# block 1

block_1/clock_nets.png
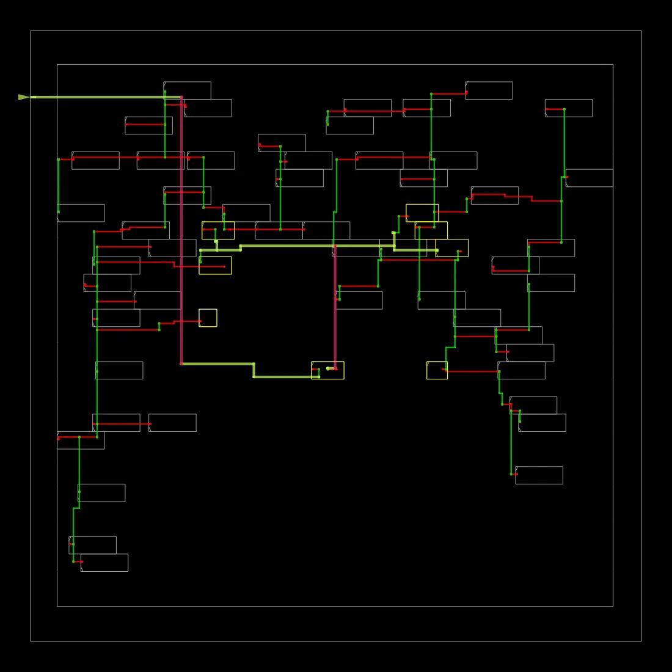
block_1/m2.png
Drawn at 3 px/um.
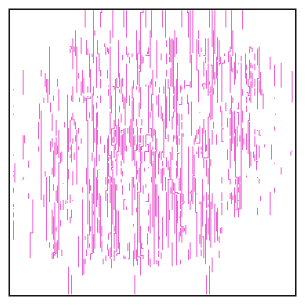
block_1/m3.png
Drawn at 3 px/um. Cells faint in the background.
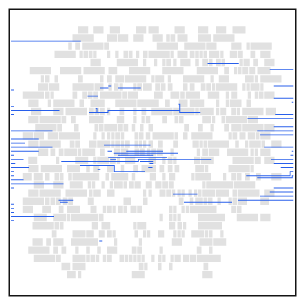
File: config.mk
export PLATFORM = sky130hd
export DESIGN_NAME = ula_sequenciador_flat
export DESIGN_NICKNAME = d
export VERILOG_FILES = /design/src/rtl/ula_sequenciador_if.sv /design/src/rtl/ula_sequenciador.sv /design/src/flat_wrapper.sv
export SDC_FILE = /design/constraint.sdc
export NUM_CORES = 1
export LEC_CHECK = 0
export ABC_AREA = 1
export CORE_MARGIN = 4
export CORE_UTILIZATION = 40
export DETAILED_ROUTE_END_ITERATION = 10
export GPL_TIMING_DRIVEN = 0
export PLACE_DENSITY_LB_ADDON = 0.25
export SYNTH_ARGS = -nofsm -noshare
export SYNTH_HDL_FRONTEND = slang
export SYNTH_SLANG_ARGS = --single-unit
File: constraint.sdc
create_clock -name clock -period 1.9 [get_ports clock]
set_input_delay 0.475 -clock clock [delete_from_list [all_inputs] [get_ports clock]]
set_output_delay 0.475 -clock clock [all_outputs]
set_load 0.02 [all_outputs]
File: src/rtl/ula_sequenciador_if.sv
// Command, ULA-drive and result buses between the sequencer and its environment.
// The master modport is the sequencer; slave is the operation source, ULA and result consumer.
interface ula_sequenciador_if #(
  parameter int unsigned W = 8
);
  logic         cmd_valid;
  logic         cmd_ready;
  logic [W-1:0] cmd_a;
  logic [W-1:0] cmd_b;
  logic [1:0]   cmd_f;

  logic [W-1:0] ula_a;
  logic [W-1:0] ula_b;
  logic [1:0]   ula_f;
  logic [W-1:0] ula_saida;
  logic         ula_flag_o;

  logic         res_valid;
  logic         res_ready;
  logic [W-1:0] res_saida;
  logic         res_flag_o;
  logic [1:0]   res_f;

  modport master (
    input  cmd_valid, cmd_a, cmd_b, cmd_f, ula_saida, ula_flag_o, res_ready,
    output cmd_ready, ula_a, ula_b, ula_f, res_valid, res_saida, res_flag_o, res_f
  );

  modport slave (
    output cmd_valid, cmd_a, cmd_b, cmd_f, ula_saida, ula_flag_o, res_ready,
    input  cmd_ready, ula_a, ula_b, ula_f, res_valid, res_saida, res_flag_o, res_f
  );
endinterface

File: src/rtl/ula_sequenciador.sv
// Issues one operation at a time to the combinational ULA, captures its result,
// cross-checks it against an internal model and counts overflow events.
module ula_sequenciador #(
  parameter int unsigned W     = 8,
  parameter int unsigned CNT_W = 8
) (
  input  logic             clock,
  input  logic             reset,
  ula_sequenciador_if.master bus,
  output logic [CNT_W-1:0] ovf_count,
  output logic             chk_err
);

  typedef enum logic [1:0] {
    IDLE  = 2'd0,
    ISSUE = 2'd1,
    DONE  = 2'd2
  } state_t;

  localparam logic [CNT_W-1:0] CNT_MAX = '1;

  state_t           state_q, state_d;
  logic             cmd_ready_q, cmd_ready_d;
  logic [W-1:0]     ula_a_q, ula_a_d;
  logic [W-1:0]     ula_b_q, ula_b_d;
  logic [1:0]       ula_f_q, ula_f_d;
  logic [W-1:0]     exp_saida_q, exp_saida_d;
  logic             exp_flag_q, exp_flag_d;
  logic             res_valid_q, res_valid_d;
  logic [W-1:0]     res_saida_q, res_saida_d;
  logic             res_flag_q, res_flag_d;
  logic [1:0]       res_f_q, res_f_d;
  logic [CNT_W-1:0] ovf_q, ovf_d;
  logic             chk_err_q, chk_err_d;

  logic [W-1:0]     sum_c, diff_c, mdl_saida_c;
  logic             mdl_flag_c;

  // Reference result/overflow for the command being offered, wrap-around on W bits.
  always_comb begin
    sum_c       = W'(bus.cmd_a + bus.cmd_b);
    diff_c      = W'(bus.cmd_a - bus.cmd_b);
    mdl_saida_c = '0;
    mdl_flag_c  = 1'b0;
    unique case (bus.cmd_f)
      2'b00: mdl_saida_c = bus.cmd_a & bus.cmd_b;
      2'b01: mdl_saida_c = bus.cmd_a | bus.cmd_b;
      2'b10: begin
        mdl_saida_c = sum_c;
        mdl_flag_c  = (bus.cmd_a[W-1] == bus.cmd_b[W-1]) && (sum_c[W-1] != bus.cmd_a[W-1]);
      end
      default: begin
        mdl_saida_c = diff_c;
        mdl_flag_c  = (bus.cmd_a[W-1] != bus.cmd_b[W-1]) && (diff_c[W-1] != bus.cmd_a[W-1]);
      end
    endcase
  end

  // Next-state and next-register values.
  always_comb begin
    state_d     = state_q;
    ula_a_d     = ula_a_q;
    ula_b_d     = ula_b_q;
    ula_f_d     = ula_f_q;
    exp_saida_d = exp_saida_q;
    exp_flag_d  = exp_flag_q;
    res_valid_d = res_valid_q;
    res_saida_d = res_saida_q;
    res_flag_d  = res_flag_q;
    res_f_d     = res_f_q;
    ovf_d       = ovf_q;
    chk_err_d   = chk_err_q;

    unique case (state_q)
      IDLE: begin
        if (bus.cmd_valid && cmd_ready_q) begin
          state_d     = ISSUE;
          ula_a_d     = bus.cmd_a;
          ula_b_d     = bus.cmd_b;
          ula_f_d     = bus.cmd_f;
          exp_saida_d = mdl_saida_c;
          exp_flag_d  = mdl_flag_c;
        end
      end
      ISSUE: begin
        state_d     = DONE;
        res_saida_d = bus.ula_saida;
        res_flag_d  = bus.ula_flag_o;
        res_f_d     = ula_f_q;
        res_valid_d = 1'b1;
        if ((bus.ula_saida != exp_saida_q) || (bus.ula_flag_o != exp_flag_q)) begin
          chk_err_d = 1'b1;
        end
        // Counts the flag the ULA reported, saturating at all-ones.
        if (bus.ula_flag_o && (ovf_q != CNT_MAX)) begin
          ovf_d = ovf_q + CNT_W'(1);
        end
      end
      DONE: begin
        if (bus.res_ready) begin
          state_d     = IDLE;
          res_valid_d = 1'b0;
        end
      end
      default: state_d = IDLE;
    endcase

    cmd_ready_d = (state_d == IDLE);
  end

  always_ff @(posedge clock) begin
    if (reset) begin
      state_q     <= IDLE;
      cmd_ready_q <= 1'b1;
      ula_a_q     <= '0;
      ula_b_q     <= '0;
      ula_f_q     <= '0;
      exp_saida_q <= '0;
      exp_flag_q  <= 1'b0;
      res_valid_q <= 1'b0;
      res_saida_q <= '0;
      res_flag_q  <= 1'b0;
      res_f_q     <= '0;
      ovf_q       <= '0;
      chk_err_q   <= 1'b0;
    end else begin
      state_q     <= state_d;
      cmd_ready_q <= cmd_ready_d;
      ula_a_q     <= ula_a_d;
      ula_b_q     <= ula_b_d;
      ula_f_q     <= ula_f_d;
      exp_saida_q <= exp_saida_d;
      exp_flag_q  <= exp_flag_d;
      res_valid_q <= res_valid_d;
      res_saida_q <= res_saida_d;
      res_flag_q  <= res_flag_d;
      res_f_q     <= res_f_d;
      ovf_q       <= ovf_d;
      chk_err_q   <= chk_err_d;
    end
  end

  assign bus.cmd_ready  = cmd_ready_q;
  assign bus.ula_a      = ula_a_q;
  assign bus.ula_b      = ula_b_q;
  assign bus.ula_f      = ula_f_q;
  assign bus.res_valid  = res_valid_q;
  assign bus.res_saida  = res_saida_q;
  assign bus.res_flag_o = res_flag_q;
  assign bus.res_f      = res_f_q;
  assign ovf_count      = ovf_q;
  assign chk_err        = chk_err_q;

endmodule

File: src/flat_wrapper.sv
// flat-port wrapper written by rule: the top's interface ports become plain ports
module ula_sequenciador_flat 
#(
  parameter int unsigned W     = 8,
  parameter int unsigned CNT_W = 8
)
  (clock, reset, ovf_count, chk_err, bus_cmd_valid, bus_cmd_a, bus_cmd_b, bus_cmd_f, bus_ula_saida, bus_ula_flag_o, bus_res_ready, bus_cmd_ready, bus_ula_a, bus_ula_b, bus_ula_f, bus_res_valid, bus_res_saida, bus_res_flag_o, bus_res_f);
  ula_sequenciador_if #(.W(W)) bus_i ();
  input  logic clock;
  input  logic reset;
  output logic [CNT_W-1:0] ovf_count;
  output logic chk_err;
  input wire logic [$bits(bus_i.cmd_valid)-1:0] bus_cmd_valid;
  input wire logic [$bits(bus_i.cmd_a)-1:0] bus_cmd_a;
  input wire logic [$bits(bus_i.cmd_b)-1:0] bus_cmd_b;
  input wire logic [$bits(bus_i.cmd_f)-1:0] bus_cmd_f;
  input wire logic [$bits(bus_i.ula_saida)-1:0] bus_ula_saida;
  input wire logic [$bits(bus_i.ula_flag_o)-1:0] bus_ula_flag_o;
  input wire logic [$bits(bus_i.res_ready)-1:0] bus_res_ready;
  output wire logic [$bits(bus_i.cmd_ready)-1:0] bus_cmd_ready;
  output wire logic [$bits(bus_i.ula_a)-1:0] bus_ula_a;
  output wire logic [$bits(bus_i.ula_b)-1:0] bus_ula_b;
  output wire logic [$bits(bus_i.ula_f)-1:0] bus_ula_f;
  output wire logic [$bits(bus_i.res_valid)-1:0] bus_res_valid;
  output wire logic [$bits(bus_i.res_saida)-1:0] bus_res_saida;
  output wire logic [$bits(bus_i.res_flag_o)-1:0] bus_res_flag_o;
  output wire logic [$bits(bus_i.res_f)-1:0] bus_res_f;
  assign bus_i.cmd_valid = bus_cmd_valid;
  assign bus_i.cmd_a = bus_cmd_a;
  assign bus_i.cmd_b = bus_cmd_b;
  assign bus_i.cmd_f = bus_cmd_f;
  assign bus_i.ula_saida = bus_ula_saida;
  assign bus_i.ula_flag_o = bus_ula_flag_o;
  assign bus_i.res_ready = bus_res_ready;
  assign bus_cmd_ready = bus_i.cmd_ready;
  assign bus_ula_a = bus_i.ula_a;
  assign bus_ula_b = bus_i.ula_b;
  assign bus_ula_f = bus_i.ula_f;
  assign bus_res_valid = bus_i.res_valid;
  assign bus_res_saida = bus_i.res_saida;
  assign bus_res_flag_o = bus_i.res_flag_o;
  assign bus_res_f = bus_i.res_f;
  ula_sequenciador #(.W(W), .CNT_W(CNT_W)) u_core (.clock(clock), .reset(reset), .bus(bus_i), .ovf_count(ovf_count), .chk_err(chk_err));
endmodule
==> qor.yml <==
cts_tree: "done"
fmax_mhz: 547.5
ir_drop_v: 0.0004614
status: "finished, final reports clean"
cts_buffer_depth: 2
warnings: 44
ys_sh_adder: 0.1165
layout_top_cells: "nand2_1 (64), clkdlybuf4s50_1 (52), dfxtp_1 (51), nor2_1 (46), o21ai_0 (42)"
post_cts_resized: 49
n_tap_cell: 99
arrival_ns: 1.35
synth.distinct_cells: 31
crit_chain: "clkdlybuf4s50_1"
cp-startpoint: "u_core.ovf_count[0]"
synthesis.nets: 487
first_global_vias: 3041
routed_via_density: 5.020
cts_root_buf: "clkbuf_8"
async_flop_share: 0
regArea_um2: 1021
## Picture notes: block_1/clock_nets.png
Max Clock Skew: 0.009521 ns
clk sinks: 51
cts bufs inserted: 5

## Picture notes: block_1/m2.png
- main direction: vertical
- wire length on this layer: 3820 um

## Picture notes: block_1/m3.png
- wire length on this layer: 570 um
- main direction: horizontal
- nets with wire on the layer: 63
- longest straight run: 25.5 um
- share of all routed wire: 6.6%


# block 2

block_2/layers.png
Drawn at 4 px/um.
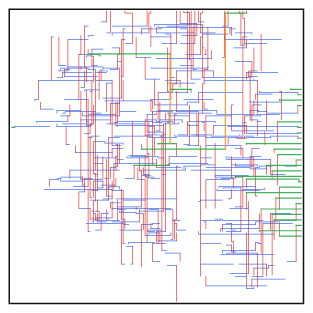
block_2/m2.png
Drawn at 4 px/um.
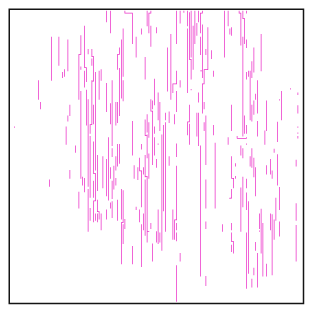
block_2/floorplan.png
Drawn at 4 px/um. Pins as bars on the die edge. Tap cells in gray.
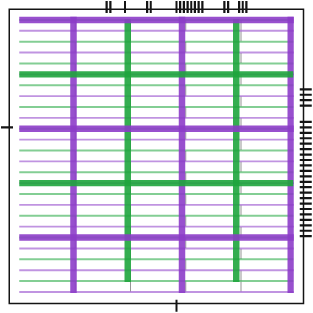
===== src/rtl/ram_word_ctrl.sv =====
// Access sequencer for a 4-word x WIDTH latch-based RAM array.
// Each host request runs through SETUP -> STROBE -> HOLD so that the latch
// inputs (rw_mode, data_out) are stable before word_sel rises and after it
// falls. Every output comes straight from a flop.
module ram_word_ctrl #(
    parameter int WIDTH         = 8,
    parameter int SETTLE_CYCLES = 2
) (
    input  logic             clk,
    input  logic             rst_n,
    input  logic             req_valid,
    output logic             req_ready,
    input  logic             req_we,
    input  logic [1:0]       req_addr,
    input  logic [WIDTH-1:0] req_wdata,
    output logic             rsp_valid,
    input  logic             rsp_ready,
    output logic [WIDTH-1:0] rsp_rdata,
    output logic [3:0]       word_sel,
    output logic             rw_mode,
    output logic [WIDTH-1:0] data_out,
    input  logic [WIDTH-1:0] data_in
);

    // A strobe of zero cycles would never open the latch, so 0 is treated as 1.
    localparam int         SETTLE_EFF = (SETTLE_CYCLES < 1) ? 1 : SETTLE_CYCLES;
    localparam logic [3:0] CNT_LOAD   = 4'(SETTLE_EFF - 1);

    typedef enum logic [2:0] {
        IDLE,
        SETUP,
        STROBE,
        HOLD,
        RESP
    } state_t;

    state_t           state, state_nxt;
    logic [3:0]       cnt, cnt_nxt;
    logic [1:0]       lat_addr;
    logic             latch_req;
    logic             req_ready_nxt;
    logic             rsp_valid_nxt;
    logic [WIDTH-1:0] rsp_rdata_nxt;
    logic [3:0]       word_sel_nxt;
    logic             rw_mode_nxt;
    logic [WIDTH-1:0] data_out_nxt;

    // Next-state and next-output decode; outputs are computed one cycle
    // ahead so they can be registered without a combinational path.
    always_comb begin
        // NOTE: every signal gets a default before the case so no path
        // leaves it unassigned, which would otherwise infer a latch.
        state_nxt     = state;
        cnt_nxt       = cnt;
        latch_req     = 1'b0;
        req_ready_nxt = 1'b0;
        rsp_valid_nxt = 1'b0;
        rsp_rdata_nxt = rsp_rdata;
        word_sel_nxt  = 4'b0000;
        rw_mode_nxt   = rw_mode;
        data_out_nxt  = data_out;

        case (state)
            IDLE: begin
                if (req_valid && req_ready) begin
                    state_nxt    = SETUP;
                    latch_req    = 1'b1;
                    rw_mode_nxt  = req_we;
                    data_out_nxt = req_we ? req_wdata : '0;
                end else begin
                    req_ready_nxt = 1'b1;
                end
            end
            SETUP: begin
                state_nxt    = STROBE;
                cnt_nxt      = CNT_LOAD;
                word_sel_nxt = 4'b0001 << lat_addr;
            end
            STROBE: begin
                if (cnt == 4'd0) begin
                    state_nxt = HOLD;
                    if (!rw_mode) begin
                        rsp_rdata_nxt = data_in;
                    end
                end else begin
                    cnt_nxt      = cnt - 4'd1;
                    word_sel_nxt = word_sel;
                end
            end
            HOLD: begin
                // word_sel is already low here, so the bus may now change.
                state_nxt     = RESP;
                rsp_valid_nxt = 1'b1;
                rw_mode_nxt   = 1'b0;
                data_out_nxt  = '0;
            end
            RESP: begin
                if (rsp_ready) begin
                    state_nxt     = IDLE;
                    req_ready_nxt = 1'b1;
                end else begin
                    rsp_valid_nxt = 1'b1;
                end
            end
            default: begin
                state_nxt = IDLE;
            end
        endcase
    end

    // State, phase counter, latched address and all registered outputs.
    always_ff @(posedge clk or negedge rst_n) begin
        if (!rst_n) begin
            state     <= IDLE;
            cnt       <= 4'd0;
            lat_addr  <= 2'd0;
            req_ready <= 1'b0;
            rsp_valid <= 1'b0;
            rsp_rdata <= '0;
            word_sel  <= 4'b0000;
            rw_mode   <= 1'b0;
            data_out  <= '0;
        end else begin
            // NOTE: non-blocking assignments so every flop samples the
            // pre-edge values regardless of statement order.
            state     <= state_nxt;
            cnt       <= cnt_nxt;
            req_ready <= req_ready_nxt;
            rsp_valid <= rsp_valid_nxt;
            rsp_rdata <= rsp_rdata_nxt;
            word_sel  <= word_sel_nxt;
            rw_mode   <= rw_mode_nxt;
            data_out  <= data_out_nxt;
            if (latch_req) begin
                lat_addr <= req_addr;
            end
        end
    end

endmodule


===== config.mk =====
export PLATFORM = sky130hd
export DESIGN_NAME = ram_word_ctrl
export DESIGN_NICKNAME = d
export VERILOG_FILES = /design/src/rtl/ram_word_ctrl.sv
export SDC_FILE = /design/constraint.sdc
export NUM_CORES = 1
export LEC_CHECK = 0
export ABC_CLOCK_PERIOD_IN_PS = 2500
export CELL_PAD_IN_SITES_DETAIL_PLACEMENT = 1
export CELL_PAD_IN_SITES_GLOBAL_PLACEMENT = 2
export CORE_MARGIN = 2
export CORE_UTILIZATION = 29
export CTS_CLUSTER_SIZE = 12
export DETAILED_ROUTE_END_ITERATION = 6
export GPL_ROUTABILITY_DRIVEN = 0
export PLACE_DENSITY = 0.78
export RECOVER_POWER = 50
export REMOVE_ABC_BUFFERS = 1
export SKIP_CTS_REPAIR_TIMING = 1
export SLEW_MARGIN = 20
export SYNTH_ARGS = -nofsm -noshare
export SYNTH_HDL_FRONTEND = slang
export SYNTH_SLANG_ARGS = --single-unit
export TNS_END_PERCENT = 1

===== constraint.sdc =====
create_clock -name clk -period 2.5 [get_ports clk]
set_clock_uncertainty 0.2 [all_clocks]
set_input_delay 0.25 -clock clk [delete_from_list [all_inputs] [get_ports clk]]
set_output_delay 0.25 -clock clk [all_outputs]
set_load 0.01 [all_outputs]

==> qor.yml <==
port_buffers: 45
routedWlPerCell_um: 15.82
worst_path_largest_cell_delay_ns: 0.60
buf_share: 0.2354
power_leader: "combinational cells"
synth.most_common_cell: "dfrtp_1"
ys_cells: 106
r2r-start: "cnt[0]"
first_global_vias: 1130
syn_inst: 106
p_comb_uw: 957
combPwrFrac: 0.405
largest_area_cell: "dfrtp_1"
firstDrtPassIters: 3
layout_setup_ws_ns: 0.1569
utilization: 0.4357
status: "finished, final reports clean"
rows: 25
n_tap_cell: 54
cts_root_buf: "clkbuf_8"
slowest_stage: "or4_4"
maxSlewHeadroom: 0.4593
layout-drive-gt1-share: 0.1911
comb_share: 0.2693
htree_levels: 2
busiest_layer: "met2"
core-area_um2: 4661
simple_gate_area_frac: 0.1315
crit_buf_inv: 1
antenna_found_initial: 0
About block_2/layers.png:
- blue: M1 (wire length 1540 um)
- orange: M4 (wire length 56.4 um)
- green: M3 (wire length 226 um)
- red: M2 (wire length 1510 um)

About block_2/m2.png:
- longest straight run: 32.6 um
- share of all routed wire: 45%

About block_2/floorplan.png:
- green: VDD
- purple: VSS
- rows: 25
- met1 rails: 26
- met5 straps: 5
- signal pins: 46
- met4 straps: 5


# block 3

block_3/layers.png
Drawn at 4 px/um.
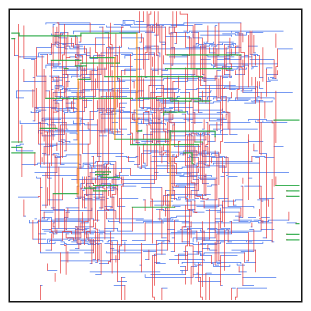
==> src/rtl/oneshot_event_arbiter.sv <==
// -----------------------------------------------------------------------------
// oneshot_event_arbiter
//
// Collects one-cycle event pulses from NUM_CH asynchronous trap oneshots. Each
// event sets a per-channel pending flag. A round-robin arbiter offers one
// pending channel at a time to a consumer. After the consumer accepts, the
// arbiter sends a one-cycle re-arm pulse back to that channel's trap. An event
// that arrives while its channel is already pending is counted as a "miss" in
// a saturating per-channel counter.
//
// Ports
//   outclk       in   system clock; all state changes on its rising edge
//   reset        in   asynchronous, active-high reset
//   event_pulse  in   [NUM_CH]  one-cycle event pulses, one per channel
//   trap_clear   out  [NUM_CH]  one-cycle re-arm pulse to the serviced trap
//   out_valid    out  an event is being offered on out_id
//   out_id       out  [ID_W]    channel index of the offered event
//   out_ready    in   consumer accepts the offered event
//   pending      out  [NUM_CH]  per-channel pending-event flags
//   cnt_sel      in   [ID_W]    selects which miss counter drives cnt_out
//   cnt_out      out  [CNT_W]   selected miss counter (combinational)
//   cnt_clr      in   synchronous clear of all miss counters
//   fsm_state    out  [2]       current arbiter state, for observation
//
// Handshake: out_valid/out_ready follow strict valid/ready rules. out_valid is
// registered. Once raised, it stays high with out_id unchanged until the
// consumer accepts. An accept is an edge where out_valid=1 and out_ready=1.
// out_ready has no effect while out_valid=0.
// -----------------------------------------------------------------------------
module oneshot_event_arbiter #(
  parameter int NUM_CH = 4,
  parameter int CNT_W  = 8,
  localparam int ID_W  = (NUM_CH > 1) ? $clog2(NUM_CH) : 1
) (
  input  logic              outclk,
  input  logic              reset,
  input  logic [NUM_CH-1:0] event_pulse,
  output logic [NUM_CH-1:0] trap_clear,
  output logic              out_valid,
  output logic [ID_W-1:0]   out_id,
  input  logic              out_ready,
  output logic [NUM_CH-1:0] pending,
  input  logic [ID_W-1:0]   cnt_sel,
  output logic [CNT_W-1:0]  cnt_out,
  input  logic              cnt_clr,
  output logic [1:0]        fsm_state
);

  typedef enum logic [1:0] {
    ST_IDLE  = 2'd0,
    ST_OFFER = 2'd1,
    ST_CLEAR = 2'd2
  } state_t;

  state_t            state;
  logic [ID_W-1:0]   rr_ptr;
  logic [CNT_W-1:0]  miss_cnt [NUM_CH];

  logic              handshake;
  logic [NUM_CH-1:0] accept_mask;
  logic [NUM_CH-1:0] pending_next;
  logic [NUM_CH-1:0] miss_hit;
  logic [NUM_CH-1:0] grant_onehot;
  logic              pick_found;
  logic [ID_W-1:0]   pick_id;
  logic [ID_W:0]     scan_idx;
  logic [ID_W-1:0]   rr_next;

  assign fsm_state = state;

  // An accept happens only while the event is actually being offered.
  assign handshake = (state == ST_OFFER) && out_ready;

  // One-hot decode of the registered channel index.
  always_comb begin
    grant_onehot = '0;
    for (int i = 0; i < NUM_CH; i++) begin
      if (out_id == ID_W'(i)) grant_onehot[i] = 1'b1;
    end
  end

  assign accept_mask = handshake ? grant_onehot : '0;

  // A new pulse always (re)sets pending. This covers the case where a pulse
  // arrives on the same edge the channel is accepted: the new event wins.
  // A miss counts only when the old event is still waiting, i.e. the channel
  // is pending and is not being accepted on this edge.
  always_comb begin
    pending_next = event_pulse | (pending & ~accept_mask);
    miss_hit     = event_pulse & pending & ~accept_mask;
  end

  // Round-robin pick: find the first pending bit at or above rr_ptr,
  // wrapping modulo NUM_CH. This works for any NUM_CH, not only powers of two.
  always_comb begin
    pick_found = 1'b0;
    pick_id    = '0;
    scan_idx   = '0;
    for (int k = 0; k < NUM_CH; k++) begin
      scan_idx = {1'b0, rr_ptr} + (ID_W + 1)'(k);
      if (scan_idx >= (ID_W + 1)'(NUM_CH)) scan_idx = scan_idx - (ID_W + 1)'(NUM_CH);
      if (!pick_found && pending[scan_idx[ID_W-1:0]]) begin
        pick_found = 1'b1;
        pick_id    = scan_idx[ID_W-1:0];
      end
    end
  end

  // The pointer moves to the channel just after the one that was served.
  assign rr_next = (out_id == ID_W'(NUM_CH - 1)) ? '0 : out_id + ID_W'(1);

  // Pending flags.
  always_ff @(posedge outclk or posedge reset) begin
    if (reset) begin
      pending <= '0;
    end else begin
      pending <= pending_next;
    end
  end

  // Saturating miss counters. A clear wins over an increment on the same edge.
  always_ff @(posedge outclk or posedge reset) begin
    if (reset) begin
      for (int i = 0; i < NUM_CH; i++) miss_cnt[i] <= '0;
    end else if (cnt_clr) begin
      for (int i = 0; i < NUM_CH; i++) miss_cnt[i] <= '0;
    end else begin
      for (int i = 0; i < NUM_CH; i++) begin
        if (miss_hit[i] && (miss_cnt[i] != '1)) miss_cnt[i] <= miss_cnt[i] + CNT_W'(1);
      end
    end
  end

  // Arbiter FSM. out_valid and trap_clear are registered. Because the reset
  // is asynchronous, asserting it drops both immediately, even between edges.
  // A single grant takes IDLE -> OFFER -> CLEAR -> IDLE, so at most one grant
  // completes every three cycles.
  always_ff @(posedge outclk or posedge reset) begin
    if (reset) begin
      state      <= ST_IDLE;
      rr_ptr     <= '0;
      out_valid  <= 1'b0;
      out_id     <= '0;
      trap_clear <= '0;
    end else begin
      case (state)
        ST_IDLE: begin
          trap_clear <= '0;
          if (pick_found) begin
            out_id    <= pick_id;
            out_valid <= 1'b1;
            state     <= ST_OFFER;
          end
        end
        ST_OFFER: begin
          if (out_ready) begin
            out_valid  <= 1'b0;
            trap_clear <= grant_onehot;
            rr_ptr     <= rr_next;
            state      <= ST_CLEAR;
          end
        end
        ST_CLEAR: begin
          trap_clear <= '0;
          state      <= ST_IDLE;
        end
        default: begin
          out_valid  <= 1'b0;
          trap_clear <= '0;
          state      <= ST_IDLE;
        end
      endcase
    end
  end

  // Miss counter readback.
  always_comb begin
    cnt_out = '0;
    for (int i = 0; i < NUM_CH; i++) begin
      if (cnt_sel == ID_W'(i)) cnt_out = miss_cnt[i];
    end
  end

endmodule

==> config.mk <==
export PLATFORM = sky130hd
export DESIGN_NAME = oneshot_event_arbiter
export DESIGN_NICKNAME = d
export VERILOG_FILES = /design/src/rtl/oneshot_event_arbiter.sv
export SDC_FILE = /design/constraint.sdc
export NUM_CORES = 1
export LEC_CHECK = 0
export CAP_MARGIN = 40
export CORE_MARGIN = 1.5
export CORE_UTILIZATION = 56
export CTS_CLUSTER_DIAMETER = 200
export DETAILED_ROUTE_END_ITERATION = 8
export PLACE_DENSITY_LB_ADDON = 0.25
export REMOVE_ABC_BUFFERS = 1
export SETUP_SLACK_MARGIN = 0.2
export SLEW_MARGIN = 20
export SYNTH_ARGS = -nofsm -noshare
export SYNTH_HDL_FRONTEND = slang
export SYNTH_SLANG_ARGS = --single-unit
==> constraint.sdc <==
create_clock -name outclk -period 2.5 [get_ports outclk]
set_clock_uncertainty 0.15 [all_clocks]
set_input_delay 0.5 -clock outclk [delete_from_list [all_inputs] [get_ports outclk]]
set_output_delay 0.5 -clock outclk [all_outputs]
set_load 0.01 [all_outputs]
==> qor.yml <==
critPathLaunchType: "input pin"
wirelength_mm: 6.196
reg_top3: "miss_cnt: 32 flops, pending: 4 flops, trap_clear: 4 flops"
postCtsSetupBuffers: 1
routabilityCongestion: 0.8442
cts_buffer_depth: 2
core-area_um2: 4692
power_leader: "registers"
wl_met1_mm: 2.755
cts_sinks: 47
maxCapViolations: 0
crit_family: "buffers and inverters"
status: "finished, final reports clean"
crit_buf_inv: 4
sw_frac_of_total: 0.3346
io_pins: 31
cp.depth: 5
p_comb_uw: 646
clock_tree_area_fraction: 0.02726
slowest_stage: "dlygate4sd2_1"
arrival_ns: 1.60
placedCellCount: 350
p_seq_mw: 1.01
synth_chip_area_um2: 2726
p_int_mw: 1.419
met2_usage: 0.4057
nets: 322
top_layer_used: "met4"
pre_cts_slack_ns: -0.3206
layout.area.top_class: "multi-input combinational cells"
path_clk_slew_ns: 0.09
fin_tns_setup_ns: 0
pwr-share-clk: 0.223
cts_buffers: 5
yosys_warnings: 0
finalClockPeriodUsage: 0.8981
cp-startpoint: "cnt_sel[0]"
flop_cell: "dfrtp_1"
netlist.area_leader.share: 0.4314
grtUsageMet1: 0.3463
seqPwrFrac: 0.475
power_density_nw_per_um2: 663.9
aoi_share: 0.1661
combPwrFrac: 0.303
Notes on block_3/layers.png above:
- orange: M4 (wire length 90.4 um)
- blue: M1 (wire length 2760 um)
- green: M3 (wire length 309 um)
- red: M2 (wire length 3040 um)


# block 4

block_4/floorplan.png
Drawn at 1 px/um. Pins as bars on the die edge. Tap cells in gray.
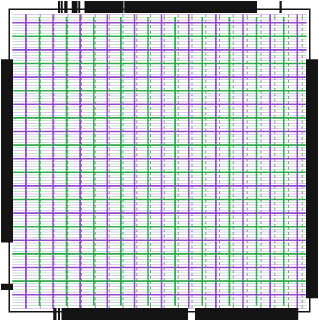
## src/rtl/spu_pkg.sv

```systemverilog
// Shared SPU datapath definitions.
// Holds the default datapath widths, the EX/MEM payload struct and the
// occupancy state of the two-entry skid buffer used by elastic stages.
package spu_pkg;

    localparam int SPU_PC_W   = 32;
    localparam int SPU_DATA_W = 128;
    localparam int SPU_REG_W  = 7;

    // EX/MEM payload at the default widths.
    typedef struct packed {
        logic [SPU_PC_W-1:0]   jump_pc;
        logic                  zero;
        logic [SPU_DATA_W-1:0] alu_result;
        logic [SPU_DATA_W-1:0] store_data;
        logic [SPU_REG_W-1:0]  rt;
        logic                  reg_write;
        logic                  mem_read;
        logic                  mem_write;
    } ex_mem_t;

    // Occupancy of a two-entry skid buffer.
    typedef enum logic [1:0] {
        SKID_EMPTY = 2'd0,
        SKID_ONE   = 2'd1,
        SKID_FULL  = 2'd2
    } skid_state_e;

endpackage

```

## src/rtl/spu_skid_buf.sv

```systemverilog
// Generic two-entry valid/ready buffer with a synchronous flush.
// The main register is the head and drives out_data; the skid register
// catches the entry accepted while the head is back-pressured.
// Ports:
//   clk, reset (sync, active-high), flush (drops held entries)
//   in_valid / in_ready / in_data    : upstream handshake, in_ready registered
//   out_valid / out_ready / out_data : downstream handshake, head entry
module spu_skid_buf
    import spu_pkg::*;
#(
    parameter type T = logic [7:0]
) (
    input  logic clk,
    input  logic reset,
    input  logic flush,
    input  logic in_valid,
    output logic in_ready,
    input  T     in_data,
    output logic out_valid,
    input  logic out_ready,
    output T     out_data
);

    skid_state_e state_q;
    logic        in_ready_q;
    T            main_q;
    T            skid_q;
    logic        push;
    logic        pop;

    assign push      = in_valid && in_ready_q;
    assign pop       = (state_q != SKID_EMPTY) && out_ready;
    assign in_ready  = in_ready_q;
    assign out_valid = (state_q != SKID_EMPTY);
    assign out_data  = main_q;

    // in_ready_q is loaded with "next state is not FULL", so the upstream
    // ready never depends combinationally on out_ready.
    // NOTE: sequential state uses <= so every flop samples pre-edge values;
    // a blocking = here would let main_q <= skid_q see a freshly written skid.
    always_ff @(posedge clk) begin
        if (reset) begin
            state_q    <= SKID_EMPTY;
            in_ready_q <= 1'b1;
            // NOTE: payload is reset as well because out_* must read zero
            // after reset; plain data storage would normally be left unreset.
            main_q     <= '0;
            skid_q     <= '0;
        end else if (flush) begin
            // Only occupancy clears; payload registers keep their contents.
            state_q    <= SKID_EMPTY;
            in_ready_q <= 1'b1;
        end else begin
            case (state_q)
                SKID_EMPTY: begin
                    if (push) begin
                        main_q  <= in_data;
                        state_q <= SKID_ONE;
                    end
                end
                SKID_ONE: begin
                    if (push && !pop) begin
                        skid_q     <= in_data;
                        state_q    <= SKID_FULL;
                        in_ready_q <= 1'b0;
                    end else if (push && pop) begin
                        main_q <= in_data;
                    end else if (pop) begin
                        state_q <= SKID_EMPTY;
                    end
                end
                SKID_FULL: begin
                    if (pop) begin
                        main_q     <= skid_q;
                        state_q    <= SKID_ONE;
                        in_ready_q <= 1'b1;
                    end
                end
                default: begin
                    state_q    <= SKID_EMPTY;
                    in_ready_q <= 1'b1;
                end
            endcase
        end
    end

endmodule

```

## src/rtl/spu_ex_mem_stage.sv

```systemverilog
// Elastic EX/MEM pipeline stage of the SPU datapath.
// Wraps a two-entry skid buffer around the EX/MEM payload and adds a
// forwarding tap from the head entry and a saturating stall counter.
// Ports:
//   clk, reset (sync, active-high), flush (drop held entries)
//   in_valid / in_ready, in_* : entry from EX
//   out_valid / out_ready, out_* : head entry towards MEM
//   fwd_valid / fwd_rt / fwd_data : forwarding tap, combinational from head
//   stall_count : saturating count of cycles with out_valid && !out_ready
module spu_ex_mem_stage
    import spu_pkg::*;
#(
    parameter int PC_W   = SPU_PC_W,
    parameter int DATA_W = SPU_DATA_W,
    parameter int REG_W  = SPU_REG_W,
    parameter int CNT_W  = 16
) (
    input  logic              clk,
    input  logic              reset,
    input  logic              flush,
    input  logic              in_valid,
    output logic              in_ready,
    input  logic [PC_W-1:0]   in_jump_pc,
    input  logic              in_zero,
    input  logic [DATA_W-1:0] in_alu_result,
    input  logic [DATA_W-1:0] in_store_data,
    input  logic [REG_W-1:0]  in_rt,
    input  logic              in_reg_write,
    input  logic              in_mem_read,
    input  logic              in_mem_write,
    output logic              out_valid,
    input  logic              out_ready,
    output logic [PC_W-1:0]   out_jump_pc,
    output logic              out_zero,
    output logic [DATA_W-1:0] out_alu_result,
    output logic [DATA_W-1:0] out_store_data,
    output logic [REG_W-1:0]  out_rt,
    output logic              out_reg_write,
    output logic              out_mem_read,
    output logic              out_mem_write,
    output logic              fwd_valid,
    output logic [REG_W-1:0]  fwd_rt,
    output logic [DATA_W-1:0] fwd_data,
    output logic [CNT_W-1:0]  stall_count
);

    // Same layout as ex_mem_t but sized by this instance's parameters.
    typedef struct packed {
        logic [PC_W-1:0]   jump_pc;
        logic              zero;
        logic [DATA_W-1:0] alu_result;
        logic [DATA_W-1:0] store_data;
        logic [REG_W-1:0]  rt;
        logic              reg_write;
        logic              mem_read;
        logic              mem_write;
    } payload_t;

    payload_t in_payload;
    payload_t head;

    assign in_payload = '{
        jump_pc:    in_jump_pc,
        zero:       in_zero,
        alu_result: in_alu_result,
        store_data: in_store_data,
        rt:         in_rt,
        reg_write:  in_reg_write,
        mem_read:   in_mem_read,
        mem_write:  in_mem_write
    };

    spu_skid_buf #(
        .T (payload_t)
    ) u_skid (
        .clk       (clk),
        .reset     (reset),
        .flush     (flush),
        .in_valid  (in_valid),
        .in_ready  (in_ready),
        .in_data   (in_payload),
        .out_valid (out_valid),
        .out_ready (out_ready),
        .out_data  (head)
    );

    assign out_jump_pc    = head.jump_pc;
    assign out_zero       = head.zero;
    assign out_alu_result = head.alu_result;
    assign out_store_data = head.store_data;
    assign out_rt         = head.rt;
    assign out_reg_write  = head.reg_write;
    assign out_mem_read   = head.mem_read;
    assign out_mem_write  = head.mem_write;

    // Forwarding tap: no added latency, straight off the head register.
    assign fwd_valid = out_valid && head.reg_write;
    assign fwd_rt    = head.rt;
    assign fwd_data  = head.alu_result;

    logic [CNT_W-1:0] stall_cnt_q;
    logic [CNT_W-1:0] stall_cnt_d;

    // NOTE: the default assignment first keeps this block purely
    // combinational; without it stall_cnt_d would infer a latch.
    always_comb begin
        stall_cnt_d = stall_cnt_q;
        if (out_valid && !out_ready && (stall_cnt_q != {CNT_W{1'b1}})) begin
            stall_cnt_d = stall_cnt_q + CNT_W'(1);
        end
    end

    // Flush deliberately leaves the counter alone; only reset clears it.
    always_ff @(posedge clk) begin
        if (reset) begin
            stall_cnt_q <= '0;
        end else begin
            stall_cnt_q <= stall_cnt_d;
        end
    end

    assign stall_count = stall_cnt_q;

endmodule

```

## config.mk

```make
export PLATFORM = sky130hd
export DESIGN_NAME = spu_ex_mem_stage
export DESIGN_NICKNAME = d
export VERILOG_FILES = /design/src/rtl/spu_pkg.sv /design/src/rtl/spu_skid_buf.sv /design/src/rtl/spu_ex_mem_stage.sv
export SDC_FILE = /design/constraint.sdc
export NUM_CORES = 1
export LEC_CHECK = 0
export ABC_AREA = 1
export ABC_CLOCK_PERIOD_IN_PS = 1400
export CAP_MARGIN = 20
export CORE_AREA = 2 2 297 299
export DETAILED_ROUTE_END_ITERATION = 7
export DIE_AREA = 0 0 299 301
export HOLD_SLACK_MARGIN = 0.12
export PLACE_DENSITY = 0.7
export SYNTH_ARGS = -nofsm -noshare
export SYNTH_HDL_FRONTEND = slang
export SYNTH_HIERARCHICAL = 1
export SYNTH_SLANG_ARGS = --single-unit
export TNS_END_PERCENT = 20
```

## constraint.sdc

```tcl
create_clock -name clk -period 1.4 [get_ports clk]
set_input_delay 0.28 -clock clk [delete_from_list [all_inputs] [get_ports clk]]
set_output_delay 0.28 -clock clk [all_outputs]
set_load 0.01 [all_outputs]
```

==> qor.yml <==
path_class: "reg2reg"
clock_tree_area_fraction: 0.05494
rows: 108
flop_cell: "dfxtp_1"
status: "finished with violations"
netlist.area_leader.share: 0.3954
layout_setup_ws_ns: -0.3626
die_area_um2: 90000
finalSetupViolCount: 874
cts_buffer_depth: 3
violations: "design-rule violations, negative setup slack"
drc_errors: 5
ys_top_cells_by_count: "nand2_1 (1542), nor2_1 (1238), inv_1 (619)"
power_density_nw_per_um2: 1046
wl_met1_mm: 48.53
About block_4/floorplan.png:
- green: VDD
- purple: VSS
- met5 straps: 21
- signal pins: 757


# block 5

block_5/m3.png
Drawn at 4 px/um. Cells faint in the background.
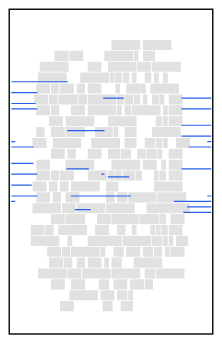
block_5/m2.png
Drawn at 4 px/um.
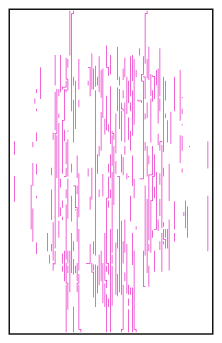
`src/rtl/serial_add_sequencer_pkg.sv`:
```
// Shared definitions for the bit-serial adder: FSM state encoding, width limit
// and the helper that sizes the bit counter.
package serial_add_sequencer_pkg;

   localparam int ADD_WIDTH_MAX = 32;

   typedef enum logic [1:0] {
      ST_IDLE = 2'd0,
      ST_RUN  = 2'd1,
      ST_DONE = 2'd2
   } state_t;

   // One extra bit beyond $clog2 so the counter never wraps before the final compare.
   function automatic int cntWidth(input int width);
      return $clog2(width) + 1;
   endfunction

endpackage

```
`src/rtl/serial_add_sequencer_fa_cell.sv`:
```
// Single-bit full adder shared by every bit position of the serial adder.
// Purely combinational.
module fa_cell (
   input  logic a,
   input  logic b,
   input  logic ci,
   output logic s,
   output logic co
);

   assign s  = a ^ b ^ ci;
   assign co = (a & b) | (a & ci) | (b & ci);

endmodule

```
`src/rtl/serial_add_sequencer.sv`:
```
// Bit-serial WIDTH-bit adder: operands enter on a valid/ready handshake, are
// summed LSB first through one full-adder cell, and leave with cout/overflow.
module serial_add_sequencer
   import serial_add_sequencer_pkg::*;
#(
   parameter int WIDTH = 8
) (
   input  logic             clk,
   input  logic             reset,
   input  logic             in_valid,
   output logic             in_ready,
   input  logic [WIDTH-1:0] a,
   input  logic [WIDTH-1:0] b,
   input  logic             cin,
   output logic             out_valid,
   input  logic             out_ready,
   output logic [WIDTH-1:0] sum,
   output logic             cout,
   output logic             overflow,
   output logic             busy
);

   localparam int             CNT_W    = cntWidth(WIDTH);
   localparam logic [CNT_W-1:0] LAST_CNT = CNT_W'(WIDTH - 1);

   if (WIDTH < 1 || WIDTH > ADD_WIDTH_MAX) begin : g_badWidth
      $error("serial_add_sequencer: WIDTH out of range");
   end

   state_t           r_state;
   state_t           w_nextState;
   logic [WIDTH-1:0] r_aSh;
   logic [WIDTH-1:0] r_bSh;
   logic [WIDTH-1:0] r_sum;
   logic [CNT_W-1:0] r_cnt;
   logic             r_carry;
   logic             r_cout;
   logic             r_overflow;

   logic             w_s;
   logic             w_co;
   logic             w_accept;
   logic             w_lastBit;
   logic             w_take;
   logic [WIDTH-1:0] w_sumShift;

   fa_cell u_faCell (
      .a  (r_aSh[0]),
      .b  (r_bSh[0]),
      .ci (r_carry),
      .s  (w_s),
      .co (w_co)
   );

   assign w_accept   = in_valid & in_ready;
   assign w_lastBit  = (r_state == ST_RUN) && (r_cnt == LAST_CNT);
   assign w_take     = (r_state == ST_DONE) & out_ready;
   assign w_sumShift = (r_sum >> 1) | (WIDTH'(w_s) << (WIDTH - 1));

   always_ff @(posedge clk) begin
      if (reset) begin
         r_state <= ST_IDLE;
      end else begin
         r_state <= w_nextState;
      end
   end

   always_comb begin
      w_nextState = r_state;
      case (r_state)
         ST_IDLE: if (w_accept)  w_nextState = ST_RUN;
         ST_RUN:  if (w_lastBit) w_nextState = ST_DONE;
         ST_DONE: if (w_take)    w_nextState = ST_IDLE;
         default:                w_nextState = ST_IDLE;
      endcase
   end

   // in_ready looks at reset directly so nothing can be accepted on a reset edge.
   always_comb begin
      in_ready  = (r_state == ST_IDLE) & ~reset;
      out_valid = (r_state == ST_DONE);
      busy      = (r_state != ST_IDLE);
   end

   always_ff @(posedge clk) begin
      if (reset) begin
         r_aSh      <= '0;
         r_bSh      <= '0;
         r_sum      <= '0;
         r_cnt      <= '0;
         r_carry    <= 1'b0;
         r_cout     <= 1'b0;
         r_overflow <= 1'b0;
      end else if (w_accept) begin
         r_aSh   <= a;
         r_bSh   <= b;
         r_carry <= cin;
         r_cnt   <= '0;
         r_sum   <= '0;
      end else if (r_state == ST_RUN) begin
         r_sum   <= w_sumShift;
         r_aSh   <= r_aSh >> 1;
         r_bSh   <= r_bSh >> 1;
         r_carry <= w_co;
         r_cnt   <= r_cnt + CNT_W'(1);
         // r_carry here is still the carry into the MSB, which overflow needs.
         if (w_lastBit) begin
            r_cout     <= w_co;
            r_overflow <= r_carry ^ w_co;
         end
      end
   end

   assign sum      = r_sum;
   assign cout     = r_cout;
   assign overflow = r_overflow;

endmodule
```
`config.mk`:
```
export PLATFORM = sky130hd
export DESIGN_NAME = serial_add_sequencer
export DESIGN_NICKNAME = d
export VERILOG_FILES = /design/src/rtl/serial_add_sequencer_pkg.sv /design/src/rtl/serial_add_sequencer_fa_cell.sv /design/src/rtl/serial_add_sequencer.sv
export SDC_FILE = /design/constraint.sdc
export NUM_CORES = 1
export LEC_CHECK = 0
export CAP_MARGIN = 20
export CORE_ASPECT_RATIO = 1.75
export CORE_MARGIN = 5
export CORE_UTILIZATION = 48
export DETAILED_ROUTE_END_ITERATION = 10
export PLACE_DENSITY = 0.78
export SLEW_MARGIN = 15
export SYNTH_ARGS = -nofsm -noshare
export SYNTH_HDL_FRONTEND = slang
export SYNTH_SLANG_ARGS = --single-unit
```
`constraint.sdc`:
```
create_clock -name clk -period 1.7 [get_ports clk]
set_input_delay 0.255 -clock clk [delete_from_list [all_inputs] [get_ports clk]]
set_output_delay 0.255 -clock clk [all_outputs]
set_load 0.01 [all_outputs]
```
==> qor.yml <==
status: "finished, final reports clean"
die_area_um2: 4081
layout_setup_ws_ns: 0.07988
async_flop_share: 0
period_minus_slack_ns: 1.620
busiest_layer: "met2"
globalRouteTotalUtil: 0.1566
grt_pass1_wl_mm: 4.988
aoi_share: 0.2055
yosysSeqAreaShare: 0.4800
netlist_area_um2: 1376
post_cts_resized: 2
worst_path_largest_cell_delay_ns: 0.49
n_all_inverters: 1
cts_root_buf: "clkbuf_8"
cts_tree: "done"
layout_top_cells: "dfxtp_1 (33), clkdlybuf4s50_1 (31), nand2_1 (18), and2_1 (15), a221o_1 (15)"
diodes: 0
routedWlPerCell_um: 14.60
clkbuf_count: 7
ir_drop_v: 0.0008792
reg2reg_to: "r_bSh[0]"
arrival_ns: 1.37
netlist.area_leader.share: 0.4800
port_buffers: 33
power_density_nw_per_um2: 941.2
top_layer_used: "met4"
comb_cells: 93
finalPower_mw: 1.757
fin_tns_setup_ns: 0
met2_usage: 0.3097
vias: 1142
clock_tree_area_fraction: 0.06233
drc_errors: 0
sh_seq_area: 0.3539
area_leaders: "dfxtp_1 (48%), a221o_1 (11%), and2_1 (6.8%)"
rows: 25
met3RoutedLength_um: 167
ant_nets: 0
Notes on block_5/m3.png above:
- main direction: horizontal
- share of all routed wire: 5.7%
- wire length on this layer: 168 um

Notes on block_5/m2.png above:
- wire length on this layer: 1690 um
- nets with wire on the layer: 169
- main direction: vertical
- share of all routed wire: 57%
- longest straight run: 41.1 um


# block 6

$ cat src/rtl/add8_rr_sched_if.sv
`default_nettype none
// ============================================================================
// Module   : add8_rr_sched_if
// Brief    : Requester and response bundle for the shared 8-bit adder scheduler.
// Revision : 1.0 - initial release
// ============================================================================
interface add8_rr_sched_if #(
    parameter int NREQ = 4,
    parameter int IDW  = 2,
    parameter int CNTW = 16
);
    logic [NREQ-1:0]   req_valid;
    logic [NREQ-1:0]   req_ready;
    logic [8*NREQ-1:0] req_a;
    logic [8*NREQ-1:0] req_b;
    logic              rsp_valid;
    logic              rsp_ready;
    logic [8:0]        rsp_sum;
    logic [IDW-1:0]    rsp_id;
    logic [CNTW-1:0]   grant_cnt;

    // Client side: requesters plus the response consumer.
    modport master (
        output req_valid, req_a, req_b, rsp_ready,
        input  req_ready, rsp_valid, rsp_sum, rsp_id, grant_cnt
    );

    // Scheduler side.
    modport slave (
        input  req_valid, req_a, req_b, rsp_ready,
        output req_ready, rsp_valid, rsp_sum, rsp_id, grant_cnt
    );
endinterface
`default_nettype wire

$ cat src/rtl/add8_rr_sched.sv
`default_nettype none
// ============================================================================
// Module   : add8_rr_sched
// Brief    : Round-robin scheduler time-sharing one exact 8-bit adder among
//            NREQ requesters, with a one-deep registered response slot.
// Revision : 1.0 - initial release
// ============================================================================
module add8_rr_sched #(
    parameter int NREQ = 4,
    parameter int IDW  = 2,
    parameter int CNTW = 16
) (
    input  wire                 clk,
    input  wire                 rst,
    add8_rr_sched_if.slave      bus
);

    typedef enum logic [0:0] {
        S_EMPTY = 1'b0,
        S_FULL  = 1'b1
    } state_t;

    state_t          state_q, state_d;
    logic [8:0]      sum_q,   sum_d;
    logic [IDW-1:0]  id_q,    id_d;
    logic [IDW-1:0]  ptr_q,   ptr_d;
    logic [CNTW-1:0] cnt_q,   cnt_d;

    logic            w_slot_free;
    logic            w_found;
    logic [IDW-1:0]  w_idx;
    logic [IDW-1:0]  w_cand;
    int              w_j;
    logic            w_accept;
    logic [NREQ-1:0] w_req_ready;
    logic [7:0]      w_a;
    logic [7:0]      w_b;

    assign w_slot_free = (state_q == S_EMPTY) || bus.rsp_ready;

    // Rotating priority search: first valid requester at or after ptr_q.
    always_comb begin
        w_found = 1'b0;
        w_idx   = '0;
        w_cand  = '0;
        w_j     = 0;
        for (int k = 0; k < NREQ; k++) begin
            w_j = int'(ptr_q) + k;
            if (w_j >= NREQ) begin
                w_j = w_j - NREQ;
            end
            w_cand = IDW'(w_j);
            if (!w_found && bus.req_valid[w_cand]) begin
                w_found = 1'b1;
                w_idx   = w_cand;
            end
        end
    end

    assign w_accept = w_found && w_slot_free && !rst;

    always_comb begin
        w_req_ready = '0;
        if (w_accept) begin
            w_req_ready[w_idx] = 1'b1;
        end
    end

    always_comb begin
        w_a = '0;
        w_b = '0;
        for (int k = 0; k < NREQ; k++) begin
            if (w_idx == IDW'(k)) begin
                w_a = bus.req_a[8*k +: 8];
                w_b = bus.req_b[8*k +: 8];
            end
        end
    end

    always_comb begin
        state_d = state_q;
        case (state_q)
            S_EMPTY: begin
                if (w_accept) begin
                    state_d = S_FULL;
                end
            end
            S_FULL: begin
                if (bus.rsp_ready && !w_accept) begin
                    state_d = S_EMPTY;
                end
            end
            default: state_d = S_EMPTY;
        endcase
    end

    always_comb begin
        sum_d = sum_q;
        id_d  = id_q;
        ptr_d = ptr_q;
        cnt_d = cnt_q;
        if (w_accept) begin
            sum_d = {1'b0, w_a} + {1'b0, w_b};
            id_d  = w_idx;
            ptr_d = (w_idx == IDW'(NREQ - 1)) ? '0 : w_idx + IDW'(1);
            if (!(&cnt_q)) begin
                cnt_d = cnt_q + CNTW'(1);
            end
        end
    end

    always_ff @(posedge clk) begin
        if (rst) begin
            state_q <= S_EMPTY;
            sum_q   <= '0;
            id_q    <= '0;
            ptr_q   <= '0;
            cnt_q   <= '0;
        end else begin
            state_q <= state_d;
            sum_q   <= sum_d;
            id_q    <= id_d;
            ptr_q   <= ptr_d;
            cnt_q   <= cnt_d;
        end
    end

    assign bus.req_ready = w_req_ready;
    assign bus.rsp_valid = (state_q == S_FULL);
    assign bus.rsp_sum   = sum_q;
    assign bus.rsp_id    = id_q;
    assign bus.grant_cnt = cnt_q;

endmodule
`default_nettype wire

$ cat src/flat_wrapper.sv
// flat-port wrapper written by rule: the top's interface ports become plain ports
module add8_rr_sched_flat 
#(
    parameter int NREQ = 4,
    parameter int IDW  = 2,
    parameter int CNTW = 16
)
  (clk, rst, bus_req_valid, bus_req_a, bus_req_b, bus_rsp_ready, bus_req_ready, bus_rsp_valid, bus_rsp_sum, bus_rsp_id, bus_grant_cnt);
  add8_rr_sched_if #(.NREQ(NREQ), .IDW(IDW), .CNTW(CNTW)) bus_i ();
  input  wire clk;
  input  wire rst;
  input wire logic [$bits(bus_i.req_valid)-1:0] bus_req_valid;
  input wire logic [$bits(bus_i.req_a)-1:0] bus_req_a;
  input wire logic [$bits(bus_i.req_b)-1:0] bus_req_b;
  input wire logic [$bits(bus_i.rsp_ready)-1:0] bus_rsp_ready;
  output wire logic [$bits(bus_i.req_ready)-1:0] bus_req_ready;
  output wire logic [$bits(bus_i.rsp_valid)-1:0] bus_rsp_valid;
  output wire logic [$bits(bus_i.rsp_sum)-1:0] bus_rsp_sum;
  output wire logic [$bits(bus_i.rsp_id)-1:0] bus_rsp_id;
  output wire logic [$bits(bus_i.grant_cnt)-1:0] bus_grant_cnt;
  assign bus_i.req_valid = bus_req_valid;
  assign bus_i.req_a = bus_req_a;
  assign bus_i.req_b = bus_req_b;
  assign bus_i.rsp_ready = bus_rsp_ready;
  assign bus_req_ready = bus_i.req_ready;
  assign bus_rsp_valid = bus_i.rsp_valid;
  assign bus_rsp_sum = bus_i.rsp_sum;
  assign bus_rsp_id = bus_i.rsp_id;
  assign bus_grant_cnt = bus_i.grant_cnt;
  add8_rr_sched #(.NREQ(NREQ), .IDW(IDW), .CNTW(CNTW)) u_core (.clk(clk), .rst(rst), .bus(bus_i));
endmodule
$ cat config.mk
export PLATFORM = sky130hd
export DESIGN_NAME = add8_rr_sched_flat
export DESIGN_NICKNAME = d
export VERILOG_FILES = /design/src/rtl/add8_rr_sched_if.sv /design/src/rtl/add8_rr_sched.sv /design/src/flat_wrapper.sv
export SDC_FILE = /design/constraint.sdc
export NUM_CORES = 1
export LEC_CHECK = 0
export CAP_MARGIN = 20
export CORE_MARGIN = 2
export CORE_UTILIZATION = 44
export DETAILED_ROUTE_END_ITERATION = 10
export GPL_TIMING_DRIVEN = 0
export HOLD_SLACK_MARGIN = 0.02
export MAX_ROUTING_LAYER = met4
export PLACE_DENSITY_LB_ADDON = 0.15
export SYNTH_ARGS = -nofsm -noshare
export SYNTH_HDL_FRONTEND = slang
export SYNTH_SLANG_ARGS = --single-unit
$ cat constraint.sdc
create_clock -name clk -period 13.46 [get_ports clk]
set_input_delay 2.692 -clock clk [delete_from_list [all_inputs] [get_ports clk]]
set_output_delay 2.692 -clock clk [all_outputs]
set_load 0.1 [all_outputs]
==> qor.yml <==
layout-drive-gt1-share: 0.06404
port_buffers: 101
routabilityCongestion: 0.9100
ys_sh_xor: 0.003714
aoi_share: 0.2716
globalRouteTotalUtil: 0.2437
fin_area_um2: 3548
whs_path_depth: 2
rsz0062_at_grt: "no"
placed_area_um2: 3457
fmax_mhz: 109.8
p_seq_uw: 112
finClkSkew_ns: 0.003996
clkbuf_count: 7
nets: 490
use_met3: 0.03412
fin_cells: 476
critPathMaxFanout: 10
syn_inst: 297
layout_top_cells: "clkdlybuf4s50_1 (101), nand2_1 (32), dfxtp_1 (30), nor2b_1 (24), o31ai_1 (23)"
period_minus_slack_ns: 9.106
cp.depth: 9
cp-startpoint: "bus_req_valid[1]"
netlist.area_leader.share: 0.2546
p_comb_uw: 339
sh_seq_area: 0.1693
netlist_area_um2: 2359
diodes: 0
core-area_um2: 5140
cp-endpoint: "bus_req_ready[1]"
clkLatencyLatePin_ns: 0.29
top_layer_used: "met4"
ys_top_logic_family: "simple AND/OR/NAND/NOR gates"
drc_errors: 0
wirelength_mm: 7.260
status: "finished, final reports clean"
combGateArea_um2: 1618
crit_buf_inv: 5
firstDrtPassIters: 4
block_6/layers.png
Drawn at 4 px/um.
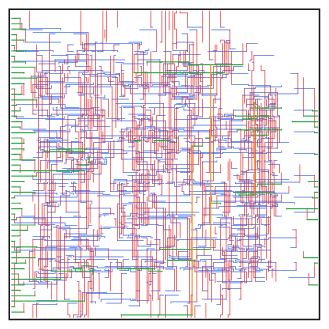
- red: M2 (wire length 3610 um)
- orange: M4 (wire length 112 um)
- green: M3 (wire length 439 um)
- blue: M1 (wire length 3100 um)


# block 7

[config.mk]
export PLATFORM = sky130hd
export DESIGN_NAME = comparator_serial_4b
export DESIGN_NICKNAME = d
export VERILOG_FILES = /design/src/rtl/comparator_serial_4b_pkg.sv /design/src/rtl/comparator_serial_4b_cmp.sv /design/src/rtl/comparator_serial_4b.sv
export SDC_FILE = /design/constraint.sdc
export NUM_CORES = 1
export LEC_CHECK = 0
export CORE_MARGIN = 10
export CORE_UTILIZATION = 38
export CTS_BUF_LIST = sky130_fd_sc_hd__clkbuf_8 sky130_fd_sc_hd__clkbuf_16
export DETAILED_ROUTE_END_ITERATION = 6
export GPL_TIMING_DRIVEN = 0
export PLACE_DENSITY_LB_ADDON = 0.12
export SETUP_SLACK_MARGIN = 0.02
export SLEW_MARGIN = 10
export SYNTH_ARGS = -nofsm -noshare
export SYNTH_HDL_FRONTEND = slang
export SYNTH_SLANG_ARGS = --single-unit
[constraint.sdc]
create_clock -name clk -period 1 [get_ports clk]
set_input_delay 0.1 -clock clk [delete_from_list [all_inputs] [get_ports clk]]
set_output_delay 0.1 -clock clk [all_outputs]
set_load 0.005 [all_outputs]
[src/rtl/comparator_serial_4b_pkg.sv]
// Shared types and flag encodings for the serial nibble-wise magnitude comparator.
// Flag vectors are ordered {l, g, m}: l = A<B, g = A==B, m = A>B.
package comparator_serial_4b_pkg;

  typedef enum logic {
    ST_IDLE = 1'b0,
    ST_RUN  = 1'b1
  } state_e;

  localparam logic [2:0] CMP_EQ = 3'b010;
  localparam logic [2:0] CMP_LT = 3'b100;
  localparam logic [2:0] CMP_GT = 3'b001;

endpackage

[src/rtl/comparator_serial_4b_cmp.sv]
// 4-bit magnitude comparator with l/g/m cascade inputs.
// An unequal nibble decides the result; an equal nibble passes the cascade through.
module comparator_4b
  import comparator_serial_4b_pkg::*;
(
  input  logic [3:0] a,
  input  logic [3:0] b,
  input  logic       l_in,
  input  logic       g_in,
  input  logic       m_in,
  output logic       l,
  output logic       g,
  output logic       m
);

  always_comb begin
    if (a < b) begin
      {l, g, m} = CMP_LT;
    end else if (a > b) begin
      {l, g, m} = CMP_GT;
    end else begin
      {l, g, m} = {l_in, g_in, m_in};
    end
  end

endmodule

[src/rtl/comparator_serial_4b.sv]
// Serial multi-nibble magnitude comparator: operands arrive LSB nibble first, the
// running decision is kept in an accumulator fed back through comparator_4b's cascade.
module comparator_serial_4b
  import comparator_serial_4b_pkg::*;
#(
  parameter int NIBBLES = 4
) (
  input  logic       clk,
  input  logic       rst_n,
  input  logic       start,
  input  logic       nib_valid,
  output logic       nib_ready,
  input  logic [3:0] a_nib,
  input  logic [3:0] b_nib,
  output logic       busy,
  output logic       done,
  output logic       l,
  output logic       g,
  output logic       m
);

  localparam int                CNT_W    = (NIBBLES > 1) ? $clog2(NIBBLES) : 1;
  localparam logic [CNT_W-1:0] CNT_LAST = CNT_W'(NIBBLES - 1);

  state_e           state_q, state_d;
  logic [CNT_W-1:0] cnt_q, cnt_d;
  logic [2:0]       acc_q, acc_d;
  logic [2:0]       res_q, res_d;
  logic             done_q, done_d;
  logic [2:0]       cmp_out;
  logic             hs;

  comparator_4b u_cmp (
    .a    (a_nib),
    .b    (b_nib),
    .l_in (acc_q[2]),
    .g_in (acc_q[1]),
    .m_in (acc_q[0]),
    .l    (cmp_out[2]),
    .g    (cmp_out[1]),
    .m    (cmp_out[0])
  );

  // busy and nib_ready are decoded straight from the state flop, so they stay glitch-free.
  assign busy      = (state_q == ST_RUN);
  assign nib_ready = (state_q == ST_RUN);
  assign hs        = nib_valid & nib_ready;

  always_comb begin
    // NOTE: every variable gets a default first so no path leaves it unassigned (no latch).
    state_d = state_q;
    cnt_d   = cnt_q;
    acc_d   = acc_q;
    res_d   = res_q;
    done_d  = 1'b0;
    case (state_q)
      ST_IDLE: begin
        if (start) begin
          state_d = ST_RUN;
          cnt_d   = '0;
          acc_d   = CMP_EQ;
        end
      end
      ST_RUN: begin
        if (hs) begin
          acc_d = cmp_out;
          cnt_d = cnt_q + CNT_W'(1);
          if (cnt_q == CNT_LAST) begin
            state_d = ST_IDLE;
            done_d  = 1'b1;
            res_d   = cmp_out;
          end
        end
      end
    endcase
  end

  // NOTE: sequential state uses non-blocking assignments so all flops update together.
  always_ff @(posedge clk or negedge rst_n) begin
    if (!rst_n) begin
      state_q <= ST_IDLE;
      cnt_q   <= '0;
      acc_q   <= CMP_EQ;
    end else begin
      state_q <= state_d;
      cnt_q   <= cnt_d;
      acc_q   <= acc_d;
    end
  end

  always_ff @(posedge clk or negedge rst_n) begin
    if (!rst_n) begin
      res_q  <= 3'b000;
      done_q <= 1'b0;
    end else begin
      res_q  <= res_d;
      done_q <= done_d;
    end
  end

  assign done      = done_q;
  assign {l, g, m} = res_q;

endmodule

==> qor.yml <==
p_clk_uw: 411
yosysSeqAreaShare: 0.4589
fin_area_um2: 975.9
muxShareOfSynthArea: 0
maxCapViolations: 0
violations: "negative setup slack"
grt_max_degree: 11
period_minus_slack_ns: 1.091
status: "finished with violations"
crit_buf_inv: 1
top_layer_used: "met4"
finalSetupViolCount: 6
n_all_buffers: 23
n_tap_cell: 15
layout_setup_ws_ns: -0.09122
block_7/m2.png
Drawn at 4 px/um.
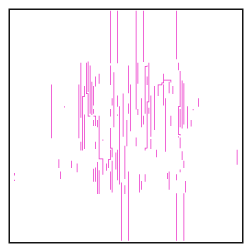
- nets with wire on the layer: 88
- longest straight run: 24.6 um


# block 8

block_8/clock_nets.png
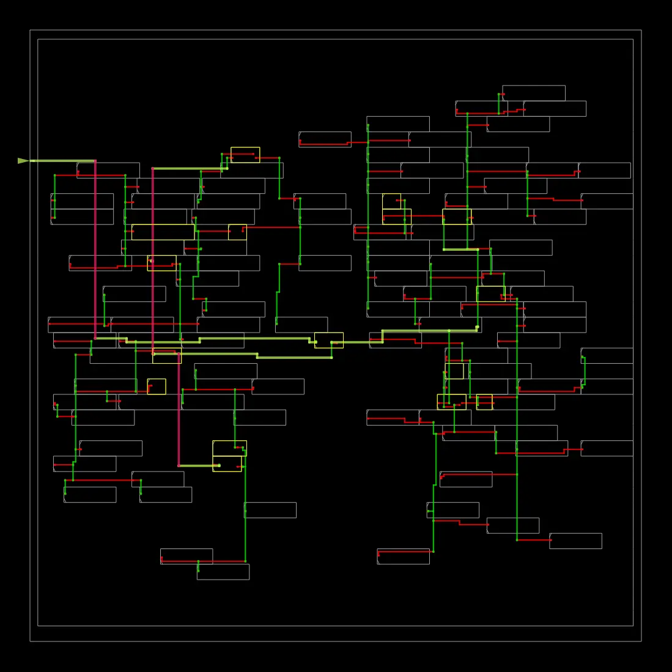
block_8/m2.png
Drawn at 2 px/um.
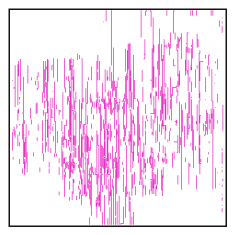
[config.mk]
export PLATFORM = sky130hd
export DESIGN_NAME = apb_uart_bridge_flat
export DESIGN_NICKNAME = d
export VERILOG_FILES = /design/src/rtl/apb_uart_bridge_pkg.sv /design/src/rtl/apb_uart_bridge_if.sv /design/src/rtl/apb_uart_bridge_sync_fifo.sv /design/src/rtl/apb_uart_bridge.sv /design/src/flat_wrapper.sv
export SDC_FILE = /design/constraint.sdc
export NUM_CORES = 1
export LEC_CHECK = 0
export ABC_CLOCK_PERIOD_IN_PS = 5240
export CORE_UTILIZATION = 40
export CTS_BUF_LIST = sky130_fd_sc_hd__clkbuf_8
export DETAILED_ROUTE_END_ITERATION = 10
export PLACE_DENSITY = 0.7
export SYNTH_ARGS = -nofsm -noshare
export SYNTH_HDL_FRONTEND = slang
export SYNTH_SLANG_ARGS = --single-unit
[constraint.sdc]
create_clock -name clk -period 5.24 [get_ports clk]
set_input_delay 1.572 -clock clk [delete_from_list [all_inputs] [get_ports clk]]
set_output_delay 1.572 -clock clk [all_outputs]
set_load 0.05 [all_outputs]
[src/rtl/apb_uart_bridge_pkg.sv]
// Shared definitions for the APB UART bridge:
// register map, STATUS/CTRL bit positions and TX state encoding.
package uart_bridge_pkg;

  localparam logic [3:0] ADDR_DATA   = 4'h0;
  localparam logic [3:0] ADDR_STATUS = 4'h4;
  localparam logic [3:0] ADDR_CTRL   = 4'h8;

  localparam int ST_TX_EMPTY = 0;
  localparam int ST_TX_FULL  = 1;
  localparam int ST_RX_EMPTY = 2;
  localparam int ST_RX_FULL  = 3;
  localparam int ST_OVERRUN  = 4;
  localparam int ST_FRAME    = 5;
  localparam int ST_TX_BUSY  = 6;

  localparam int CT_TX_EN    = 0;
  localparam int CT_RX_EN    = 1;
  localparam int CT_TX_FLUSH = 2;
  localparam int CT_RX_FLUSH = 3;
  localparam int CT_RX_IE    = 4;
  localparam int CT_TX_IE    = 5;

  typedef enum logic [1:0] {
    T_IDLE,
    T_START,
    T_WAIT
  } tx_state_e;

  typedef struct packed {
    logic tx_ie;
    logic rx_ie;
    logic rx_en;
    logic tx_en;
  } ctrl_t;

  function automatic logic [7:0] cnt8(input logic [31:0] c);
    return c[7:0];
  endfunction

endpackage

[src/rtl/apb_uart_bridge_if.sv]
// APB bus bundle between the processor side and the UART bridge.
// master drives the request, slave returns data and completion.
interface apb_uart_bridge_if;

  logic        psel;
  logic        penable;
  logic        pwrite;
  logic [3:0]  paddr;
  logic [31:0] pwdata;
  logic [31:0] prdata;
  logic        pready;
  logic        pslverr;

  modport master (
    output psel, penable, pwrite, paddr, pwdata,
    input  prdata, pready, pslverr
  );

  modport slave (
    input  psel, penable, pwrite, paddr, pwdata,
    output prdata, pready, pslverr
  );

endinterface

[src/rtl/apb_uart_bridge_sync_fifo.sv]
// Synchronous FIFO; full/empty come from the registered count,
// so a same-cycle pop never makes room for a push.
import uart_bridge_pkg::*;

module sync_fifo #(
  parameter int WIDTH = 8,
  parameter int DEPTH = 4
) (
  input  logic                     clk,
  input  logic                     rst_n,
  input  logic                     push,
  input  logic                     pop,
  input  logic                     flush,
  input  logic [WIDTH-1:0]         din,
  output logic [WIDTH-1:0]         dout,
  output logic                     full,
  output logic                     empty,
  output logic [$clog2(DEPTH):0]   count
);

  localparam int AW = $clog2(DEPTH);
  localparam int CW = AW + 1;

  logic [WIDTH-1:0] mem_q [DEPTH];
  logic [AW-1:0]    wr_q, wr_d;
  logic [AW-1:0]    rd_q, rd_d;
  logic [CW-1:0]    cnt_q, cnt_d;
  logic             do_push;
  logic             do_pop;

  assign full    = cnt_q == CW'(DEPTH);
  assign empty   = cnt_q == '0;
  assign do_push = push & ~full;
  assign do_pop  = pop & ~empty;
  assign dout    = mem_q[rd_q];
  assign count   = cnt_q;

  always_comb begin
    wr_d  = wr_q;
    rd_d  = rd_q;
    cnt_d = cnt_q;
    if (flush) begin
      wr_d  = '0;
      rd_d  = '0;
      cnt_d = '0;
    end else begin
      if (do_push) wr_d = wr_q + 1'b1;
      if (do_pop)  rd_d = rd_q + 1'b1;
      case ({do_push, do_pop})
        2'b10:   cnt_d = cnt_q + 1'b1;
        2'b01:   cnt_d = cnt_q - 1'b1;
        default: cnt_d = cnt_q;
      endcase
    end
  end

  always_ff @(posedge clk or negedge rst_n) begin
    if (!rst_n) begin
      wr_q  <= '0;
      rd_q  <= '0;
      cnt_q <= '0;
    end else begin
      wr_q  <= wr_d;
      rd_q  <= rd_d;
      cnt_q <= cnt_d;
    end
  end

  // storage needs no reset; the count gates visibility
  always_ff @(posedge clk) begin
    if (do_push) mem_q[wr_q] <= din;
  end

endmodule

[src/rtl/apb_uart_bridge.sv]
// APB slave bridging the CPU bus to the UART TX/RX cores
// through independent TX and RX FIFOs with sticky error flags.
import uart_bridge_pkg::*;

module apb_uart_bridge #(
  parameter int DATA_W   = 8,
  parameter int TX_DEPTH = 4,
  parameter int RX_DEPTH = 4
) (
  input  logic              clk,
  input  logic              rst_n,
  apb_uart_bridge_if.slave  apb,
  output logic              txStart,
  output logic [DATA_W-1:0] txData,
  input  logic              txDone,
  input  logic [DATA_W-1:0] rxData,
  input  logic              rxDone,
  input  logic              err_in,
  output logic              irq
);

  localparam int TCW = $clog2(TX_DEPTH) + 1;
  localparam int RCW = $clog2(RX_DEPTH) + 1;

  logic              pready_q, pready_d;
  ctrl_t             ctrl_q, ctrl_d;
  logic              ovr_q, ovr_d;
  logic              ferr_q, ferr_d;
  logic              irq_q, irq_d;
  tx_state_e         state_q;
  logic              tx_start_q;
  logic [DATA_W-1:0] tx_data_q;

  logic              tx_push, tx_pop, tx_flush;
  logic              tx_full, tx_empty;
  logic [DATA_W-1:0] tx_dout;
  logic [TCW-1:0]    tx_count;
  logic              rx_push, rx_pop, rx_flush;
  logic              rx_full, rx_empty;
  logic [DATA_W-1:0] rx_dout;
  logic [RCW-1:0]    rx_count;

  logic              is_data, is_stat, is_ctrl;
  logic              fire, stat_w, ctrl_w;
  logic              tx_busy;
  logic [31:0]       status, rdata;
  logic              slverr;
  logic              unused_pwdata;

  assign unused_pwdata = ^apb.pwdata;

  assign is_data = apb.paddr == ADDR_DATA;
  assign is_stat = apb.paddr == ADDR_STATUS;
  assign is_ctrl = apb.paddr == ADDR_CTRL;
  assign tx_busy = state_q != T_IDLE;

  always_comb begin
    status                 = '0;
    status[ST_TX_EMPTY]    = tx_empty;
    status[ST_TX_FULL]     = tx_full;
    status[ST_RX_EMPTY]    = rx_empty;
    status[ST_RX_FULL]     = rx_full;
    status[ST_OVERRUN]     = ovr_q;
    status[ST_FRAME]       = ferr_q;
    status[ST_TX_BUSY]     = tx_busy;
    status[15:8]           = cnt8(32'(tx_count));
    status[23:16]          = cnt8(32'(rx_count));
  end

  always_comb begin
    rdata  = '0;
    slverr = 1'b0;
    unique case (1'b1)
      is_data: begin
        if (apb.pwrite)    slverr = tx_full;
        else if (rx_empty) slverr = 1'b1;
        else               rdata  = 32'(rx_dout);
      end
      is_stat: begin
        if (!apb.pwrite) rdata = status;
      end
      is_ctrl: begin
        if (!apb.pwrite) begin
          rdata[CT_TX_EN] = ctrl_q.tx_en;
          rdata[CT_RX_EN] = ctrl_q.rx_en;
          rdata[CT_RX_IE] = ctrl_q.rx_ie;
          rdata[CT_TX_IE] = ctrl_q.tx_ie;
        end
      end
      default: slverr = 1'b1;
    endcase
  end

  assign apb.pready  = pready_q;
  assign apb.prdata  = pready_q ? rdata : '0;
  assign apb.pslverr = pready_q & slverr;

  // the single side effect of a transfer lands on its pready cycle
  assign fire     = pready_q & ~slverr;
  assign tx_push  = fire & is_data & apb.pwrite;
  assign rx_pop   = fire & is_data & ~apb.pwrite;
  assign stat_w   = fire & is_stat & apb.pwrite;
  assign ctrl_w   = fire & is_ctrl & apb.pwrite;
  assign tx_flush = ctrl_w & apb.pwdata[CT_TX_FLUSH];
  assign rx_flush = ctrl_w & apb.pwdata[CT_RX_FLUSH];
  assign tx_pop   = ~tx_busy & ctrl_q.tx_en & ~tx_empty & ~tx_flush;
  assign rx_push  = rxDone & ctrl_q.rx_en;

  always_comb begin
    pready_d = apb.psel & apb.penable & ~pready_q;
    ctrl_d   = ctrl_q;
    if (ctrl_w) begin
      ctrl_d.tx_en = apb.pwdata[CT_TX_EN];
      ctrl_d.rx_en = apb.pwdata[CT_RX_EN];
      ctrl_d.rx_ie = apb.pwdata[CT_RX_IE];
      ctrl_d.tx_ie = apb.pwdata[CT_TX_IE];
    end
    ovr_d  = (ovr_q & ~(stat_w & apb.pwdata[ST_OVERRUN]))
           | (rx_push & rx_full);
    ferr_d = (ferr_q & ~(stat_w & apb.pwdata[ST_FRAME]))
           | err_in;
    irq_d  = (ctrl_q.rx_ie & ~rx_empty)
           | (ctrl_q.tx_ie & tx_empty & ~tx_busy)
           | ovr_q | ferr_q;
  end

  always_ff @(posedge clk or negedge rst_n) begin
    if (!rst_n) begin
      pready_q <= 1'b0;
      ctrl_q   <= '0;
      ovr_q    <= 1'b0;
      ferr_q   <= 1'b0;
      irq_q    <= 1'b0;
    end else begin
      pready_q <= pready_d;
      ctrl_q   <= ctrl_d;
      ovr_q    <= ovr_d;
      ferr_q   <= ferr_d;
      irq_q    <= irq_d;
    end
  end

  always_ff @(posedge clk or negedge rst_n) begin
    if (!rst_n) begin
      state_q    <= T_IDLE;
      tx_start_q <= 1'b0;
      tx_data_q  <= '0;
    end else begin
      tx_start_q <= 1'b0;
      unique case (state_q)
        T_IDLE: begin
          if (tx_pop) begin
            tx_data_q  <= tx_dout;
            tx_start_q <= 1'b1;
            state_q    <= T_START;
          end
        end
        T_START: state_q <= T_WAIT;
        T_WAIT:  if (txDone) state_q <= T_IDLE;
        default: state_q <= T_IDLE;
      endcase
    end
  end

  assign txStart = tx_start_q;
  assign txData  = tx_data_q;
  assign irq     = irq_q;

  sync_fifo #(
    .WIDTH (DATA_W),
    .DEPTH (TX_DEPTH)
  ) u_tx_fifo (
    .clk   (clk),
    .rst_n (rst_n),
    .push  (tx_push),
    .pop   (tx_pop),
    .flush (tx_flush),
    .din   (apb.pwdata[DATA_W-1:0]),
    .dout  (tx_dout),
    .full  (tx_full),
    .empty (tx_empty),
    .count (tx_count)
  );

  sync_fifo #(
    .WIDTH (DATA_W),
    .DEPTH (RX_DEPTH)
  ) u_rx_fifo (
    .clk   (clk),
    .rst_n (rst_n),
    .push  (rx_push),
    .pop   (rx_pop),
    .flush (rx_flush),
    .din   (rxData),
    .dout  (rx_dout),
    .full  (rx_full),
    .empty (rx_empty),
    .count (rx_count)
  );

endmodule

[src/flat_wrapper.sv]
// flat-port wrapper written by rule: the top's interface ports become plain ports
module apb_uart_bridge_flat 
#(
  parameter int DATA_W   = 8,
  parameter int TX_DEPTH = 4,
  parameter int RX_DEPTH = 4
)
  (clk, rst_n, txStart, txData, txDone, rxData, rxDone, err_in, irq, apb_psel, apb_penable, apb_pwrite, apb_paddr, apb_pwdata, apb_prdata, apb_pready, apb_pslverr);
  apb_uart_bridge_if apb_i ();
  input  logic clk;
  input  logic rst_n;
  output logic txStart;
  output logic [DATA_W-1:0] txData;
  input  logic txDone;
  input  logic [DATA_W-1:0] rxData;
  input  logic rxDone;
  input  logic err_in;
  output logic irq;
  input wire logic [$bits(apb_i.psel)-1:0] apb_psel;
  input wire logic [$bits(apb_i.penable)-1:0] apb_penable;
  input wire logic [$bits(apb_i.pwrite)-1:0] apb_pwrite;
  input wire logic [$bits(apb_i.paddr)-1:0] apb_paddr;
  input wire logic [$bits(apb_i.pwdata)-1:0] apb_pwdata;
  output wire logic [$bits(apb_i.prdata)-1:0] apb_prdata;
  output wire logic [$bits(apb_i.pready)-1:0] apb_pready;
  output wire logic [$bits(apb_i.pslverr)-1:0] apb_pslverr;
  assign apb_i.psel = apb_psel;
  assign apb_i.penable = apb_penable;
  assign apb_i.pwrite = apb_pwrite;
  assign apb_i.paddr = apb_paddr;
  assign apb_i.pwdata = apb_pwdata;
  assign apb_prdata = apb_i.prdata;
  assign apb_pready = apb_i.pready;
  assign apb_pslverr = apb_i.pslverr;
  apb_uart_bridge #(.DATA_W(DATA_W), .TX_DEPTH(TX_DEPTH), .RX_DEPTH(RX_DEPTH)) u_core (.clk(clk), .rst_n(rst_n), .apb(apb_i), .txStart(txStart), .txData(txData), .txDone(txDone), .rxData(rxData), .rxDone(rxDone), .err_in(err_in), .irq(irq));
endmodule
==> qor.yml <==
status: "finished, final reports clean"
edf_count: 64
whs_ns: 0.5072
seqPwrFrac: 0.478
cp-endpoint: "apb_prdata[2]"
synth-seq-cells: 97
whs_endpoint: "u_core.state_q[1]"
p_int_mw: 1.412
ys_cells: 298
aoi_share: 0.05263
grtUsageMet1: 0.1960
wl_met1_mm: 3.684
post_cts_resized: 0
critPathLaunchType: "input pin"
die_h_um: 107.7
grt_max_degree: 34
syn_to_final_growth_pct: 22.56
n_tap_cell: 140
routed_via_density: 5.198
worst_path_largest_cell_delay_ns: 0.65
fin_tns_setup_ns: 0
ir_drop_v: 0.0002430
async_flop_share: 0.3402
globalRouteTotalUtil: 0.1633
tightest_slew_ns: 0.7453
r2r_cells: 9
cts_buffer_depth: 2
placedCellCount: 489
use_met3: 0.04237
warnings: 56
p_seq_mw: 1.03
yosysSeqAreaShare: 0.6148
wirelength_mm: 8.661
yosys_warnings: 0
layout.area.top_class: "flip-flops and latches"
period_minus_slack_ns: 4.989
pre_cts_slack_ns: 0.2556
fin_area_um2: 5478
rows: 38
About block_8/clock_nets.png:
flip-flop and latch count: 97
clk sinks: 97

About block_8/m2.png:
- share of all routed wire: 51%
- wire length on this layer: 4450 um


# block 9

block_9/clock_nets.png
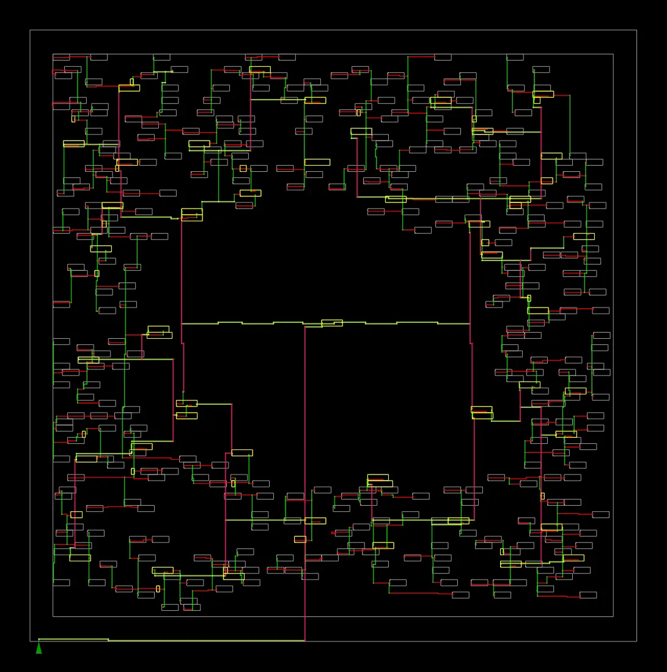
## src/rtl/csr_commit.sv

```systemverilog
// csr_commit -- serialising commit stage in front of the CSR register file.
//
// Accepts one SYSTEM-class instruction at a time (CSRRW/S/C[I], ECALL, MRET).
// It computes the read-modify-write value and publishes a writer record. The
// CSR file applies the record when wr_inst_counter changes. The stage then
// flushes the pipeline and redirects fetch, so younger instructions see the
// updated CSR state.
//
// Sequence: IDLE -(accept)-> APPLY (1 cycle) -> FLUSH (FLUSH_CYCLES) -> IDLE
//
// Ports:
//   clk, rst             clock, synchronous active-high reset
//   in_*                 instruction offered by writeback (valid/ready)
//   csr_old_value        current value of in_csr_addr (combinational read)
//   csr_mtvec/csr_mepc   current trap vector / exception pc
//   wr_*                 CSR writer record, registered at accept and held
//   rd_valid/rd_value    old CSR value for rd writeback (1-cycle pulse)
//   flush/redirect_*     pipeline flush and fetch redirect during FLUSH
//
// Optional build macro CSR_COMMIT_PERF_EN adds the perf_commits and
// perf_traps counters (accepted instructions / accepted ECALLs).

module csr_commit #(
    parameter int unsigned XLEN         = 64,
    parameter int unsigned FLUSH_CYCLES = 1
) (
    input  logic            clk,
    input  logic            rst,
    input  logic            in_valid,
    output logic            in_ready,
    input  logic [XLEN-1:0] in_pc,
    input  logic [2:0]      in_funct3,
    input  logic [11:0]     in_csr_addr,
    input  logic [4:0]      in_rs1_idx,
    input  logic [XLEN-1:0] in_rs1_val,
    input  logic            in_is_ecall,
    input  logic            in_is_mret,
    input  logic [XLEN-1:0] csr_old_value,
    input  logic [XLEN-1:0] csr_mtvec,
    input  logic [XLEN-1:0] csr_mepc,
    output logic [XLEN-1:0] wr_inst_counter,
    output logic [XLEN-1:0] wr_pc,
    output logic            wr_ecall,
    output logic            wr_mret,
    output logic            wr_csr_write_enable,
    output logic            wr_plain,
    output logic [11:0]     wr_csr_dest_addr,
    output logic [XLEN-1:0] wr_csr_write_data,
    output logic            rd_valid,
    output logic [XLEN-1:0] rd_value,
    output logic            flush,
    output logic            redirect_valid,
    output logic [XLEN-1:0] redirect_pc
`ifdef CSR_COMMIT_PERF_EN
    ,
    output logic [XLEN-1:0] perf_commits,
    output logic [XLEN-1:0] perf_traps
`endif
);

    localparam int unsigned CW = (FLUSH_CYCLES > 1) ? $clog2(FLUSH_CYCLES) : 1;

    typedef enum logic [1:0] {
        S_IDLE,
        S_APPLY,
        S_FLUSH
    } state_t;

    state_t          state;
    state_t          state_next;
    logic [CW-1:0]   fcnt;
    logic            accept;

    logic [XLEN-1:0] src;
    logic [XLEN-1:0] new_value;
    logic [XLEN-1:0] target;
    logic            is_csr_op;
    logic            write_en;

    logic [XLEN-1:0] old_q;
    logic [XLEN-1:0] target_q;
    logic            rd_pend_q;

    // Datapath for the instruction currently offered; only used on accept.
    always_comb begin
        src       = in_funct3[2] ? {{(XLEN-5){1'b0}}, in_rs1_idx} : in_rs1_val;
        new_value = '0;
        unique case (in_funct3[1:0])
            2'b01:   new_value = src;
            2'b10:   new_value = csr_old_value | src;
            2'b11:   new_value = csr_old_value & ~src;
            default: new_value = '0;
        endcase

        // ECALL and MRET take precedence over whatever funct3 carries.
        is_csr_op = !in_is_ecall && !in_is_mret && (in_funct3[1:0] != 2'b00);
        // RS/RC with rs1=x0 (or zimm=0) must not write: they are pure reads.
        write_en  = is_csr_op && ((in_funct3[1:0] == 2'b01) || (in_rs1_idx != 5'd0));

        if (in_is_ecall)
            target = csr_mtvec & ~XLEN'(3);
        else if (in_is_mret)
            target = csr_mepc;
        else
            target = in_pc + XLEN'(4);
    end

    // Next-state and stage outputs.
    always_comb begin
        state_next     = state;
        in_ready       = 1'b0;
        flush          = 1'b0;
        redirect_valid = 1'b0;
        redirect_pc    = '0;
        rd_valid       = 1'b0;
        rd_value       = '0;

        unique case (state)
            S_IDLE: begin
                in_ready = !rst;
                if (in_valid && !rst)
                    state_next = S_APPLY;
            end
            S_APPLY: begin
                state_next = S_FLUSH;
            end
            S_FLUSH: begin
                flush          = 1'b1;
                redirect_valid = 1'b1;
                redirect_pc    = target_q;
                if (fcnt == '0 && rd_pend_q) begin
                    rd_valid = 1'b1;
                    rd_value = old_q;
                end
                if (fcnt == CW'(FLUSH_CYCLES - 1))
                    state_next = S_IDLE;
            end
            default: state_next = S_IDLE;
        endcase

        accept = in_valid && in_ready;
    end

    always_ff @(posedge clk) begin
        if (rst) begin
            state               <= S_IDLE;
            fcnt                <= '0;
            wr_inst_counter     <= '0;
            wr_pc               <= '0;
            wr_ecall            <= 1'b0;
            wr_mret             <= 1'b0;
            wr_csr_write_enable <= 1'b0;
            wr_plain            <= 1'b0;
            wr_csr_dest_addr    <= '0;
            wr_csr_write_data   <= '0;
            old_q               <= '0;
            target_q            <= '0;
            rd_pend_q           <= 1'b0;
`ifdef CSR_COMMIT_PERF_EN
            perf_commits        <= '0;
            perf_traps          <= '0;
`endif
        end else begin
            state <= state_next;
            fcnt  <= (state == S_FLUSH) ? fcnt + 1'b1 : '0;
            if (accept) begin
                wr_inst_counter     <= wr_inst_counter + 1'b1;
                wr_pc               <= in_pc;
                wr_ecall            <= in_is_ecall;
                wr_mret             <= in_is_mret && !in_is_ecall;
                wr_csr_write_enable <= write_en;
                wr_plain            <= write_en;
                wr_csr_dest_addr    <= in_csr_addr;
                wr_csr_write_data   <= is_csr_op ? new_value : '0;
                old_q               <= csr_old_value;
                target_q            <= target;
                rd_pend_q           <= is_csr_op;
`ifdef CSR_COMMIT_PERF_EN
                perf_commits        <= perf_commits + 1'b1;
                if (in_is_ecall)
                    perf_traps <= perf_traps + 1'b1;
`endif
            end
        end
    end

endmodule

```

## config.mk

```make
export PLATFORM = sky130hd
export DESIGN_NAME = csr_commit
export DESIGN_NICKNAME = d
export VERILOG_FILES = /design/src/rtl/csr_commit.sv
export SDC_FILE = /design/constraint.sdc
export NUM_CORES = 1
export LEC_CHECK = 0
export ABC_CLOCK_PERIOD_IN_PS = 6200
export CORE_AREA = 10 10 257 259
export DETAILED_ROUTE_END_ITERATION = 10
export DIE_AREA = 0 0 267 269
export PLACE_DENSITY = 0.67
export SETUP_SLACK_MARGIN = 0.3
export SLEW_MARGIN = 10
export SYNTH_ARGS = -nofsm -noshare
export SYNTH_HDL_FRONTEND = slang
export SYNTH_SLANG_ARGS = --single-unit
```

## constraint.sdc

```tcl
create_clock -name clk -period 6.2 [get_ports clk]
set_input_delay 1.55 -clock clk [delete_from_list [all_inputs] [get_ports clk]]
set_output_delay 1.55 -clock clk [all_outputs]
set_load 0.02 [all_outputs]
```

==> qor.yml <==
ys_sh_xor: 0.05681
layout.area.top_class: "multi-input combinational cells"
routedWlPerCell_um: 21.26
r2r_cells: 6
layout-drive-gt1-share: 0.04359
met3RoutedLength_mm: 6.424
end_kind: "output pin"
yosys_warnings: 0
path_clk_slew_ns: 0.05
wl_met1_mm: 30.40
tightest_slew_ns: 1.147
busiest_layer: "met2"
warnings: 34
drv_slew: 0
fin_area_um2: 25430
sw_frac_of_total: 0.2655
synth.distinct_cells: 56
crit_buf_inv: 2
die_width_um: 267
cts_sinks: 339
ys_sh_adder: 0.001503
synth.most_common_cell: "nand2_1"
status: "finished, final reports clean"
port_buffers: 682
avgSynthCellArea_um2: 7.690
whs_path_depth: 2
placed_area_um2: 24060
first_global_vias: 16887
period_minus_slack_ns: 4.631
r2r-start: "state[0]"
routed_via_density: 5.046
firstDrtPassIters: 7
critPathLaunchType: "flip-flop"
n_tap_cell: 790
use_met3: 0.05489
synth_chip_area_um2: 16650
largest_area_cell: "dfxtp_1"
edf_count: 0
top_layer_used: "met5"
pwr-share-clk: 0.433
utilization: 0.4167
aoi_share: 0.1988
wirelength_mm: 75.96
p_seq_mw: 2.36
About block_9/clock_nets.png:
cts bufs inserted: 42
clock-net power: 2.48 mW
flip-flop and latch count: 339


# block 10

block_10/layers.png
Drawn at 3 px/um.
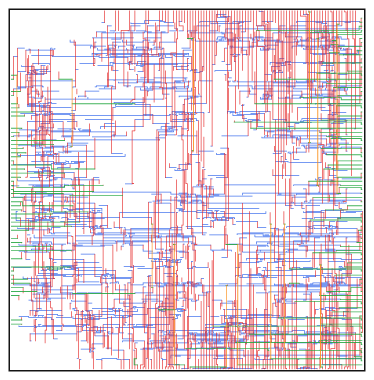
block_10/clock_nets.png
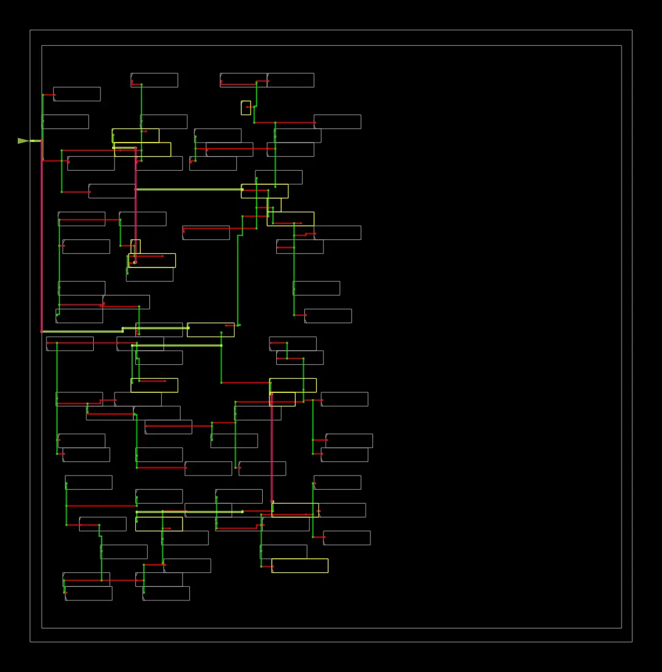
File: src/rtl/dmem_arbiter.sv
// Two-requester (core / DMA) arbiter in front of a single-port data memory.
// Optional DMEM_ARB_ROUND_ROBIN_EN: alternate grants on contention instead of fixed core priority.
module dmem_arbiter #(
  parameter int unsigned addr_data_width = 32
) (
  input  logic                       clk,
  input  logic                       reset_n,
  input  logic                       core_req,
  input  logic                       core_we,
  input  logic [addr_data_width-1:0] core_addr,
  input  logic [addr_data_width-1:0] core_wdata,
  output logic                       core_gnt,
  output logic                       core_rvalid,
  output logic [addr_data_width-1:0] core_rdata,
  input  logic                       dma_req,
  input  logic                       dma_we,
  input  logic [addr_data_width-1:0] dma_addr,
  input  logic [addr_data_width-1:0] dma_wdata,
  output logic                       dma_gnt,
  output logic                       dma_rvalid,
  output logic [addr_data_width-1:0] dma_rdata,
  output logic                       mem_wr_en,
  output logic                       mem_r_en,
  output logic [addr_data_width-1:0] mem_addr,
  output logic [addr_data_width-1:0] mem_data_in,
  input  logic [addr_data_width-1:0] mem_data_out,
  output logic                       busy
);

  typedef enum logic [1:0] {IDLE, ACCESS, RESP} state_t;
  typedef enum logic {OWN_CORE = 1'b0, OWN_DMA = 1'b1} owner_t;

  state_t                     state_q, state_d;
  owner_t                     owner_q, owner_d;
  logic [addr_data_width-1:0] core_rdata_q, core_rdata_d;
  logic [addr_data_width-1:0] dma_rdata_q, dma_rdata_d;
  logic                       dma_wins;
  logic                       owner_we;
  logic [addr_data_width-1:0] owner_addr;
  logic [addr_data_width-1:0] owner_wdata;
`ifdef DMEM_ARB_ROUND_ROBIN_EN
  owner_t                     last_q, last_d;
`endif

  // Winner selection when leaving IDLE; a lone requester always wins.
`ifdef DMEM_ARB_ROUND_ROBIN_EN
  assign dma_wins = dma_req && (!core_req || (last_q == OWN_CORE));
`else
  assign dma_wins = dma_req && !core_req;
`endif

  // Owner's live qualifiers feed the memory during ACCESS.
  assign owner_we    = (owner_q == OWN_DMA) ? dma_we    : core_we;
  assign owner_addr  = (owner_q == OWN_DMA) ? dma_addr  : core_addr;
  assign owner_wdata = (owner_q == OWN_DMA) ? dma_wdata : core_wdata;

  assign core_rdata = core_rdata_q;
  assign dma_rdata  = dma_rdata_q;

  always_ff @(posedge clk or negedge reset_n) begin
    if (!reset_n) begin
      state_q      <= IDLE;
      owner_q      <= OWN_CORE;
      core_rdata_q <= '0;
      dma_rdata_q  <= '0;
`ifdef DMEM_ARB_ROUND_ROBIN_EN
      last_q       <= OWN_DMA;
`endif
    end else begin
      state_q      <= state_d;
      owner_q      <= owner_d;
      core_rdata_q <= core_rdata_d;
      dma_rdata_q  <= dma_rdata_d;
`ifdef DMEM_ARB_ROUND_ROBIN_EN
      last_q       <= last_d;
`endif
    end
  end

  always_comb begin
    state_d      = state_q;
    owner_d      = owner_q;
    core_rdata_d = core_rdata_q;
    dma_rdata_d  = dma_rdata_q;
`ifdef DMEM_ARB_ROUND_ROBIN_EN
    last_d       = last_q;
`endif
    core_gnt     = 1'b0;
    dma_gnt      = 1'b0;
    core_rvalid  = 1'b0;
    dma_rvalid   = 1'b0;
    mem_wr_en    = 1'b0;
    mem_r_en     = 1'b0;
    mem_addr     = '0;
    mem_data_in  = '0;
    busy         = (state_q != IDLE);

    case (state_q)
      IDLE: begin
        if (core_req || dma_req) begin
          owner_d = dma_wins ? OWN_DMA : OWN_CORE;
          state_d = ACCESS;
        end
      end
      ACCESS: begin
        // Completes even if the owner dropped req early, using whatever it drives now.
        core_gnt    = (owner_q == OWN_CORE);
        dma_gnt     = (owner_q == OWN_DMA);
        mem_addr    = owner_addr;
        mem_data_in = owner_wdata;
        mem_wr_en   = owner_we;
        mem_r_en    = !owner_we;
`ifdef DMEM_ARB_ROUND_ROBIN_EN
        last_d      = owner_q;
`endif
        if (owner_we) begin
          state_d = IDLE;
        end else begin
          if (owner_q == OWN_DMA) dma_rdata_d  = mem_data_out;
          else                    core_rdata_d = mem_data_out;
          state_d = RESP;
        end
      end
      RESP: begin
        core_rvalid = (owner_q == OWN_CORE);
        dma_rvalid  = (owner_q == OWN_DMA);
        state_d     = IDLE;
      end
      default: state_d = IDLE;
    endcase
  end

endmodule

File: config.mk
export PLATFORM = sky130hd
export DESIGN_NAME = dmem_arbiter
export DESIGN_NICKNAME = d
export VERILOG_FILES = /design/src/rtl/dmem_arbiter.sv
export SDC_FILE = /design/constraint.sdc
export NUM_CORES = 1
export LEC_CHECK = 0
export ABC_AREA = 1
export CAP_MARGIN = 20
export CORE_AREA = 2 2 116 118
export DETAILED_ROUTE_END_ITERATION = 7
export DIE_AREA = 0 0 118 120
export PLACE_DENSITY_LB_ADDON = 0.2
export SLEW_MARGIN = 5
export SYNTH_ARGS = -nofsm -noshare
export SYNTH_HDL_FRONTEND = slang
export SYNTH_SLANG_ARGS = --single-unit
File: constraint.sdc
create_clock -name clk -period 2.6 [get_ports clk]
set_clock_uncertainty 0.1 [all_clocks]
set_input_delay 0.39 -clock clk [delete_from_list [all_inputs] [get_ports clk]]
set_output_delay 0.39 -clock clk [all_outputs]
set_load 0.1 [all_outputs]
==> qor.yml <==
finalHoldViolations: 0
synth.distinct_cells: 13
globalRouteTotalUtil: 0.2331
n_all_inverters: 7
postCtsSetupBuffers: 0
routed_via_density: 4.483
layout-drive-gt1-share: 0.2142
crit_chain: "inv_2 > nand2_1 > nor2_4 > buf_12 > nand2_1 > nand2_1 > buf_12"
edf_count: 0
muxShareOfSynthArea: 0
status: "finished, final reports clean"
wirelength_mm: 16.31
end_kind: "output pin"
synth-seq-cells: 67
rsz0062_at_grt: "no"
synth_chip_area_um2: 3527
layout.area.top_class: "buffers"
cp.depth: 7
met2_usage: 0.3993
worst_path_largest_cell_delay_ns: 0.42
firstDrtPassIters: 4
ys_top_logic_family: "simple AND/OR/NAND/NOR gates"
async_flop_share: 1.000
diodes: 0
Notes on block_10/layers.png above:
- blue: M1 (wire length 6240 um)
- orange: M4 (wire length 496 um)
- red: M2 (wire length 8030 um)
- green: M3 (wire length 1550 um)

Notes on block_10/clock_nets.png above:
Late-Pin Clk Latency: 0.32 ns


# block 11

block_11/m3.png
Drawn at 4 px/um. Cells faint in the background.
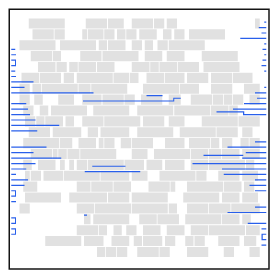
$ cat config.mk
export PLATFORM = sky130hd
export DESIGN_NAME = itcm_ifu_rsp
export DESIGN_NICKNAME = d
export VERILOG_FILES = /design/src/rtl/itcm_ifu_rsp.sv
export SDC_FILE = /design/constraint.sdc
export NUM_CORES = 1
export LEC_CHECK = 0
export ABC_CLOCK_PERIOD_IN_PS = 1930
export CAP_MARGIN = 20
export CORE_MARGIN = 2
export CORE_UTILIZATION = 60
export DETAILED_ROUTE_END_ITERATION = 7
export DONT_BUFFER_PORTS = 1
export PLACE_DENSITY = 0.78
export SYNTH_ARGS = -nofsm -noshare
export SYNTH_HDL_FRONTEND = slang
export SYNTH_SLANG_ARGS = --single-unit
$ cat constraint.sdc
create_clock -name clk -period 1.93 [get_ports clk]
set_input_delay 0.386 -clock clk [delete_from_list [all_inputs] [get_ports clk]]
set_output_delay 0.386 -clock clk [all_outputs]
set_load 0.02 [all_outputs]
$ cat src/rtl/itcm_ifu_rsp.sv
// ---------------------------------------------------------------------------
// itcm_ifu_rsp
// Memory-side responder of the IFU-to-ITCM fetch channel. It accepts IFU
// fetch commands, drives the single-port ITCM SRAM read port, and returns
// one 32-bit lane per command together with an error flag. The LSU always
// wins the SRAM. A response held by backpressure is moved into a local
// buffer so a later LSU access cannot overwrite it.
//
// Optional feature macro: ITCM_ADDR_CHK_EN
//   defined   : a command whose word address is >= RAM_DP is accepted
//               without touching the SRAM and answered with rsp_err=1.
//   undefined : err is never raised and the address wraps modulo the
//               SRAM depth.
//
// Ports
//   clk, rst_n              clock, asynchronous active-low reset
//   ifu2itcm_cmd_valid/ready/addr     fetch command channel
//   ifu2itcm_rsp_valid/ready/err/rdata fetch response channel
//   ifu2itcm_holdup         SRAM output still holds the last IFU-read lane
//   lsu_ram_req             LSU owns the SRAM this cycle
//   itcm_ram_cs/addr        SRAM read request for an IFU fetch
//   itcm_ram_dout           SRAM read data (valid the cycle after cs, held)
// ---------------------------------------------------------------------------
module itcm_ifu_rsp #(
    parameter int AW     = 16,
    parameter int RAM_AW = 14,
    parameter int DW     = 32,
    parameter int RAM_DP = 16384
) (
    input  logic              clk,
    input  logic              rst_n,
    input  logic              ifu2itcm_cmd_valid,
    output logic              ifu2itcm_cmd_ready,
    input  logic [AW-1:0]     ifu2itcm_addr,
    output logic              ifu2itcm_rsp_valid,
    input  logic              ifu2itcm_rsp_ready,
    output logic              ifu2itcm_rsp_err,
    output logic [DW-1:0]     ifu2itcm_rsp_rdata,
    output logic              ifu2itcm_holdup,
    input  logic              lsu_ram_req,
    output logic              itcm_ram_cs,
    output logic [RAM_AW-1:0] itcm_ram_addr,
    input  logic [DW-1:0]     itcm_ram_dout
);

    typedef enum logic [1:0] {
        IDLE    = 2'd0,
        RSP_RAM = 2'd1,
        RSP_BUF = 2'd2
    } state_t;

    state_t        r_state;
    state_t        w_state_nxt;
    logic [DW-1:0] r_rsp_buf;
    logic          r_err;
    logic          r_holdup;

    logic          w_accept;
    logic          w_rsp_hs;
    logic          w_addr_err;
    logic          w_buf_load;
    logic [1:0]    w_unused_addr;

    // Byte-offset bits select nothing inside a 32-bit lane.
    assign w_unused_addr = ifu2itcm_addr[1:0];

`ifdef ITCM_ADDR_CHK_EN
    assign w_addr_err = (32'(ifu2itcm_addr[AW-1:2]) >= 32'(RAM_DP));
`else
    assign w_addr_err = 1'b0;
`endif

    assign ifu2itcm_rsp_valid = (r_state != IDLE);
    assign ifu2itcm_cmd_ready = ~lsu_ram_req & (~ifu2itcm_rsp_valid | ifu2itcm_rsp_ready);
    assign w_accept           = ifu2itcm_cmd_valid & ifu2itcm_cmd_ready;
    assign w_rsp_hs           = ifu2itcm_rsp_valid & ifu2itcm_rsp_ready;

    // cmd_ready already excludes lsu_ram_req, so an accepted command never
    // collides with an LSU access on the SRAM.
    assign itcm_ram_cs   = w_accept & ~w_addr_err;
    assign itcm_ram_addr = ifu2itcm_addr[RAM_AW+1:2];

    // A live-SRAM response that is not taken this cycle is copied now, while
    // the SRAM output still holds it; any LSU access this cycle lands later.
    assign w_buf_load = (r_state == RSP_RAM) & ~w_rsp_hs;

    // Next-state logic.
    always_comb begin
        w_state_nxt = r_state;
        case (r_state)
            IDLE: begin
                if (w_accept) w_state_nxt = RSP_RAM;
            end
            RSP_RAM: begin
                if (w_rsp_hs) w_state_nxt = w_accept ? RSP_RAM : IDLE;
                else          w_state_nxt = RSP_BUF;
            end
            RSP_BUF: begin
                if (w_rsp_hs) w_state_nxt = w_accept ? RSP_RAM : IDLE;
            end
            default: w_state_nxt = IDLE;
        endcase
    end

    always_ff @(posedge clk or negedge rst_n) begin
        if (!rst_n) begin
            r_state <= IDLE;
        end else begin
            r_state <= w_state_nxt;
        end
    end

    always_ff @(posedge clk or negedge rst_n) begin
        if (!rst_n) begin
            r_rsp_buf <= '0;
            r_err     <= 1'b0;
        end else begin
            if (w_buf_load) r_rsp_buf <= itcm_ram_dout;
            if (w_accept)   r_err     <= w_addr_err;
        end
    end

    // holdup tracks whether the SRAM output register still carries the last
    // IFU-read lane: an IFU read refreshes it, any LSU access destroys it.
    always_ff @(posedge clk or negedge rst_n) begin
        if (!rst_n) begin
            r_holdup <= 1'b0;
        end else if (lsu_ram_req) begin
            r_holdup <= 1'b0;
        end else if (itcm_ram_cs) begin
            r_holdup <= 1'b1;
        end
    end

    assign ifu2itcm_holdup  = r_holdup;
    assign ifu2itcm_rsp_err = ifu2itcm_rsp_valid & r_err;

    always_comb begin
        ifu2itcm_rsp_rdata = '0;
        if (!r_err) begin
            case (r_state)
                RSP_RAM: ifu2itcm_rsp_rdata = itcm_ram_dout;
                RSP_BUF: ifu2itcm_rsp_rdata = r_rsp_buf;
                default: ifu2itcm_rsp_rdata = '0;
            endcase
        end
    end

endmodule

==> qor.yml <==
status: "finished with violations"
violations: "negative setup slack"
wirelength_mm: 4.814
use_met3: 0.07292
cp-endpoint: "ifu2itcm_rsp_rdata[6]"
nFillCells: 233
sh_seq_area: 0.3176
grt_max_degree: 36
synth_chip_area_um2: 2201
layout_setup_ws_ns: -0.01016
placed_area_um2: 2316
final_common_cell: "dfrtp_1"
ff_count: 35
rsz0062_at_grt: "yes"
ys_cells: 182
ys_sh_xor: 0
combGateArea_um2: 1299
grtUsageMet1: 0.2989
utilization: 0.7658
yosys_warnings: 0
combPwrFrac: 0.586
post_cts_resized: 47
synthesis.nets: 239
power_leakage_nw: 1.221
pwr-share-clk: 0.110
grt_pass1_wl_mm: 7.534
finalSetupViolCount: 2
fin_area_um2: 2761
critPathLaunchType: "flip-flop"
n_all_inverters: 4
crit_chain: "buf_6 > ha_4 > buf_12 > a22oi_1 > nor2b_1 > buf_4"
p_clk_uw: 506
layout_top_cells: "dfrtp_1 (34), mux2_4 (30), buf_4 (30), a22oi_2 (28), nor2b_1 (24)"
flop_cell: "dfrtp_1"
critPathMaxFanout: 17
fin_cells: 254
maxCapViolations: 0
ant_nets: 0
globalRouteTotalUtil: 0.2373
p_int_mw: 2.893
finalPower_mw: 4.597
ys_top_logic_family: "multiplexers"
reg2reg_to: "r_rsp_buf[13]"
ctsHoldBuffers: 2
top_layer_used: "met4"
Notes on block_11/m3.png above:
- wire length on this layer: 319 um
- main direction: horizontal
- longest straight run: 22.5 um
- nets with wire on the layer: 53
- share of all routed wire: 6.6%


# block 12

$ cat config.mk
export PLATFORM = sky130hd
export DESIGN_NAME = mem_store_align_unit
export DESIGN_NICKNAME = d
export VERILOG_FILES = /design/src/rtl/mem_pkg.sv /design/src/rtl/store_lane_shift.sv /design/src/rtl/mem_store_align_unit.sv
export SDC_FILE = /design/constraint.sdc
export NUM_CORES = 1
export LEC_CHECK = 0
export ABC_AREA = 1
export ABC_CLOCK_PERIOD_IN_PS = 1400
export CAP_MARGIN = 10
export CORE_MARGIN = 2
export CORE_UTILIZATION = 45
export DETAILED_ROUTE_END_ITERATION = 6
export PLACE_DENSITY = 0.77
export SYNTH_ARGS = -nofsm -noshare
export SYNTH_HDL_FRONTEND = slang
export SYNTH_SLANG_ARGS = --single-unit
$ cat constraint.sdc
create_clock -name clk -period 1.4 [get_ports clk]
set_input_delay 0.35 -clock clk [delete_from_list [all_inputs] [get_ports clk]]
set_output_delay 0.35 -clock clk [all_outputs]
set_load 0.01 [all_outputs]
$ cat src/rtl/mem_pkg.sv
// Shared definitions for the store-path aligner: store funct3 codes, FSM states, exception cause.
package mem_pkg;

    localparam logic [2:0] F3_LSB = 3'b000;
    localparam logic [2:0] F3_LSH = 3'b001;
    localparam logic [2:0] F3_LSW = 3'b010;
    localparam logic [2:0] F3_LSD = 3'b011;

    typedef enum logic [1:0] {
        IDLE  = 2'd0,
        BEAT0 = 2'd1,
        BEAT1 = 2'd2
    } state_t;

    typedef struct packed {
        logic illegal;
        logic misalign;
    } exc_cause_t;

endpackage

$ cat src/rtl/store_lane_shift.sv
// Combinational lane shifter: places LSB-justified store data and byte enables onto
// the bus lanes for the first beat and the spill-over beat of a word-crossing store.
module store_lane_shift #(
    parameter int unsigned XLEN = 32,
    localparam int unsigned NB  = XLEN / 8,
    localparam int unsigned OW  = $clog2(NB)
) (
    input  logic [XLEN-1:0] data,
    input  logic [OW-1:0]   offset,
    input  logic [1:0]      size_log2,
    output logic [XLEN-1:0] b0_data,
    output logic [NB-1:0]   b0_mask,
    output logic [XLEN-1:0] b1_data,
    output logic [NB-1:0]   b1_mask,
    output logic            crossing
);

    logic [3:0]        size_bytes;
    logic [2*NB-1:0]   size_mask;
    logic [2*NB-1:0]   wide_mask;
    logic [2*XLEN-1:0] wide_data;

    // Shift into a double-width window; the upper half is exactly what spills into beat 1.
    always_comb begin
        size_bytes = 4'd1 << size_log2;
        size_mask  = (2*NB)'((17'd1 << size_bytes) - 17'd1);
        wide_mask  = size_mask << offset;
        wide_data  = (2*XLEN)'(data) << {offset, 3'b000};
        b0_data    = wide_data[XLEN-1:0];
        b1_data    = wide_data[2*XLEN-1:XLEN];
        b0_mask    = wide_mask[NB-1:0];
        b1_mask    = wide_mask[2*NB-1:NB];
        crossing   = (5'(offset) + 5'(size_bytes)) > 5'(NB);
    end

endmodule

$ cat src/rtl/mem_store_align_unit.sv
// Store-path aligner: accepts one store per handshake and emits one or two registered,
// lane-aligned bus beats, or a one-cycle exception pulse for faulting stores.
// Optional performance counters are enabled with `define MEM_STORE_ALIGN_PERF_EN.
module mem_store_align_unit
    import mem_pkg::*;
#(
    parameter int unsigned XLEN             = 32,
    parameter bit          ALLOW_MISALIGNED = 1'b1,
    parameter int unsigned AW               = 32
) (
    input  logic              clk,
    input  logic              rst_n,
    input  logic              req_valid,
    output logic              req_ready,
    input  logic [AW-1:0]     req_addr,
    input  logic [XLEN-1:0]   req_data,
    input  logic [2:0]        req_format,
    output logic              bus_valid,
    input  logic              bus_ready,
    output logic [AW-1:0]     bus_addr,
    output logic [XLEN-1:0]   bus_data,
    output logic [XLEN/8-1:0] bus_mask,
    output logic              bus_last,
    output logic              except_valid,
    output logic              except_misalign,
    output logic              except_illegal
`ifdef MEM_STORE_ALIGN_PERF_EN
    ,
    output logic [31:0]       perf_stores,
    output logic [31:0]       perf_splits
`endif
);

    localparam int unsigned NB = XLEN / 8;
    localparam int unsigned OW = $clog2(NB);

    state_t          state;
    exc_cause_t      cause;
    logic            misaligned;
    logic [XLEN-1:0] b0_data;
    logic [XLEN-1:0] b1_data;
    logic [NB-1:0]   b0_mask;
    logic [NB-1:0]   b1_mask;
    logic            crossing;
    logic [XLEN-1:0] hold_data;
    logic [NB-1:0]   hold_mask;

    store_lane_shift #(.XLEN(XLEN)) u_shift (
        .data      (req_data),
        .offset    (req_addr[OW-1:0]),
        .size_log2 (req_format[1:0]),
        .b0_data   (b0_data),
        .b0_mask   (b0_mask),
        .b1_data   (b1_data),
        .b1_mask   (b1_mask),
        .crossing  (crossing)
    );

    // Classify the incoming request; illegal format takes priority over misalignment.
    always_comb begin
        cause = '0;
        unique case (req_format[1:0])
            2'd0:    misaligned = 1'b0;
            2'd1:    misaligned = req_addr[0];
            2'd2:    misaligned = |req_addr[1:0];
            default: misaligned = |req_addr[2:0];
        endcase
        cause.illegal  = req_format[2] || (XLEN == 32 && req_format == F3_LSD);
        cause.misalign = !cause.illegal && misaligned && !ALLOW_MISALIGNED;
    end

    // FSM with registered bus, ready and exception outputs; beat 1 is parked in hold regs.
    always_ff @(posedge clk or negedge rst_n) begin
        if (!rst_n) begin
            state           <= IDLE;
            req_ready       <= 1'b1;
            bus_valid       <= 1'b0;
            bus_addr        <= '0;
            bus_data        <= '0;
            bus_mask        <= '0;
            bus_last        <= 1'b0;
            except_valid    <= 1'b0;
            except_misalign <= 1'b0;
            except_illegal  <= 1'b0;
            hold_data       <= '0;
            hold_mask       <= '0;
        end else begin
            except_valid    <= 1'b0;
            except_misalign <= 1'b0;
            except_illegal  <= 1'b0;
            unique case (state)
                IDLE: begin
                    if (req_valid) begin
                        if (cause.illegal || cause.misalign) begin
                            except_valid    <= 1'b1;
                            except_illegal  <= cause.illegal;
                            except_misalign <= cause.misalign;
                        end else begin
                            state     <= BEAT0;
                            req_ready <= 1'b0;
                            bus_valid <= 1'b1;
                            bus_addr  <= {req_addr[AW-1:OW], {OW{1'b0}}};
                            bus_data  <= b0_data;
                            bus_mask  <= b0_mask;
                            bus_last  <= !crossing;
                            hold_data <= b1_data;
                            hold_mask <= b1_mask;
                        end
                    end
                end
                BEAT0: begin
                    if (bus_ready) begin
                        if (bus_last) begin
                            state     <= IDLE;
                            bus_valid <= 1'b0;
                            req_ready <= 1'b1;
                        end else begin
                            state    <= BEAT1;
                            bus_addr <= bus_addr + AW'(NB);
                            bus_data <= hold_data;
                            bus_mask <= hold_mask;
                            bus_last <= 1'b1;
                        end
                    end
                end
                BEAT1: begin
                    if (bus_ready) begin
                        state     <= IDLE;
                        bus_valid <= 1'b0;
                        req_ready <= 1'b1;
                    end
                end
                default: begin
                    state     <= IDLE;
                    bus_valid <= 1'b0;
                    req_ready <= 1'b1;
                end
            endcase
        end
    end

`ifdef MEM_STORE_ALIGN_PERF_EN
    // Free-running wrap-around counters of completed stores and of second beats.
    always_ff @(posedge clk or negedge rst_n) begin
        if (!rst_n) begin
            perf_stores <= '0;
            perf_splits <= '0;
        end else begin
            if (bus_valid && bus_ready && bus_last) begin
                perf_stores <= perf_stores + 32'd1;
            end
            if (state == BEAT1 && bus_ready) begin
                perf_splits <= perf_splits + 32'd1;
            end
        end
    end
`endif

endmodule

block_12/clock_nets.png
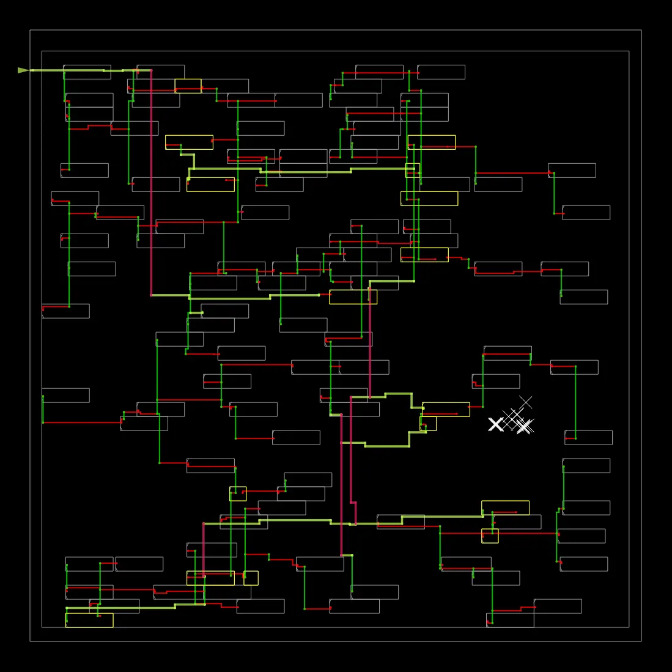
flip-flop and latch count: 100
clk sinks: 100
clock buffers: 10
clock-net power: 2.74 mW

==> qor.yml <==
status: "finished with violations"
path_clk_slew_ns: 0.08
cts_root_buf: "clkbuf_16"
cts_tree: "done"
layout_setup_ws_ns: -0.3834
finalSetupViolCount: 88
drc_errors: 27
firstDrtPassIters: 7
buf_share: 0.3167
n_all_inverters: 74
reg_top3: "bus_data: 32 flops, bus_addr: 30 flops, hold_data: 24 flops"
routabilityCongestion: 0.9417
post_cts_resized: 296
htree_levels: 3
violations: "design-rule violations, negative setup slack"
grt_pass1_wl_mm: 36.59
flop_cell: "dfrtp_1"
power_density_nw_per_um2: 1649
whs_endpoint: "hold_mask[2]"
cts_buffers: 9
top_layer_used: "met4"
rrSetupSlack_ns: -0.38
placed_area_um2: 8270
cp-startpoint: "bus_addr[6]"
finalPower_mw: 17.39
p_seq_mw: 4.86
syn_to_final_growth_pct: 79.42

# block 13

block_13/m3.png
Drawn at 3 px/um. Cells faint in the background.
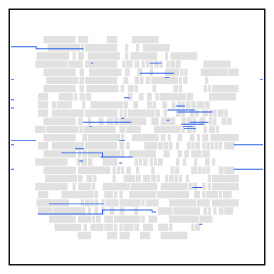
block_13/m2.png
Drawn at 3 px/um.
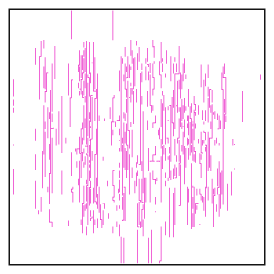
===== src/rtl/uart_tx_fifo.sv =====
// uart_tx_fifo
//   UART transmitter with an input FIFO and a built-in baud divider. Words are
//   accepted over a valid/ready handshake and buffered. Each word is then sent
//   as: start bit, DATA_BITS data bits (LSB first), an optional parity bit and
//   STOP_BITS stop bits. Queued frames go out back to back with no idle gap.
//
// Parameters
//   CLK_DIV    clk cycles per bit period (>= 2)
//   DATA_BITS  data bits per frame (5..9)
//   PARITY     0 none, 1 even, 2 odd (3 behaves as none)
//   STOP_BITS  1 or 2
//   FIFO_DEPTH FIFO entries, power of two, >= 2
//
// Ports
//   clk         clock
//   reset       asynchronous, active-high reset
//   in_valid    producer offers in_data
//   in_data     word to send
//   in_ready    FIFO has room (fifo_count < FIFO_DEPTH)
//   txd         serial line, idle high, registered
//   busy        a frame is in progress, registered
//   tx_done     one-cycle pulse after each completed frame, registered
//   fifo_count  words currently buffered
module uart_tx_fifo #(
  parameter int CLK_DIV    = 10,
  parameter int DATA_BITS  = 8,
  parameter int PARITY     = 0,
  parameter int STOP_BITS  = 1,
  parameter int FIFO_DEPTH = 4
) (
  input  logic                          clk,
  input  logic                          reset,
  input  logic                          in_valid,
  input  logic [DATA_BITS-1:0]          in_data,
  output logic                          in_ready,
  output logic                          txd,
  output logic                          busy,
  output logic                          tx_done,
  output logic [$clog2(FIFO_DEPTH):0]   fifo_count
);

  localparam int PTR_W  = $clog2(FIFO_DEPTH);
  localparam int DIV_W  = $clog2(CLK_DIV);
  localparam int BCNT_W = 4;
  localparam bit HAS_PAR = (PARITY == 1) || (PARITY == 2);

  typedef enum logic [2:0] {
    S_IDLE,
    S_START,
    S_DATA,
    S_PARITY,
    S_STOP
  } state_t;

  // FIFO storage and bookkeeping
  logic [DATA_BITS-1:0] r_mem [FIFO_DEPTH];
  logic [PTR_W-1:0]     r_wr_ptr;
  logic [PTR_W-1:0]     r_rd_ptr;
  logic [PTR_W:0]       r_count;

  // Transmit FSM and datapath
  state_t               r_state,   w_state_n;
  logic [DATA_BITS-1:0] r_sh,      w_sh_n;
  logic [BCNT_W-1:0]    r_bcnt,    w_bcnt_n;
  logic [DIV_W-1:0]     r_div,     w_div_n;
  logic                 r_par,     w_par_n;
  logic                 r_txd,     w_txd_n;
  logic                 r_tx_done, w_tx_done_n;
  logic                 r_busy;

  logic                 w_push;
  logic                 w_pop;
  logic                 w_tick;
  logic                 w_has_word;
  logic                 w_par_calc;
  logic [DATA_BITS-1:0] w_head;

  assign in_ready   = (r_count < (PTR_W+1)'(FIFO_DEPTH));
  assign fifo_count = r_count;
  assign txd        = r_txd;
  assign busy       = r_busy;
  assign tx_done    = r_tx_done;

  assign w_push     = in_valid && in_ready;
  assign w_has_word = (r_count != '0);
  assign w_tick     = (r_div == DIV_W'(CLK_DIV - 1));
  assign w_head     = r_mem[r_rd_ptr];
  // Parity is taken from the word as it leaves the FIFO, before any shifting.
  assign w_par_calc = (PARITY == 2) ? ~^w_head : ^w_head;

  // NOTE: the FIFO array has no reset; only the pointers and count define
  // which entries are valid, so clearing the storage would add logic for nothing.
  always_ff @(posedge clk) begin
    if (w_push) r_mem[r_wr_ptr] <= in_data;
  end

  // NOTE: every sequential block uses non-blocking assignments so all
  // registers update from the same pre-edge values.
  always_ff @(posedge clk or posedge reset) begin
    if (reset) begin
      r_wr_ptr <= '0;
      r_rd_ptr <= '0;
      r_count  <= '0;
    end else begin
      if (w_push) r_wr_ptr <= r_wr_ptr + 1'b1;
      if (w_pop)  r_rd_ptr <= r_rd_ptr + 1'b1;
      case ({w_push, w_pop})
        2'b10:   r_count <= r_count + 1'b1;
        2'b01:   r_count <= r_count - 1'b1;
        default: r_count <= r_count;
      endcase
    end
  end

  // FSM state and datapath registers
  always_ff @(posedge clk or posedge reset) begin
    if (reset) begin
      r_state   <= S_IDLE;
      r_sh      <= '0;
      r_bcnt    <= '0;
      r_div     <= '0;
      r_par     <= 1'b0;
      r_txd     <= 1'b1;
      r_tx_done <= 1'b0;
      r_busy    <= 1'b0;
    end else begin
      r_state   <= w_state_n;
      r_sh      <= w_sh_n;
      r_bcnt    <= w_bcnt_n;
      r_div     <= w_div_n;
      r_par     <= w_par_n;
      r_txd     <= w_txd_n;
      r_tx_done <= w_tx_done_n;
      r_busy    <= (w_state_n != S_IDLE);
    end
  end

  // NOTE: every signal driven here gets a default first so no path can
  // leave it unassigned and infer a latch.
  always_comb begin
    w_state_n   = r_state;
    w_sh_n      = r_sh;
    w_bcnt_n    = r_bcnt;
    w_div_n     = r_div;
    w_par_n     = r_par;
    w_txd_n     = r_txd;
    w_tx_done_n = 1'b0;
    w_pop       = 1'b0;

    // The baud counter runs in every active state and wraps on each tick.
    if (r_state != S_IDLE) begin
      w_div_n = w_tick ? '0 : r_div + 1'b1;
    end

    case (r_state)
      S_IDLE: begin
        if (w_has_word) begin
          w_pop     = 1'b1;
          w_state_n = S_START;
        end
      end

      S_START: begin
        if (w_tick) begin
          w_state_n = S_DATA;
          w_txd_n   = r_sh[0];
        end
      end

      S_DATA: begin
        if (w_tick) begin
          w_sh_n = r_sh >> 1;
          if (r_bcnt == BCNT_W'(DATA_BITS - 1)) begin
            w_bcnt_n = '0;
            if (HAS_PAR) begin
              w_state_n = S_PARITY;
              w_txd_n   = r_par;
            end else begin
              w_state_n = S_STOP;
              w_txd_n   = 1'b1;
            end
          end else begin
            w_bcnt_n = r_bcnt + 1'b1;
            w_txd_n  = r_sh[1];
          end
        end
      end

      S_PARITY: begin
        if (w_tick) begin
          w_state_n = S_STOP;
          w_txd_n   = 1'b1;
          w_bcnt_n  = '0;
        end
      end

      S_STOP: begin
        if (w_tick) begin
          if (r_bcnt == BCNT_W'(STOP_BITS - 1)) begin
            w_tx_done_n = 1'b1;
            // A queued word starts its start bit straight after the last stop bit.
            if (w_has_word) begin
              w_pop     = 1'b1;
              w_state_n = S_START;
            end else begin
              w_state_n = S_IDLE;
              w_txd_n   = 1'b1;
            end
          end else begin
            w_bcnt_n = r_bcnt + 1'b1;
          end
        end
      end

      default: w_state_n = S_IDLE;
    endcase

    // Loading a new word is the same from IDLE and from the end of STOP.
    if (w_pop) begin
      w_sh_n   = w_head;
      w_par_n  = w_par_calc;
      w_txd_n  = 1'b0;
      w_bcnt_n = '0;
      w_div_n  = '0;
    end
  end

endmodule

===== config.mk =====
export PLATFORM = sky130hd
export DESIGN_NAME = uart_tx_fifo
export DESIGN_NICKNAME = d
export VERILOG_FILES = /design/src/rtl/uart_tx_fifo.sv
export SDC_FILE = /design/constraint.sdc
export NUM_CORES = 1
export LEC_CHECK = 0
export ABC_AREA = 1
export CAP_MARGIN = 20
export CORE_MARGIN = 8
export CORE_UTILIZATION = 60
export DETAILED_ROUTE_END_ITERATION = 8
export GPL_ROUTABILITY_DRIVEN = 0
export PLACE_DENSITY = 0.77
export SETUP_SLACK_MARGIN = 0.4
export SYNTH_ARGS = -nofsm -noshare
export SYNTH_HDL_FRONTEND = slang
export SYNTH_SLANG_ARGS = --single-unit

===== constraint.sdc =====
create_clock -name clk -period 5.3 [get_ports clk]
set_input_delay 1.06 -clock clk [delete_from_list [all_inputs] [get_ports clk]]
set_output_delay 1.06 -clock clk [all_outputs]
set_load 0.02 [all_outputs]

==> qor.yml <==
p_clk_uw: 434
cp-startpoint: "r_div[1]"
fmax_mhz: 367.4
hpwlAfterDp_mm: 3.569
power_leader: "registers"
area_leaders: "edfxtp_1 (34%), dfrtp_1 (25%), nand2_1 (6.0%)"
first_global_vias: 1953
layout-drive-gt1-share: 0.09524
maxSlewHeadroom: 0.4955
n_all_inverters: 38
tightest_slew_ns: 0.7540
reg_top3: "r_mem: 32 flops, r_sh: 8 flops"
port_buffers: 17
async_flop_share: 0.4754
synthesis.nets: 307
fp_util: 0.6114
firstDrtPassIters: 4
sw_frac_of_total: 0.2555
flop_cell: "edfxtp_1"
comb_cells: 182
rrSetupSlack_ns: 2.58
rows: 25
ys_sh_adder: 0.04686
synth.distinct_cells: 28
status: "finished, final reports clean"
drc_errors: 0
power_leakage_nw: 1.400
die_width_um: 84.68
n_tap_cell: 54
critPathMaxFanout: 22
maxCapViolations: 0
aoi_share: 0.1065
grt_max_degree: 23
pre_cts_slack_ns: 2.461
yosysSeqAreaShare: 0.5964
warnings: 31
## Picture notes: block_13/m3.png
- nets with wire on the layer: 27
- longest straight run: 21.4 um
- share of all routed wire: 4.6%
- main direction: horizontal

## Picture notes: block_13/m2.png
- share of all routed wire: 50%
- main direction: vertical
- wire length on this layer: 2480 um
- longest straight run: 38.2 um
- nets with wire on the layer: 253


# block 14

block_14/clock_nets.png
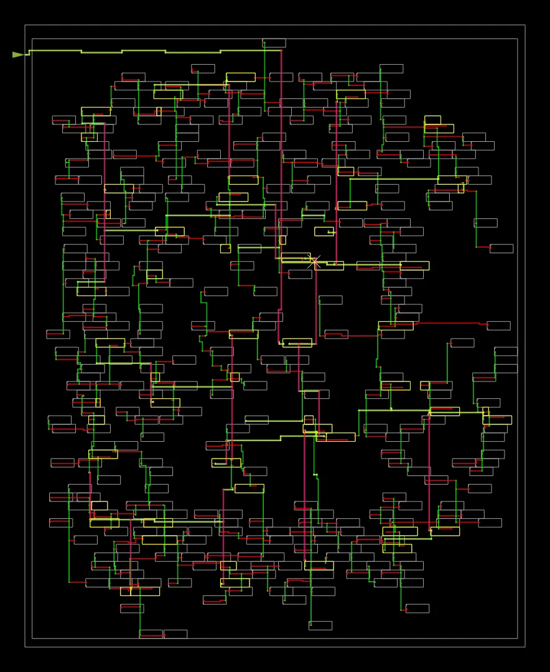
`src/rtl/serial_out_if.sv`:
```
// ----------------------------------------------------------------------------
// serial_out_if
// Groups the control, RAM read port and serial stream signals of serial_out.
//
// Parameters
//   ADDR_WIDTH : RAM read address width
//   DATA_WIDTH : RAM record word width
//
// Signals
//   start, num_dp[11:0], feat[3:0]  : transmission request and its settings
//   rd_addr, rd_en, rd_data         : synchronous RAM read port (data one cycle after rd_en)
//   ser, ser_valid, last            : serial bit stream
//   busy, done                      : transmission status
//
// Modports
//   master : the serializer (drives rd_addr/rd_en, the stream and the status)
//   slave  : the environment (drives start/num_dp/feat, returns rd_data)
// ----------------------------------------------------------------------------
interface serial_out_if #(
   parameter int ADDR_WIDTH = 12,
   parameter int DATA_WIDTH = 256
);
   logic                  start;
   logic [11:0]           num_dp;
   logic [3:0]            feat;
   logic [ADDR_WIDTH-1:0] rd_addr;
   logic                  rd_en;
   logic [DATA_WIDTH-1:0] rd_data;
   logic                  ser;
   logic                  ser_valid;
   logic                  last;
   logic                  busy;
   logic                  done;

   modport master (
      input  start, num_dp, feat, rd_data,
      output rd_addr, rd_en, ser, ser_valid, last, busy, done
   );

   modport slave (
      output start, num_dp, feat, rd_data,
      input  rd_addr, rd_en, ser, ser_valid, last, busy, done
   );
endinterface

```
`src/rtl/serial_out.sv`:
```
// ----------------------------------------------------------------------------
// serial_out
// Reads num_dp records from a synchronous RAM and shifts the active fields of
// each record out one bit per cycle, LSB of the lowest active field first.
// A record holds MAX_FEATURES+1 fields of LENGTH bits; only the top feat+1
// fields are sent, so each record emits LENGTH*(feat+1) bits starting at
// index DATA_WIDTH-LENGTH*(feat+1) and ending at DATA_WIDTH-1.
// Every record is preceded by a two-cycle gap (FETCH, LOAD).
//
// Ports
//   CLK  : rising-edge clock
//   RST  : synchronous, active-high reset (aborts a transmission, no done)
//   bus  : serial_out_if.master (start/num_dp/feat in, RAM read port,
//          ser/ser_valid/last stream, busy/done status)
//
// Build option
//   SERIAL_OUT_PARITY_EN : when defined, one extra bit carrying the even
//   parity of the record's sent bits follows each record, and last moves to
//   that parity bit. Undefined (default): no parity bit.
//
// All outputs are registered; they are computed from the next-state values.
// ----------------------------------------------------------------------------
module serial_out #(
   parameter int ADDR_WIDTH   = 12,
   parameter int MAX_FEATURES = 15,
   parameter int LENGTH       = 16,
   parameter int DATA_WIDTH   = LENGTH * (MAX_FEATURES + 1)
) (
   input  logic         CLK,
   input  logic         RST,
   serial_out_if.master bus
);

   localparam int IDX_W = 9;
   localparam int SEL_W = $clog2(DATA_WIDTH);
   localparam logic [IDX_W-1:0] IDX_TOP = IDX_W'(DATA_WIDTH - 1);
   localparam logic [IDX_W-1:0] IDX_DW  = IDX_W'(DATA_WIDTH);
   localparam logic [IDX_W-1:0] IDX_LEN = IDX_W'(LENGTH);

   typedef enum logic [2:0] {
      IDLE  = 3'd0,
      FETCH = 3'd1,
      LOAD  = 3'd2,
      SHIFT = 3'd3,
      FIN   = 3'd4
   } state_t;

   // state and datapath registers
   state_t                state_r,   state_nxt;
   logic [11:0]           num_dp_r,  num_dp_nxt;
   logic [3:0]            feat_r,    feat_nxt;
   logic [ADDR_WIDTH-1:0] addr_r,    addr_nxt;
   logic [DATA_WIDTH-1:0] word_r,    word_nxt;
   logic [IDX_W-1:0]      idx_r,     idx_nxt;

   // registered outputs
   logic [ADDR_WIDTH-1:0] rd_addr_r,   rd_addr_nxt;
   logic                  rd_en_r,     rd_en_nxt;
   logic                  ser_r,       ser_nxt;
   logic                  ser_valid_r, ser_valid_nxt;
   logic                  last_r,      last_nxt;
   logic                  busy_r,      busy_nxt;
   logic                  done_r,      done_nxt;

   // helpers
   logic [IDX_W-1:0]      fld_cnt_s;
   logic [IDX_W-1:0]      base_s;
   logic [ADDR_WIDTH-1:0] last_addr_s;
   logic                  rec_end_s;
   logic                  final_bit_s;

`ifdef SERIAL_OUT_PARITY_EN
   logic                  par_acc_r,   par_acc_nxt;
   logic                  par_phase_r, par_phase_nxt;

   // Even parity of a bit stream is the running XOR of its bits.
   function automatic logic par_fold(input logic acc, input logic b);
      return acc ^ b;
   endfunction
`endif

   // First transmitted bit index and address of the final record.
   always_comb begin
      fld_cnt_s   = {5'd0, feat_r} + 9'd1;
      base_s      = IDX_DW - (fld_cnt_s * IDX_LEN);
      last_addr_s = ADDR_WIDTH'(num_dp_r - 12'd1);
   end

   // Next-state, datapath and next output values.
   always_comb begin
      state_nxt     = state_r;
      num_dp_nxt    = num_dp_r;
      feat_nxt      = feat_r;
      addr_nxt      = addr_r;
      word_nxt      = word_r;
      idx_nxt       = idx_r;
      rec_end_s     = 1'b0;
      final_bit_s   = 1'b0;
      rd_addr_nxt   = rd_addr_r;
      rd_en_nxt     = 1'b0;
      ser_nxt       = 1'b0;
      ser_valid_nxt = 1'b0;
      last_nxt      = 1'b0;
      busy_nxt      = 1'b0;
      done_nxt      = 1'b0;
`ifdef SERIAL_OUT_PARITY_EN
      par_acc_nxt   = par_acc_r;
      par_phase_nxt = par_phase_r;
`endif

      case (state_r)
         IDLE: begin
            // Settings are captured only here, so later changes are ignored.
            if (bus.start) begin
               num_dp_nxt = bus.num_dp;
               feat_nxt   = bus.feat;
               addr_nxt   = '0;
               if (bus.num_dp == 12'd0) begin
                  state_nxt = FIN;
               end else begin
                  state_nxt = FETCH;
               end
            end else begin
               state_nxt = IDLE;
            end
         end

         FETCH: begin
            state_nxt = LOAD;
         end

         LOAD: begin
            // rd_data is valid now: one cycle after the FETCH read strobe.
            word_nxt  = bus.rd_data;
            idx_nxt   = base_s;
            state_nxt = SHIFT;
`ifdef SERIAL_OUT_PARITY_EN
            par_acc_nxt   = 1'b0;
            par_phase_nxt = 1'b0;
`endif
         end

         SHIFT: begin
`ifdef SERIAL_OUT_PARITY_EN
            // After the top data bit one extra cycle carries the parity bit.
            if (par_phase_r) begin
               par_phase_nxt = 1'b0;
               rec_end_s     = 1'b1;
            end else begin
               par_acc_nxt = par_fold(par_acc_r, word_r[idx_r[SEL_W-1:0]]);
               if (idx_r == IDX_TOP) begin
                  par_phase_nxt = 1'b1;
               end else begin
                  idx_nxt = idx_r + 9'd1;
               end
            end
`else
            if (idx_r == IDX_TOP) begin
               rec_end_s = 1'b1;
            end else begin
               idx_nxt = idx_r + 9'd1;
            end
`endif
            if (rec_end_s) begin
               if (addr_r == last_addr_s) begin
                  state_nxt = FIN;
               end else begin
                  addr_nxt  = addr_r + ADDR_WIDTH'(1);
                  state_nxt = FETCH;
               end
            end else begin
               state_nxt = SHIFT;
            end
         end

         FIN: begin
            state_nxt = IDLE;
         end

         default: begin
            state_nxt = IDLE;
         end
      endcase

      // Final bit of the current record in the upcoming cycle.
`ifdef SERIAL_OUT_PARITY_EN
      final_bit_s = par_phase_nxt;
`else
      final_bit_s = (idx_nxt == IDX_TOP);
`endif

      // Outputs describe the state being entered, so they are registered.
      rd_en_nxt = (state_nxt == FETCH);
      if (rd_en_nxt) begin
         rd_addr_nxt = addr_nxt;
      end else begin
         rd_addr_nxt = rd_addr_r;
      end

      ser_valid_nxt = (state_nxt == SHIFT);
      if (ser_valid_nxt) begin
`ifdef SERIAL_OUT_PARITY_EN
         if (par_phase_nxt) begin
            ser_nxt = par_acc_nxt;
         end else begin
            ser_nxt = word_nxt[idx_nxt[SEL_W-1:0]];
         end
`else
         ser_nxt = word_nxt[idx_nxt[SEL_W-1:0]];
`endif
      end else begin
         ser_nxt = 1'b0;
      end

      last_nxt = ser_valid_nxt && final_bit_s && (addr_nxt == last_addr_s);
      busy_nxt = (state_nxt != IDLE);
      done_nxt = (state_nxt == FIN);
   end

   // State, datapath and output registers with synchronous reset.
   always_ff @(posedge CLK) begin
      if (RST) begin
         state_r     <= IDLE;
         num_dp_r    <= 12'd0;
         feat_r      <= 4'd0;
         addr_r      <= '0;
         word_r      <= '0;
         idx_r       <= 9'd0;
         rd_addr_r   <= '0;
         rd_en_r     <= 1'b0;
         ser_r       <= 1'b0;
         ser_valid_r <= 1'b0;
         last_r      <= 1'b0;
         busy_r      <= 1'b0;
         done_r      <= 1'b0;
`ifdef SERIAL_OUT_PARITY_EN
         par_acc_r   <= 1'b0;
         par_phase_r <= 1'b0;
`endif
      end else begin
         state_r     <= state_nxt;
         num_dp_r    <= num_dp_nxt;
         feat_r      <= feat_nxt;
         addr_r      <= addr_nxt;
         word_r      <= word_nxt;
         idx_r       <= idx_nxt;
         rd_addr_r   <= rd_addr_nxt;
         rd_en_r     <= rd_en_nxt;
         ser_r       <= ser_nxt;
         ser_valid_r <= ser_valid_nxt;
         last_r      <= last_nxt;
         busy_r      <= busy_nxt;
         done_r      <= done_nxt;
`ifdef SERIAL_OUT_PARITY_EN
         par_acc_r   <= par_acc_nxt;
         par_phase_r <= par_phase_nxt;
`endif
      end
   end

   assign bus.rd_addr   = rd_addr_r;
   assign bus.rd_en     = rd_en_r;
   assign bus.ser       = ser_r;
   assign bus.ser_valid = ser_valid_r;
   assign bus.last      = last_r;
   assign bus.busy      = busy_r;
   assign bus.done      = done_r;

endmodule

```
`src/flat_wrapper.sv`:
```
// flat-port wrapper written by rule: the top's interface ports become plain ports
module serial_out_flat 
#(
   parameter int ADDR_WIDTH   = 12,
   parameter int MAX_FEATURES = 15,
   parameter int LENGTH       = 16,
   parameter int DATA_WIDTH   = LENGTH * (MAX_FEATURES + 1)
)
  (CLK, RST, bus_start, bus_num_dp, bus_feat, bus_rd_data, bus_rd_addr, bus_rd_en, bus_ser, bus_ser_valid, bus_last, bus_busy, bus_done);
  serial_out_if #(.ADDR_WIDTH(ADDR_WIDTH), .DATA_WIDTH(DATA_WIDTH)) bus_i ();
  input  logic CLK;
  input  logic RST;
  input wire logic [$bits(bus_i.start)-1:0] bus_start;
  input wire logic [$bits(bus_i.num_dp)-1:0] bus_num_dp;
  input wire logic [$bits(bus_i.feat)-1:0] bus_feat;
  input wire logic [$bits(bus_i.rd_data)-1:0] bus_rd_data;
  output wire logic [$bits(bus_i.rd_addr)-1:0] bus_rd_addr;
  output wire logic [$bits(bus_i.rd_en)-1:0] bus_rd_en;
  output wire logic [$bits(bus_i.ser)-1:0] bus_ser;
  output wire logic [$bits(bus_i.ser_valid)-1:0] bus_ser_valid;
  output wire logic [$bits(bus_i.last)-1:0] bus_last;
  output wire logic [$bits(bus_i.busy)-1:0] bus_busy;
  output wire logic [$bits(bus_i.done)-1:0] bus_done;
  assign bus_i.start = bus_start;
  assign bus_i.num_dp = bus_num_dp;
  assign bus_i.feat = bus_feat;
  assign bus_i.rd_data = bus_rd_data;
  assign bus_rd_addr = bus_i.rd_addr;
  assign bus_rd_en = bus_i.rd_en;
  assign bus_ser = bus_i.ser;
  assign bus_ser_valid = bus_i.ser_valid;
  assign bus_last = bus_i.last;
  assign bus_busy = bus_i.busy;
  assign bus_done = bus_i.done;
  serial_out #(.ADDR_WIDTH(ADDR_WIDTH), .MAX_FEATURES(MAX_FEATURES), .LENGTH(LENGTH), .DATA_WIDTH(DATA_WIDTH)) u_core (.CLK(CLK), .RST(RST), .bus(bus_i));
endmodule
```
`config.mk`:
```
export PLATFORM = sky130hd
export DESIGN_NAME = serial_out_flat
export DESIGN_NICKNAME = d
export VERILOG_FILES = /design/src/rtl/serial_out_if.sv /design/src/rtl/serial_out.sv /design/src/flat_wrapper.sv
export SDC_FILE = /design/constraint.sdc
export NUM_CORES = 1
export LEC_CHECK = 0
export CORE_ASPECT_RATIO = 1.25
export CORE_MARGIN = 2
export CORE_UTILIZATION = 53
export DETAILED_ROUTE_END_ITERATION = 8
export GPL_ROUTABILITY_DRIVEN = 0
export PLACE_DENSITY = 0.83
export SLEW_MARGIN = 25
export SYNTH_ARGS = -nofsm -noshare
export SYNTH_HDL_FRONTEND = slang
export SYNTH_SLANG_ARGS = --single-unit
```
`constraint.sdc`:
```
create_clock -name CLK -period 4.75 [get_ports CLK]
set_input_delay 0.95 -clock CLK [delete_from_list [all_inputs] [get_ports CLK]]
set_output_delay 0.95 -clock CLK [all_outputs]
set_load 0.1 [all_outputs]
```
==> qor.yml <==
status: "finished with violations"
violations: "design-rule violations"
finalPower_mw: 7.307
end_kind: "flip-flop"
power_leakage_nw: 7.006
clock_tree_area_fraction: 0.05648
post_cts_resized: 0
ir_drop_v: 0.0002282
fin_area_um2: 20110
layout_top_cells: "nand2_1 (534), dfxtp_1 (313), clkdlybuf4s50_1 (291), a21oi_1 (290), nor2_1 (165)"
regArea_um2: 6287
netlist.area_leader.share: 0.3959
cts_root_buf: "clkbuf_16"
layout-drive-gt1-share: 0.05660
placedCellCount: 2688
hold_start: "u_core.word_r[152]"
yosys_warnings: 0
path_clk_slew_ns: 0.06
final_common_cell: "nand2_1"
r2r_cells: 12
busiest_layer: "met2"
drc_errors: 1
rows: 70
antenna_found_initial: 1
firstDrtPassIters: 9
wirelength_mm: 55.63
core-area_um2: 29340
sh_seq_area: 0.3126
worst_path_largest_cell_delay_ns: 0.85
largest_area_cell: "dfxtp_1"
crit_chain: "ha_1 > nand4b_1 > or3_1 > buf_4 > nand3_1 > o211ai_1 > a31o_2 > o41ai_1 > a31oi_1 > a211oi_1 > o311ai_0 > nand3_1"
cp.depth: 12
buf_share: 0.1627
first_iter_violations: 2600
synthesis.nets: 2421
power_density_nw_per_um2: 363.3
## Picture notes: block_14/clock_nets.png
cts bufs inserted: 34
clock-net power: 2.71 mW
clk sinks: 314
Max Clock Skew: 0.02151 ns


# block 15

$ cat config.mk
export PLATFORM = sky130hd
export DESIGN_NAME = spi_master_param
export DESIGN_NICKNAME = d
export VERILOG_FILES = /design/src/rtl/spi_pkg.sv /design/src/rtl/spi_sclk_gen.sv /design/src/rtl/spi_master_param.sv
export SDC_FILE = /design/constraint.sdc
export NUM_CORES = 1
export LEC_CHECK = 0
export CAP_MARGIN = 20
export CORE_MARGIN = 2
export CORE_UTILIZATION = 50
export DETAILED_ROUTE_END_ITERATION = 8
export GPL_TIMING_DRIVEN = 0
export HOLD_SLACK_MARGIN = 0.05
export PLACE_DENSITY = 0.78
export SYNTH_ARGS = -nofsm -noshare
export SYNTH_HDL_FRONTEND = slang
export SYNTH_SLANG_ARGS = --single-unit
$ cat constraint.sdc
create_clock -name clk -period 2.2 [get_ports clk]
set_clock_uncertainty 0.15 [all_clocks]
set_input_delay 0.66 -clock clk [delete_from_list [all_inputs] [get_ports clk]]
set_output_delay 0.66 -clock clk [all_outputs]
set_load 0.1 [all_outputs]
$ cat src/rtl/spi_pkg.sv
// Shared types for the parameterised SPI master: FSM states and the
// per-transfer configuration captured when a start is accepted.
package spi_pkg;

    // Storage widths for latched fields. DIV_W must not exceed
    // SPIM_DIV_MAX_W. NUM_CS is at most 8, so 3 select bits are enough.
    localparam int SPIM_DIV_MAX_W = 16;
    localparam int SPIM_CS_MAX_W  = 3;

    typedef enum logic [2:0] {
        IDLE,
        SETUP,
        SHIFT,
        FINISH,
        HOLD
    } spim_state_t;

    typedef struct packed {
        logic                      cpol;
        logic                      cpha;
        logic                      lsb_first;
        logic [SPIM_DIV_MAX_W-1:0] clk_div;
        logic [SPIM_CS_MAX_W-1:0]  cs_sel;
        logic                      hold_cs;
    } spim_cfg_t;

endpackage

$ cat src/rtl/spi_sclk_gen.sv
// Half-period timer. While enabled it counts 0..load and raises tick for
// one cycle on the last count, so ticks are load+1 cycles apart. Dropping
// en clears the count so every transfer starts with a full half-period.
module spi_sclk_gen #(
    parameter int W = 16
) (
    input  logic         clk,
    input  logic         rst,
    input  logic         en,
    input  logic [W-1:0] load,
    output logic         tick
);

    logic [W-1:0] cnt_q, cnt_d;

    // Next count and expiry pulse
    always_comb begin
        cnt_d = cnt_q;
        tick  = 1'b0;
        if (!en) begin
            cnt_d = '0;
        end else if (cnt_q == load) begin
            tick  = 1'b1;
            cnt_d = '0;
        end else begin
            cnt_d = cnt_q + 1'b1;
        end
    end

    // Counter register
    always_ff @(posedge clk or posedge rst) begin
        if (rst) cnt_q <= '0;
        else     cnt_q <= cnt_d;
    end

endmodule

$ cat src/rtl/spi_master_param.sv
// Parameterised SPI master: DATA_W-bit words, runtime SCLK divider, all
// four CPOL/CPHA modes, MSB/LSB-first, NUM_CS selects, CS hold for bursts.
// Optional feature macro SPIM_LOOPBACK_EN adds a `loopback` input that
// samples the master's own mosi instead of miso.
// Timeline for half-period H: accept at cycle 0, CS low at cycle 1,
// SETUP H cycles, SHIFT 2*DATA_W*H cycles, FINISH H cycles, and done at
// cycle (2*DATA_W+2)*H+1.
module spi_master_param
    import spi_pkg::*;
#(
    parameter  int DATA_W = 8,
    parameter  int NUM_CS = 1,
    parameter  int DIV_W  = 8,
    localparam int CS_W   = (NUM_CS > 1) ? $clog2(NUM_CS) : 1
) (
    input  logic              clk,
    input  logic              rst,
    input  logic              cpol,
    input  logic              cpha,
    input  logic              lsb_first,
    input  logic [DIV_W-1:0]  clk_div,
    input  logic [CS_W-1:0]   cs_sel,
    input  logic              hold_cs,
    input  logic              cs_release,
    input  logic              start,
    input  logic [DATA_W-1:0] tx_data,
`ifdef SPIM_LOOPBACK_EN
    input  logic              loopback,
`endif
    output logic              tx_ready,
    output logic              busy,
    output logic              done,
    output logic [DATA_W-1:0] rx_data,
    output logic              sclk,
    output logic              mosi,
    input  logic              miso,
    output logic [NUM_CS-1:0] cs_n
);

    localparam int EW = $clog2(2 * DATA_W + 1);

    spim_state_t         state_q, state_d;
    spim_cfg_t           cfg_q, cfg_d;
    logic [DATA_W-1:0]   tx_sh_q, tx_sh_d;
    logic [DATA_W-1:0]   rx_sh_q, rx_sh_d;
    logic [DATA_W-1:0]   rx_data_q, rx_data_d;
    logic [EW-1:0]       edge_q, edge_d;
    logic [NUM_CS-1:0]   cs_n_q, cs_n_d;
    logic                sclk_q, sclk_d;
    logic                mosi_q, mosi_d;
    logic                done_q, done_d;
    logic                tick, gen_en, rx_bit;
    logic                odd_edge, last_edge, do_sample, do_shift;

    // Out-of-range selects match no bit, so no CS is asserted.
    function automatic logic [NUM_CS-1:0] cs_dec(input logic [SPIM_CS_MAX_W-1:0] sel);
        logic [NUM_CS-1:0] v;
        v = '1;
        for (int i = 0; i < NUM_CS; i++)
            if (sel == SPIM_CS_MAX_W'(i)) v[i] = 1'b0;
        return v;
    endfunction

`ifdef SPIM_LOOPBACK_EN
    logic lb_q, lb_d;
    assign rx_bit = lb_q ? mosi_q : miso;
`else
    assign rx_bit = miso;
`endif

    assign gen_en = (state_q == SETUP) || (state_q == SHIFT) || (state_q == FINISH);

    spi_sclk_gen #(.W(SPIM_DIV_MAX_W)) u_sclk_gen (
        .clk  (clk),
        .rst  (rst),
        .en   (gen_en),
        .load (cfg_q.clk_div),
        .tick (tick)
    );

    // edge_q counts edges already made; the coming edge k = edge_q+1.
    assign odd_edge  = ~edge_q[0];
    assign last_edge = (edge_q == EW'(2 * DATA_W - 1));
    assign do_sample = cfg_q.cpha ? ~odd_edge : odd_edge;
    assign do_shift  = cfg_q.cpha ? (odd_edge && (edge_q != '0)) : (~odd_edge && ~last_edge);

    // Transfer FSM next-state and datapath
    always_comb begin
        state_d   = state_q;
        cfg_d     = cfg_q;
        tx_sh_d   = tx_sh_q;
        rx_sh_d   = rx_sh_q;
        rx_data_d = rx_data_q;
        edge_d    = edge_q;
        cs_n_d    = cs_n_q;
        sclk_d    = sclk_q;
        mosi_d    = mosi_q;
        done_d    = 1'b0;
`ifdef SPIM_LOOPBACK_EN
        lb_d      = lb_q;
`endif
        case (state_q)
            IDLE, HOLD: begin
                if (state_q == IDLE) begin
                    sclk_d = cpol;
                    cs_n_d = '1;
                end else begin
                    cs_n_d = cs_dec(cfg_q.cs_sel);
                end
                if (start) begin
                    // Start wins over a coincident cs_release.
                    state_d         = SETUP;
                    cfg_d.cpol      = cpol;
                    cfg_d.cpha      = cpha;
                    cfg_d.lsb_first = lsb_first;
                    cfg_d.clk_div   = SPIM_DIV_MAX_W'(clk_div);
                    cfg_d.cs_sel    = SPIM_CS_MAX_W'(cs_sel);
                    cfg_d.hold_cs   = hold_cs;
                    tx_sh_d         = tx_data;
                    rx_sh_d         = '0;
                    edge_d          = '0;
                    sclk_d          = cpol;
                    mosi_d          = lsb_first ? tx_data[0] : tx_data[DATA_W-1];
                    cs_n_d          = cs_dec(SPIM_CS_MAX_W'(cs_sel));
`ifdef SPIM_LOOPBACK_EN
                    lb_d            = loopback;
`endif
                end else if ((state_q == HOLD) && cs_release) begin
                    state_d = IDLE;
                    cs_n_d  = '1;
                end
            end
            SETUP: begin
                if (tick) state_d = SHIFT;
            end
            SHIFT: begin
                if (tick) begin
                    sclk_d = ~sclk_q;
                    edge_d = edge_q + 1'b1;
                    if (do_sample)
                        rx_sh_d = cfg_q.lsb_first ? {rx_bit, rx_sh_q[DATA_W-1:1]}
                                                  : {rx_sh_q[DATA_W-2:0], rx_bit};
                    if (do_shift) begin
                        if (cfg_q.lsb_first) begin
                            tx_sh_d = {1'b0, tx_sh_q[DATA_W-1:1]};
                            mosi_d  = tx_sh_q[1];
                        end else begin
                            tx_sh_d = {tx_sh_q[DATA_W-2:0], 1'b0};
                            mosi_d  = tx_sh_q[DATA_W-2];
                        end
                    end
                    if (last_edge) state_d = FINISH;
                end
            end
            FINISH: begin
                if (tick) begin
                    done_d    = 1'b1;
                    rx_data_d = rx_sh_q;
                    if (cfg_q.hold_cs) begin
                        state_d = HOLD;
                    end else begin
                        state_d = IDLE;
                        cs_n_d  = '1;
                    end
                end
            end
            default: state_d = IDLE;
        endcase
    end

    // State and output registers; reset aborts any transfer at once
    always_ff @(posedge clk or posedge rst) begin
        if (rst) begin
            state_q   <= IDLE;
            cfg_q     <= '0;
            tx_sh_q   <= '0;
            rx_sh_q   <= '0;
            rx_data_q <= '0;
            edge_q    <= '0;
            cs_n_q    <= '1;
            sclk_q    <= 1'b0;
            mosi_q    <= 1'b0;
            done_q    <= 1'b0;
`ifdef SPIM_LOOPBACK_EN
            lb_q      <= 1'b0;
`endif
        end else begin
            state_q   <= state_d;
            cfg_q     <= cfg_d;
            tx_sh_q   <= tx_sh_d;
            rx_sh_q   <= rx_sh_d;
            rx_data_q <= rx_data_d;
            edge_q    <= edge_d;
            cs_n_q    <= cs_n_d;
            sclk_q    <= sclk_d;
            mosi_q    <= mosi_d;
            done_q    <= done_d;
`ifdef SPIM_LOOPBACK_EN
            lb_q      <= lb_d;
`endif
        end
    end

    assign tx_ready = (state_q == IDLE) || (state_q == HOLD);
    assign busy     = gen_en;
    assign done     = done_q;
    assign rx_data  = rx_data_q;
    assign sclk     = sclk_q;
    assign mosi     = mosi_q;
    assign cs_n     = cs_n_q;

endmodule

block_15/layers.png
Drawn at 4 px/um.
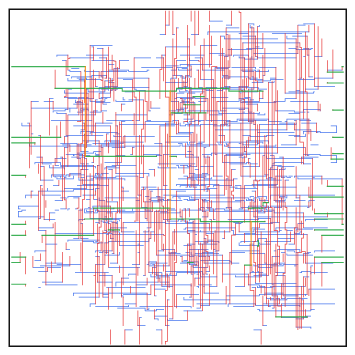
- red: M2 (wire length 3700 um)
- green: M3 (wire length 299 um)
- blue: M1 (wire length 3040 um)
- orange: M4 (wire length 65.3 um)

block_15/floorplan.png
Drawn at 4 px/um. Pins as bars on the die edge. Tap cells in gray.
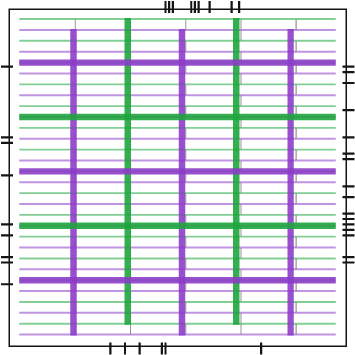
- green: VDD
- purple: VSS
- rows: 29
- met5 straps: 5
- met1 rails: 30
- tap cells: 77

block_15/clock_nets.png
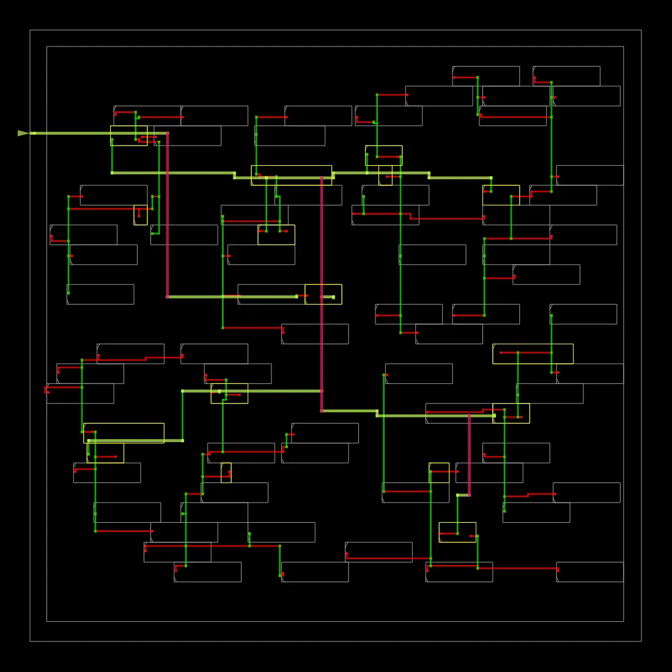
cts bufs inserted: 9
clk sinks: 64

==> qor.yml <==
ff_count: 64
r2r-start: "u_sclk_gen.cnt_q[11]"
finalSetupViolCount: 33
placedCellCount: 401
async_flop_share: 1.000
layout_setup_ws_ns: -0.3200
status: "finished with violations"
finalPower_mw: 5.690
fmax_mhz: 396.8
nets: 386
power_density_nw_per_um2: 1312
layout_top_cells: "dfrtp_1 (63), clkdlybuf4s50_1 (25), nor2_1 (24), nand2_1 (18)"
combGateArea_um2: 1667
synth-seq-cells: 64
avgSynthCellArea_um2: 11.23
violations: "negative setup slack"

# block 16

block_16/layers.png
Drawn at 4 px/um.
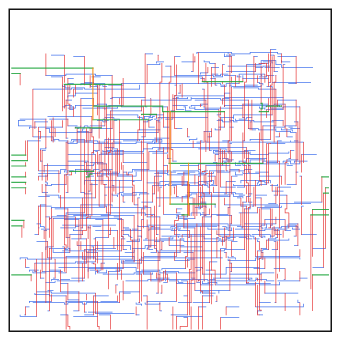
block_16/m2.png
Drawn at 3 px/um.
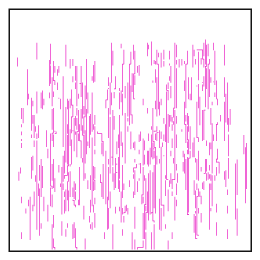
`src/rtl/seq_alu.sv`:
```
// seq_alu: clocked ALU with two operand registers and an accumulator.
// Ops: 00 xor, 01 add, 10 subtract (1-cycle), 11 unsigned multiply
// (shift-add, WIDTH cycles, full-width product in {C_hi,C}).
//
// Ports:
//   clk        rising-edge clock
//   reset      synchronous active-high reset
//   A, B       operand data, captured by load1 / load2
//   load1/2    operand register load enables (honoured in any state)
//   op_select  operation code
//   start      operation request, sampled only in IDLE
//   busy       high while a multiply is in progress
//   done       one-cycle pulse when C and the flags update
//   C, C_hi    result low / high half (C_hi is 0 for non-multiply ops)
//   carry, zero, negative, overflow  status flags
module seq_alu #(
  parameter int WIDTH = 4,
  parameter int CNTW  = 5
) (
  input  logic             clk,
  input  logic             reset,
  input  logic [WIDTH-1:0] A,
  input  logic [WIDTH-1:0] B,
  input  logic             load1,
  input  logic             load2,
  input  logic [1:0]       op_select,
  input  logic             start,
  output logic             busy,
  output logic             done,
  output logic [WIDTH-1:0] C,
  output logic [WIDTH-1:0] C_hi,
  output logic             carry,
  output logic             zero,
  output logic             negative,
  output logic             overflow
);

  typedef enum logic {IDLE, MUL} state_t;

  localparam logic [1:0] OP_XOR = 2'b00;
  localparam logic [1:0] OP_ADD = 2'b01;
  localparam logic [1:0] OP_SUB = 2'b10;
  localparam logic [1:0] OP_MUL = 2'b11;

  state_t             state, state_next;
  logic [WIDTH-1:0]   op1, op2;
  logic [WIDTH-1:0]   mplier;
  logic [2*WIDTH-1:0] mcand, prod, prod_next;
  logic [CNTW-1:0]    cnt;
  logic               last_iter;

  logic [WIDTH-1:0]   b_eff;
  logic [WIDTH:0]     sum;
  logic [WIDTH-1:0]   alu_res;
  logic               alu_carry, alu_ovf;

  // Subtract reuses the adder as opA + ~opB + 1, so carry-out is "no borrow".
  // NOTE: every always_comb output gets a default first so no path leaves it
  // unassigned, which would otherwise infer a latch.
  always_comb begin
    b_eff     = (op_select == OP_SUB) ? ~op2 : op2;
    sum       = {1'b0, op1} + {1'b0, b_eff} +
                {{WIDTH{1'b0}}, (op_select == OP_SUB)};
    alu_res   = '0;
    alu_carry = 1'b0;
    alu_ovf   = 1'b0;
    case (op_select)
      OP_XOR: alu_res = op1 ^ op2;
      OP_ADD, OP_SUB: begin
        alu_res   = sum[WIDTH-1:0];
        alu_carry = sum[WIDTH];
        // Signed overflow: same-sign inputs giving a different-sign result.
        alu_ovf   = (op1[WIDTH-1] == b_eff[WIDTH-1]) &&
                    (sum[WIDTH-1] != op1[WIDTH-1]);
      end
      default: ;
    endcase
  end

  // One shift-add step; the counter value 1 marks the final iteration.
  assign prod_next = prod + (mplier[0] ? mcand : '0);
  assign last_iter = (cnt == CNTW'(1));
  assign busy      = (state == MUL);

  always_comb begin
    state_next = state;
    case (state)
      IDLE: if (start && op_select == OP_MUL) state_next = MUL;
      MUL:  if (last_iter) state_next = IDLE;
      default: state_next = IDLE;
    endcase
  end

  // NOTE: sequential state uses non-blocking assignments so every register
  // samples pre-edge values, independent of statement order.
  always_ff @(posedge clk) begin
    if (reset) state <= IDLE;
    else       state <= state_next;
  end

  // NOTE: all datapath registers are reset, including the multiplier
  // working registers, so a multiply aborted by reset leaves no residue.
  always_ff @(posedge clk) begin
    if (reset) begin
      op1      <= '0;
      op2      <= '0;
      mplier   <= '0;
      mcand    <= '0;
      prod     <= '0;
      cnt      <= '0;
      C        <= '0;
      C_hi     <= '0;
      carry    <= 1'b0;
      zero     <= 1'b0;
      negative <= 1'b0;
      overflow <= 1'b0;
      done     <= 1'b0;
    end else begin
      done <= 1'b0;
      if (load1) op1 <= A;
      if (load2) op2 <= B;
      case (state)
        IDLE: begin
          if (start) begin
            if (op_select == OP_MUL) begin
              mcand  <= {{WIDTH{1'b0}}, op1};
              mplier <= op2;
              prod   <= '0;
              cnt    <= CNTW'(WIDTH);
            end else begin
              C        <= alu_res;
              C_hi     <= '0;
              carry    <= alu_carry;
              overflow <= alu_ovf;
              zero     <= (alu_res == '0);
              negative <= alu_res[WIDTH-1];
              done     <= 1'b1;
            end
          end
        end
        MUL: begin
          prod   <= prod_next;
          mplier <= mplier >> 1;
          mcand  <= mcand << 1;
          cnt    <= cnt - CNTW'(1);
          if (last_iter) begin
            C        <= prod_next[WIDTH-1:0];
            C_hi     <= prod_next[2*WIDTH-1:WIDTH];
            carry    <= (prod_next[2*WIDTH-1:WIDTH] != '0);
            overflow <= 1'b0;
            zero     <= (prod_next[WIDTH-1:0] == '0);
            negative <= prod_next[WIDTH-1];
            done     <= 1'b1;
          end
        end
        default: ;
      endcase
    end
  end

endmodule

```
`config.mk`:
```
export PLATFORM = sky130hd
export DESIGN_NAME = seq_alu
export DESIGN_NICKNAME = d
export VERILOG_FILES = /design/src/rtl/seq_alu.sv
export SDC_FILE = /design/constraint.sdc
export NUM_CORES = 1
export LEC_CHECK = 0
export CORE_MARGIN = 2
export CORE_UTILIZATION = 45
export DETAILED_ROUTE_END_ITERATION = 10
export PLACE_DENSITY = 0.66
export REMOVE_ABC_BUFFERS = 1
export SLEW_MARGIN = 20
export SYNTH_ARGS = -nofsm -noshare
export SYNTH_HDL_FRONTEND = slang
export SYNTH_SLANG_ARGS = --single-unit
```
`constraint.sdc`:
```
create_clock -name clk -period 3.75 [get_ports clk]
set_input_delay 0.5625 -clock clk [delete_from_list [all_inputs] [get_ports clk]]
set_output_delay 0.5625 -clock clk [all_outputs]
set_load 0.05 [all_outputs]
```
==> qor.yml <==
status: "finished, final reports clean"
cts_buffers: 5
regArea_um2: 920.9
flop_cell: "dfxtp_1"
die_width_um: 80.14
async_flop_share: 0
slowest_stage: "clkdlybuf4s50_1"
maxCapViolations: 0
grtUsageMet1: 0.2571
finalHoldViolations: 0
rsz0062_at_grt: "no"
power_density_nw_per_um2: 349.3
layout_setup_ws_ns: 1.177
wirelength_mm: 5.828
fin_cells: 413
netlist_area_um2: 2609
first_iter_violations: 128
routedWlPerCell_um: 14.11
wl_met1_mm: 2.819
synth.distinct_cells: 47
area_leaders: "dfxtp_1 (35%), a21oi_1 (7.7%), ha_1 (7.2%)"
p_comb_uw: 189
diodes: 0
comb_cells: 245
path_class: "in2reg"
synth.most_common_cell: "dfxtp_1"
p_clk_uw: 324
## Picture notes: block_16/layers.png
- blue: M1 (wire length 2820 um)
- orange: M4 (wire length 49.0 um)
- green: M3 (wire length 204 um)
- red: M2 (wire length 2760 um)

## Picture notes: block_16/m2.png
- wire length on this layer: 2760 um
- nets with wire on the layer: 294


# block 17

block_17/floorplan.png
Drawn at 6 px/um. Pins as bars on the die edge. Tap cells in gray.
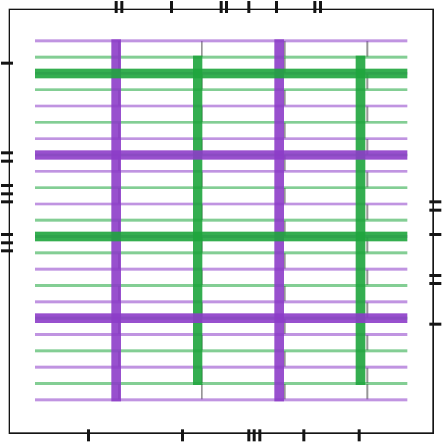
block_17/m2.png
Drawn at 4 px/um.
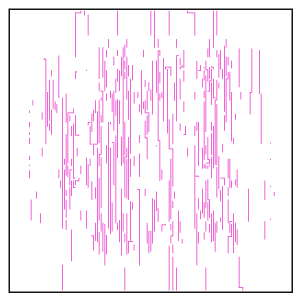
block_17/clock_nets.png
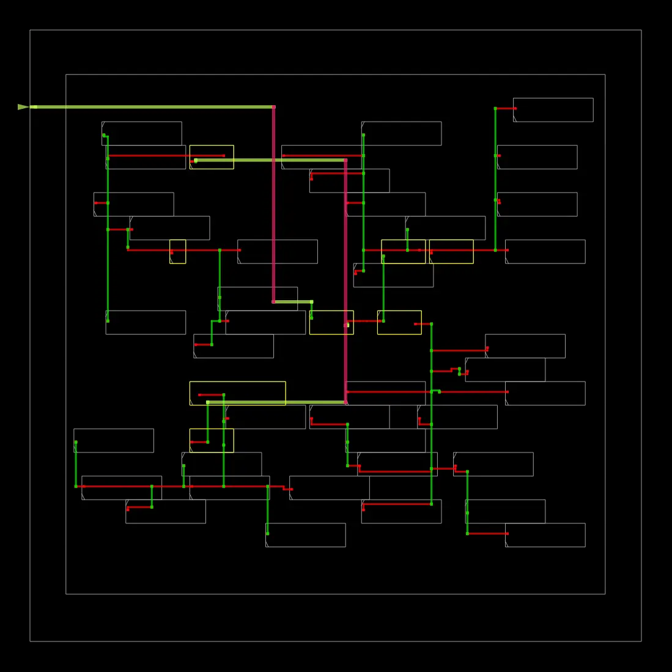
[config.mk]
export PLATFORM = sky130hd
export DESIGN_NAME = serial_add_ctrl_flat
export DESIGN_NICKNAME = d
export VERILOG_FILES = /design/src/rtl/serial_add_ctrl_if.sv /design/src/rtl/serial_add_ctrl.sv /design/src/flat_wrapper.sv
export SDC_FILE = /design/constraint.sdc
export NUM_CORES = 1
export LEC_CHECK = 0
export ABC_AREA = 1
export CORE_MARGIN = 4
export CORE_UTILIZATION = 48
export DETAILED_ROUTE_END_ITERATION = 16
export GPL_TIMING_DRIVEN = 0
export PLACE_DENSITY = 0.73
export SLEW_MARGIN = 20
export SYNTH_ARGS = -nofsm -noshare
export SYNTH_HDL_FRONTEND = slang
export SYNTH_HIERARCHICAL = 1
export SYNTH_SLANG_ARGS = --single-unit
[constraint.sdc]
create_clock -name clk -period 4.22 [get_ports clk]
set_clock_uncertainty 0.2 [all_clocks]
set_input_delay 1.266 -clock clk [delete_from_list [all_inputs] [get_ports clk]]
set_output_delay 1.266 -clock clk [all_outputs]
set_load 0.05 [all_outputs]
[src/rtl/serial_add_ctrl_if.sv]
// Handshake/operand bundle for the bit-serial adder controller.
// The sub line exists only when SERIAL_ADD_SUB_EN is defined.
`timescale 1ns/1ps
interface serial_add_ctrl_if #(
  parameter int WIDTH = 8
);
  logic             start;
  logic [WIDTH-1:0] a;
  logic [WIDTH-1:0] b;
  logic             cin;
`ifdef SERIAL_ADD_SUB_EN
  logic             sub;
`endif
  logic             busy;
  logic             done;
  logic [WIDTH-1:0] sum;
  logic             cout;

  modport master (
`ifdef SERIAL_ADD_SUB_EN
    output sub,
`endif
    output start, a, b, cin,
    input  busy, done, sum, cout
  );

  modport slave (
`ifdef SERIAL_ADD_SUB_EN
    input  sub,
`endif
    input  start, a, b, cin,
    output busy, done, sum, cout
  );
endinterface

[src/rtl/serial_add_ctrl.sv]
// Bit-serial adder: one full_adder stepped LSB-first over WIDTH bits.
// Optional macro SERIAL_ADD_SUB_EN adds a subtract mode (b inverted, carry-in forced to 1).
`timescale 1ns/1ps
module full_adder (
  input  logic a,
  input  logic b,
  input  logic ci,
  output logic s,
  output logic co
);
  assign s  = a ^ b ^ ci;
  assign co = (a & b) | (ci & (a ^ b));
endmodule

module serial_add_ctrl #(
  parameter int WIDTH = 8
) (
  input  logic             clk,
  input  logic             rst_n,
  serial_add_ctrl_if.slave bus
);
  localparam int              CW   = $clog2(WIDTH);
  localparam logic [CW-1:0]   LAST = CW'(WIDTH - 1);

  typedef enum logic [1:0] {IDLE, RUN, DONE} state_t;

  state_t           state;
  logic [WIDTH-1:0] a_sr;
  logic [WIDTH-1:0] b_sr;
  logic [WIDTH-2:0] res_sr;
  logic             carry;
  logic [CW-1:0]    cnt;
  logic             busy_q;
  logic             done_q;
  logic [WIDTH-1:0] sum_q;
  logic             cout_q;

  logic             fa_s;
  logic             fa_co;
  logic [WIDTH-1:0] res_nxt;
  logic [WIDTH-1:0] b_load;
  logic             c_load;

  full_adder u_fa (
    .a  (a_sr[0]),
    .b  (b_sr[0]),
    .ci (carry),
    .s  (fa_s),
    .co (fa_co)
  );

  // New sum bit enters at the MSB; after WIDTH-1 shifts the partial
  // result fills res_sr, so the final bit completes the word.
  assign res_nxt = {fa_s, res_sr};

  always_comb begin
    b_load = bus.b;
    c_load = bus.cin;
`ifdef SERIAL_ADD_SUB_EN
    if (bus.sub) begin
      b_load = ~bus.b;
      c_load = 1'b1;
    end
`endif
  end

  always_ff @(posedge clk or negedge rst_n) begin
    if (!rst_n) begin
      state  <= IDLE;
      a_sr   <= '0;
      b_sr   <= '0;
      res_sr <= '0;
      carry  <= 1'b0;
      cnt    <= '0;
      busy_q <= 1'b0;
      done_q <= 1'b0;
      sum_q  <= '0;
      cout_q <= 1'b0;
    end else begin
      case (state)
        IDLE, DONE: begin
          done_q <= 1'b0;
          if (bus.start) begin
            a_sr   <= bus.a;
            b_sr   <= b_load;
            carry  <= c_load;
            cnt    <= '0;
            busy_q <= 1'b1;
            state  <= RUN;
          end else begin
            state  <= IDLE;
          end
        end
        RUN: begin
          res_sr <= res_nxt[WIDTH-1:1];
          a_sr   <= a_sr >> 1;
          b_sr   <= b_sr >> 1;
          carry  <= fa_co;
          cnt    <= cnt + 1'b1;
          if (cnt == LAST) begin
            sum_q  <= res_nxt;
            cout_q <= fa_co;
            done_q <= 1'b1;
            busy_q <= 1'b0;
            state  <= DONE;
          end
        end
        default: begin
          busy_q <= 1'b0;
          done_q <= 1'b0;
          state  <= IDLE;
        end
      endcase
    end
  end

  assign bus.busy = busy_q;
  assign bus.done = done_q;
  assign bus.sum  = sum_q;
  assign bus.cout = cout_q;
endmodule

[src/flat_wrapper.sv]
// flat-port wrapper written by rule: the top's interface ports become plain ports
module serial_add_ctrl_flat 
#(
  parameter int WIDTH = 8
)
  (clk, rst_n, bus_start, bus_a, bus_b, bus_cin, bus_busy, bus_done, bus_sum, bus_cout);
  serial_add_ctrl_if #(.WIDTH(WIDTH)) bus_i ();
  input  logic clk;
  input  logic rst_n;
  input wire logic [$bits(bus_i.start)-1:0] bus_start;
  input wire logic [$bits(bus_i.a)-1:0] bus_a;
  input wire logic [$bits(bus_i.b)-1:0] bus_b;
  input wire logic [$bits(bus_i.cin)-1:0] bus_cin;
  output wire logic [$bits(bus_i.busy)-1:0] bus_busy;
  output wire logic [$bits(bus_i.done)-1:0] bus_done;
  output wire logic [$bits(bus_i.sum)-1:0] bus_sum;
  output wire logic [$bits(bus_i.cout)-1:0] bus_cout;
  assign bus_i.start = bus_start;
  assign bus_i.a = bus_a;
  assign bus_i.b = bus_b;
  assign bus_i.cin = bus_cin;
  assign bus_busy = bus_i.busy;
  assign bus_done = bus_i.done;
  assign bus_sum = bus_i.sum;
  assign bus_cout = bus_i.cout;
  serial_add_ctrl #(.WIDTH(WIDTH)) u_core (.clk(clk), .rst_n(rst_n), .bus(bus_i));
endmodule
==> qor.yml <==
status: "finished, final reports clean"
fmax_mhz: 330.1
finalClockPeriodUsage: 0.7179
path_class: "reg2out"
drv_slew: 0
htree_levels: 2
regArea_um2: 975.9
met3RoutedLength_um: 158
combGateArea_um2: 654.4
clock_tree_area_fraction: 0.04979
power_leakage_nw: 1.258
finalSetupViolCount: 0
largest_area_cell: "dfrtp_1"
critPathLaunchType: "flip-flop"
p_clk_uw: 316
first_iter_violations: 88
ir_drop_v: 0.0003486
placedCellCount: 301
grt_max_degree: 27
rows: 22
hold_start: "u_core/res_sr[0]"
critPathMaxFanout: 4
comb_cells: 132
first_global_vias: 1415
fin_tns_setup_ns: 0
path_clk_slew_ns: 0.08
period_minus_slack_ns: 3.030
worst_path_largest_cell_delay_ns: 0.83
aoi_share: 0.06961
wirelength_mm: 3.645
end_kind: "output pin"
top_layer_used: "met4"
firstDrtPassIters: 4
## Picture notes: block_17/floorplan.png
- green: VDD
- purple: VSS
- met5 straps: 4
- rows: 22
- tap cells: 48

## Picture notes: block_17/m2.png
- longest straight run: 32.6 um
- nets with wire on the layer: 213
- main direction: vertical
- wire length on this layer: 1790 um

## Picture notes: block_17/clock_nets.png
clk sinks: 39
flip-flop and latch count: 39
clock buffers: 6
Late-Pin Clk Latency: 0.29 ns


# block 18

block_18/floorplan.png
Drawn at 4 px/um. Pins as bars on the die edge. Tap cells in gray.
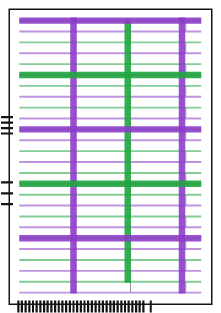
block_18/m3.png
Drawn at 4 px/um. Cells faint in the background.
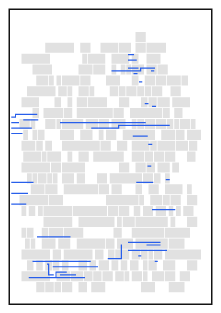
--- config.mk ---
export PLATFORM = sky130hd
export DESIGN_NAME = out_port_arbiter
export DESIGN_NICKNAME = d
export VERILOG_FILES = /design/src/rtl/out_port_arbiter.sv
export SDC_FILE = /design/constraint.sdc
export NUM_CORES = 1
export LEC_CHECK = 0
export CORE_ASPECT_RATIO = 1.5
export CORE_MARGIN = 2
export CORE_UTILIZATION = 50
export CTS_BUF_LIST = sky130_fd_sc_hd__clkbuf_8 sky130_fd_sc_hd__clkbuf_16
export CTS_CLUSTER_SIZE = 12
export DETAILED_ROUTE_END_ITERATION = 10
export DONT_BUFFER_PORTS = 1
export HOLD_SLACK_MARGIN = 0.06
export PLACE_DENSITY = 0.72
export SLEW_MARGIN = 20
export SYNTH_ARGS = -nofsm -noshare
export SYNTH_HDL_FRONTEND = slang
export SYNTH_SLANG_ARGS = --single-unit
--- constraint.sdc ---
create_clock -name clk -period 3.2 [get_ports clk]
set_input_delay 0.48 -clock clk [delete_from_list [all_inputs] [get_ports clk]]
set_output_delay 0.48 -clock clk [all_outputs]
set_load 0.01 [all_outputs]
--- src/rtl/out_port_arbiter.sv ---
// Packet-level round-robin arbiter for one router output port: locks the output
// to a single input from HEADER to TAIL and drives crossbar select and FIFO strobes.
module out_port_arbiter #(
    parameter int unsigned N_REQ     = 5,
    parameter int unsigned FLIT_ID_W = 3,
    parameter int unsigned SEL_W     = 3
) (
    input  logic                       clk,
    input  logic                       rst,
    input  logic [N_REQ-1:0]           req,
    input  logic [N_REQ-1:0]           valid,
    input  logic [N_REQ*FLIT_ID_W-1:0] flit_id,
    input  logic                       out_full,
    output logic [N_REQ-1:0]           grant,
    output logic [SEL_W-1:0]           sel,
    output logic [N_REQ-1:0]           rd_en,
    output logic                       wr_en,
    output logic                       busy
);

    localparam logic [FLIT_ID_W-1:0] TAIL  = FLIT_ID_W'(3'b100);
    localparam int unsigned          SUM_W = SEL_W + 1;
    localparam logic [SEL_W-1:0]     LAST  = SEL_W'(N_REQ - 1);

    typedef enum logic {
        IDLE   = 1'b0,
        LOCKED = 1'b1
    } state_t;

    state_t               state_q;
    state_t               state_d;
    logic [N_REQ-1:0]     grant_d;
    logic [SEL_W-1:0]     sel_d;
    logic [SEL_W-1:0]     ptr_q;
    logic [SEL_W-1:0]     ptr_d;
    logic                 busy_d;
    logic [N_REQ-1:0]     elig;
    logic [N_REQ-1:0]     rot;
    logic [SUM_W-1:0]     win;
    logic [FLIT_ID_W-1:0] owner_flit;
    logic                 xfer;

    // Rotate the eligible set so bit 0 is the input at ptr, pick the lowest set bit
    always_comb begin
        elig = req & valid;
        rot  = N_REQ'({elig, elig} >> ptr_q);
        win  = '0;
        for (int j = N_REQ - 1; j >= 0; j--) begin
            if (rot[j]) begin
                win = SUM_W'(ptr_q) + SUM_W'(j);
            end
        end
        if (win >= SUM_W'(N_REQ)) begin
            win = win - SUM_W'(N_REQ);
        end
    end

    // Flit type at the head of the owner's FIFO
    always_comb begin
        owner_flit = '0;
        for (int i = 0; i < N_REQ; i++) begin
            if (grant[i]) begin
                owner_flit = owner_flit | flit_id[i*FLIT_ID_W +: FLIT_ID_W];
            end
        end
    end

    // Transfer strobes; reset suppresses them in the reset cycle itself
    always_comb begin
        xfer  = (state_q == LOCKED) && (|(grant & valid)) && !out_full && !rst;
        rd_en = xfer ? grant : '0;
        wr_en = xfer;
    end

    always_comb begin
        state_d = state_q;
        grant_d = grant;
        sel_d   = sel;
        ptr_d   = ptr_q;
        busy_d  = busy;
        case (state_q)
            IDLE: begin
                if (|elig) begin
                    state_d = LOCKED;
                    grant_d = N_REQ'(1) << win;
                    sel_d   = SEL_W'(win);
                    busy_d  = 1'b1;
                end
            end
            LOCKED: begin
                // Only a transferred TAIL ends the packet; a stray HEADER is just data
                if (xfer && (owner_flit == TAIL)) begin
                    state_d = IDLE;
                    grant_d = '0;
                    busy_d  = 1'b0;
                    ptr_d   = (sel == LAST) ? '0 : sel + SEL_W'(1);
                end
            end
            default: begin
                state_d = IDLE;
            end
        endcase
    end

    always_ff @(posedge clk) begin
        if (rst) begin
            state_q <= IDLE;
            grant   <= '0;
            sel     <= '0;
            ptr_q   <= '0;
            busy    <= 1'b0;
        end else begin
            state_q <= state_d;
            grant   <= grant_d;
            sel     <= sel_d;
            ptr_q   <= ptr_d;
            busy    <= busy_d;
        end
    end

endmodule

==> qor.yml <==
synth.most_common_cell: "nor2_1"
period_minus_slack_ns: 3.226
power_density_nw_per_um2: 262.0
p_int_uw: 357.8
simple_gate_area_frac: 0.2527
whs_ns: 0.2811
finalSetupViolCount: 1
warnings: 32
ir_drop_v: 0.0003060
violations: "negative setup slack"
synth.distinct_cells: 59
cts_sinks: 13
critPathLaunchType: "flip-flop"
ff_count: 13
rrSetupSlack_ns: -0.03
crit_buf_inv: 1
maxSlewHeadroom: 0.5745
reg2reg_to: "grant[3]"
vias: 1820
sw_frac_of_total: 0.3429
grtUsageMet1: 0.2994
n_all_buffers: 38
worst_path_largest_cell_delay_ns: 0.52
critPathMaxFanout: 12
drv_slew: 0
status: "finished with violations"
finalPower_uw: 544.6
first_global_vias: 1848
cp-endpoint: "grant[3]"
io_pins: 43
layout_setup_ws_ns: -0.02553
Notes on block_18/floorplan.png above:
- green: VDD
- purple: VSS
- signal pins: 43
- met5 straps: 5

Notes on block_18/m3.png above:
- wire length on this layer: 194 um
- longest straight run: 21.2 um
- share of all routed wire: 3.6%
- nets with wire on the layer: 28
- main direction: horizontal


# block 19

[src/rtl/param_updown_counter_if.sv]
`default_nettype none
// ============================================================================
// Module   : param_updown_counter_if
// Brief    : Control/status bundle between a counter and its controller.
// Revision : 1.0 - initial release
// ============================================================================
interface param_updown_counter_if #(
  parameter int WIDTH = 4
);
  logic             en;
  logic             up;
  logic             load;
  logic [WIDTH-1:0] din;
  logic             clr_ovf;
  logic [WIDTH-1:0] q;
  logic             tc;
  logic             wrap;
  logic             ovf;

  modport master (
    output en, up, load, din, clr_ovf,
    input  q, tc, wrap, ovf
  );

  modport slave (
    input  en, up, load, din, clr_ovf,
    output q, tc, wrap, ovf
  );
endinterface
`default_nettype wire

[src/rtl/param_updown_counter.sv]
`default_nettype none
// ============================================================================
// Module   : param_updown_counter
// Brief    : Synchronous modulo-MOD up/down counter with load, wrap/saturate,
//            terminal count, wrap pulse and sticky overflow.
// Revision : 1.0 - initial release
// ============================================================================
module param_updown_counter #(
  parameter int WIDTH    = 4,
  parameter int MOD      = 16,
  parameter int SATURATE = 0
) (
  input  wire clk,
  input  wire reset,
  param_updown_counter_if.slave bus
);

  generate
    if ((MOD < 2) || (longint'(MOD) > (longint'(1) << WIDTH))) begin : g_bad_mod
      $error("param_updown_counter: MOD=%0d illegal for WIDTH=%0d", MOD, WIDTH);
    end
  endgenerate

  localparam logic [WIDTH-1:0] c_max_val = WIDTH'(MOD - 1);
  localparam logic [WIDTH:0]   c_mod_ext = (WIDTH + 1)'(MOD);

  logic [WIDTH-1:0] count_q, count_d;
  logic             wrap_q,  wrap_d;
  logic             ovf_q,   ovf_d;

  logic             w_at_max;
  logic             w_at_min;
  logic             w_tc;
  logic             w_bound;
  logic [WIDTH-1:0] w_load_val;
  logic [WIDTH-1:0] w_up_bound;
  logic [WIDTH-1:0] w_dn_bound;
  logic [WIDTH-1:0] w_inc;
  logic [WIDTH-1:0] w_dec;

  assign w_at_max = (count_q == c_max_val);
  assign w_at_min = (count_q == '0);
  assign w_tc     = bus.en & (bus.up ? w_at_max : w_at_min);
  assign w_bound  = w_tc & ~bus.load;

  // Clamp out-of-range loads so q can never leave 0..MOD-1.
  assign w_load_val = ({1'b0, bus.din} >= c_mod_ext) ? c_max_val : bus.din;

  generate
    if (SATURATE != 0) begin : g_saturate
      assign w_up_bound = c_max_val;
      assign w_dn_bound = '0;
    end else begin : g_wrap
      assign w_up_bound = '0;
      assign w_dn_bound = c_max_val;
    end
  endgenerate

  assign w_inc = w_at_max ? w_up_bound : count_q + WIDTH'(1);
  assign w_dec = w_at_min ? w_dn_bound : count_q - WIDTH'(1);

  always_comb begin
    count_d = count_q;
    if (bus.load) begin
      count_d = w_load_val;
    end else if (bus.en) begin
      count_d = bus.up ? w_inc : w_dec;
    end
  end

  // A bound event sets ovf even when clr_ovf is asserted on the same edge.
  assign wrap_d = w_bound;
  assign ovf_d  = w_bound | (ovf_q & ~bus.clr_ovf);

  always_ff @(posedge clk or posedge reset) begin
    if (reset) begin
      count_q <= '0;
      wrap_q  <= 1'b0;
      ovf_q   <= 1'b0;
    end else begin
      count_q <= count_d;
      wrap_q  <= wrap_d;
      ovf_q   <= ovf_d;
    end
  end

  assign bus.q    = count_q;
  assign bus.tc   = w_tc;
  assign bus.wrap = wrap_q;
  assign bus.ovf  = ovf_q;

endmodule
`default_nettype wire

[src/flat_wrapper.sv]
// flat-port wrapper written by rule: the top's interface ports become plain ports
module param_updown_counter_flat 
#(
  parameter int WIDTH    = 4,
  parameter int MOD      = 16,
  parameter int SATURATE = 0
)
  (clk, reset, bus_en, bus_up, bus_load, bus_din, bus_clr_ovf, bus_q, bus_tc, bus_wrap, bus_ovf);
  param_updown_counter_if #(.WIDTH(WIDTH)) bus_i ();
  input  wire clk;
  input  wire reset;
  input wire logic [$bits(bus_i.en)-1:0] bus_en;
  input wire logic [$bits(bus_i.up)-1:0] bus_up;
  input wire logic [$bits(bus_i.load)-1:0] bus_load;
  input wire logic [$bits(bus_i.din)-1:0] bus_din;
  input wire logic [$bits(bus_i.clr_ovf)-1:0] bus_clr_ovf;
  output wire logic [$bits(bus_i.q)-1:0] bus_q;
  output wire logic [$bits(bus_i.tc)-1:0] bus_tc;
  output wire logic [$bits(bus_i.wrap)-1:0] bus_wrap;
  output wire logic [$bits(bus_i.ovf)-1:0] bus_ovf;
  assign bus_i.en = bus_en;
  assign bus_i.up = bus_up;
  assign bus_i.load = bus_load;
  assign bus_i.din = bus_din;
  assign bus_i.clr_ovf = bus_clr_ovf;
  assign bus_q = bus_i.q;
  assign bus_tc = bus_i.tc;
  assign bus_wrap = bus_i.wrap;
  assign bus_ovf = bus_i.ovf;
  param_updown_counter #(.WIDTH(WIDTH), .MOD(MOD), .SATURATE(SATURATE)) u_core (.clk(clk), .reset(reset), .bus(bus_i));
endmodule
[config.mk]
export PLATFORM = sky130hd
export DESIGN_NAME = param_updown_counter_flat
export DESIGN_NICKNAME = d
export VERILOG_FILES = /design/src/rtl/param_updown_counter_if.sv /design/src/rtl/param_updown_counter.sv /design/src/flat_wrapper.sv
export SDC_FILE = /design/constraint.sdc
export NUM_CORES = 1
export LEC_CHECK = 0
export CAP_MARGIN = 20
export CORE_AREA = 2 2 39 41
export DETAILED_ROUTE_END_ITERATION = 16
export DIE_AREA = 0 0 41 43
export HOLD_SLACK_MARGIN = 0.12
export SYNTH_ARGS = -nofsm -noshare
export SYNTH_HDL_FRONTEND = slang
export SYNTH_SLANG_ARGS = --single-unit
[constraint.sdc]
create_clock -name clk -period 3.95 [get_ports clk]
set_clock_uncertainty 0.05 [all_clocks]
set_input_delay 0.395 -clock clk [delete_from_list [all_inputs] [get_ports clk]]
set_output_delay 0.395 -clock clk [all_outputs]
set_load 0.05 [all_outputs]
block_19/m3.png
Drawn at 6 px/um. Cells faint in the background.
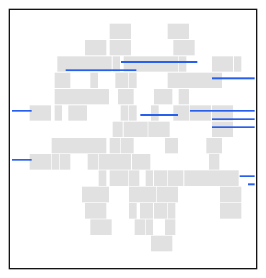
- share of all routed wire: 7.7%
- wire length on this layer: 69.7 um
- main direction: horizontal
- nets with wire on the layer: 11
- longest straight run: 12.4 um

block_19/floorplan.png
Drawn at 8 px/um. Pins as bars on the die edge. Tap cells in gray.
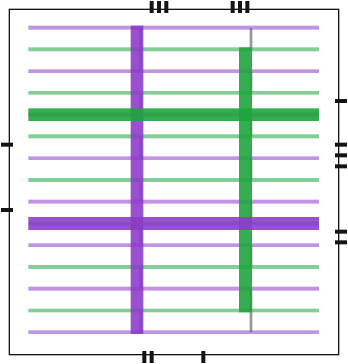
- purple: VSS
- green: VDD
- met1 rails: 15
- tap cells: 16
- rows: 14

==> qor.yml <==
status: "finished, final reports clean"
simple_gate_area_frac: 0.1735
cts_buffers: 3
n_all_buffers: 16
wirelength_um: 901
rrSetupSlack_ns: 2.20
required_ns: 3.50
rows: 14
nFillCells: 151
nets: 81
yosys_warnings: 0
path_clk_slew_ns: 0.05
grt_max_degree: 12
grt_overflow: 0
p_clk_uw: 55.2
worst_path_largest_cell_delay_ns: 0.79
met2_usage: 0.1656
crit_family: "buffers and inverters"
n_tap_cell: 16
vias: 413

# block 20

block_20/m3.png
Drawn at 2 px/um. Cells faint in the background.
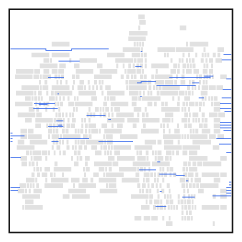
block_20/floorplan.png
Drawn at 3 px/um. Pins as bars on the die edge. Tap cells in gray.
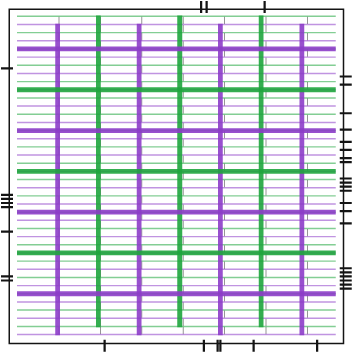
**config.mk**
```make
export PLATFORM = sky130hd
export DESIGN_NAME = bounce_engine
export DESIGN_NICKNAME = d
export VERILOG_FILES = /design/src/rtl/bounce_engine.sv
export SDC_FILE = /design/constraint.sdc
export NUM_CORES = 1
export LEC_CHECK = 0
export ABC_AREA = 1
export CORE_MARGIN = 2
export CORE_UTILIZATION = 40
export DETAILED_ROUTE_END_ITERATION = 6
export HOLD_SLACK_MARGIN = 0.12
export PLACE_DENSITY = 0.65
export SKIP_LAST_GASP = 1
export SYNTH_ARGS = -nofsm -noshare
export SYNTH_HDL_FRONTEND = slang
export SYNTH_SLANG_ARGS = --single-unit
```
**constraint.sdc**
```tcl
create_clock -name clk -period 4.99 [get_ports clk]
set_input_delay 0.998 -clock clk [delete_from_list [all_inputs] [get_ports clk]]
set_output_delay 0.998 -clock clk [all_outputs]
set_load 0.01 [all_outputs]
```
**src/rtl/bounce_engine.sv**
```systemverilog
// bounce_engine: screen-saver logo motion generator with speed control,
// pause/restart, per-axis hit pulses and sound requests.
module bounce_engine #(
    parameter int H_RES    = 640,
    parameter int V_RES    = 480,
    parameter int OBJ_W    = 80,
    parameter int OBJ_H    = 96,
    parameter int BORDER   = 0,
    parameter int CW       = 10,
    parameter int STEP_X   = 1,
    parameter int STEP_Y   = 2,
    parameter int CNT_W    = 32,
    parameter int DLY_MIN  = 0,
    parameter int DLY_MAX  = 24,
    parameter int DLY_INIT = 16,
    parameter int SND_LEN  = 8
) (
    input  logic          clk,
    input  logic          clr_n,
    input  logic          inc_vel,
    input  logic          dec_vel,
    input  logic          pause,
    input  logic          restart,
    output logic [CW-1:0] x_logo,
    output logic [CW-1:0] y_logo,
    output logic          dir_x,
    output logic          dir_y,
    output logic          hit_x,
    output logic          hit_y,
    output logic [4:0]    delay,
    output logic          mute,
    output logic [1:0]    code_sound
);

    localparam int TW = $clog2(SND_LEN + 1);

    localparam logic [CW-1:0] X_C = CW'((H_RES - OBJ_W) / 2);
    localparam logic [CW-1:0] Y_C = CW'((V_RES - OBJ_H) / 2);

    localparam logic [CW:0] X_LO = (CW+1)'(BORDER);
    localparam logic [CW:0] X_HI = (CW+1)'(H_RES - OBJ_W - BORDER);
    localparam logic [CW:0] Y_LO = (CW+1)'(BORDER);
    localparam logic [CW:0] Y_HI = (CW+1)'(V_RES - OBJ_H - BORDER);
    localparam logic [CW:0] SX   = (CW+1)'(STEP_X);
    localparam logic [CW:0] SY   = (CW+1)'(STEP_Y);

    localparam logic [4:0]    D_MIN  = 5'(DLY_MIN);
    localparam logic [4:0]    D_MAX  = 5'(DLY_MAX);
    localparam logic [4:0]    D_INIT = 5'(DLY_INIT);
    localparam logic [TW-1:0] T_LEN  = TW'(SND_LEN);

    logic [CNT_W-1:0] cnt;
    logic [CNT_W-1:0] mask;
    logic             upd;
    logic             mv;
    logic             inc_q;
    logic             dec_q;
    logic             inc_rise;
    logic             dec_rise;
    logic [4:0]       delay_nxt;
    logic [TW-1:0]    snd_t;

    logic [CW-1:0]    x_nxt;
    logic [CW-1:0]    y_nxt;
    logic             dx_nxt;
    logic             dy_nxt;
    logic             hx;
    logic             hy;

    // Result packed as {hit, dir, pos}; compares run one bit wider than CW.
    function automatic logic [CW+1:0] step_axis(
        input logic [CW-1:0] p,
        input logic          d,
        input logic [CW:0]   s,
        input logic [CW:0]   lo,
        input logic [CW:0]   hi
    );
        logic [CW:0] pe;
        logic [CW:0] fwd;
        logic [CW:0] bwd;
        pe  = {1'b0, p};
        fwd = pe + s;
        bwd = pe - s;
        if (d) begin
            if (fwd > hi)
                step_axis = {1'b1, 1'b0, hi[CW-1:0]};
            else
                step_axis = {1'b0, 1'b1, fwd[CW-1:0]};
        end else begin
            if (pe < lo + s)
                step_axis = {1'b1, 1'b1, lo[CW-1:0]};
            else
                step_axis = {1'b0, 1'b0, bwd[CW-1:0]};
        end
    endfunction

    // Prescaler strobe: low `delay` bits of the counter all ones.
    assign mask = ~({CNT_W{1'b1}} << delay);
    assign upd  = &(cnt | ~mask);
    assign mv   = upd & ~pause;

    assign inc_rise = inc_vel & ~inc_q;
    assign dec_rise = dec_vel & ~dec_q;

    always_comb begin
        delay_nxt = delay;
        unique case (1'b1)
            inc_rise & ~dec_rise:
                if (delay > D_MIN) delay_nxt = delay - 5'd1;
            dec_rise & ~inc_rise:
                if (delay < D_MAX) delay_nxt = delay + 5'd1;
            default: delay_nxt = delay;
        endcase
    end

    always_comb begin
        {hx, dx_nxt, x_nxt} = step_axis(x_logo, dir_x, SX, X_LO, X_HI);
        {hy, dy_nxt, y_nxt} = step_axis(y_logo, dir_y, SY, Y_LO, Y_HI);
    end

    always_ff @(posedge clk or negedge clr_n) begin
        if (!clr_n) begin
            cnt   <= '0;
            inc_q <= 1'b0;
            dec_q <= 1'b0;
            delay <= D_INIT;
        end else begin
            cnt   <= cnt + 1'b1;
            inc_q <= inc_vel;
            dec_q <= dec_vel;
            delay <= delay_nxt;
        end
    end

    always_ff @(posedge clk or negedge clr_n) begin
        if (!clr_n) begin
            x_logo <= X_C;
            y_logo <= Y_C;
            dir_x  <= 1'b1;
            dir_y  <= 1'b1;
            hit_x  <= 1'b0;
            hit_y  <= 1'b0;
        end else if (restart) begin
            x_logo <= X_C;
            y_logo <= Y_C;
            dir_x  <= 1'b1;
            dir_y  <= 1'b1;
            hit_x  <= 1'b0;
            hit_y  <= 1'b0;
        end else if (mv) begin
            x_logo <= x_nxt;
            y_logo <= y_nxt;
            dir_x  <= dx_nxt;
            dir_y  <= dy_nxt;
            hit_x  <= hx;
            hit_y  <= hy;
        end else begin
            hit_x  <= 1'b0;
            hit_y  <= 1'b0;
        end
    end

    // Any hit retriggers the sound; hit-free updates count it down.
    always_ff @(posedge clk or negedge clr_n) begin
        if (!clr_n) begin
            mute       <= 1'b1;
            code_sound <= 2'b00;
            snd_t      <= '0;
        end else if (restart) begin
            mute       <= 1'b0;
            code_sound <= 2'b11;
            snd_t      <= T_LEN;
        end else if (mv) begin
            if (hx | hy) begin
                mute  <= 1'b0;
                snd_t <= T_LEN;
                if (hx & hy)
                    code_sound <= 2'b11;
                else if (hx)
                    code_sound <= 2'b01;
                else
                    code_sound <= 2'b10;
            end else if (snd_t != '0) begin
                snd_t <= snd_t - 1'b1;
                if (snd_t == TW'(1))
                    mute <= 1'b1;
            end
        end
    end

endmodule

```
==> qor.yml <==
synth_chip_area_um2: 4572
cts_root_buf: "clkbuf_16"
layout-drive-gt1-share: 0.1073
finalClockPeriodUsage: 0.5621
largest_register_ffs: 31
maxCapViolations: 0
p_comb_uw: 479
placed_area_um2: 5029
clkbuf_count: 13
netlist_area_um2: 4572
clock_tree_area_fraction: 0.05458
maxSlewHeadroom: 0.4832
utilization: 0.4719
warnings: 31
fin_area_um2: 5319
critPathMaxFanout: 5
firstDrtPassIters: 4
ctsHoldBuffers: 0
buf_share: 0.06822
placedCellCount: 770
critPathLaunchType: "input pin"
met3RoutedLength_um: 355
met2_usage: 0.2994
pwr-share-clk: 0.343
first_global_vias: 3959
ant_nets: 0
sh_seq_area: 0.3220
synthesis.nets: 621
cts_buffers: 9
die_h_um: 110.9
comb_share: 0.4646
layout_top_cells: "nand2_1 (135), inv_1 (70), nor2_1 (62), dfrtp_1 (59), nand3_1 (53)"
avgSynthCellArea_um2: 7.607
power_leader: "registers"
regArea_um2: 1713
async_flop_share: 1.000
seqPwrFrac: 0.384
drv_slew: 0
ys_top_cells_by_count: "nand2_1 (135), inv_1 (70), nor2_1 (62)"
slowest_stage: "clkdlybuf4s50_1"
status: "finished, final reports clean"
flop_cell: "dfrtp_1"
p_seq_uw: 673
finClkSkew_ns: 0.007318
## Picture notes: block_20/m3.png
- longest straight run: 20.2 um
- nets with wire on the layer: 52
- main direction: horizontal
- wire length on this layer: 356 um

## Picture notes: block_20/floorplan.png
- purple: VSS
- green: VDD
- met1 rails: 40
- signal pins: 38


# block 21

<file path="src/rtl/order_pkg.sv">
`default_nettype none
// ============================================================================
//  Module      : order_pkg
//  Description : Shared types and constants for the order path. Holds the
//                order side encoding, the default stock-id / price widths
//                shared with the momentum signal generator, and the packed
//                order record carried through the order queue.
//  Revision    : 1.0  initial release
// ============================================================================
package order_pkg;

    // Default widths shared with the upstream signal generator.
    localparam int ID_W    = 2;
    localparam int PRICE_W = 6;

    // Order side encoding.
    localparam logic SIDE_BUY  = 1'b0;
    localparam logic SIDE_SELL = 1'b1;

    // One queued order: {side, id, price}.
    typedef struct packed {
        logic               side;
        logic [ID_W-1:0]    id;
        logic [PRICE_W-1:0] price;
    } order_t;

    localparam int ORDER_W = 1 + ID_W + PRICE_W;

endpackage : order_pkg
`default_nettype wire

</file>
<file path="src/rtl/order_fifo.sv">
`default_nettype none
// ============================================================================
//  Module      : order_fifo
//  Description : Synchronous FIFO of order_t records.
//                Ports: clk, rst (sync, active-high), push/din, pop/dout,
//                full, empty, count (0..FIFO_DEPTH).
//                dout is the head entry read directly from storage (no output
//                register) and is forced to zero while the FIFO is empty.
//                A push while full and a pop while empty are ignored.
//  Revision    : 1.0  initial release
// ============================================================================
module order_fifo
    import order_pkg::*;
#(
    parameter  int FIFO_DEPTH = 4,
    localparam int PTR_W      = $clog2(FIFO_DEPTH),
    localparam int CNT_W      = $clog2(FIFO_DEPTH + 1)
) (
    input  logic             clk,
    input  logic             rst,
    input  logic             push,
    input  order_t           din,
    input  logic             pop,
    output order_t           dout,
    output logic             full,
    output logic             empty,
    output logic [CNT_W-1:0] count
);

    localparam logic [CNT_W-1:0] c_depth = CNT_W'(FIFO_DEPTH);

    order_t           r_mem [FIFO_DEPTH];
    logic [PTR_W-1:0] r_wr_ptr;
    logic [PTR_W-1:0] r_rd_ptr;
    logic [CNT_W-1:0] r_count;

    logic w_do_push;
    logic w_do_pop;

    assign full      = (r_count == c_depth);
    assign empty     = (r_count == '0);
    assign count     = r_count;
    assign w_do_push = push & ~full;
    assign w_do_pop  = pop & ~empty;

    // Pointers wrap naturally because FIFO_DEPTH is a power of two.
    always_ff @(posedge clk) begin
        if (rst) begin
            r_wr_ptr <= '0;
            r_rd_ptr <= '0;
            r_count  <= '0;
        end else begin
            if (w_do_push) r_wr_ptr <= r_wr_ptr + PTR_W'(1);
            if (w_do_pop)  r_rd_ptr <= r_rd_ptr + PTR_W'(1);
            case ({w_do_push, w_do_pop})
                2'b10:   r_count <= r_count + CNT_W'(1);
                2'b01:   r_count <= r_count - CNT_W'(1);
                default: r_count <= r_count;
            endcase
        end
    end

    // Storage needs no reset: only entries between the pointers are visible.
    always_ff @(posedge clk) begin
        if (w_do_push) r_mem[r_wr_ptr] <= din;
    end

    assign dout = empty ? '0 : r_mem[r_rd_ptr];

endmodule : order_fifo
`default_nettype wire

</file>
<file path="src/rtl/order_manager.sv">
`default_nettype none
// ============================================================================
//  Module      : order_manager
//  Description : Turns buy/sell pulses from the momentum signal generator
//                into rate-limited, position-checked orders. Keeps a
//                long-only position and a cooldown timer per stock and queues
//                accepted orders for the transmit stage.
//  Ports       : clk, rst             - clock, sync active-high reset
//                buy_in, sell_in      - single-cycle signal pulses
//                stock_in, price_in   - registered once here to line up with
//                                       the pulses
//                halt                 - blocks new orders, queue still drains
//                order_valid/ready    - queue head handshake
//                order_side/id/price  - head order fields
//                query_id, query_pos  - combinational position read
//                fifo_count           - entries queued
//                drop_count/pulse     - rejected-event statistics
//  Revision    : 1.0  initial release
// ============================================================================
module order_manager
    import order_pkg::*;
#(
    parameter  int NUM_STOCKS = 4,
    parameter  int ID_W       = order_pkg::ID_W,
    parameter  int PRICE_W    = order_pkg::PRICE_W,
    parameter  int MAX_POS    = 3,
    parameter  int COOLDOWN   = 4,
    parameter  int FIFO_DEPTH = 4,
    localparam int POS_W      = $clog2(MAX_POS + 1),
    localparam int CNT_W      = $clog2(FIFO_DEPTH + 1)
) (
    input  logic               clk,
    input  logic               rst,
    input  logic               buy_in,
    input  logic               sell_in,
    input  logic [ID_W-1:0]    stock_in,
    input  logic [PRICE_W-1:0] price_in,
    input  logic               halt,
    output logic               order_valid,
    input  logic               order_ready,
    output logic               order_side,
    output logic [ID_W-1:0]    order_id,
    output logic [PRICE_W-1:0] order_price,
    input  logic [ID_W-1:0]    query_id,
    output logic [POS_W-1:0]   query_pos,
    output logic [CNT_W-1:0]   fifo_count,
    output logic [7:0]         drop_count,
    output logic               drop_pulse
);

    localparam int               CD_W       = $clog2(COOLDOWN + 1);
    localparam logic [POS_W-1:0] c_max_pos  = POS_W'(MAX_POS);
    localparam logic [CD_W-1:0]  c_cooldown = CD_W'(COOLDOWN);

    // Stock/price arrive one cycle ahead of the pulse that refers to them.
    logic [ID_W-1:0]    r_stock;
    logic [PRICE_W-1:0] r_price;

    logic [POS_W-1:0]   r_pos [NUM_STOCKS];
    logic [CD_W-1:0]    r_cd  [NUM_STOCKS];
    logic [7:0]         r_drop_count;
    logic               r_drop_pulse;

    logic               w_buy;
    logic               w_sell;
    logic               w_full;
    logic               w_empty;
    logic               w_can_trade;
    logic               w_buy_ok;
    logic               w_sell_ok;
    logic               w_push;
    logic               w_pop;
    logic               w_reject;
    logic [POS_W-1:0]   w_pos_s;
    logic [CD_W-1:0]    w_cd_s;
    order_t             w_push_data;
    order_t             w_head;

    always_ff @(posedge clk) begin
        if (rst) begin
            r_stock <= '0;
            r_price <= '0;
        end else begin
            r_stock <= stock_in;
            r_price <= price_in;
        end
    end

    // ------------------------------------------------------------------
    // Accept decision. Full uses the registered count, so a same-cycle
    // pop never makes room for a push.
    // ------------------------------------------------------------------
    assign w_buy       = buy_in & ~sell_in;
    assign w_sell      = sell_in & ~buy_in;
    assign w_pos_s     = r_pos[r_stock];
    assign w_cd_s      = r_cd[r_stock];
    assign w_can_trade = ~halt & (w_cd_s == '0) & ~w_full;
    assign w_buy_ok    = w_buy  & w_can_trade & (w_pos_s < c_max_pos);
    assign w_sell_ok   = w_sell & w_can_trade & (w_pos_s != '0);
    assign w_push      = w_buy_ok | w_sell_ok;
    // A conflict (both high) lands here because neither *_ok can be set.
    assign w_reject    = (buy_in | sell_in) & ~w_push;
    assign w_pop       = order_valid & order_ready;

    always_comb begin
        w_push_data       = '0;
        w_push_data.side  = w_sell_ok ? SIDE_SELL : SIDE_BUY;
        w_push_data.id    = r_stock;
        w_push_data.price = r_price;
    end

    // ------------------------------------------------------------------
    // Position and cooldown per stock. A load on accept wins over the
    // free-running decrement; halt does not stop the timers.
    // ------------------------------------------------------------------
    always_ff @(posedge clk) begin
        if (rst) begin
            for (int i = 0; i < NUM_STOCKS; i++) begin
                r_pos[i] <= '0;
                r_cd[i]  <= '0;
            end
        end else begin
            for (int i = 0; i < NUM_STOCKS; i++) begin
                if (w_push && (r_stock == ID_W'(i))) begin
                    r_cd[i]  <= c_cooldown;
                    r_pos[i] <= w_buy_ok ? r_pos[i] + POS_W'(1)
                                         : r_pos[i] - POS_W'(1);
                end else if (r_cd[i] != '0) begin
                    r_cd[i] <= r_cd[i] - CD_W'(1);
                end
            end
        end
    end

    always_ff @(posedge clk) begin
        if (rst) begin
            r_drop_count <= '0;
            r_drop_pulse <= 1'b0;
        end else begin
            r_drop_pulse <= w_reject;
            if (w_reject && (r_drop_count != 8'hFF)) begin
                r_drop_count <= r_drop_count + 8'd1;
            end
        end
    end

    order_fifo #(
        .FIFO_DEPTH (FIFO_DEPTH)
    ) u_fifo (
        .clk   (clk),
        .rst   (rst),
        .push  (w_push),
        .din   (w_push_data),
        .pop   (w_pop),
        .dout  (w_head),
        .full  (w_full),
        .empty (w_empty),
        .count (fifo_count)
    );

    assign order_valid = ~w_empty;
    assign order_side  = w_head.side;
    assign order_id    = w_head.id;
    assign order_price = w_head.price;
    assign query_pos   = r_pos[query_id];
    assign drop_count  = r_drop_count;
    assign drop_pulse  = r_drop_pulse;

endmodule : order_manager
`default_nettype wire

</file>
<file path="config.mk">
export PLATFORM = sky130hd
export DESIGN_NAME = order_manager
export DESIGN_NICKNAME = d
export VERILOG_FILES = /design/src/rtl/order_pkg.sv /design/src/rtl/order_fifo.sv /design/src/rtl/order_manager.sv
export SDC_FILE = /design/constraint.sdc
export NUM_CORES = 1
export LEC_CHECK = 0
export CORE_MARGIN = 1
export CORE_UTILIZATION = 51
export CTS_CLUSTER_DIAMETER = 60
export DETAILED_ROUTE_END_ITERATION = 16
export HOLD_SLACK_MARGIN = 0.03
export PLACE_DENSITY = 0.75
export SYNTH_ARGS = -nofsm -noshare
export SYNTH_HDL_FRONTEND = slang
export SYNTH_HIERARCHICAL = 1
export SYNTH_SLANG_ARGS = --single-unit
</file>
<file path="constraint.sdc">
create_clock -name clk -period 3.4 [get_ports clk]
set_input_delay 0.68 -clock clk [delete_from_list [all_inputs] [get_ports clk]]
set_output_delay 0.68 -clock clk [all_outputs]
set_load 0.02 [all_outputs]
</file>
block_21/m2.png
Drawn at 3 px/um.
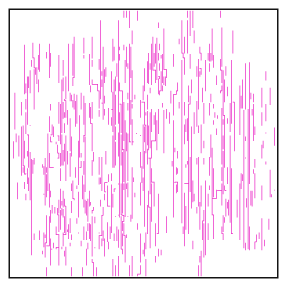
- longest straight run: 54.2 um
- share of all routed wire: 53%
- nets with wire on the layer: 315
- wire length on this layer: 3530 um

block_21/clock_nets.png
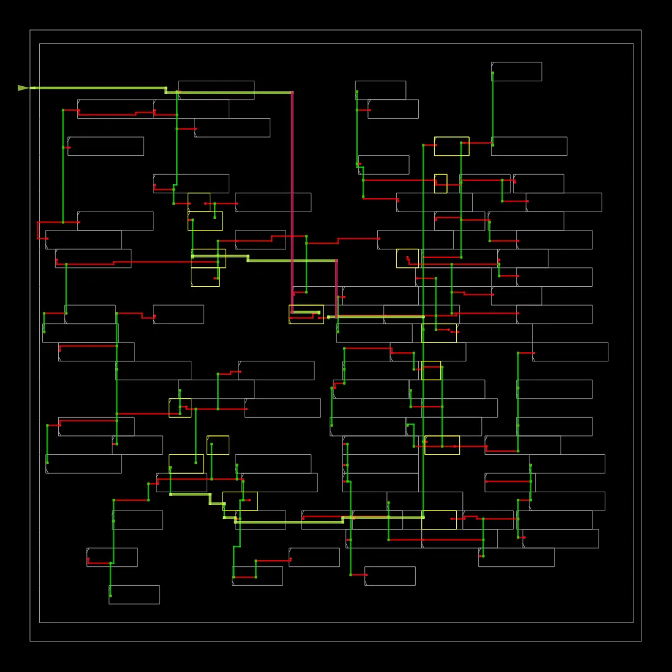
clock buffers: 9
flip-flop and latch count: 82
cts bufs inserted: 9

==> qor.yml <==
htree_levels: 3
layout.area.top_class: "flip-flops and latches"
finalHoldViolations: 0
wl_met2_mm: 3.528
n_all_buffers: 46
cts_root_buf: "clkbuf_8"
nets: 375
drc_errors: 0
hold_start: "drop_count[6]"
ys_sh_adder: 0.05053
combPwrFrac: 0.217
combGateArea_um2: 1480
ys_sh_xor: 0.02494
hpwlAfterDp_mm: 4.630
period_minus_slack_ns: 3.116
status: "finished, final reports clean"
edf_count: 56
grt_pass1_wl_mm: 11.16
ys_top_logic_family: "simple AND/OR/NAND/NOR gates"
postCtsSetupBuffers: 0
sw_frac_of_total: 0.2992
maxCapViolations: 0
rows: 31
power_leader: "registers"
cts_tree: "done"
diodes: 0
whs_ns: 0.4789

# block 22

==> src/rtl/dmc_sample_reader.sv <==
// dmc_sample_reader
//   Delta-modulation sample channel in the style of the 2A03 DMC. Reads
//   sample bytes one at a time from the latch RAM byte port. Each byte is
//   shifted out LSB first, one bit per rate tick, into a 7-bit delta DAC
//   counter: a 1 bit adds 2 and a 0 bit subtracts 2, and the counter
//   saturates instead of wrapping.
//
//   Ports
//     clk, rstn          clock, asynchronous active-low reset
//     start / stop       playback control pulses
//     loop_en, irq_en    loop at end of sample / allow end-of-sample irq
//     irq_clear          pulse, clears irq
//     sample_addr/len    first byte address and byte count (0 = empty)
//     period             rate timer reload value (tick every period+1 clk)
//     dac_load/value     direct load of the DAC counter
//     mem_addr, mem_read_n, mem_data, mem_ready
//                        RAM byte read master (11 idle, 00 8-bit read)
//     dac_out            delta counter output
//     irq                end-of-sample interrupt
//     active             bytes still to be fetched
//
//   Build option
//     DMC_RATE_TABLE_EN  when defined, period[3:0] selects an NTSC rate
//                        table entry instead of being used as a raw count.
module dmc_sample_reader #(
    parameter int RAM_BYTES   = 32,
    parameter int ADDR_BITS   = 5,
    parameter int PERIOD_BITS = 12
) (
    input  logic                   clk,
    input  logic                   rstn,
    input  logic                   start,
    input  logic                   stop,
    input  logic                   loop_en,
    input  logic                   irq_en,
    input  logic                   irq_clear,
    input  logic [ADDR_BITS-1:0]   sample_addr,
    input  logic [ADDR_BITS:0]     sample_len,
    input  logic [PERIOD_BITS-1:0] period,
    input  logic                   dac_load,
    input  logic [6:0]             dac_value,
    output logic [ADDR_BITS-1:0]   mem_addr,
    output logic [1:0]             mem_read_n,
    input  logic [7:0]             mem_data,
    input  logic                   mem_ready,
    output logic [6:0]             dac_out,
    output logic                   irq,
    output logic                   active
);

    localparam logic [1:0] S_IDLE = 2'd0;
    localparam logic [1:0] S_REQ  = 2'd1;
    localparam logic [1:0] S_DONE = 2'd2;

    localparam logic [ADDR_BITS:0]     LEN_ONE    = 1;
    localparam logic [ADDR_BITS-1:0]   ADDR_ONE   = 1;
    localparam logic [ADDR_BITS-1:0]   LAST_ADDR  = ADDR_BITS'(RAM_BYTES - 1);
    localparam logic [PERIOD_BITS-1:0] PERIOD_ONE = 1;

    // Saturating delta step: +2 / -2, holding at the ends instead of wrapping.
    function automatic logic [6:0] dac_step(input logic [6:0] v, input logic up);
        if (up) begin
            return (v <= 7'd125) ? v + 7'd2 : v;
        end
        return (v >= 7'd2) ? v - 7'd2 : v;
    endfunction

    function automatic logic [PERIOD_BITS-1:0] reload_value(input logic [PERIOD_BITS-1:0] p);
`ifdef DMC_RATE_TABLE_EN
        logic [8:0] entry;
        case (p[3:0])
            4'd0:    entry = 9'd428;
            4'd1:    entry = 9'd380;
            4'd2:    entry = 9'd340;
            4'd3:    entry = 9'd320;
            4'd4:    entry = 9'd286;
            4'd5:    entry = 9'd254;
            4'd6:    entry = 9'd226;
            4'd7:    entry = 9'd214;
            4'd8:    entry = 9'd190;
            4'd9:    entry = 9'd160;
            4'd10:   entry = 9'd142;
            4'd11:   entry = 9'd128;
            4'd12:   entry = 9'd106;
            4'd13:   entry = 9'd84;
            4'd14:   entry = 9'd72;
            default: entry = 9'd54;
        endcase
        return PERIOD_BITS'(entry - 9'd1);
`else
        return p;
`endif
    endfunction

    logic [1:0]             state_q, state_d;
    logic [ADDR_BITS:0]     bytes_rem_q, bytes_rem_d;
    logic [ADDR_BITS-1:0]   cur_addr_q, cur_addr_d;
    logic [ADDR_BITS-1:0]   mem_addr_q, mem_addr_d;
    logic [1:0]             read_n_q, read_n_d;
    logic [7:0]             buf_q, buf_d;
    logic                   buf_full_q, buf_full_d;
    logic                   silence_q, silence_d;
    logic [3:0]             bits_left_q, bits_left_d;
    logic [7:0]             shift_q, shift_d;
    logic [PERIOD_BITS-1:0] timer_q, timer_d;
    logic [6:0]             dac_q, dac_d;
    logic                   irq_q, irq_d;
    logic                   tick;
    logic                   irq_set;

    always_comb begin
        state_d     = state_q;
        bytes_rem_d = bytes_rem_q;
        cur_addr_d  = cur_addr_q;
        mem_addr_d  = mem_addr_q;
        read_n_d    = read_n_q;
        buf_d       = buf_q;
        buf_full_d  = buf_full_q;
        silence_d   = silence_q;
        bits_left_d = bits_left_q;
        shift_d     = shift_q;
        dac_d       = dac_q;
        irq_d       = irq_q;
        irq_set     = 1'b0;

        // The period input is only sampled at reload, so a change waits
        // for the current interval to finish.
        tick    = (timer_q == '0);
        timer_d = tick ? reload_value(period) : timer_q - PERIOD_ONE;

        if (tick) begin
            if (!silence_q) begin
                dac_d = dac_step(dac_q, shift_q[0]);
            end
            shift_d = shift_q >> 1;
            if (bits_left_q == 4'd1) begin
                bits_left_d = 4'd8;
                if (buf_full_q) begin
                    shift_d    = buf_q;
                    buf_full_d = 1'b0;
                    silence_d  = 1'b0;
                end else begin
                    // Underflow: play a silent byte period.
                    silence_d = 1'b1;
                end
            end else begin
                bits_left_d = bits_left_q - 4'd1;
            end
        end

        // A direct load overrides the tick's DAC update; the shifter above
        // still advances.
        if (dac_load) begin
            dac_d = dac_value;
        end

        // The reader only runs while the buffer is empty. The shifter only
        // empties a full buffer, so the two never touch buf_full in the
        // same cycle.
        case (state_q)
            S_IDLE: begin
                if (!buf_full_q && bytes_rem_q != '0) begin
                    state_d    = S_REQ;
                    mem_addr_d = cur_addr_q;
                    read_n_d   = 2'b00;
                end
            end
            S_REQ: begin
                if (mem_ready) begin
                    buf_d      = mem_data;
                    buf_full_d = 1'b1;
                    read_n_d   = 2'b11;
                    state_d    = S_DONE;
                    cur_addr_d = (cur_addr_q == LAST_ADDR) ? '0 : cur_addr_q + ADDR_ONE;
                    if (bytes_rem_q == LEN_ONE) begin
                        if (loop_en) begin
                            cur_addr_d  = sample_addr;
                            bytes_rem_d = sample_len;
                        end else begin
                            bytes_rem_d = '0;
                            irq_set     = irq_en;
                        end
                    end else if (bytes_rem_q != '0) begin
                        bytes_rem_d = bytes_rem_q - LEN_ONE;
                    end
                end
            end
            S_DONE: begin
                // One idle cycle between reads lets the RAM's beat counter reset.
                state_d = S_IDLE;
            end
            default: begin
                state_d = S_IDLE;
            end
        endcase

        if (start && bytes_rem_q == '0) begin
            cur_addr_d  = sample_addr;
            bytes_rem_d = sample_len;
        end
        if (stop) begin
            bytes_rem_d = '0;
        end

        if (start || irq_clear) begin
            irq_d = 1'b0;
        end
        if (irq_set) begin
            irq_d = 1'b1;
        end
        if (!irq_en) begin
            irq_d = 1'b0;
        end
    end

    always_ff @(posedge clk or negedge rstn) begin
        if (!rstn) begin
            state_q     <= S_IDLE;
            bytes_rem_q <= '0;
            cur_addr_q  <= '0;
            mem_addr_q  <= '0;
            read_n_q    <= 2'b11;
            buf_q       <= '0;
            buf_full_q  <= 1'b0;
            silence_q   <= 1'b1;
            bits_left_q <= 4'd8;
            shift_q     <= '0;
            timer_q     <= '0;
            dac_q       <= '0;
            irq_q       <= 1'b0;
        end else begin
            state_q     <= state_d;
            bytes_rem_q <= bytes_rem_d;
            cur_addr_q  <= cur_addr_d;
            mem_addr_q  <= mem_addr_d;
            read_n_q    <= read_n_d;
            buf_q       <= buf_d;
            buf_full_q  <= buf_full_d;
            silence_q   <= silence_d;
            bits_left_q <= bits_left_d;
            shift_q     <= shift_d;
            timer_q     <= timer_d;
            dac_q       <= dac_d;
            irq_q       <= irq_d;
        end
    end

    assign mem_addr   = mem_addr_q;
    assign mem_read_n = read_n_q;
    assign dac_out    = dac_q;
    // Dropping irq_en masks the output at once; the flop clears on the next edge.
    assign irq        = irq_q & irq_en;
    assign active     = (bytes_rem_q != '0);

endmodule

==> config.mk <==
export PLATFORM = sky130hd
export DESIGN_NAME = dmc_sample_reader
export DESIGN_NICKNAME = d
export VERILOG_FILES = /design/src/rtl/dmc_sample_reader.sv
export SDC_FILE = /design/constraint.sdc
export NUM_CORES = 1
export LEC_CHECK = 0
export CAP_MARGIN = 20
export CORE_ASPECT_RATIO = 0.6
export CORE_UTILIZATION = 40
export DETAILED_ROUTE_END_ITERATION = 8
export HOLD_SLACK_MARGIN = 0.08
export PLACE_DENSITY_LB_ADDON = 0.1
export SKIP_LAST_GASP = 1
export SLEW_MARGIN = 0
export SYNTH_ARGS = -nofsm -noshare
export SYNTH_HDL_FRONTEND = slang
export SYNTH_SLANG_ARGS = --single-unit
==> constraint.sdc <==
create_clock -name clk -period 2.85 [get_ports clk]
set_clock_uncertainty 0.05 [all_clocks]
set_input_delay 0.57 -clock clk [delete_from_list [all_inputs] [get_ports clk]]
set_output_delay 0.57 -clock clk [all_outputs]
set_load 0.05 [all_outputs]
block_22/m3.png
Drawn at 3 px/um. Cells faint in the background.
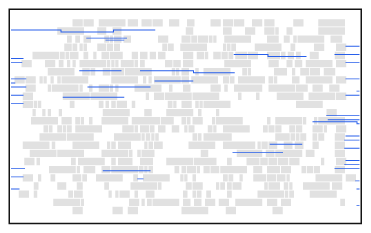
- longest straight run: 20.7 um
- wire length on this layer: 371 um

block_22/clock_nets.png
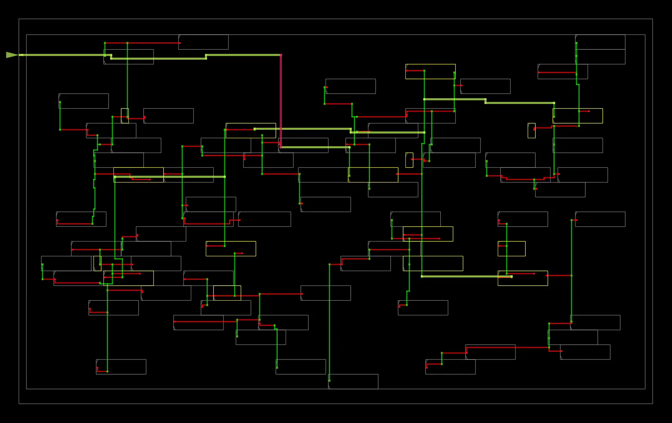
cts bufs inserted: 9
clock-net power: 1.09 mW
clk sinks: 61
clock buffers: 15

block_22/layers.png
Drawn at 4 px/um.
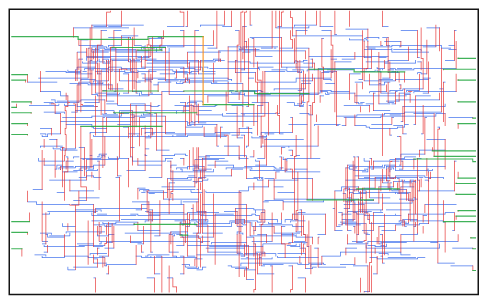
- orange: M4 (wire length 17.0 um)
- red: M2 (wire length 2860 um)
- green: M3 (wire length 371 um)
- blue: M1 (wire length 3660 um)

==> qor.yml <==
status: "finished, final reports clean"
ys_top_cells_by_count: "dfrtp_1 (58), nand2_1 (56), o21ai_0 (32)"
netlist_area_um2: 3166
first_global_vias: 2478
finalPower_mw: 2.815
r2r-start: "bytes_rem_q[2]"
yosysSeqAreaShare: 0.4834
ir_drop_v: 0.0003176
cp.depth: 3
grtUsageMet1: 0.2622
core-area_um2: 7447
wirelength_mm: 6.904
met2_usage: 0.2597
n_all_inverters: 14
sw_frac_of_total: 0.2931
layout.area.top_class: "multi-input combinational cells"
n_all_buffers: 71
hpwlAfterDp_mm: 5.079
crit_family: "simple AND/OR/NAND/NOR gates"
rows: 24
end_kind: "output pin"
nFillCells: 707
power_density_nw_per_um2: 665.9
worst_path_largest_cell_delay_ns: 0.45
buf_share: 0.1607
utilization: 0.5675
synthesis.nets: 391
simple_gate_area_frac: 0.2040
critPathLaunchType: "flip-flop"
placedCellCount: 496
firstDrtPassIters: 4
seqPwrFrac: 0.372
post_cts_resized: 1
cp-startpoint: "bytes_rem_q[2]"
use_met3: 0.05741

# block 23

block_23/layers.png
Drawn at 3 px/um.
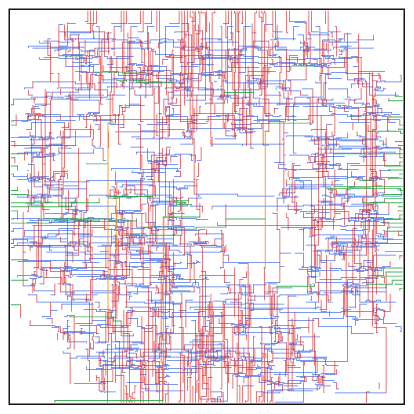
`config.mk`:
```
export PLATFORM = sky130hd
export DESIGN_NAME = id_stage
export DESIGN_NICKNAME = d
export VERILOG_FILES = /design/src/rtl/id_stage.sv
export SDC_FILE = /design/constraint.sdc
export NUM_CORES = 1
export LEC_CHECK = 0
export ABC_AREA = 1
export CAP_MARGIN = 20
export CORE_UTILIZATION = 40
export DETAILED_ROUTE_END_ITERATION = 16
export PLACE_DENSITY = 0.68
export SYNTH_ARGS = -nofsm -noshare
export SYNTH_HDL_FRONTEND = slang
export SYNTH_SLANG_ARGS = --single-unit
```
`constraint.sdc`:
```
create_clock -name clk -period 5.6 [get_ports clk]
set_input_delay 0.56 -clock clk [delete_from_list [all_inputs] [get_ports clk]]
set_output_delay 0.56 -clock clk [all_outputs]
set_load 0.05 [all_outputs]
```
`src/rtl/id_stage.sv`:
```
// id_stage: registered instruction decode feeding a DEPTH-entry output queue.
// A RUN/HALTED FSM stops intake after a halt word until flush.
// Optional macro ID_BPRED_EN adds a 2-bit saturating branch history table;
// without it only unconditional branches are predicted taken.
//
// state  | meaning
// RUN    | accepting fetch words while the queue has room
// HALTED | halt word accepted; intake stopped until flush
module id_stage #(
    parameter int DEPTH     = 2,
    parameter int PC_W      = 32,
    parameter int BHT_IDX_W = 4
) (
    input  logic            clk,
    input  logic            rst,
    input  logic            in_valid,
    output logic            in_ready,
    input  logic [31:0]     in_instr,
    input  logic [PC_W-1:0] in_pc,
    output logic            out_valid,
    input  logic            out_ready,
    output logic [1:0]      out_class,
    output logic            out_setf,
    output logic [3:0]      out_op,
    output logic [3:0]      out_cond,
    output logic [2:0]      out_rd,
    output logic [2:0]      out_rs1,
    output logic [2:0]      out_rs2,
    output logic [15:0]     out_imm,
    output logic [PC_W-1:0] out_pc,
    output logic [6:0]      out_flags,
    output logic            out_pred_taken,
    input  logic            flush,
    output logic            halted,
    input  logic            upd_valid,
    input  logic [PC_W-1:0] upd_pc,
    input  logic            upd_taken
);
    localparam int PTR_W = $clog2(DEPTH);
    localparam int CNT_W = PTR_W + 1;

    typedef enum logic {RUN, HALTED} state_t;

    typedef struct packed {
        logic [31:0]     instr;
        logic [PC_W-1:0] pc;
        logic [6:0]      flags;
        logic            pred;
    } entry_t;

    state_t            state_q, state_d;
    entry_t            mem_q [DEPTH];
    entry_t            mem_d [DEPTH];
    logic [PTR_W-1:0]  wr_ptr_q, wr_ptr_d, rd_ptr_q, rd_ptr_d;
    logic [CNT_W-1:0]  count_q, count_d;
    logic [6:0]        dec_flags;
    logic              dec_pred, is_ubr, is_cbr, push, pop, full;
    entry_t            head;

    // Decode flags {illegal, halt, nop, br_reg, br, st, ld} from the incoming word
    always_comb begin
        dec_flags = '0;
        case (in_instr[31:30])
            2'b00: begin
                case (in_instr[29:25])
                    5'b00000, 5'b00001, 5'b10001, 5'b11001, 5'b10010, 5'b11010,
                    5'b10011, 5'b11011, 5'b10100, 5'b11100, 5'b10101, 5'b11101,
                    5'b00100, 5'b00101, 5'b00010, 5'b00011: dec_flags[6] = 1'b0;
                    default:                                dec_flags[6] = 1'b1;
                endcase
            end
            2'b01: begin
                case (in_instr[29:25])
                    5'b10001, 5'b11001, 5'b10010, 5'b11010, 5'b10011, 5'b11011,
                    5'b10100, 5'b11100, 5'b10101, 5'b11101, 5'b10110: dec_flags[6] = 1'b0;
                    default:                                           dec_flags[6] = 1'b1;
                endcase
            end
            2'b10: begin
                dec_flags[1] = in_instr[25];
                dec_flags[0] = ~in_instr[25];
            end
            default: begin
                case (in_instr[28:25])
                    4'b0000, 4'b0001: dec_flags[2] = 1'b1;
                    4'b0010:          dec_flags[3] = 1'b1;
                    default: begin
                        if (in_instr[27])      dec_flags[4] = 1'b1;
                        else if (in_instr[28]) dec_flags[5] = 1'b1;
                        else                   dec_flags[6] = 1'b1;
                    end
                endcase
            end
        endcase
    end

    assign is_ubr = (in_instr[31:30] == 2'b11) && (in_instr[28:25] == 4'b0000);
    assign is_cbr = (in_instr[31:30] == 2'b11) && (in_instr[28:25] == 4'b0001);

`ifdef ID_BPRED_EN
    localparam int BHT_N = 2 ** BHT_IDX_W;
    logic [1:0]           bht_q [BHT_N];
    logic [1:0]           bht_d [BHT_N];
    logic [BHT_IDX_W-1:0] upd_idx;
    logic                 unused_upd_pc;

    assign upd_idx       = upd_pc[BHT_IDX_W+1:2];
    assign unused_upd_pc = ^upd_pc;
    // Lookup reads the registered table, so a same-cycle update is not visible
    assign dec_pred = is_ubr | (is_cbr & bht_q[in_pc[BHT_IDX_W+1:2]][1]);

    // Saturating counter update from branch resolution
    always_comb begin
        bht_d = bht_q;
        if (upd_valid) begin
            if (upd_taken && bht_q[upd_idx] != 2'b11)
                bht_d[upd_idx] = bht_q[upd_idx] + 2'b01;
            else if (!upd_taken && bht_q[upd_idx] != 2'b00)
                bht_d[upd_idx] = bht_q[upd_idx] - 2'b01;
        end
    end

    // Counters start weakly not-taken
    always_ff @(posedge clk or posedge rst) begin
        if (rst) begin
            for (int i = 0; i < BHT_N; i++) bht_q[i] <= 2'b01;
        end else begin
            bht_q <= bht_d;
        end
    end
`else
    logic unused_upd;

    assign unused_upd = ^{upd_valid, upd_pc, upd_taken, is_cbr};
    assign dec_pred   = is_ubr;
`endif

    assign full      = (count_q == CNT_W'(DEPTH));
    assign out_valid = (count_q != '0);
    assign halted    = (state_q == HALTED);
    assign in_ready  = ~full & ~halted & ~flush;
    assign push      = in_valid & in_ready;
    assign pop       = out_valid & out_ready;

    // Queue next-state; flush empties it and overrides any push or pop
    always_comb begin
        mem_d    = mem_q;
        wr_ptr_d = wr_ptr_q;
        rd_ptr_d = rd_ptr_q;
        count_d  = count_q;
        if (flush) begin
            wr_ptr_d = '0;
            rd_ptr_d = '0;
            count_d  = '0;
        end else begin
            if (push) begin
                mem_d[wr_ptr_q] = '{instr: in_instr, pc: in_pc, flags: dec_flags, pred: dec_pred};
                wr_ptr_d        = wr_ptr_q + 1'b1;
            end
            if (pop) rd_ptr_d = rd_ptr_q + 1'b1;
            count_d = count_q + CNT_W'(push) - CNT_W'(pop);
        end
    end

    // Halt word stops intake once accepted; only flush resumes
    always_comb begin
        state_d = state_q;
        case (state_q)
            RUN:     if (push && dec_flags[5]) state_d = HALTED;
            HALTED:  if (flush)                state_d = RUN;
            default: state_d = RUN;
        endcase
    end

    // Queue storage is cleared on reset so idle outputs read as zero
    always_ff @(posedge clk or posedge rst) begin
        if (rst) begin
            for (int i = 0; i < DEPTH; i++) mem_q[i] <= '0;
            wr_ptr_q <= '0;
            rd_ptr_q <= '0;
            count_q  <= '0;
            state_q  <= RUN;
        end else begin
            mem_q    <= mem_d;
            wr_ptr_q <= wr_ptr_d;
            rd_ptr_q <= rd_ptr_d;
            count_q  <= count_d;
            state_q  <= state_d;
        end
    end

    assign head           = mem_q[rd_ptr_q];
    assign out_class      = head.instr[31:30];
    assign out_setf       = head.instr[29];
    assign out_op         = head.instr[28:25];
    assign out_cond       = head.instr[24:21];
    assign out_rd         = head.instr[24:22];
    assign out_rs1        = head.instr[21:19];
    assign out_rs2        = head.instr[18:16];
    assign out_imm        = head.instr[15:0];
    assign out_pc         = head.pc;
    assign out_flags      = head.flags;
    assign out_pred_taken = head.pred;
endmodule

```
==> qor.yml <==
routedWlPerCell_um: 13.08
busiest_layer: "met2"
edf_count: 0
drv_slew: 0
met2_usage: 0.2955
pwr-share-clk: 0.199
routabilityCongestion: 0.7284
layout.area.top_class: "flip-flops and latches"
end_kind: "output pin"
path_class: "reg2out"
ys_top_logic_family: "simple AND/OR/NAND/NOR gates"
r2r-start: "count_q[1]"
firstDrtPassIters: 4
crit_chain: "buf_4 > nand2_1 > o21ai_0 > clkdlybuf4s50_1"
die_width_um: 131.2
cts_buffers: 17
drc_errors: 0
grtUsageMet1: 0.2656
worst_path_largest_cell_delay_ns: 1.04
finClkSkew_ns: 0.006529
aoi_share: 0.1150
ant_nets: 0
regArea_um2: 3732
fp_util: 0.4144
synth.most_common_cell: "nand2_1"
die_area_um2: 17210
vias: 5546
status: "finished, final reports clean"
grt_max_degree: 102
arrival_ns: 3.06
post_cts_resized: 0
finalHoldViolations: 0
final_common_cell: "nand2_1"
use_met3: 0.03704
diodes: 0
warnings: 62
slowest_stage: "dfrtp_4"
whs_endpoint: "mem_q[36]"
ctsHoldBuffers: 0
ff_count: 149
grt_pass1_wl_mm: 26.41
About block_23/layers.png:
- orange: M4 (wire length 188 um)
- blue: M1 (wire length 7300 um)
- green: M3 (wire length 723 um)
- red: M2 (wire length 7200 um)


# block 24

block_24/floorplan.png
Drawn at 2 px/um. Pins as bars on the die edge. Tap cells in gray.
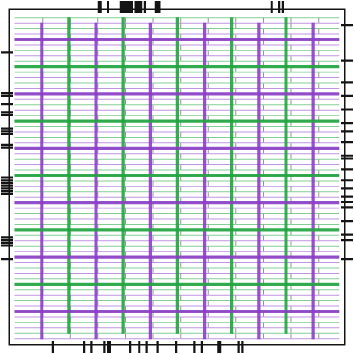
block_24/m2.png
Drawn at 1.5 px/um.
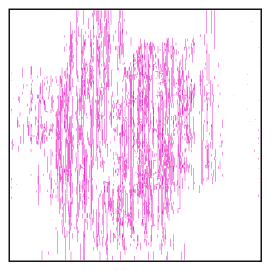
File: src/rtl/imem_loader_pkg.sv
// -----------------------------------------------------------------------------
// imem_loader_pkg
//   Shared definitions for the instruction-memory boot loader:
//   FSM state encoding, frame geometry and the word-address helper.
//   Optional feature macro used by the loader: LOADER_CHECKSUM_EN.
// -----------------------------------------------------------------------------
package imem_loader_pkg;

    typedef enum logic [2:0] {
        ST_IDLE  = 3'd0,
        ST_HDR   = 3'd1,
        ST_DATA  = 3'd2,
        ST_WRITE = 3'd3,
        ST_CHK   = 3'd4,
        ST_DONE  = 3'd5,
        ST_ERR   = 3'd6
    } loader_state_e;

    localparam int LOADER_HDR_BYTES  = 4;
    localparam int LOADER_WORD_BYTES = 4;

    // Byte address of word idx; 32-bit add, wrap-around is intentionally ignored.
    function automatic logic [31:0] word_addr(input logic [31:0] base,
                                              input logic [31:0] idx);
        return base + {idx[29:0], 2'b00};
    endfunction

endpackage

File: src/rtl/imem_loader_byte_assembler.sv
// -----------------------------------------------------------------------------
// imem_loader_byte_assembler
//   Collects LSB-first bytes into a 32-bit word. Used for the header count,
//   every payload word and (optionally) the trailing checksum.
// Ports:
//   clk, reset      clock, asynchronous active-low reset
//   clear           synchronous restart of the byte counter and buffer
//   byte_en         a byte is transferred this cycle
//   byte_data       the transferred byte
//   word            assembled word (valid while word_complete is high)
//   word_complete   high in the cycle the last byte of a word is transferred
// -----------------------------------------------------------------------------
module imem_loader_byte_assembler
    import imem_loader_pkg::*;
(
    input  logic        clk,
    input  logic        reset,
    input  logic        clear,
    input  logic        byte_en,
    input  logic [7:0]  byte_data,
    output logic [31:0] word,
    output logic        word_complete
);

    localparam logic [1:0] LAST_BYTE = 2'(LOADER_WORD_BYTES - 1);

    logic [1:0]  cnt_q;
    // Only the first three bytes need storing; the fourth is taken live from
    // byte_data so the complete word is available in its transfer cycle.
    logic [23:0] shift_q;

    always_ff @(posedge clk or negedge reset) begin
        if (!reset) begin
            cnt_q   <= '0;
            shift_q <= '0;
        end else if (clear) begin
            cnt_q   <= '0;
            shift_q <= '0;
        end else if (byte_en) begin
            cnt_q   <= cnt_q + 2'd1;
            shift_q <= {byte_data, shift_q[23:8]};
        end
    end

    assign word          = {byte_data, shift_q};
    assign word_complete = byte_en && (cnt_q == LAST_BYTE);

endmodule

File: src/rtl/imem_loader.sv
// -----------------------------------------------------------------------------
// imem_loader
//   Boot-time instruction-memory writer. Receives a framed byte stream
//   (4-byte LSB-first word count N, then N LSB-first words), writes each word
//   to imem and holds the core in reset until the image is complete.
//   Optional macro LOADER_CHECKSUM_EN: a 4-byte XOR checksum of all words
//   follows the payload; mismatch aborts the load.
// Ports:
//   clk, reset          clock, asynchronous active-low reset
//   start_i             begin a load (honoured in IDLE/DONE/ERR only)
//   byte_valid_i/_data_i  incoming stream byte
//   byte_ready_o        loader accepts a byte this cycle
//   wr_en_imem_o        one-cycle imem write strobe per word
//   wr_addr_imem_o      imem byte address of the write
//   wr_instr_imem_o     instruction word written
//   cpu_reset_o         core reset request (high until a good image is loaded)
//   done_o / err_o      load finished OK / load aborted
// -----------------------------------------------------------------------------
module imem_loader
    import imem_loader_pkg::*;
#(
    parameter logic [31:0] BASE_ADDR = 32'h0000_0000,
    parameter int          MAX_WORDS = 256
) (
    input  logic        clk,
    input  logic        reset,
    input  logic        start_i,
    input  logic        byte_valid_i,
    input  logic [7:0]  byte_data_i,
    output logic        byte_ready_o,
    output logic        wr_en_imem_o,
    output logic [31:0] wr_addr_imem_o,
    output logic [31:0] wr_instr_imem_o,
    output logic        cpu_reset_o,
    output logic        done_o,
    output logic        err_o
);

    loader_state_e state_q, state_d;

    logic        start_load;
    logic        byte_xfer;
    logic [31:0] word;
    logic        word_complete;

    logic [31:0] count_q;
    logic [31:0] idx_q;
    logic        wr_en_q;
    logic [31:0] wr_addr_q;
    logic [31:0] wr_instr_q;
`ifdef LOADER_CHECKSUM_EN
    logic [31:0] csum_q;
`endif

    assign byte_ready_o = (state_q == ST_HDR) || (state_q == ST_DATA) || (state_q == ST_CHK);
    assign byte_xfer    = byte_valid_i && byte_ready_o;

    imem_loader_byte_assembler u_asm (
        .clk           (clk),
        .reset         (reset),
        .clear         (start_load),
        .byte_en       (byte_xfer),
        .byte_data     (byte_data_i),
        .word          (word),
        .word_complete (word_complete)
    );

    always_ff @(posedge clk or negedge reset) begin
        if (!reset) state_q <= ST_IDLE;
        else        state_q <= state_d;
    end

    always_comb begin
        state_d    = state_q;
        start_load = 1'b0;
        case (state_q)
            ST_IDLE, ST_DONE, ST_ERR: begin
                if (start_i) begin
                    state_d    = ST_HDR;
                    start_load = 1'b1;
                end
            end
            ST_HDR: begin
                if (word_complete) begin
                    if (word == 32'd0)
`ifdef LOADER_CHECKSUM_EN
                        state_d = ST_CHK;
`else
                        state_d = ST_DONE;
`endif
                    else if (word > 32'(MAX_WORDS))
                        state_d = ST_ERR;
                    else
                        state_d = ST_DATA;
                end
            end
            ST_DATA: begin
                if (word_complete) state_d = ST_WRITE;
            end
            ST_WRITE: begin
                if (idx_q + 32'd1 == count_q)
`ifdef LOADER_CHECKSUM_EN
                    state_d = ST_CHK;
`else
                    state_d = ST_DONE;
`endif
                else
                    state_d = ST_DATA;
            end
`ifdef LOADER_CHECKSUM_EN
            ST_CHK: begin
                if (word_complete) state_d = (word == csum_q) ? ST_DONE : ST_ERR;
            end
`endif
            default: state_d = ST_IDLE;
        endcase
    end

    // Write port is registered: the strobe appears the cycle after the last
    // byte of a word is accepted, which is exactly the WRITE state cycle.
    always_ff @(posedge clk or negedge reset) begin
        if (!reset) begin
            count_q    <= '0;
            idx_q      <= '0;
            wr_en_q    <= 1'b0;
            wr_addr_q  <= '0;
            wr_instr_q <= '0;
`ifdef LOADER_CHECKSUM_EN
            csum_q     <= '0;
`endif
        end else begin
            wr_en_q <= 1'b0;
            if (start_load) begin
                count_q <= '0;
                idx_q   <= '0;
`ifdef LOADER_CHECKSUM_EN
                csum_q  <= '0;
`endif
            end
            if (state_q == ST_HDR && word_complete)
                count_q <= word;
            if (state_q == ST_DATA && word_complete) begin
                wr_en_q    <= 1'b1;
                wr_addr_q  <= word_addr(BASE_ADDR, idx_q);
                wr_instr_q <= word;
`ifdef LOADER_CHECKSUM_EN
                csum_q     <= csum_q ^ word;
`endif
            end
            if (state_q == ST_WRITE)
                idx_q <= idx_q + 32'd1;
        end
    end

    assign wr_en_imem_o    = wr_en_q;
    assign wr_addr_imem_o  = wr_addr_q;
    assign wr_instr_imem_o = wr_instr_q;
    assign cpu_reset_o     = (state_q != ST_DONE);
    assign done_o          = (state_q == ST_DONE);
    assign err_o           = (state_q == ST_ERR);

endmodule

File: config.mk
export PLATFORM = sky130hd
export DESIGN_NAME = imem_loader
export DESIGN_NICKNAME = d
export VERILOG_FILES = /design/src/rtl/imem_loader_pkg.sv /design/src/rtl/imem_loader_byte_assembler.sv /design/src/rtl/imem_loader.sv
export SDC_FILE = /design/constraint.sdc
export NUM_CORES = 1
export LEC_CHECK = 0
export ABC_AREA = 1
export CORE_MARGIN = 2
export CORE_UTILIZATION = 30
export DETAILED_ROUTE_END_ITERATION = 12
export GPL_TIMING_DRIVEN = 0
export SKIP_CTS_REPAIR_TIMING = 1
export SLEW_MARGIN = 10
export SYNTH_ARGS = -nofsm -noshare
export SYNTH_HDL_FRONTEND = slang
export SYNTH_SLANG_ARGS = --single-unit
File: constraint.sdc
create_clock -name clk -period 2.3 [get_ports clk]
set_input_delay 0.23 -clock clk [delete_from_list [all_inputs] [get_ports clk]]
set_output_delay 0.23 -clock clk [all_outputs]
set_load 0.01 [all_outputs]
==> qor.yml <==
status: "finished with violations"
violations: "negative setup slack"
layout-drive-gt1-share: 0.1661
simple_gate_area_frac: 0.2872
synth.distinct_cells: 31
cpMostUsedCell: "nand2_1"
arrival_ns: 2.67
syn_inst: 1001
sw_frac_of_total: 0.3571
fp_util: 0.3061
clock_tree_area_fraction: 0.05839
p_switching_mw: 3.633
finalSetupViolCount: 1
diodes: 0
placed_area_um2: 9213
n_all_inverters: 125
power_leader: "registers"
layout_top_cells: "nand2_1 (273), dfrtp_1 (145), inv_1 (116), nand3_1 (84), clkdlybuf4s50_1 (76)"
drc_errors: 0
reg2reg_to: "state_q[1]"
layout_setup_ws_ns: -0.02606
wirelength_mm: 24.31
met2_usage: 0.2675
About block_24/floorplan.png:
- green: VDD
- purple: VSS
- met4 straps: 11
- met1 rails: 60
- signal pins: 81

About block_24/m2.png:
- nets with wire on the layer: 952
- share of all routed wire: 45%
- longest straight run: 95.5 um
- main direction: vertical
- wire length on this layer: 11000 um


# block 25

**src/rtl/cache_types_pkg.sv**
```systemverilog
// rtl/cache_types_pkg.sv - shared state encoding and default geometry for inst_line_adapter
package cache_types;

    localparam int DEF_LINE_SIZE  = 256;
    localparam int DEF_BEAT_WIDTH = 64;
    localparam int BEATS          = DEF_LINE_SIZE / DEF_BEAT_WIDTH;
    localparam int OFFSET_BITS    = $clog2(DEF_LINE_SIZE / 8);

    // PF_REQ/PF_BURST are only reached with next-line prefetch compiled in
    typedef enum logic [2:0] {
        IDLE,
        REQ,
        BURST,
        RESP,
        PF_REQ,
        PF_BURST
    } adapter_state_t;

endpackage

```
**src/rtl/inst_line_adapter_line_assembler.sv**
```systemverilog
// rtl/inst_line_adapter_line_assembler.sv - beat counter and slot register building one cache line
module line_assembler #(
    parameter int BEAT_WIDTH = 64,
    parameter int BEATS      = 4
) (
    input  logic                        clk,
    input  logic                        rst,
    input  logic                        clear,
    input  logic                        beat_valid,
    input  logic [BEAT_WIDTH-1:0]       beat_data,
    output logic [BEATS*BEAT_WIDTH-1:0] line,
    output logic                        last_beat
);

    localparam int CW = (BEATS > 1) ? $clog2(BEATS) : 1;
    localparam logic [CW-1:0] LAST = CW'(BEATS - 1);

    logic [CW-1:0]         cnt;
    logic [BEAT_WIDTH-1:0] slot [BEATS];

    assign last_beat = beat_valid && (cnt == LAST);

    always_ff @(posedge clk) begin
        if (rst) begin
            cnt <= '0;
            for (int i = 0; i < BEATS; i++) slot[i] <= '0;
        end else if (clear) begin
            cnt <= '0;
        end else if (beat_valid) begin
            for (int i = 0; i < BEATS; i++) begin
                if (cnt == CW'(i)) slot[i] <= beat_data;
            end
            cnt <= last_beat ? '0 : cnt + 1'b1;
        end
    end

    // The arriving beat is merged in so the final beat is usable in its own cycle
    always_comb begin
        line = '0;
        for (int i = 0; i < BEATS; i++) begin
            line[i*BEAT_WIDTH +: BEAT_WIDTH] =
                (beat_valid && !clear && cnt == CW'(i)) ? beat_data : slot[i];
        end
    end

endmodule

```
**src/rtl/inst_line_adapter.sv**
```systemverilog
// rtl/inst_line_adapter.sv - burst line-fill adapter for the I-cache; optional INST_NEXT_LINE_PREFETCH_EN
module inst_line_adapter
    import cache_types::*;
#(
    parameter int CACHE_LINE_SIZE = 256,
    parameter int BEAT_WIDTH      = 64,
    parameter int ADDR_WIDTH      = 32
) (
    input  logic                       clk,
    input  logic                       rst,
    input  logic                       mem_read,
    input  logic [ADDR_WIDTH-1:0]      mem_addr,
    output logic                       mem_resp,
    output logic [CACHE_LINE_SIZE-1:0] mem_line,
    output logic [ADDR_WIDTH-1:0]      bmem_addr,
    output logic                       bmem_read,
    input  logic                       bmem_ready,
    input  logic [BEAT_WIDTH-1:0]      bmem_rdata,
    input  logic                       bmem_rvalid,
    output logic                       busy
);

    localparam int NUM_BEATS = CACHE_LINE_SIZE / BEAT_WIDTH;
    localparam int LINE_OFF  = $clog2(CACHE_LINE_SIZE / 8);
    localparam logic [ADDR_WIDTH-1:0] LINE_BYTES = ADDR_WIDTH'(CACHE_LINE_SIZE / 8);

    adapter_state_t state, state_next;

    logic [ADDR_WIDTH-1:0]      req_line;
    logic [CACHE_LINE_SIZE-1:0] asm_line;
    logic                       asm_last;
    logic                       unused_addr_bits;

    assign req_line         = {mem_addr[ADDR_WIDTH-1:LINE_OFF], {LINE_OFF{1'b0}}};
    assign unused_addr_bits = ^mem_addr[LINE_OFF-1:0];
    assign busy             = (state != IDLE);

    line_assembler #(
        .BEAT_WIDTH (BEAT_WIDTH),
        .BEATS      (NUM_BEATS)
    ) u_demand_asm (
        .clk        (clk),
        .rst        (rst),
        .clear      (state == IDLE),
        .beat_valid (bmem_rvalid && state == BURST),
        .beat_data  (bmem_rdata),
        .line       (asm_line),
        .last_beat  (asm_last)
    );

`ifdef INST_NEXT_LINE_PREFETCH_EN
    logic [CACHE_LINE_SIZE-1:0] pf_buf;
    logic                       pf_last;
    logic                       pf_valid;
    logic [ADDR_WIDTH-1:0]      pf_addr;
    logic                       pend;
    logic [ADDR_WIDTH-1:0]      pend_addr;
    logic                       dem_req;
    logic [ADDR_WIDTH-1:0]      dem_addr;
    logic                       pf_hit;

    line_assembler #(
        .BEAT_WIDTH (BEAT_WIDTH),
        .BEATS      (NUM_BEATS)
    ) u_pf_asm (
        .clk        (clk),
        .rst        (rst),
        .clear      (state == IDLE),
        .beat_valid (bmem_rvalid && state == PF_BURST),
        .beat_data  (bmem_rdata),
        .line       (pf_buf),
        .last_beat  (pf_last)
    );

    // A request parked during prefetch is served from IDLE like a fresh one
    assign dem_req  = mem_read || pend;
    assign dem_addr = pend ? pend_addr : req_line;
    assign pf_hit   = dem_req && pf_valid && (pf_addr == dem_addr);
`endif

    always_comb begin
        state_next = state;
        case (state)
`ifdef INST_NEXT_LINE_PREFETCH_EN
            IDLE:     if (pf_hit) state_next = RESP;
                      else if (dem_req) state_next = REQ;
            RESP:     state_next = PF_REQ;
            PF_REQ:   if (bmem_ready) state_next = PF_BURST;
            PF_BURST: if (pf_last) state_next = IDLE;
`else
            IDLE:     if (mem_read) state_next = REQ;
            RESP:     state_next = IDLE;
`endif
            REQ:      if (bmem_ready) state_next = BURST;
            BURST:    if (asm_last) state_next = RESP;
            default:  state_next = IDLE;
        endcase
    end

    always_ff @(posedge clk) begin
        if (rst) begin
            state     <= IDLE;
            mem_resp  <= 1'b0;
            mem_line  <= '0;
            bmem_read <= 1'b0;
            bmem_addr <= '0;
`ifdef INST_NEXT_LINE_PREFETCH_EN
            pf_valid  <= 1'b0;
            pf_addr   <= '0;
            pend      <= 1'b0;
            pend_addr <= '0;
`endif
        end else begin
            state    <= state_next;
            mem_resp <= 1'b0;
            case (state)
`ifdef INST_NEXT_LINE_PREFETCH_EN
                IDLE: begin
                    if (pf_hit) begin
                        mem_resp  <= 1'b1;
                        mem_line  <= pf_buf;
                        pf_valid  <= 1'b0;
                        bmem_addr <= dem_addr;
                        pend      <= 1'b0;
                    end else if (dem_req) begin
                        pf_valid  <= 1'b0;
                        bmem_addr <= dem_addr;
                        bmem_read <= 1'b1;
                        pend      <= 1'b0;
                    end
                end
                RESP: begin
                    bmem_addr <= bmem_addr + LINE_BYTES;
                    bmem_read <= 1'b1;
                end
                PF_REQ: begin
                    if (bmem_ready) bmem_read <= 1'b0;
                    if (mem_read && !pend) begin
                        pend      <= 1'b1;
                        pend_addr <= req_line;
                    end
                end
                PF_BURST: begin
                    if (pf_last) begin
                        pf_valid <= 1'b1;
                        pf_addr  <= bmem_addr;
                    end
                    if (mem_read && !pend) begin
                        pend      <= 1'b1;
                        pend_addr <= req_line;
                    end
                end
`else
                IDLE: begin
                    if (mem_read) begin
                        bmem_addr <= req_line;
                        bmem_read <= 1'b1;
                    end
                end
`endif
                REQ: begin
                    if (bmem_ready) bmem_read <= 1'b0;
                end
                BURST: begin
                    if (asm_last) begin
                        mem_resp <= 1'b1;
                        mem_line <= asm_line;
                    end
                end
                default: ;
            endcase
        end
    end

endmodule

```
**config.mk**
```make
export PLATFORM = sky130hd
export DESIGN_NAME = inst_line_adapter
export DESIGN_NICKNAME = d
export VERILOG_FILES = /design/src/rtl/cache_types_pkg.sv /design/src/rtl/inst_line_adapter_line_assembler.sv /design/src/rtl/inst_line_adapter.sv
export SDC_FILE = /design/constraint.sdc
export NUM_CORES = 1
export LEC_CHECK = 0
export CORE_ASPECT_RATIO = 1.5
export CORE_MARGIN = 2
export CORE_UTILIZATION = 35
export CTS_CLUSTER_DIAMETER = 200
export DETAILED_ROUTE_END_ITERATION = 7
export SLEW_MARGIN = 20
export SYNTH_ARGS = -nofsm -noshare
export SYNTH_HDL_FRONTEND = slang
export SYNTH_HIERARCHICAL = 1
export SYNTH_SLANG_ARGS = --single-unit
```
**constraint.sdc**
```tcl
create_clock -name clk -period 4.1 [get_ports clk]
set_clock_uncertainty 0.2 [all_clocks]
set_input_delay 0.82 -clock clk [delete_from_list [all_inputs] [get_ports clk]]
set_output_delay 0.82 -clock clk [all_outputs]
set_load 0.05 [all_outputs]
```
block_25/layers.png
Drawn at 1 px/um.
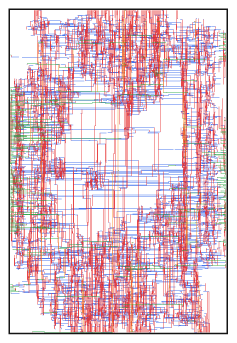
- red: M2 (wire length 34.9 mm)
- orange: M4 (wire length 1990 um)
- blue: M1 (wire length 26.9 mm)
- green: M3 (wire length 3460 um)

block_25/floorplan.png
Drawn at 1 px/um. Pins as bars on the die edge. Tap cells in gray.
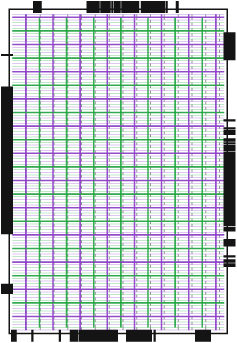
- green: VDD
- purple: VSS
- rows: 116
- met1 rails: 117
- met4 straps: 15
- met5 straps: 23

==> qor.yml <==
status: "finished, final reports clean"
sw_frac_of_total: 0.2464
cp-endpoint: "busy"
combGateArea_um2: 9270
cp.depth: 4
syn_inst: 2130
crit_chain: "inv_1 > ha_1 > inv_1 > clkdlybuf4s50_1"
n_all_inverters: 5
finalPower_mw: 12.89
fp_util: 0.3544
cp-startpoint: "state[0]"
clock_tree_area_fraction: 0.06679
flop_cell: "dfxtp_1"
layout_setup_ws_ns: 0.8058
layout_top_cells: "nand2_1 (567), clkdlybuf4s50_1 (380), dfxtp_1 (289), a21oi_1 (286), edfxtp_1 (256)"
avgSynthCellArea_um2: 11.13
r2r_cells: 9
antenna_found_initial: 2
wl_met2_mm: 34.88
period_minus_slack_ns: 3.294
met3RoutedLength_mm: 3.455
whs_ns: 0.2534
path_clk_slew_ns: 0.06
synth-seq-cells: 545
p_seq_mw: 5.93
finalClockPeriodUsage: 0.8035
ys_sh_xor: 0
p_int_mw: 9.712
finalSetupViolCount: 0
worst_path_largest_cell_delay_ns: 0.79
ys_cells: 2130
simple_gate_area_frac: 0.1680
cts_buffers: 54
async_flop_share: 0
sh_seq_area: 0.4470
synth_chip_area_um2: 23710
reg2reg_to: "mem_line[31]"
power_density_nw_per_um2: 427.5
largest_area_cell: "edfxtp_1"
warnings: 47
n_tap_cell: 885
ys_sh_adder: 0.004749
r2r-start: "state[0]"
rsz0062_at_grt: "no"
synth.most_common_cell: "nand2_1"
block_25/clock_nets.png
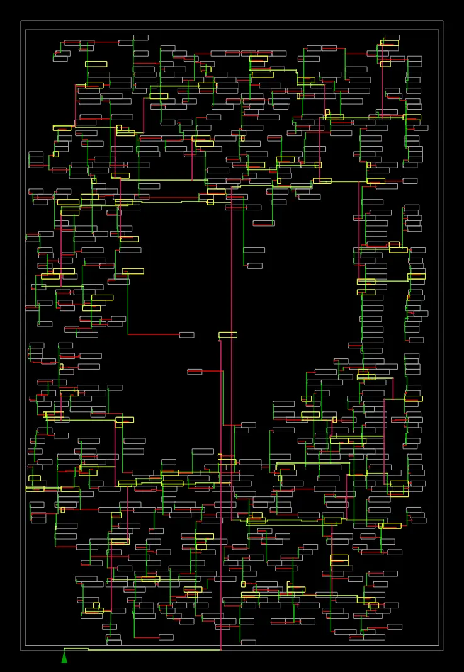
flip-flop and latch count: 545
clock buffers: 75
clk sinks: 545
Late-Pin Clk Latency: 0.61 ns


# block 26

**config.mk**
```make
export PLATFORM = sky130hd
export DESIGN_NAME = am_gap_idle_adapter
export DESIGN_NICKNAME = d
export VERILOG_FILES = /design/src/rtl/am_gap_idle_adapter.sv
export SDC_FILE = /design/constraint.sdc
export NUM_CORES = 2
export LEC_CHECK = 0
export ABC_CLOCK_PERIOD_IN_PS = 6800
export CELL_PAD_IN_SITES_DETAIL_PLACEMENT = 2
export CELL_PAD_IN_SITES_GLOBAL_PLACEMENT = 2
export CORE_UTILIZATION = 25
export DETAILED_ROUTE_END_ITERATION = 6
export MAX_ROUTING_LAYER = met4
export PLACE_DENSITY_LB_ADDON = 0.2
export SLEW_MARGIN = 20
export SYNTH_ARGS = -nofsm -noshare
export SYNTH_HDL_FRONTEND = slang
export SYNTH_SLANG_ARGS = --single-unit
export TNS_END_PERCENT = 10
```
**constraint.sdc**
```tcl
create_clock -name i_clock -period 6.8 [get_ports i_clock]
set_input_delay 1.36 -clock i_clock [delete_from_list [all_inputs] [get_ports i_clock]]
set_output_delay 1.36 -clock i_clock [all_outputs]
set_load 0.02 [all_outputs]
```
**src/rtl/am_gap_idle_adapter.sv**
```systemverilog
// ---------------------------------------------------------------------------
// am_gap_idle_adapter
//
// Purpose:
//   Idle insertion / deletion stage for the PCS TX path, placed between the
//   MII-side block stream and the encoder interface. Every AM_PERIOD output
//   slots it reserves N_LANES consecutive alignment-marker slots. Blocks that
//   arrive while a marker slot is being emitted (or while older blocks are
//   still waiting) are buffered in a small FIFO. Idle blocks are deleted when
//   the FIFO holds data, which recovers the bandwidth lost to the marker gap.
//   Idle blocks are inserted whenever there is nothing to send, so the output
//   stream never has holes.
//
// Ports:
//   i_clock       single clock
//   i_reset       asynchronous, active-high reset
//   i_enable      0 = hold all state, o_valid = 0
//   i_valid       input block present
//   i_tx_data     input block data  (NB_DATA bits)
//   i_tx_ctrl     input block ctrl  (NB_CTRL bits, 1 = control byte)
//   o_tx_data     output block data
//   o_tx_ctrl     output block ctrl
//   o_am_flag     current output slot is an alignment-marker slot
//   o_valid       output slot valid (1 in every enabled cycle)
//   o_overflow    sticky: a non-idle block was dropped on a full FIFO
//   o_fifo_level  FIFO occupancy after this cycle's push/pop
// ---------------------------------------------------------------------------
module am_gap_idle_adapter #(
    parameter int NB_DATA    = 64,
    parameter int NB_CTRL    = NB_DATA / 8,
    parameter int N_LANES    = 20,
    parameter int AM_PERIOD  = 16384,
    parameter int FIFO_DEPTH = 32,
    parameter int NB_LEVEL   = $clog2(FIFO_DEPTH) + 1
) (
    input  logic                i_clock,
    input  logic                i_reset,
    input  logic                i_enable,
    input  logic                i_valid,
    input  logic [NB_DATA-1:0]  i_tx_data,
    input  logic [NB_CTRL-1:0]  i_tx_ctrl,
    output logic [NB_DATA-1:0]  o_tx_data,
    output logic [NB_CTRL-1:0]  o_tx_ctrl,
    output logic                o_am_flag,
    output logic                o_valid,
    output logic                o_overflow,
    output logic [NB_LEVEL-1:0] o_fifo_level
);

    localparam int NB_PTR  = $clog2(FIFO_DEPTH);
    localparam int NB_SLOT = $clog2(AM_PERIOD);
    localparam int NB_WORD = NB_CTRL + NB_DATA;

    localparam logic [NB_DATA-1:0] IDLE_DATA = {(NB_DATA / 8){8'h07}};
    localparam logic [NB_CTRL-1:0] IDLE_CTRL = '1;

    // Output slot counter and FIFO state
    logic [NB_SLOT-1:0]  slot;
    logic [NB_PTR-1:0]   wr_ptr;
    logic [NB_PTR-1:0]   rd_ptr;
    logic [NB_LEVEL-1:0] level;
    logic [NB_WORD-1:0]  mem [FIFO_DEPTH];

    // Per-cycle decisions
    logic                is_am;
    logic                in_idle;
    logic                fifo_empty;
    logic                fifo_full;
    logic                pop;
    logic                pass;
    logic                del;
    logic                want_push;
    logic                push;
    logic                drop;
    logic [NB_WORD-1:0]  head;
    logic [NB_SLOT-1:0]  slot_next;
    logic [NB_LEVEL-1:0] level_next;
    logic                am_next;
    logic [NB_DATA-1:0]  data_next;
    logic [NB_CTRL-1:0]  ctrl_next;

    assign head         = mem[rd_ptr];
    assign o_fifo_level = level;

    // Slot classification and the push/pop/pass decisions.
    // Pass-through only happens with an empty FIFO so that arrival order is
    // preserved. An idle input is deleted whenever it would otherwise have to
    // queue (FIFO busy or marker slot), so idles never occupy FIFO entries.
    always_comb begin
        is_am      = (slot < NB_SLOT'(N_LANES));
        in_idle    = (i_tx_ctrl == IDLE_CTRL) && (i_tx_data == IDLE_DATA);
        fifo_empty = (level == '0);
        fifo_full  = (level == NB_LEVEL'(FIFO_DEPTH));
        pop        = !is_am && !fifo_empty;
        pass       = !is_am && fifo_empty && i_valid;
        del        = i_valid && in_idle && (!fifo_empty || is_am);
        want_push  = i_valid && !del && !pass;
        // A pop in the same cycle frees the slot, so a full FIFO still accepts
        push       = want_push && (!fifo_full || pop);
        drop       = want_push && fifo_full && !pop;
    end

    // Next output block, in priority order: marker, FIFO head, pass-through,
    // inserted idle.
    always_comb begin
        am_next   = 1'b0;
        data_next = IDLE_DATA;
        ctrl_next = IDLE_CTRL;
        if (is_am) begin
            am_next   = 1'b1;
            data_next = '0;
            ctrl_next = '0;
        end else if (pop) begin
            data_next = head[NB_DATA-1:0];
            ctrl_next = head[NB_WORD-1:NB_DATA];
        end else if (pass) begin
            data_next = i_tx_data;
            ctrl_next = i_tx_ctrl;
        end
    end

    // Counter wrap and occupancy bookkeeping
    always_comb begin
        slot_next = (slot == NB_SLOT'(AM_PERIOD - 1)) ? '0 : slot + NB_SLOT'(1);
        level_next = level;
        if (push && !pop) begin
            level_next = level + NB_LEVEL'(1);
        end else if (pop && !push) begin
            level_next = level - NB_LEVEL'(1);
        end
    end

    // Control state and registered outputs. Disabled cycles only drop o_valid.
    always_ff @(posedge i_clock or posedge i_reset) begin
        if (i_reset) begin
            slot       <= '0;
            wr_ptr     <= '0;
            rd_ptr     <= '0;
            level      <= '0;
            o_tx_data  <= '0;
            o_tx_ctrl  <= '0;
            o_am_flag  <= 1'b0;
            o_valid    <= 1'b0;
            o_overflow <= 1'b0;
        end else if (i_enable) begin
            slot      <= slot_next;
            level     <= level_next;
            o_tx_data <= data_next;
            o_tx_ctrl <= ctrl_next;
            o_am_flag <= am_next;
            o_valid   <= 1'b1;
            if (push) begin
                wr_ptr <= wr_ptr + NB_PTR'(1);
            end
            if (pop) begin
                rd_ptr <= rd_ptr + NB_PTR'(1);
            end
            // Dropped idles carry no information, so they are not an overflow
            if (drop && !in_idle) begin
                o_overflow <= 1'b1;
            end
        end else begin
            o_valid <= 1'b0;
        end
    end

    // FIFO storage has no reset; the pointers alone define its contents
    always_ff @(posedge i_clock) begin
        if (!i_reset && i_enable && push) begin
            mem[wr_ptr] <= {i_tx_ctrl, i_tx_data};
        end
    end

endmodule

```
block_26/floorplan.png
Drawn at 0.5 px/um. Pins as bars on the die edge. Tap cells in gray.
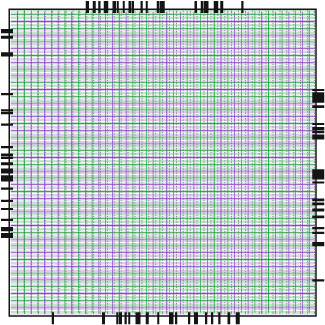
- green: VDD
- purple: VSS
- met5 straps: 44
- met4 straps: 44
- signal pins: 157

==> qor.yml <==
n_all_buffers: 378
pwr-share-clk: 0.343
routabilityCongestion: 0.7318
finalSetupViolCount: 0
grt_max_degree: 92
wl_met2_mm: 155.4
finalHoldViolations: 0
p_seq_mw: 17.3
cts_buffers: 281
first_iter_violations: 4197
ff_count: 2409
grtUsageMet1: 0.2430
avgSynthCellArea_um2: 20.54
netlist.area_leader.share: 0.7474
vias: 48326
routed_via_density: 4.794
cp.depth: 16
rows: 223
status: "finished, final reports clean"
first_global_vias: 52156
htree_levels: 5
nets: 4985
crit_buf_inv: 5
combGateArea_um2: 19800
maxCapViolations: 0
synth.most_common_cell: "edfxtp_1"


## Gallery

Signal wires on met2.
(a)
Drawn at 2 px/um.
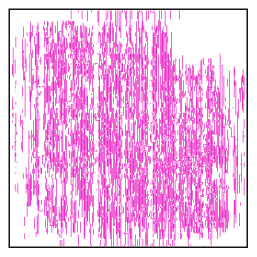
(b)
Drawn at 3 px/um.
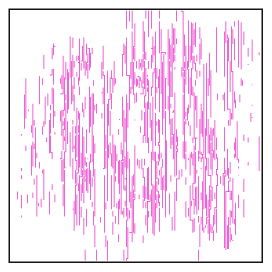
(c)
Drawn at 4 px/um.
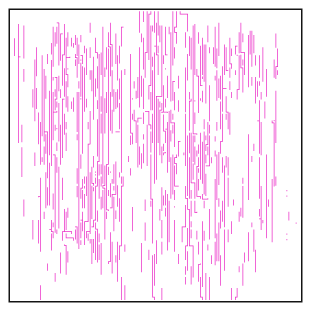
(d)
Drawn at 4 px/um.
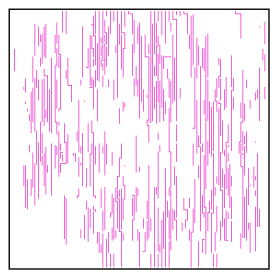
(e)
Drawn at 1 px/um.
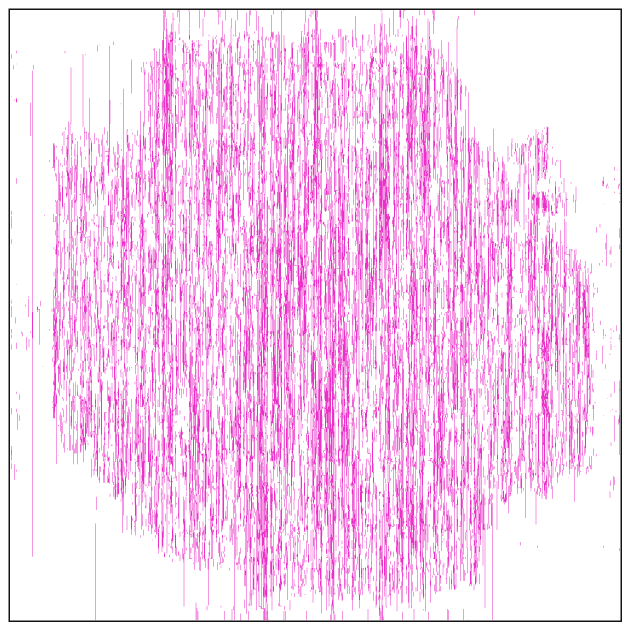
(f)
Drawn at 4 px/um.
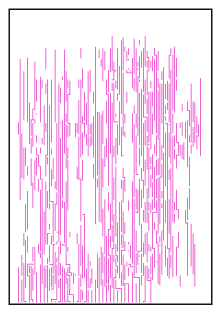
block 3 -> (c)
block 15 -> (b)
block 12 -> (a)
block 18 -> (f)
block 26 -> (e)
block 11 -> (d)


==> gallery <==
Routed metal, one color a layer.
picture 1
Drawn at 1 px/um.
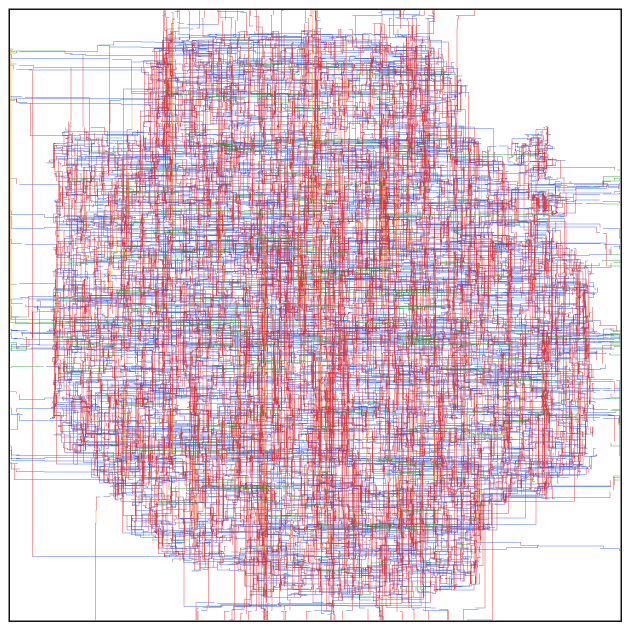
picture 2
Drawn at 8 px/um.
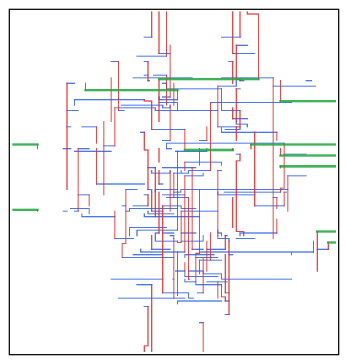
picture 3
Drawn at 4 px/um.
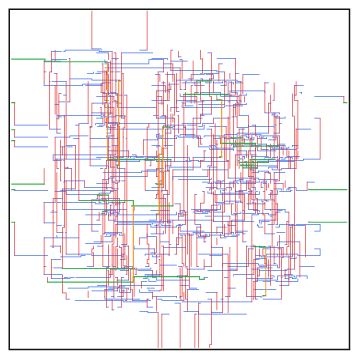
picture 4
Drawn at 2 px/um.
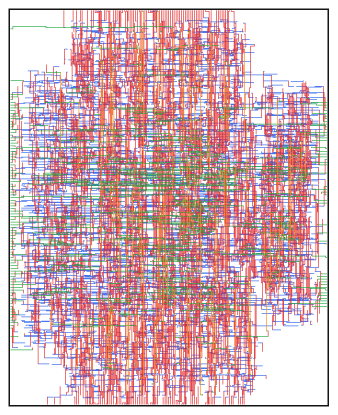
picture 5
Drawn at 4 px/um.
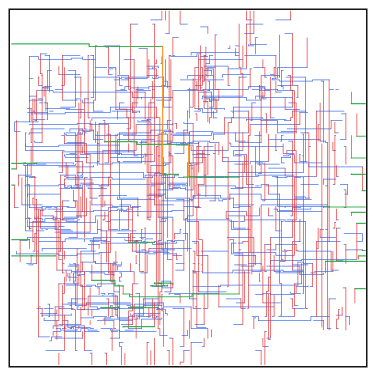
picture 6
Drawn at 3 px/um.
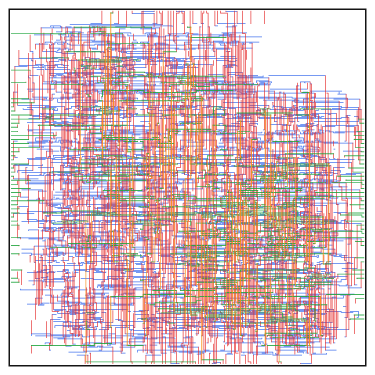
- block 26 = picture 1
- block 21 = picture 5
- block 19 = picture 2
- block 14 = picture 4
- block 13 = picture 3
- block 12 = picture 6
The one with the smallest die is picture 2.
The one with the most wire is picture 1.

Key to picture 5:
- red: M2 (wire length 3530 um)
- green: M3 (wire length 219 um)
- orange: M4 (wire length 40.1 um)
- blue: M1 (wire length 2930 um)

Power and IR drop assume default switching activity.
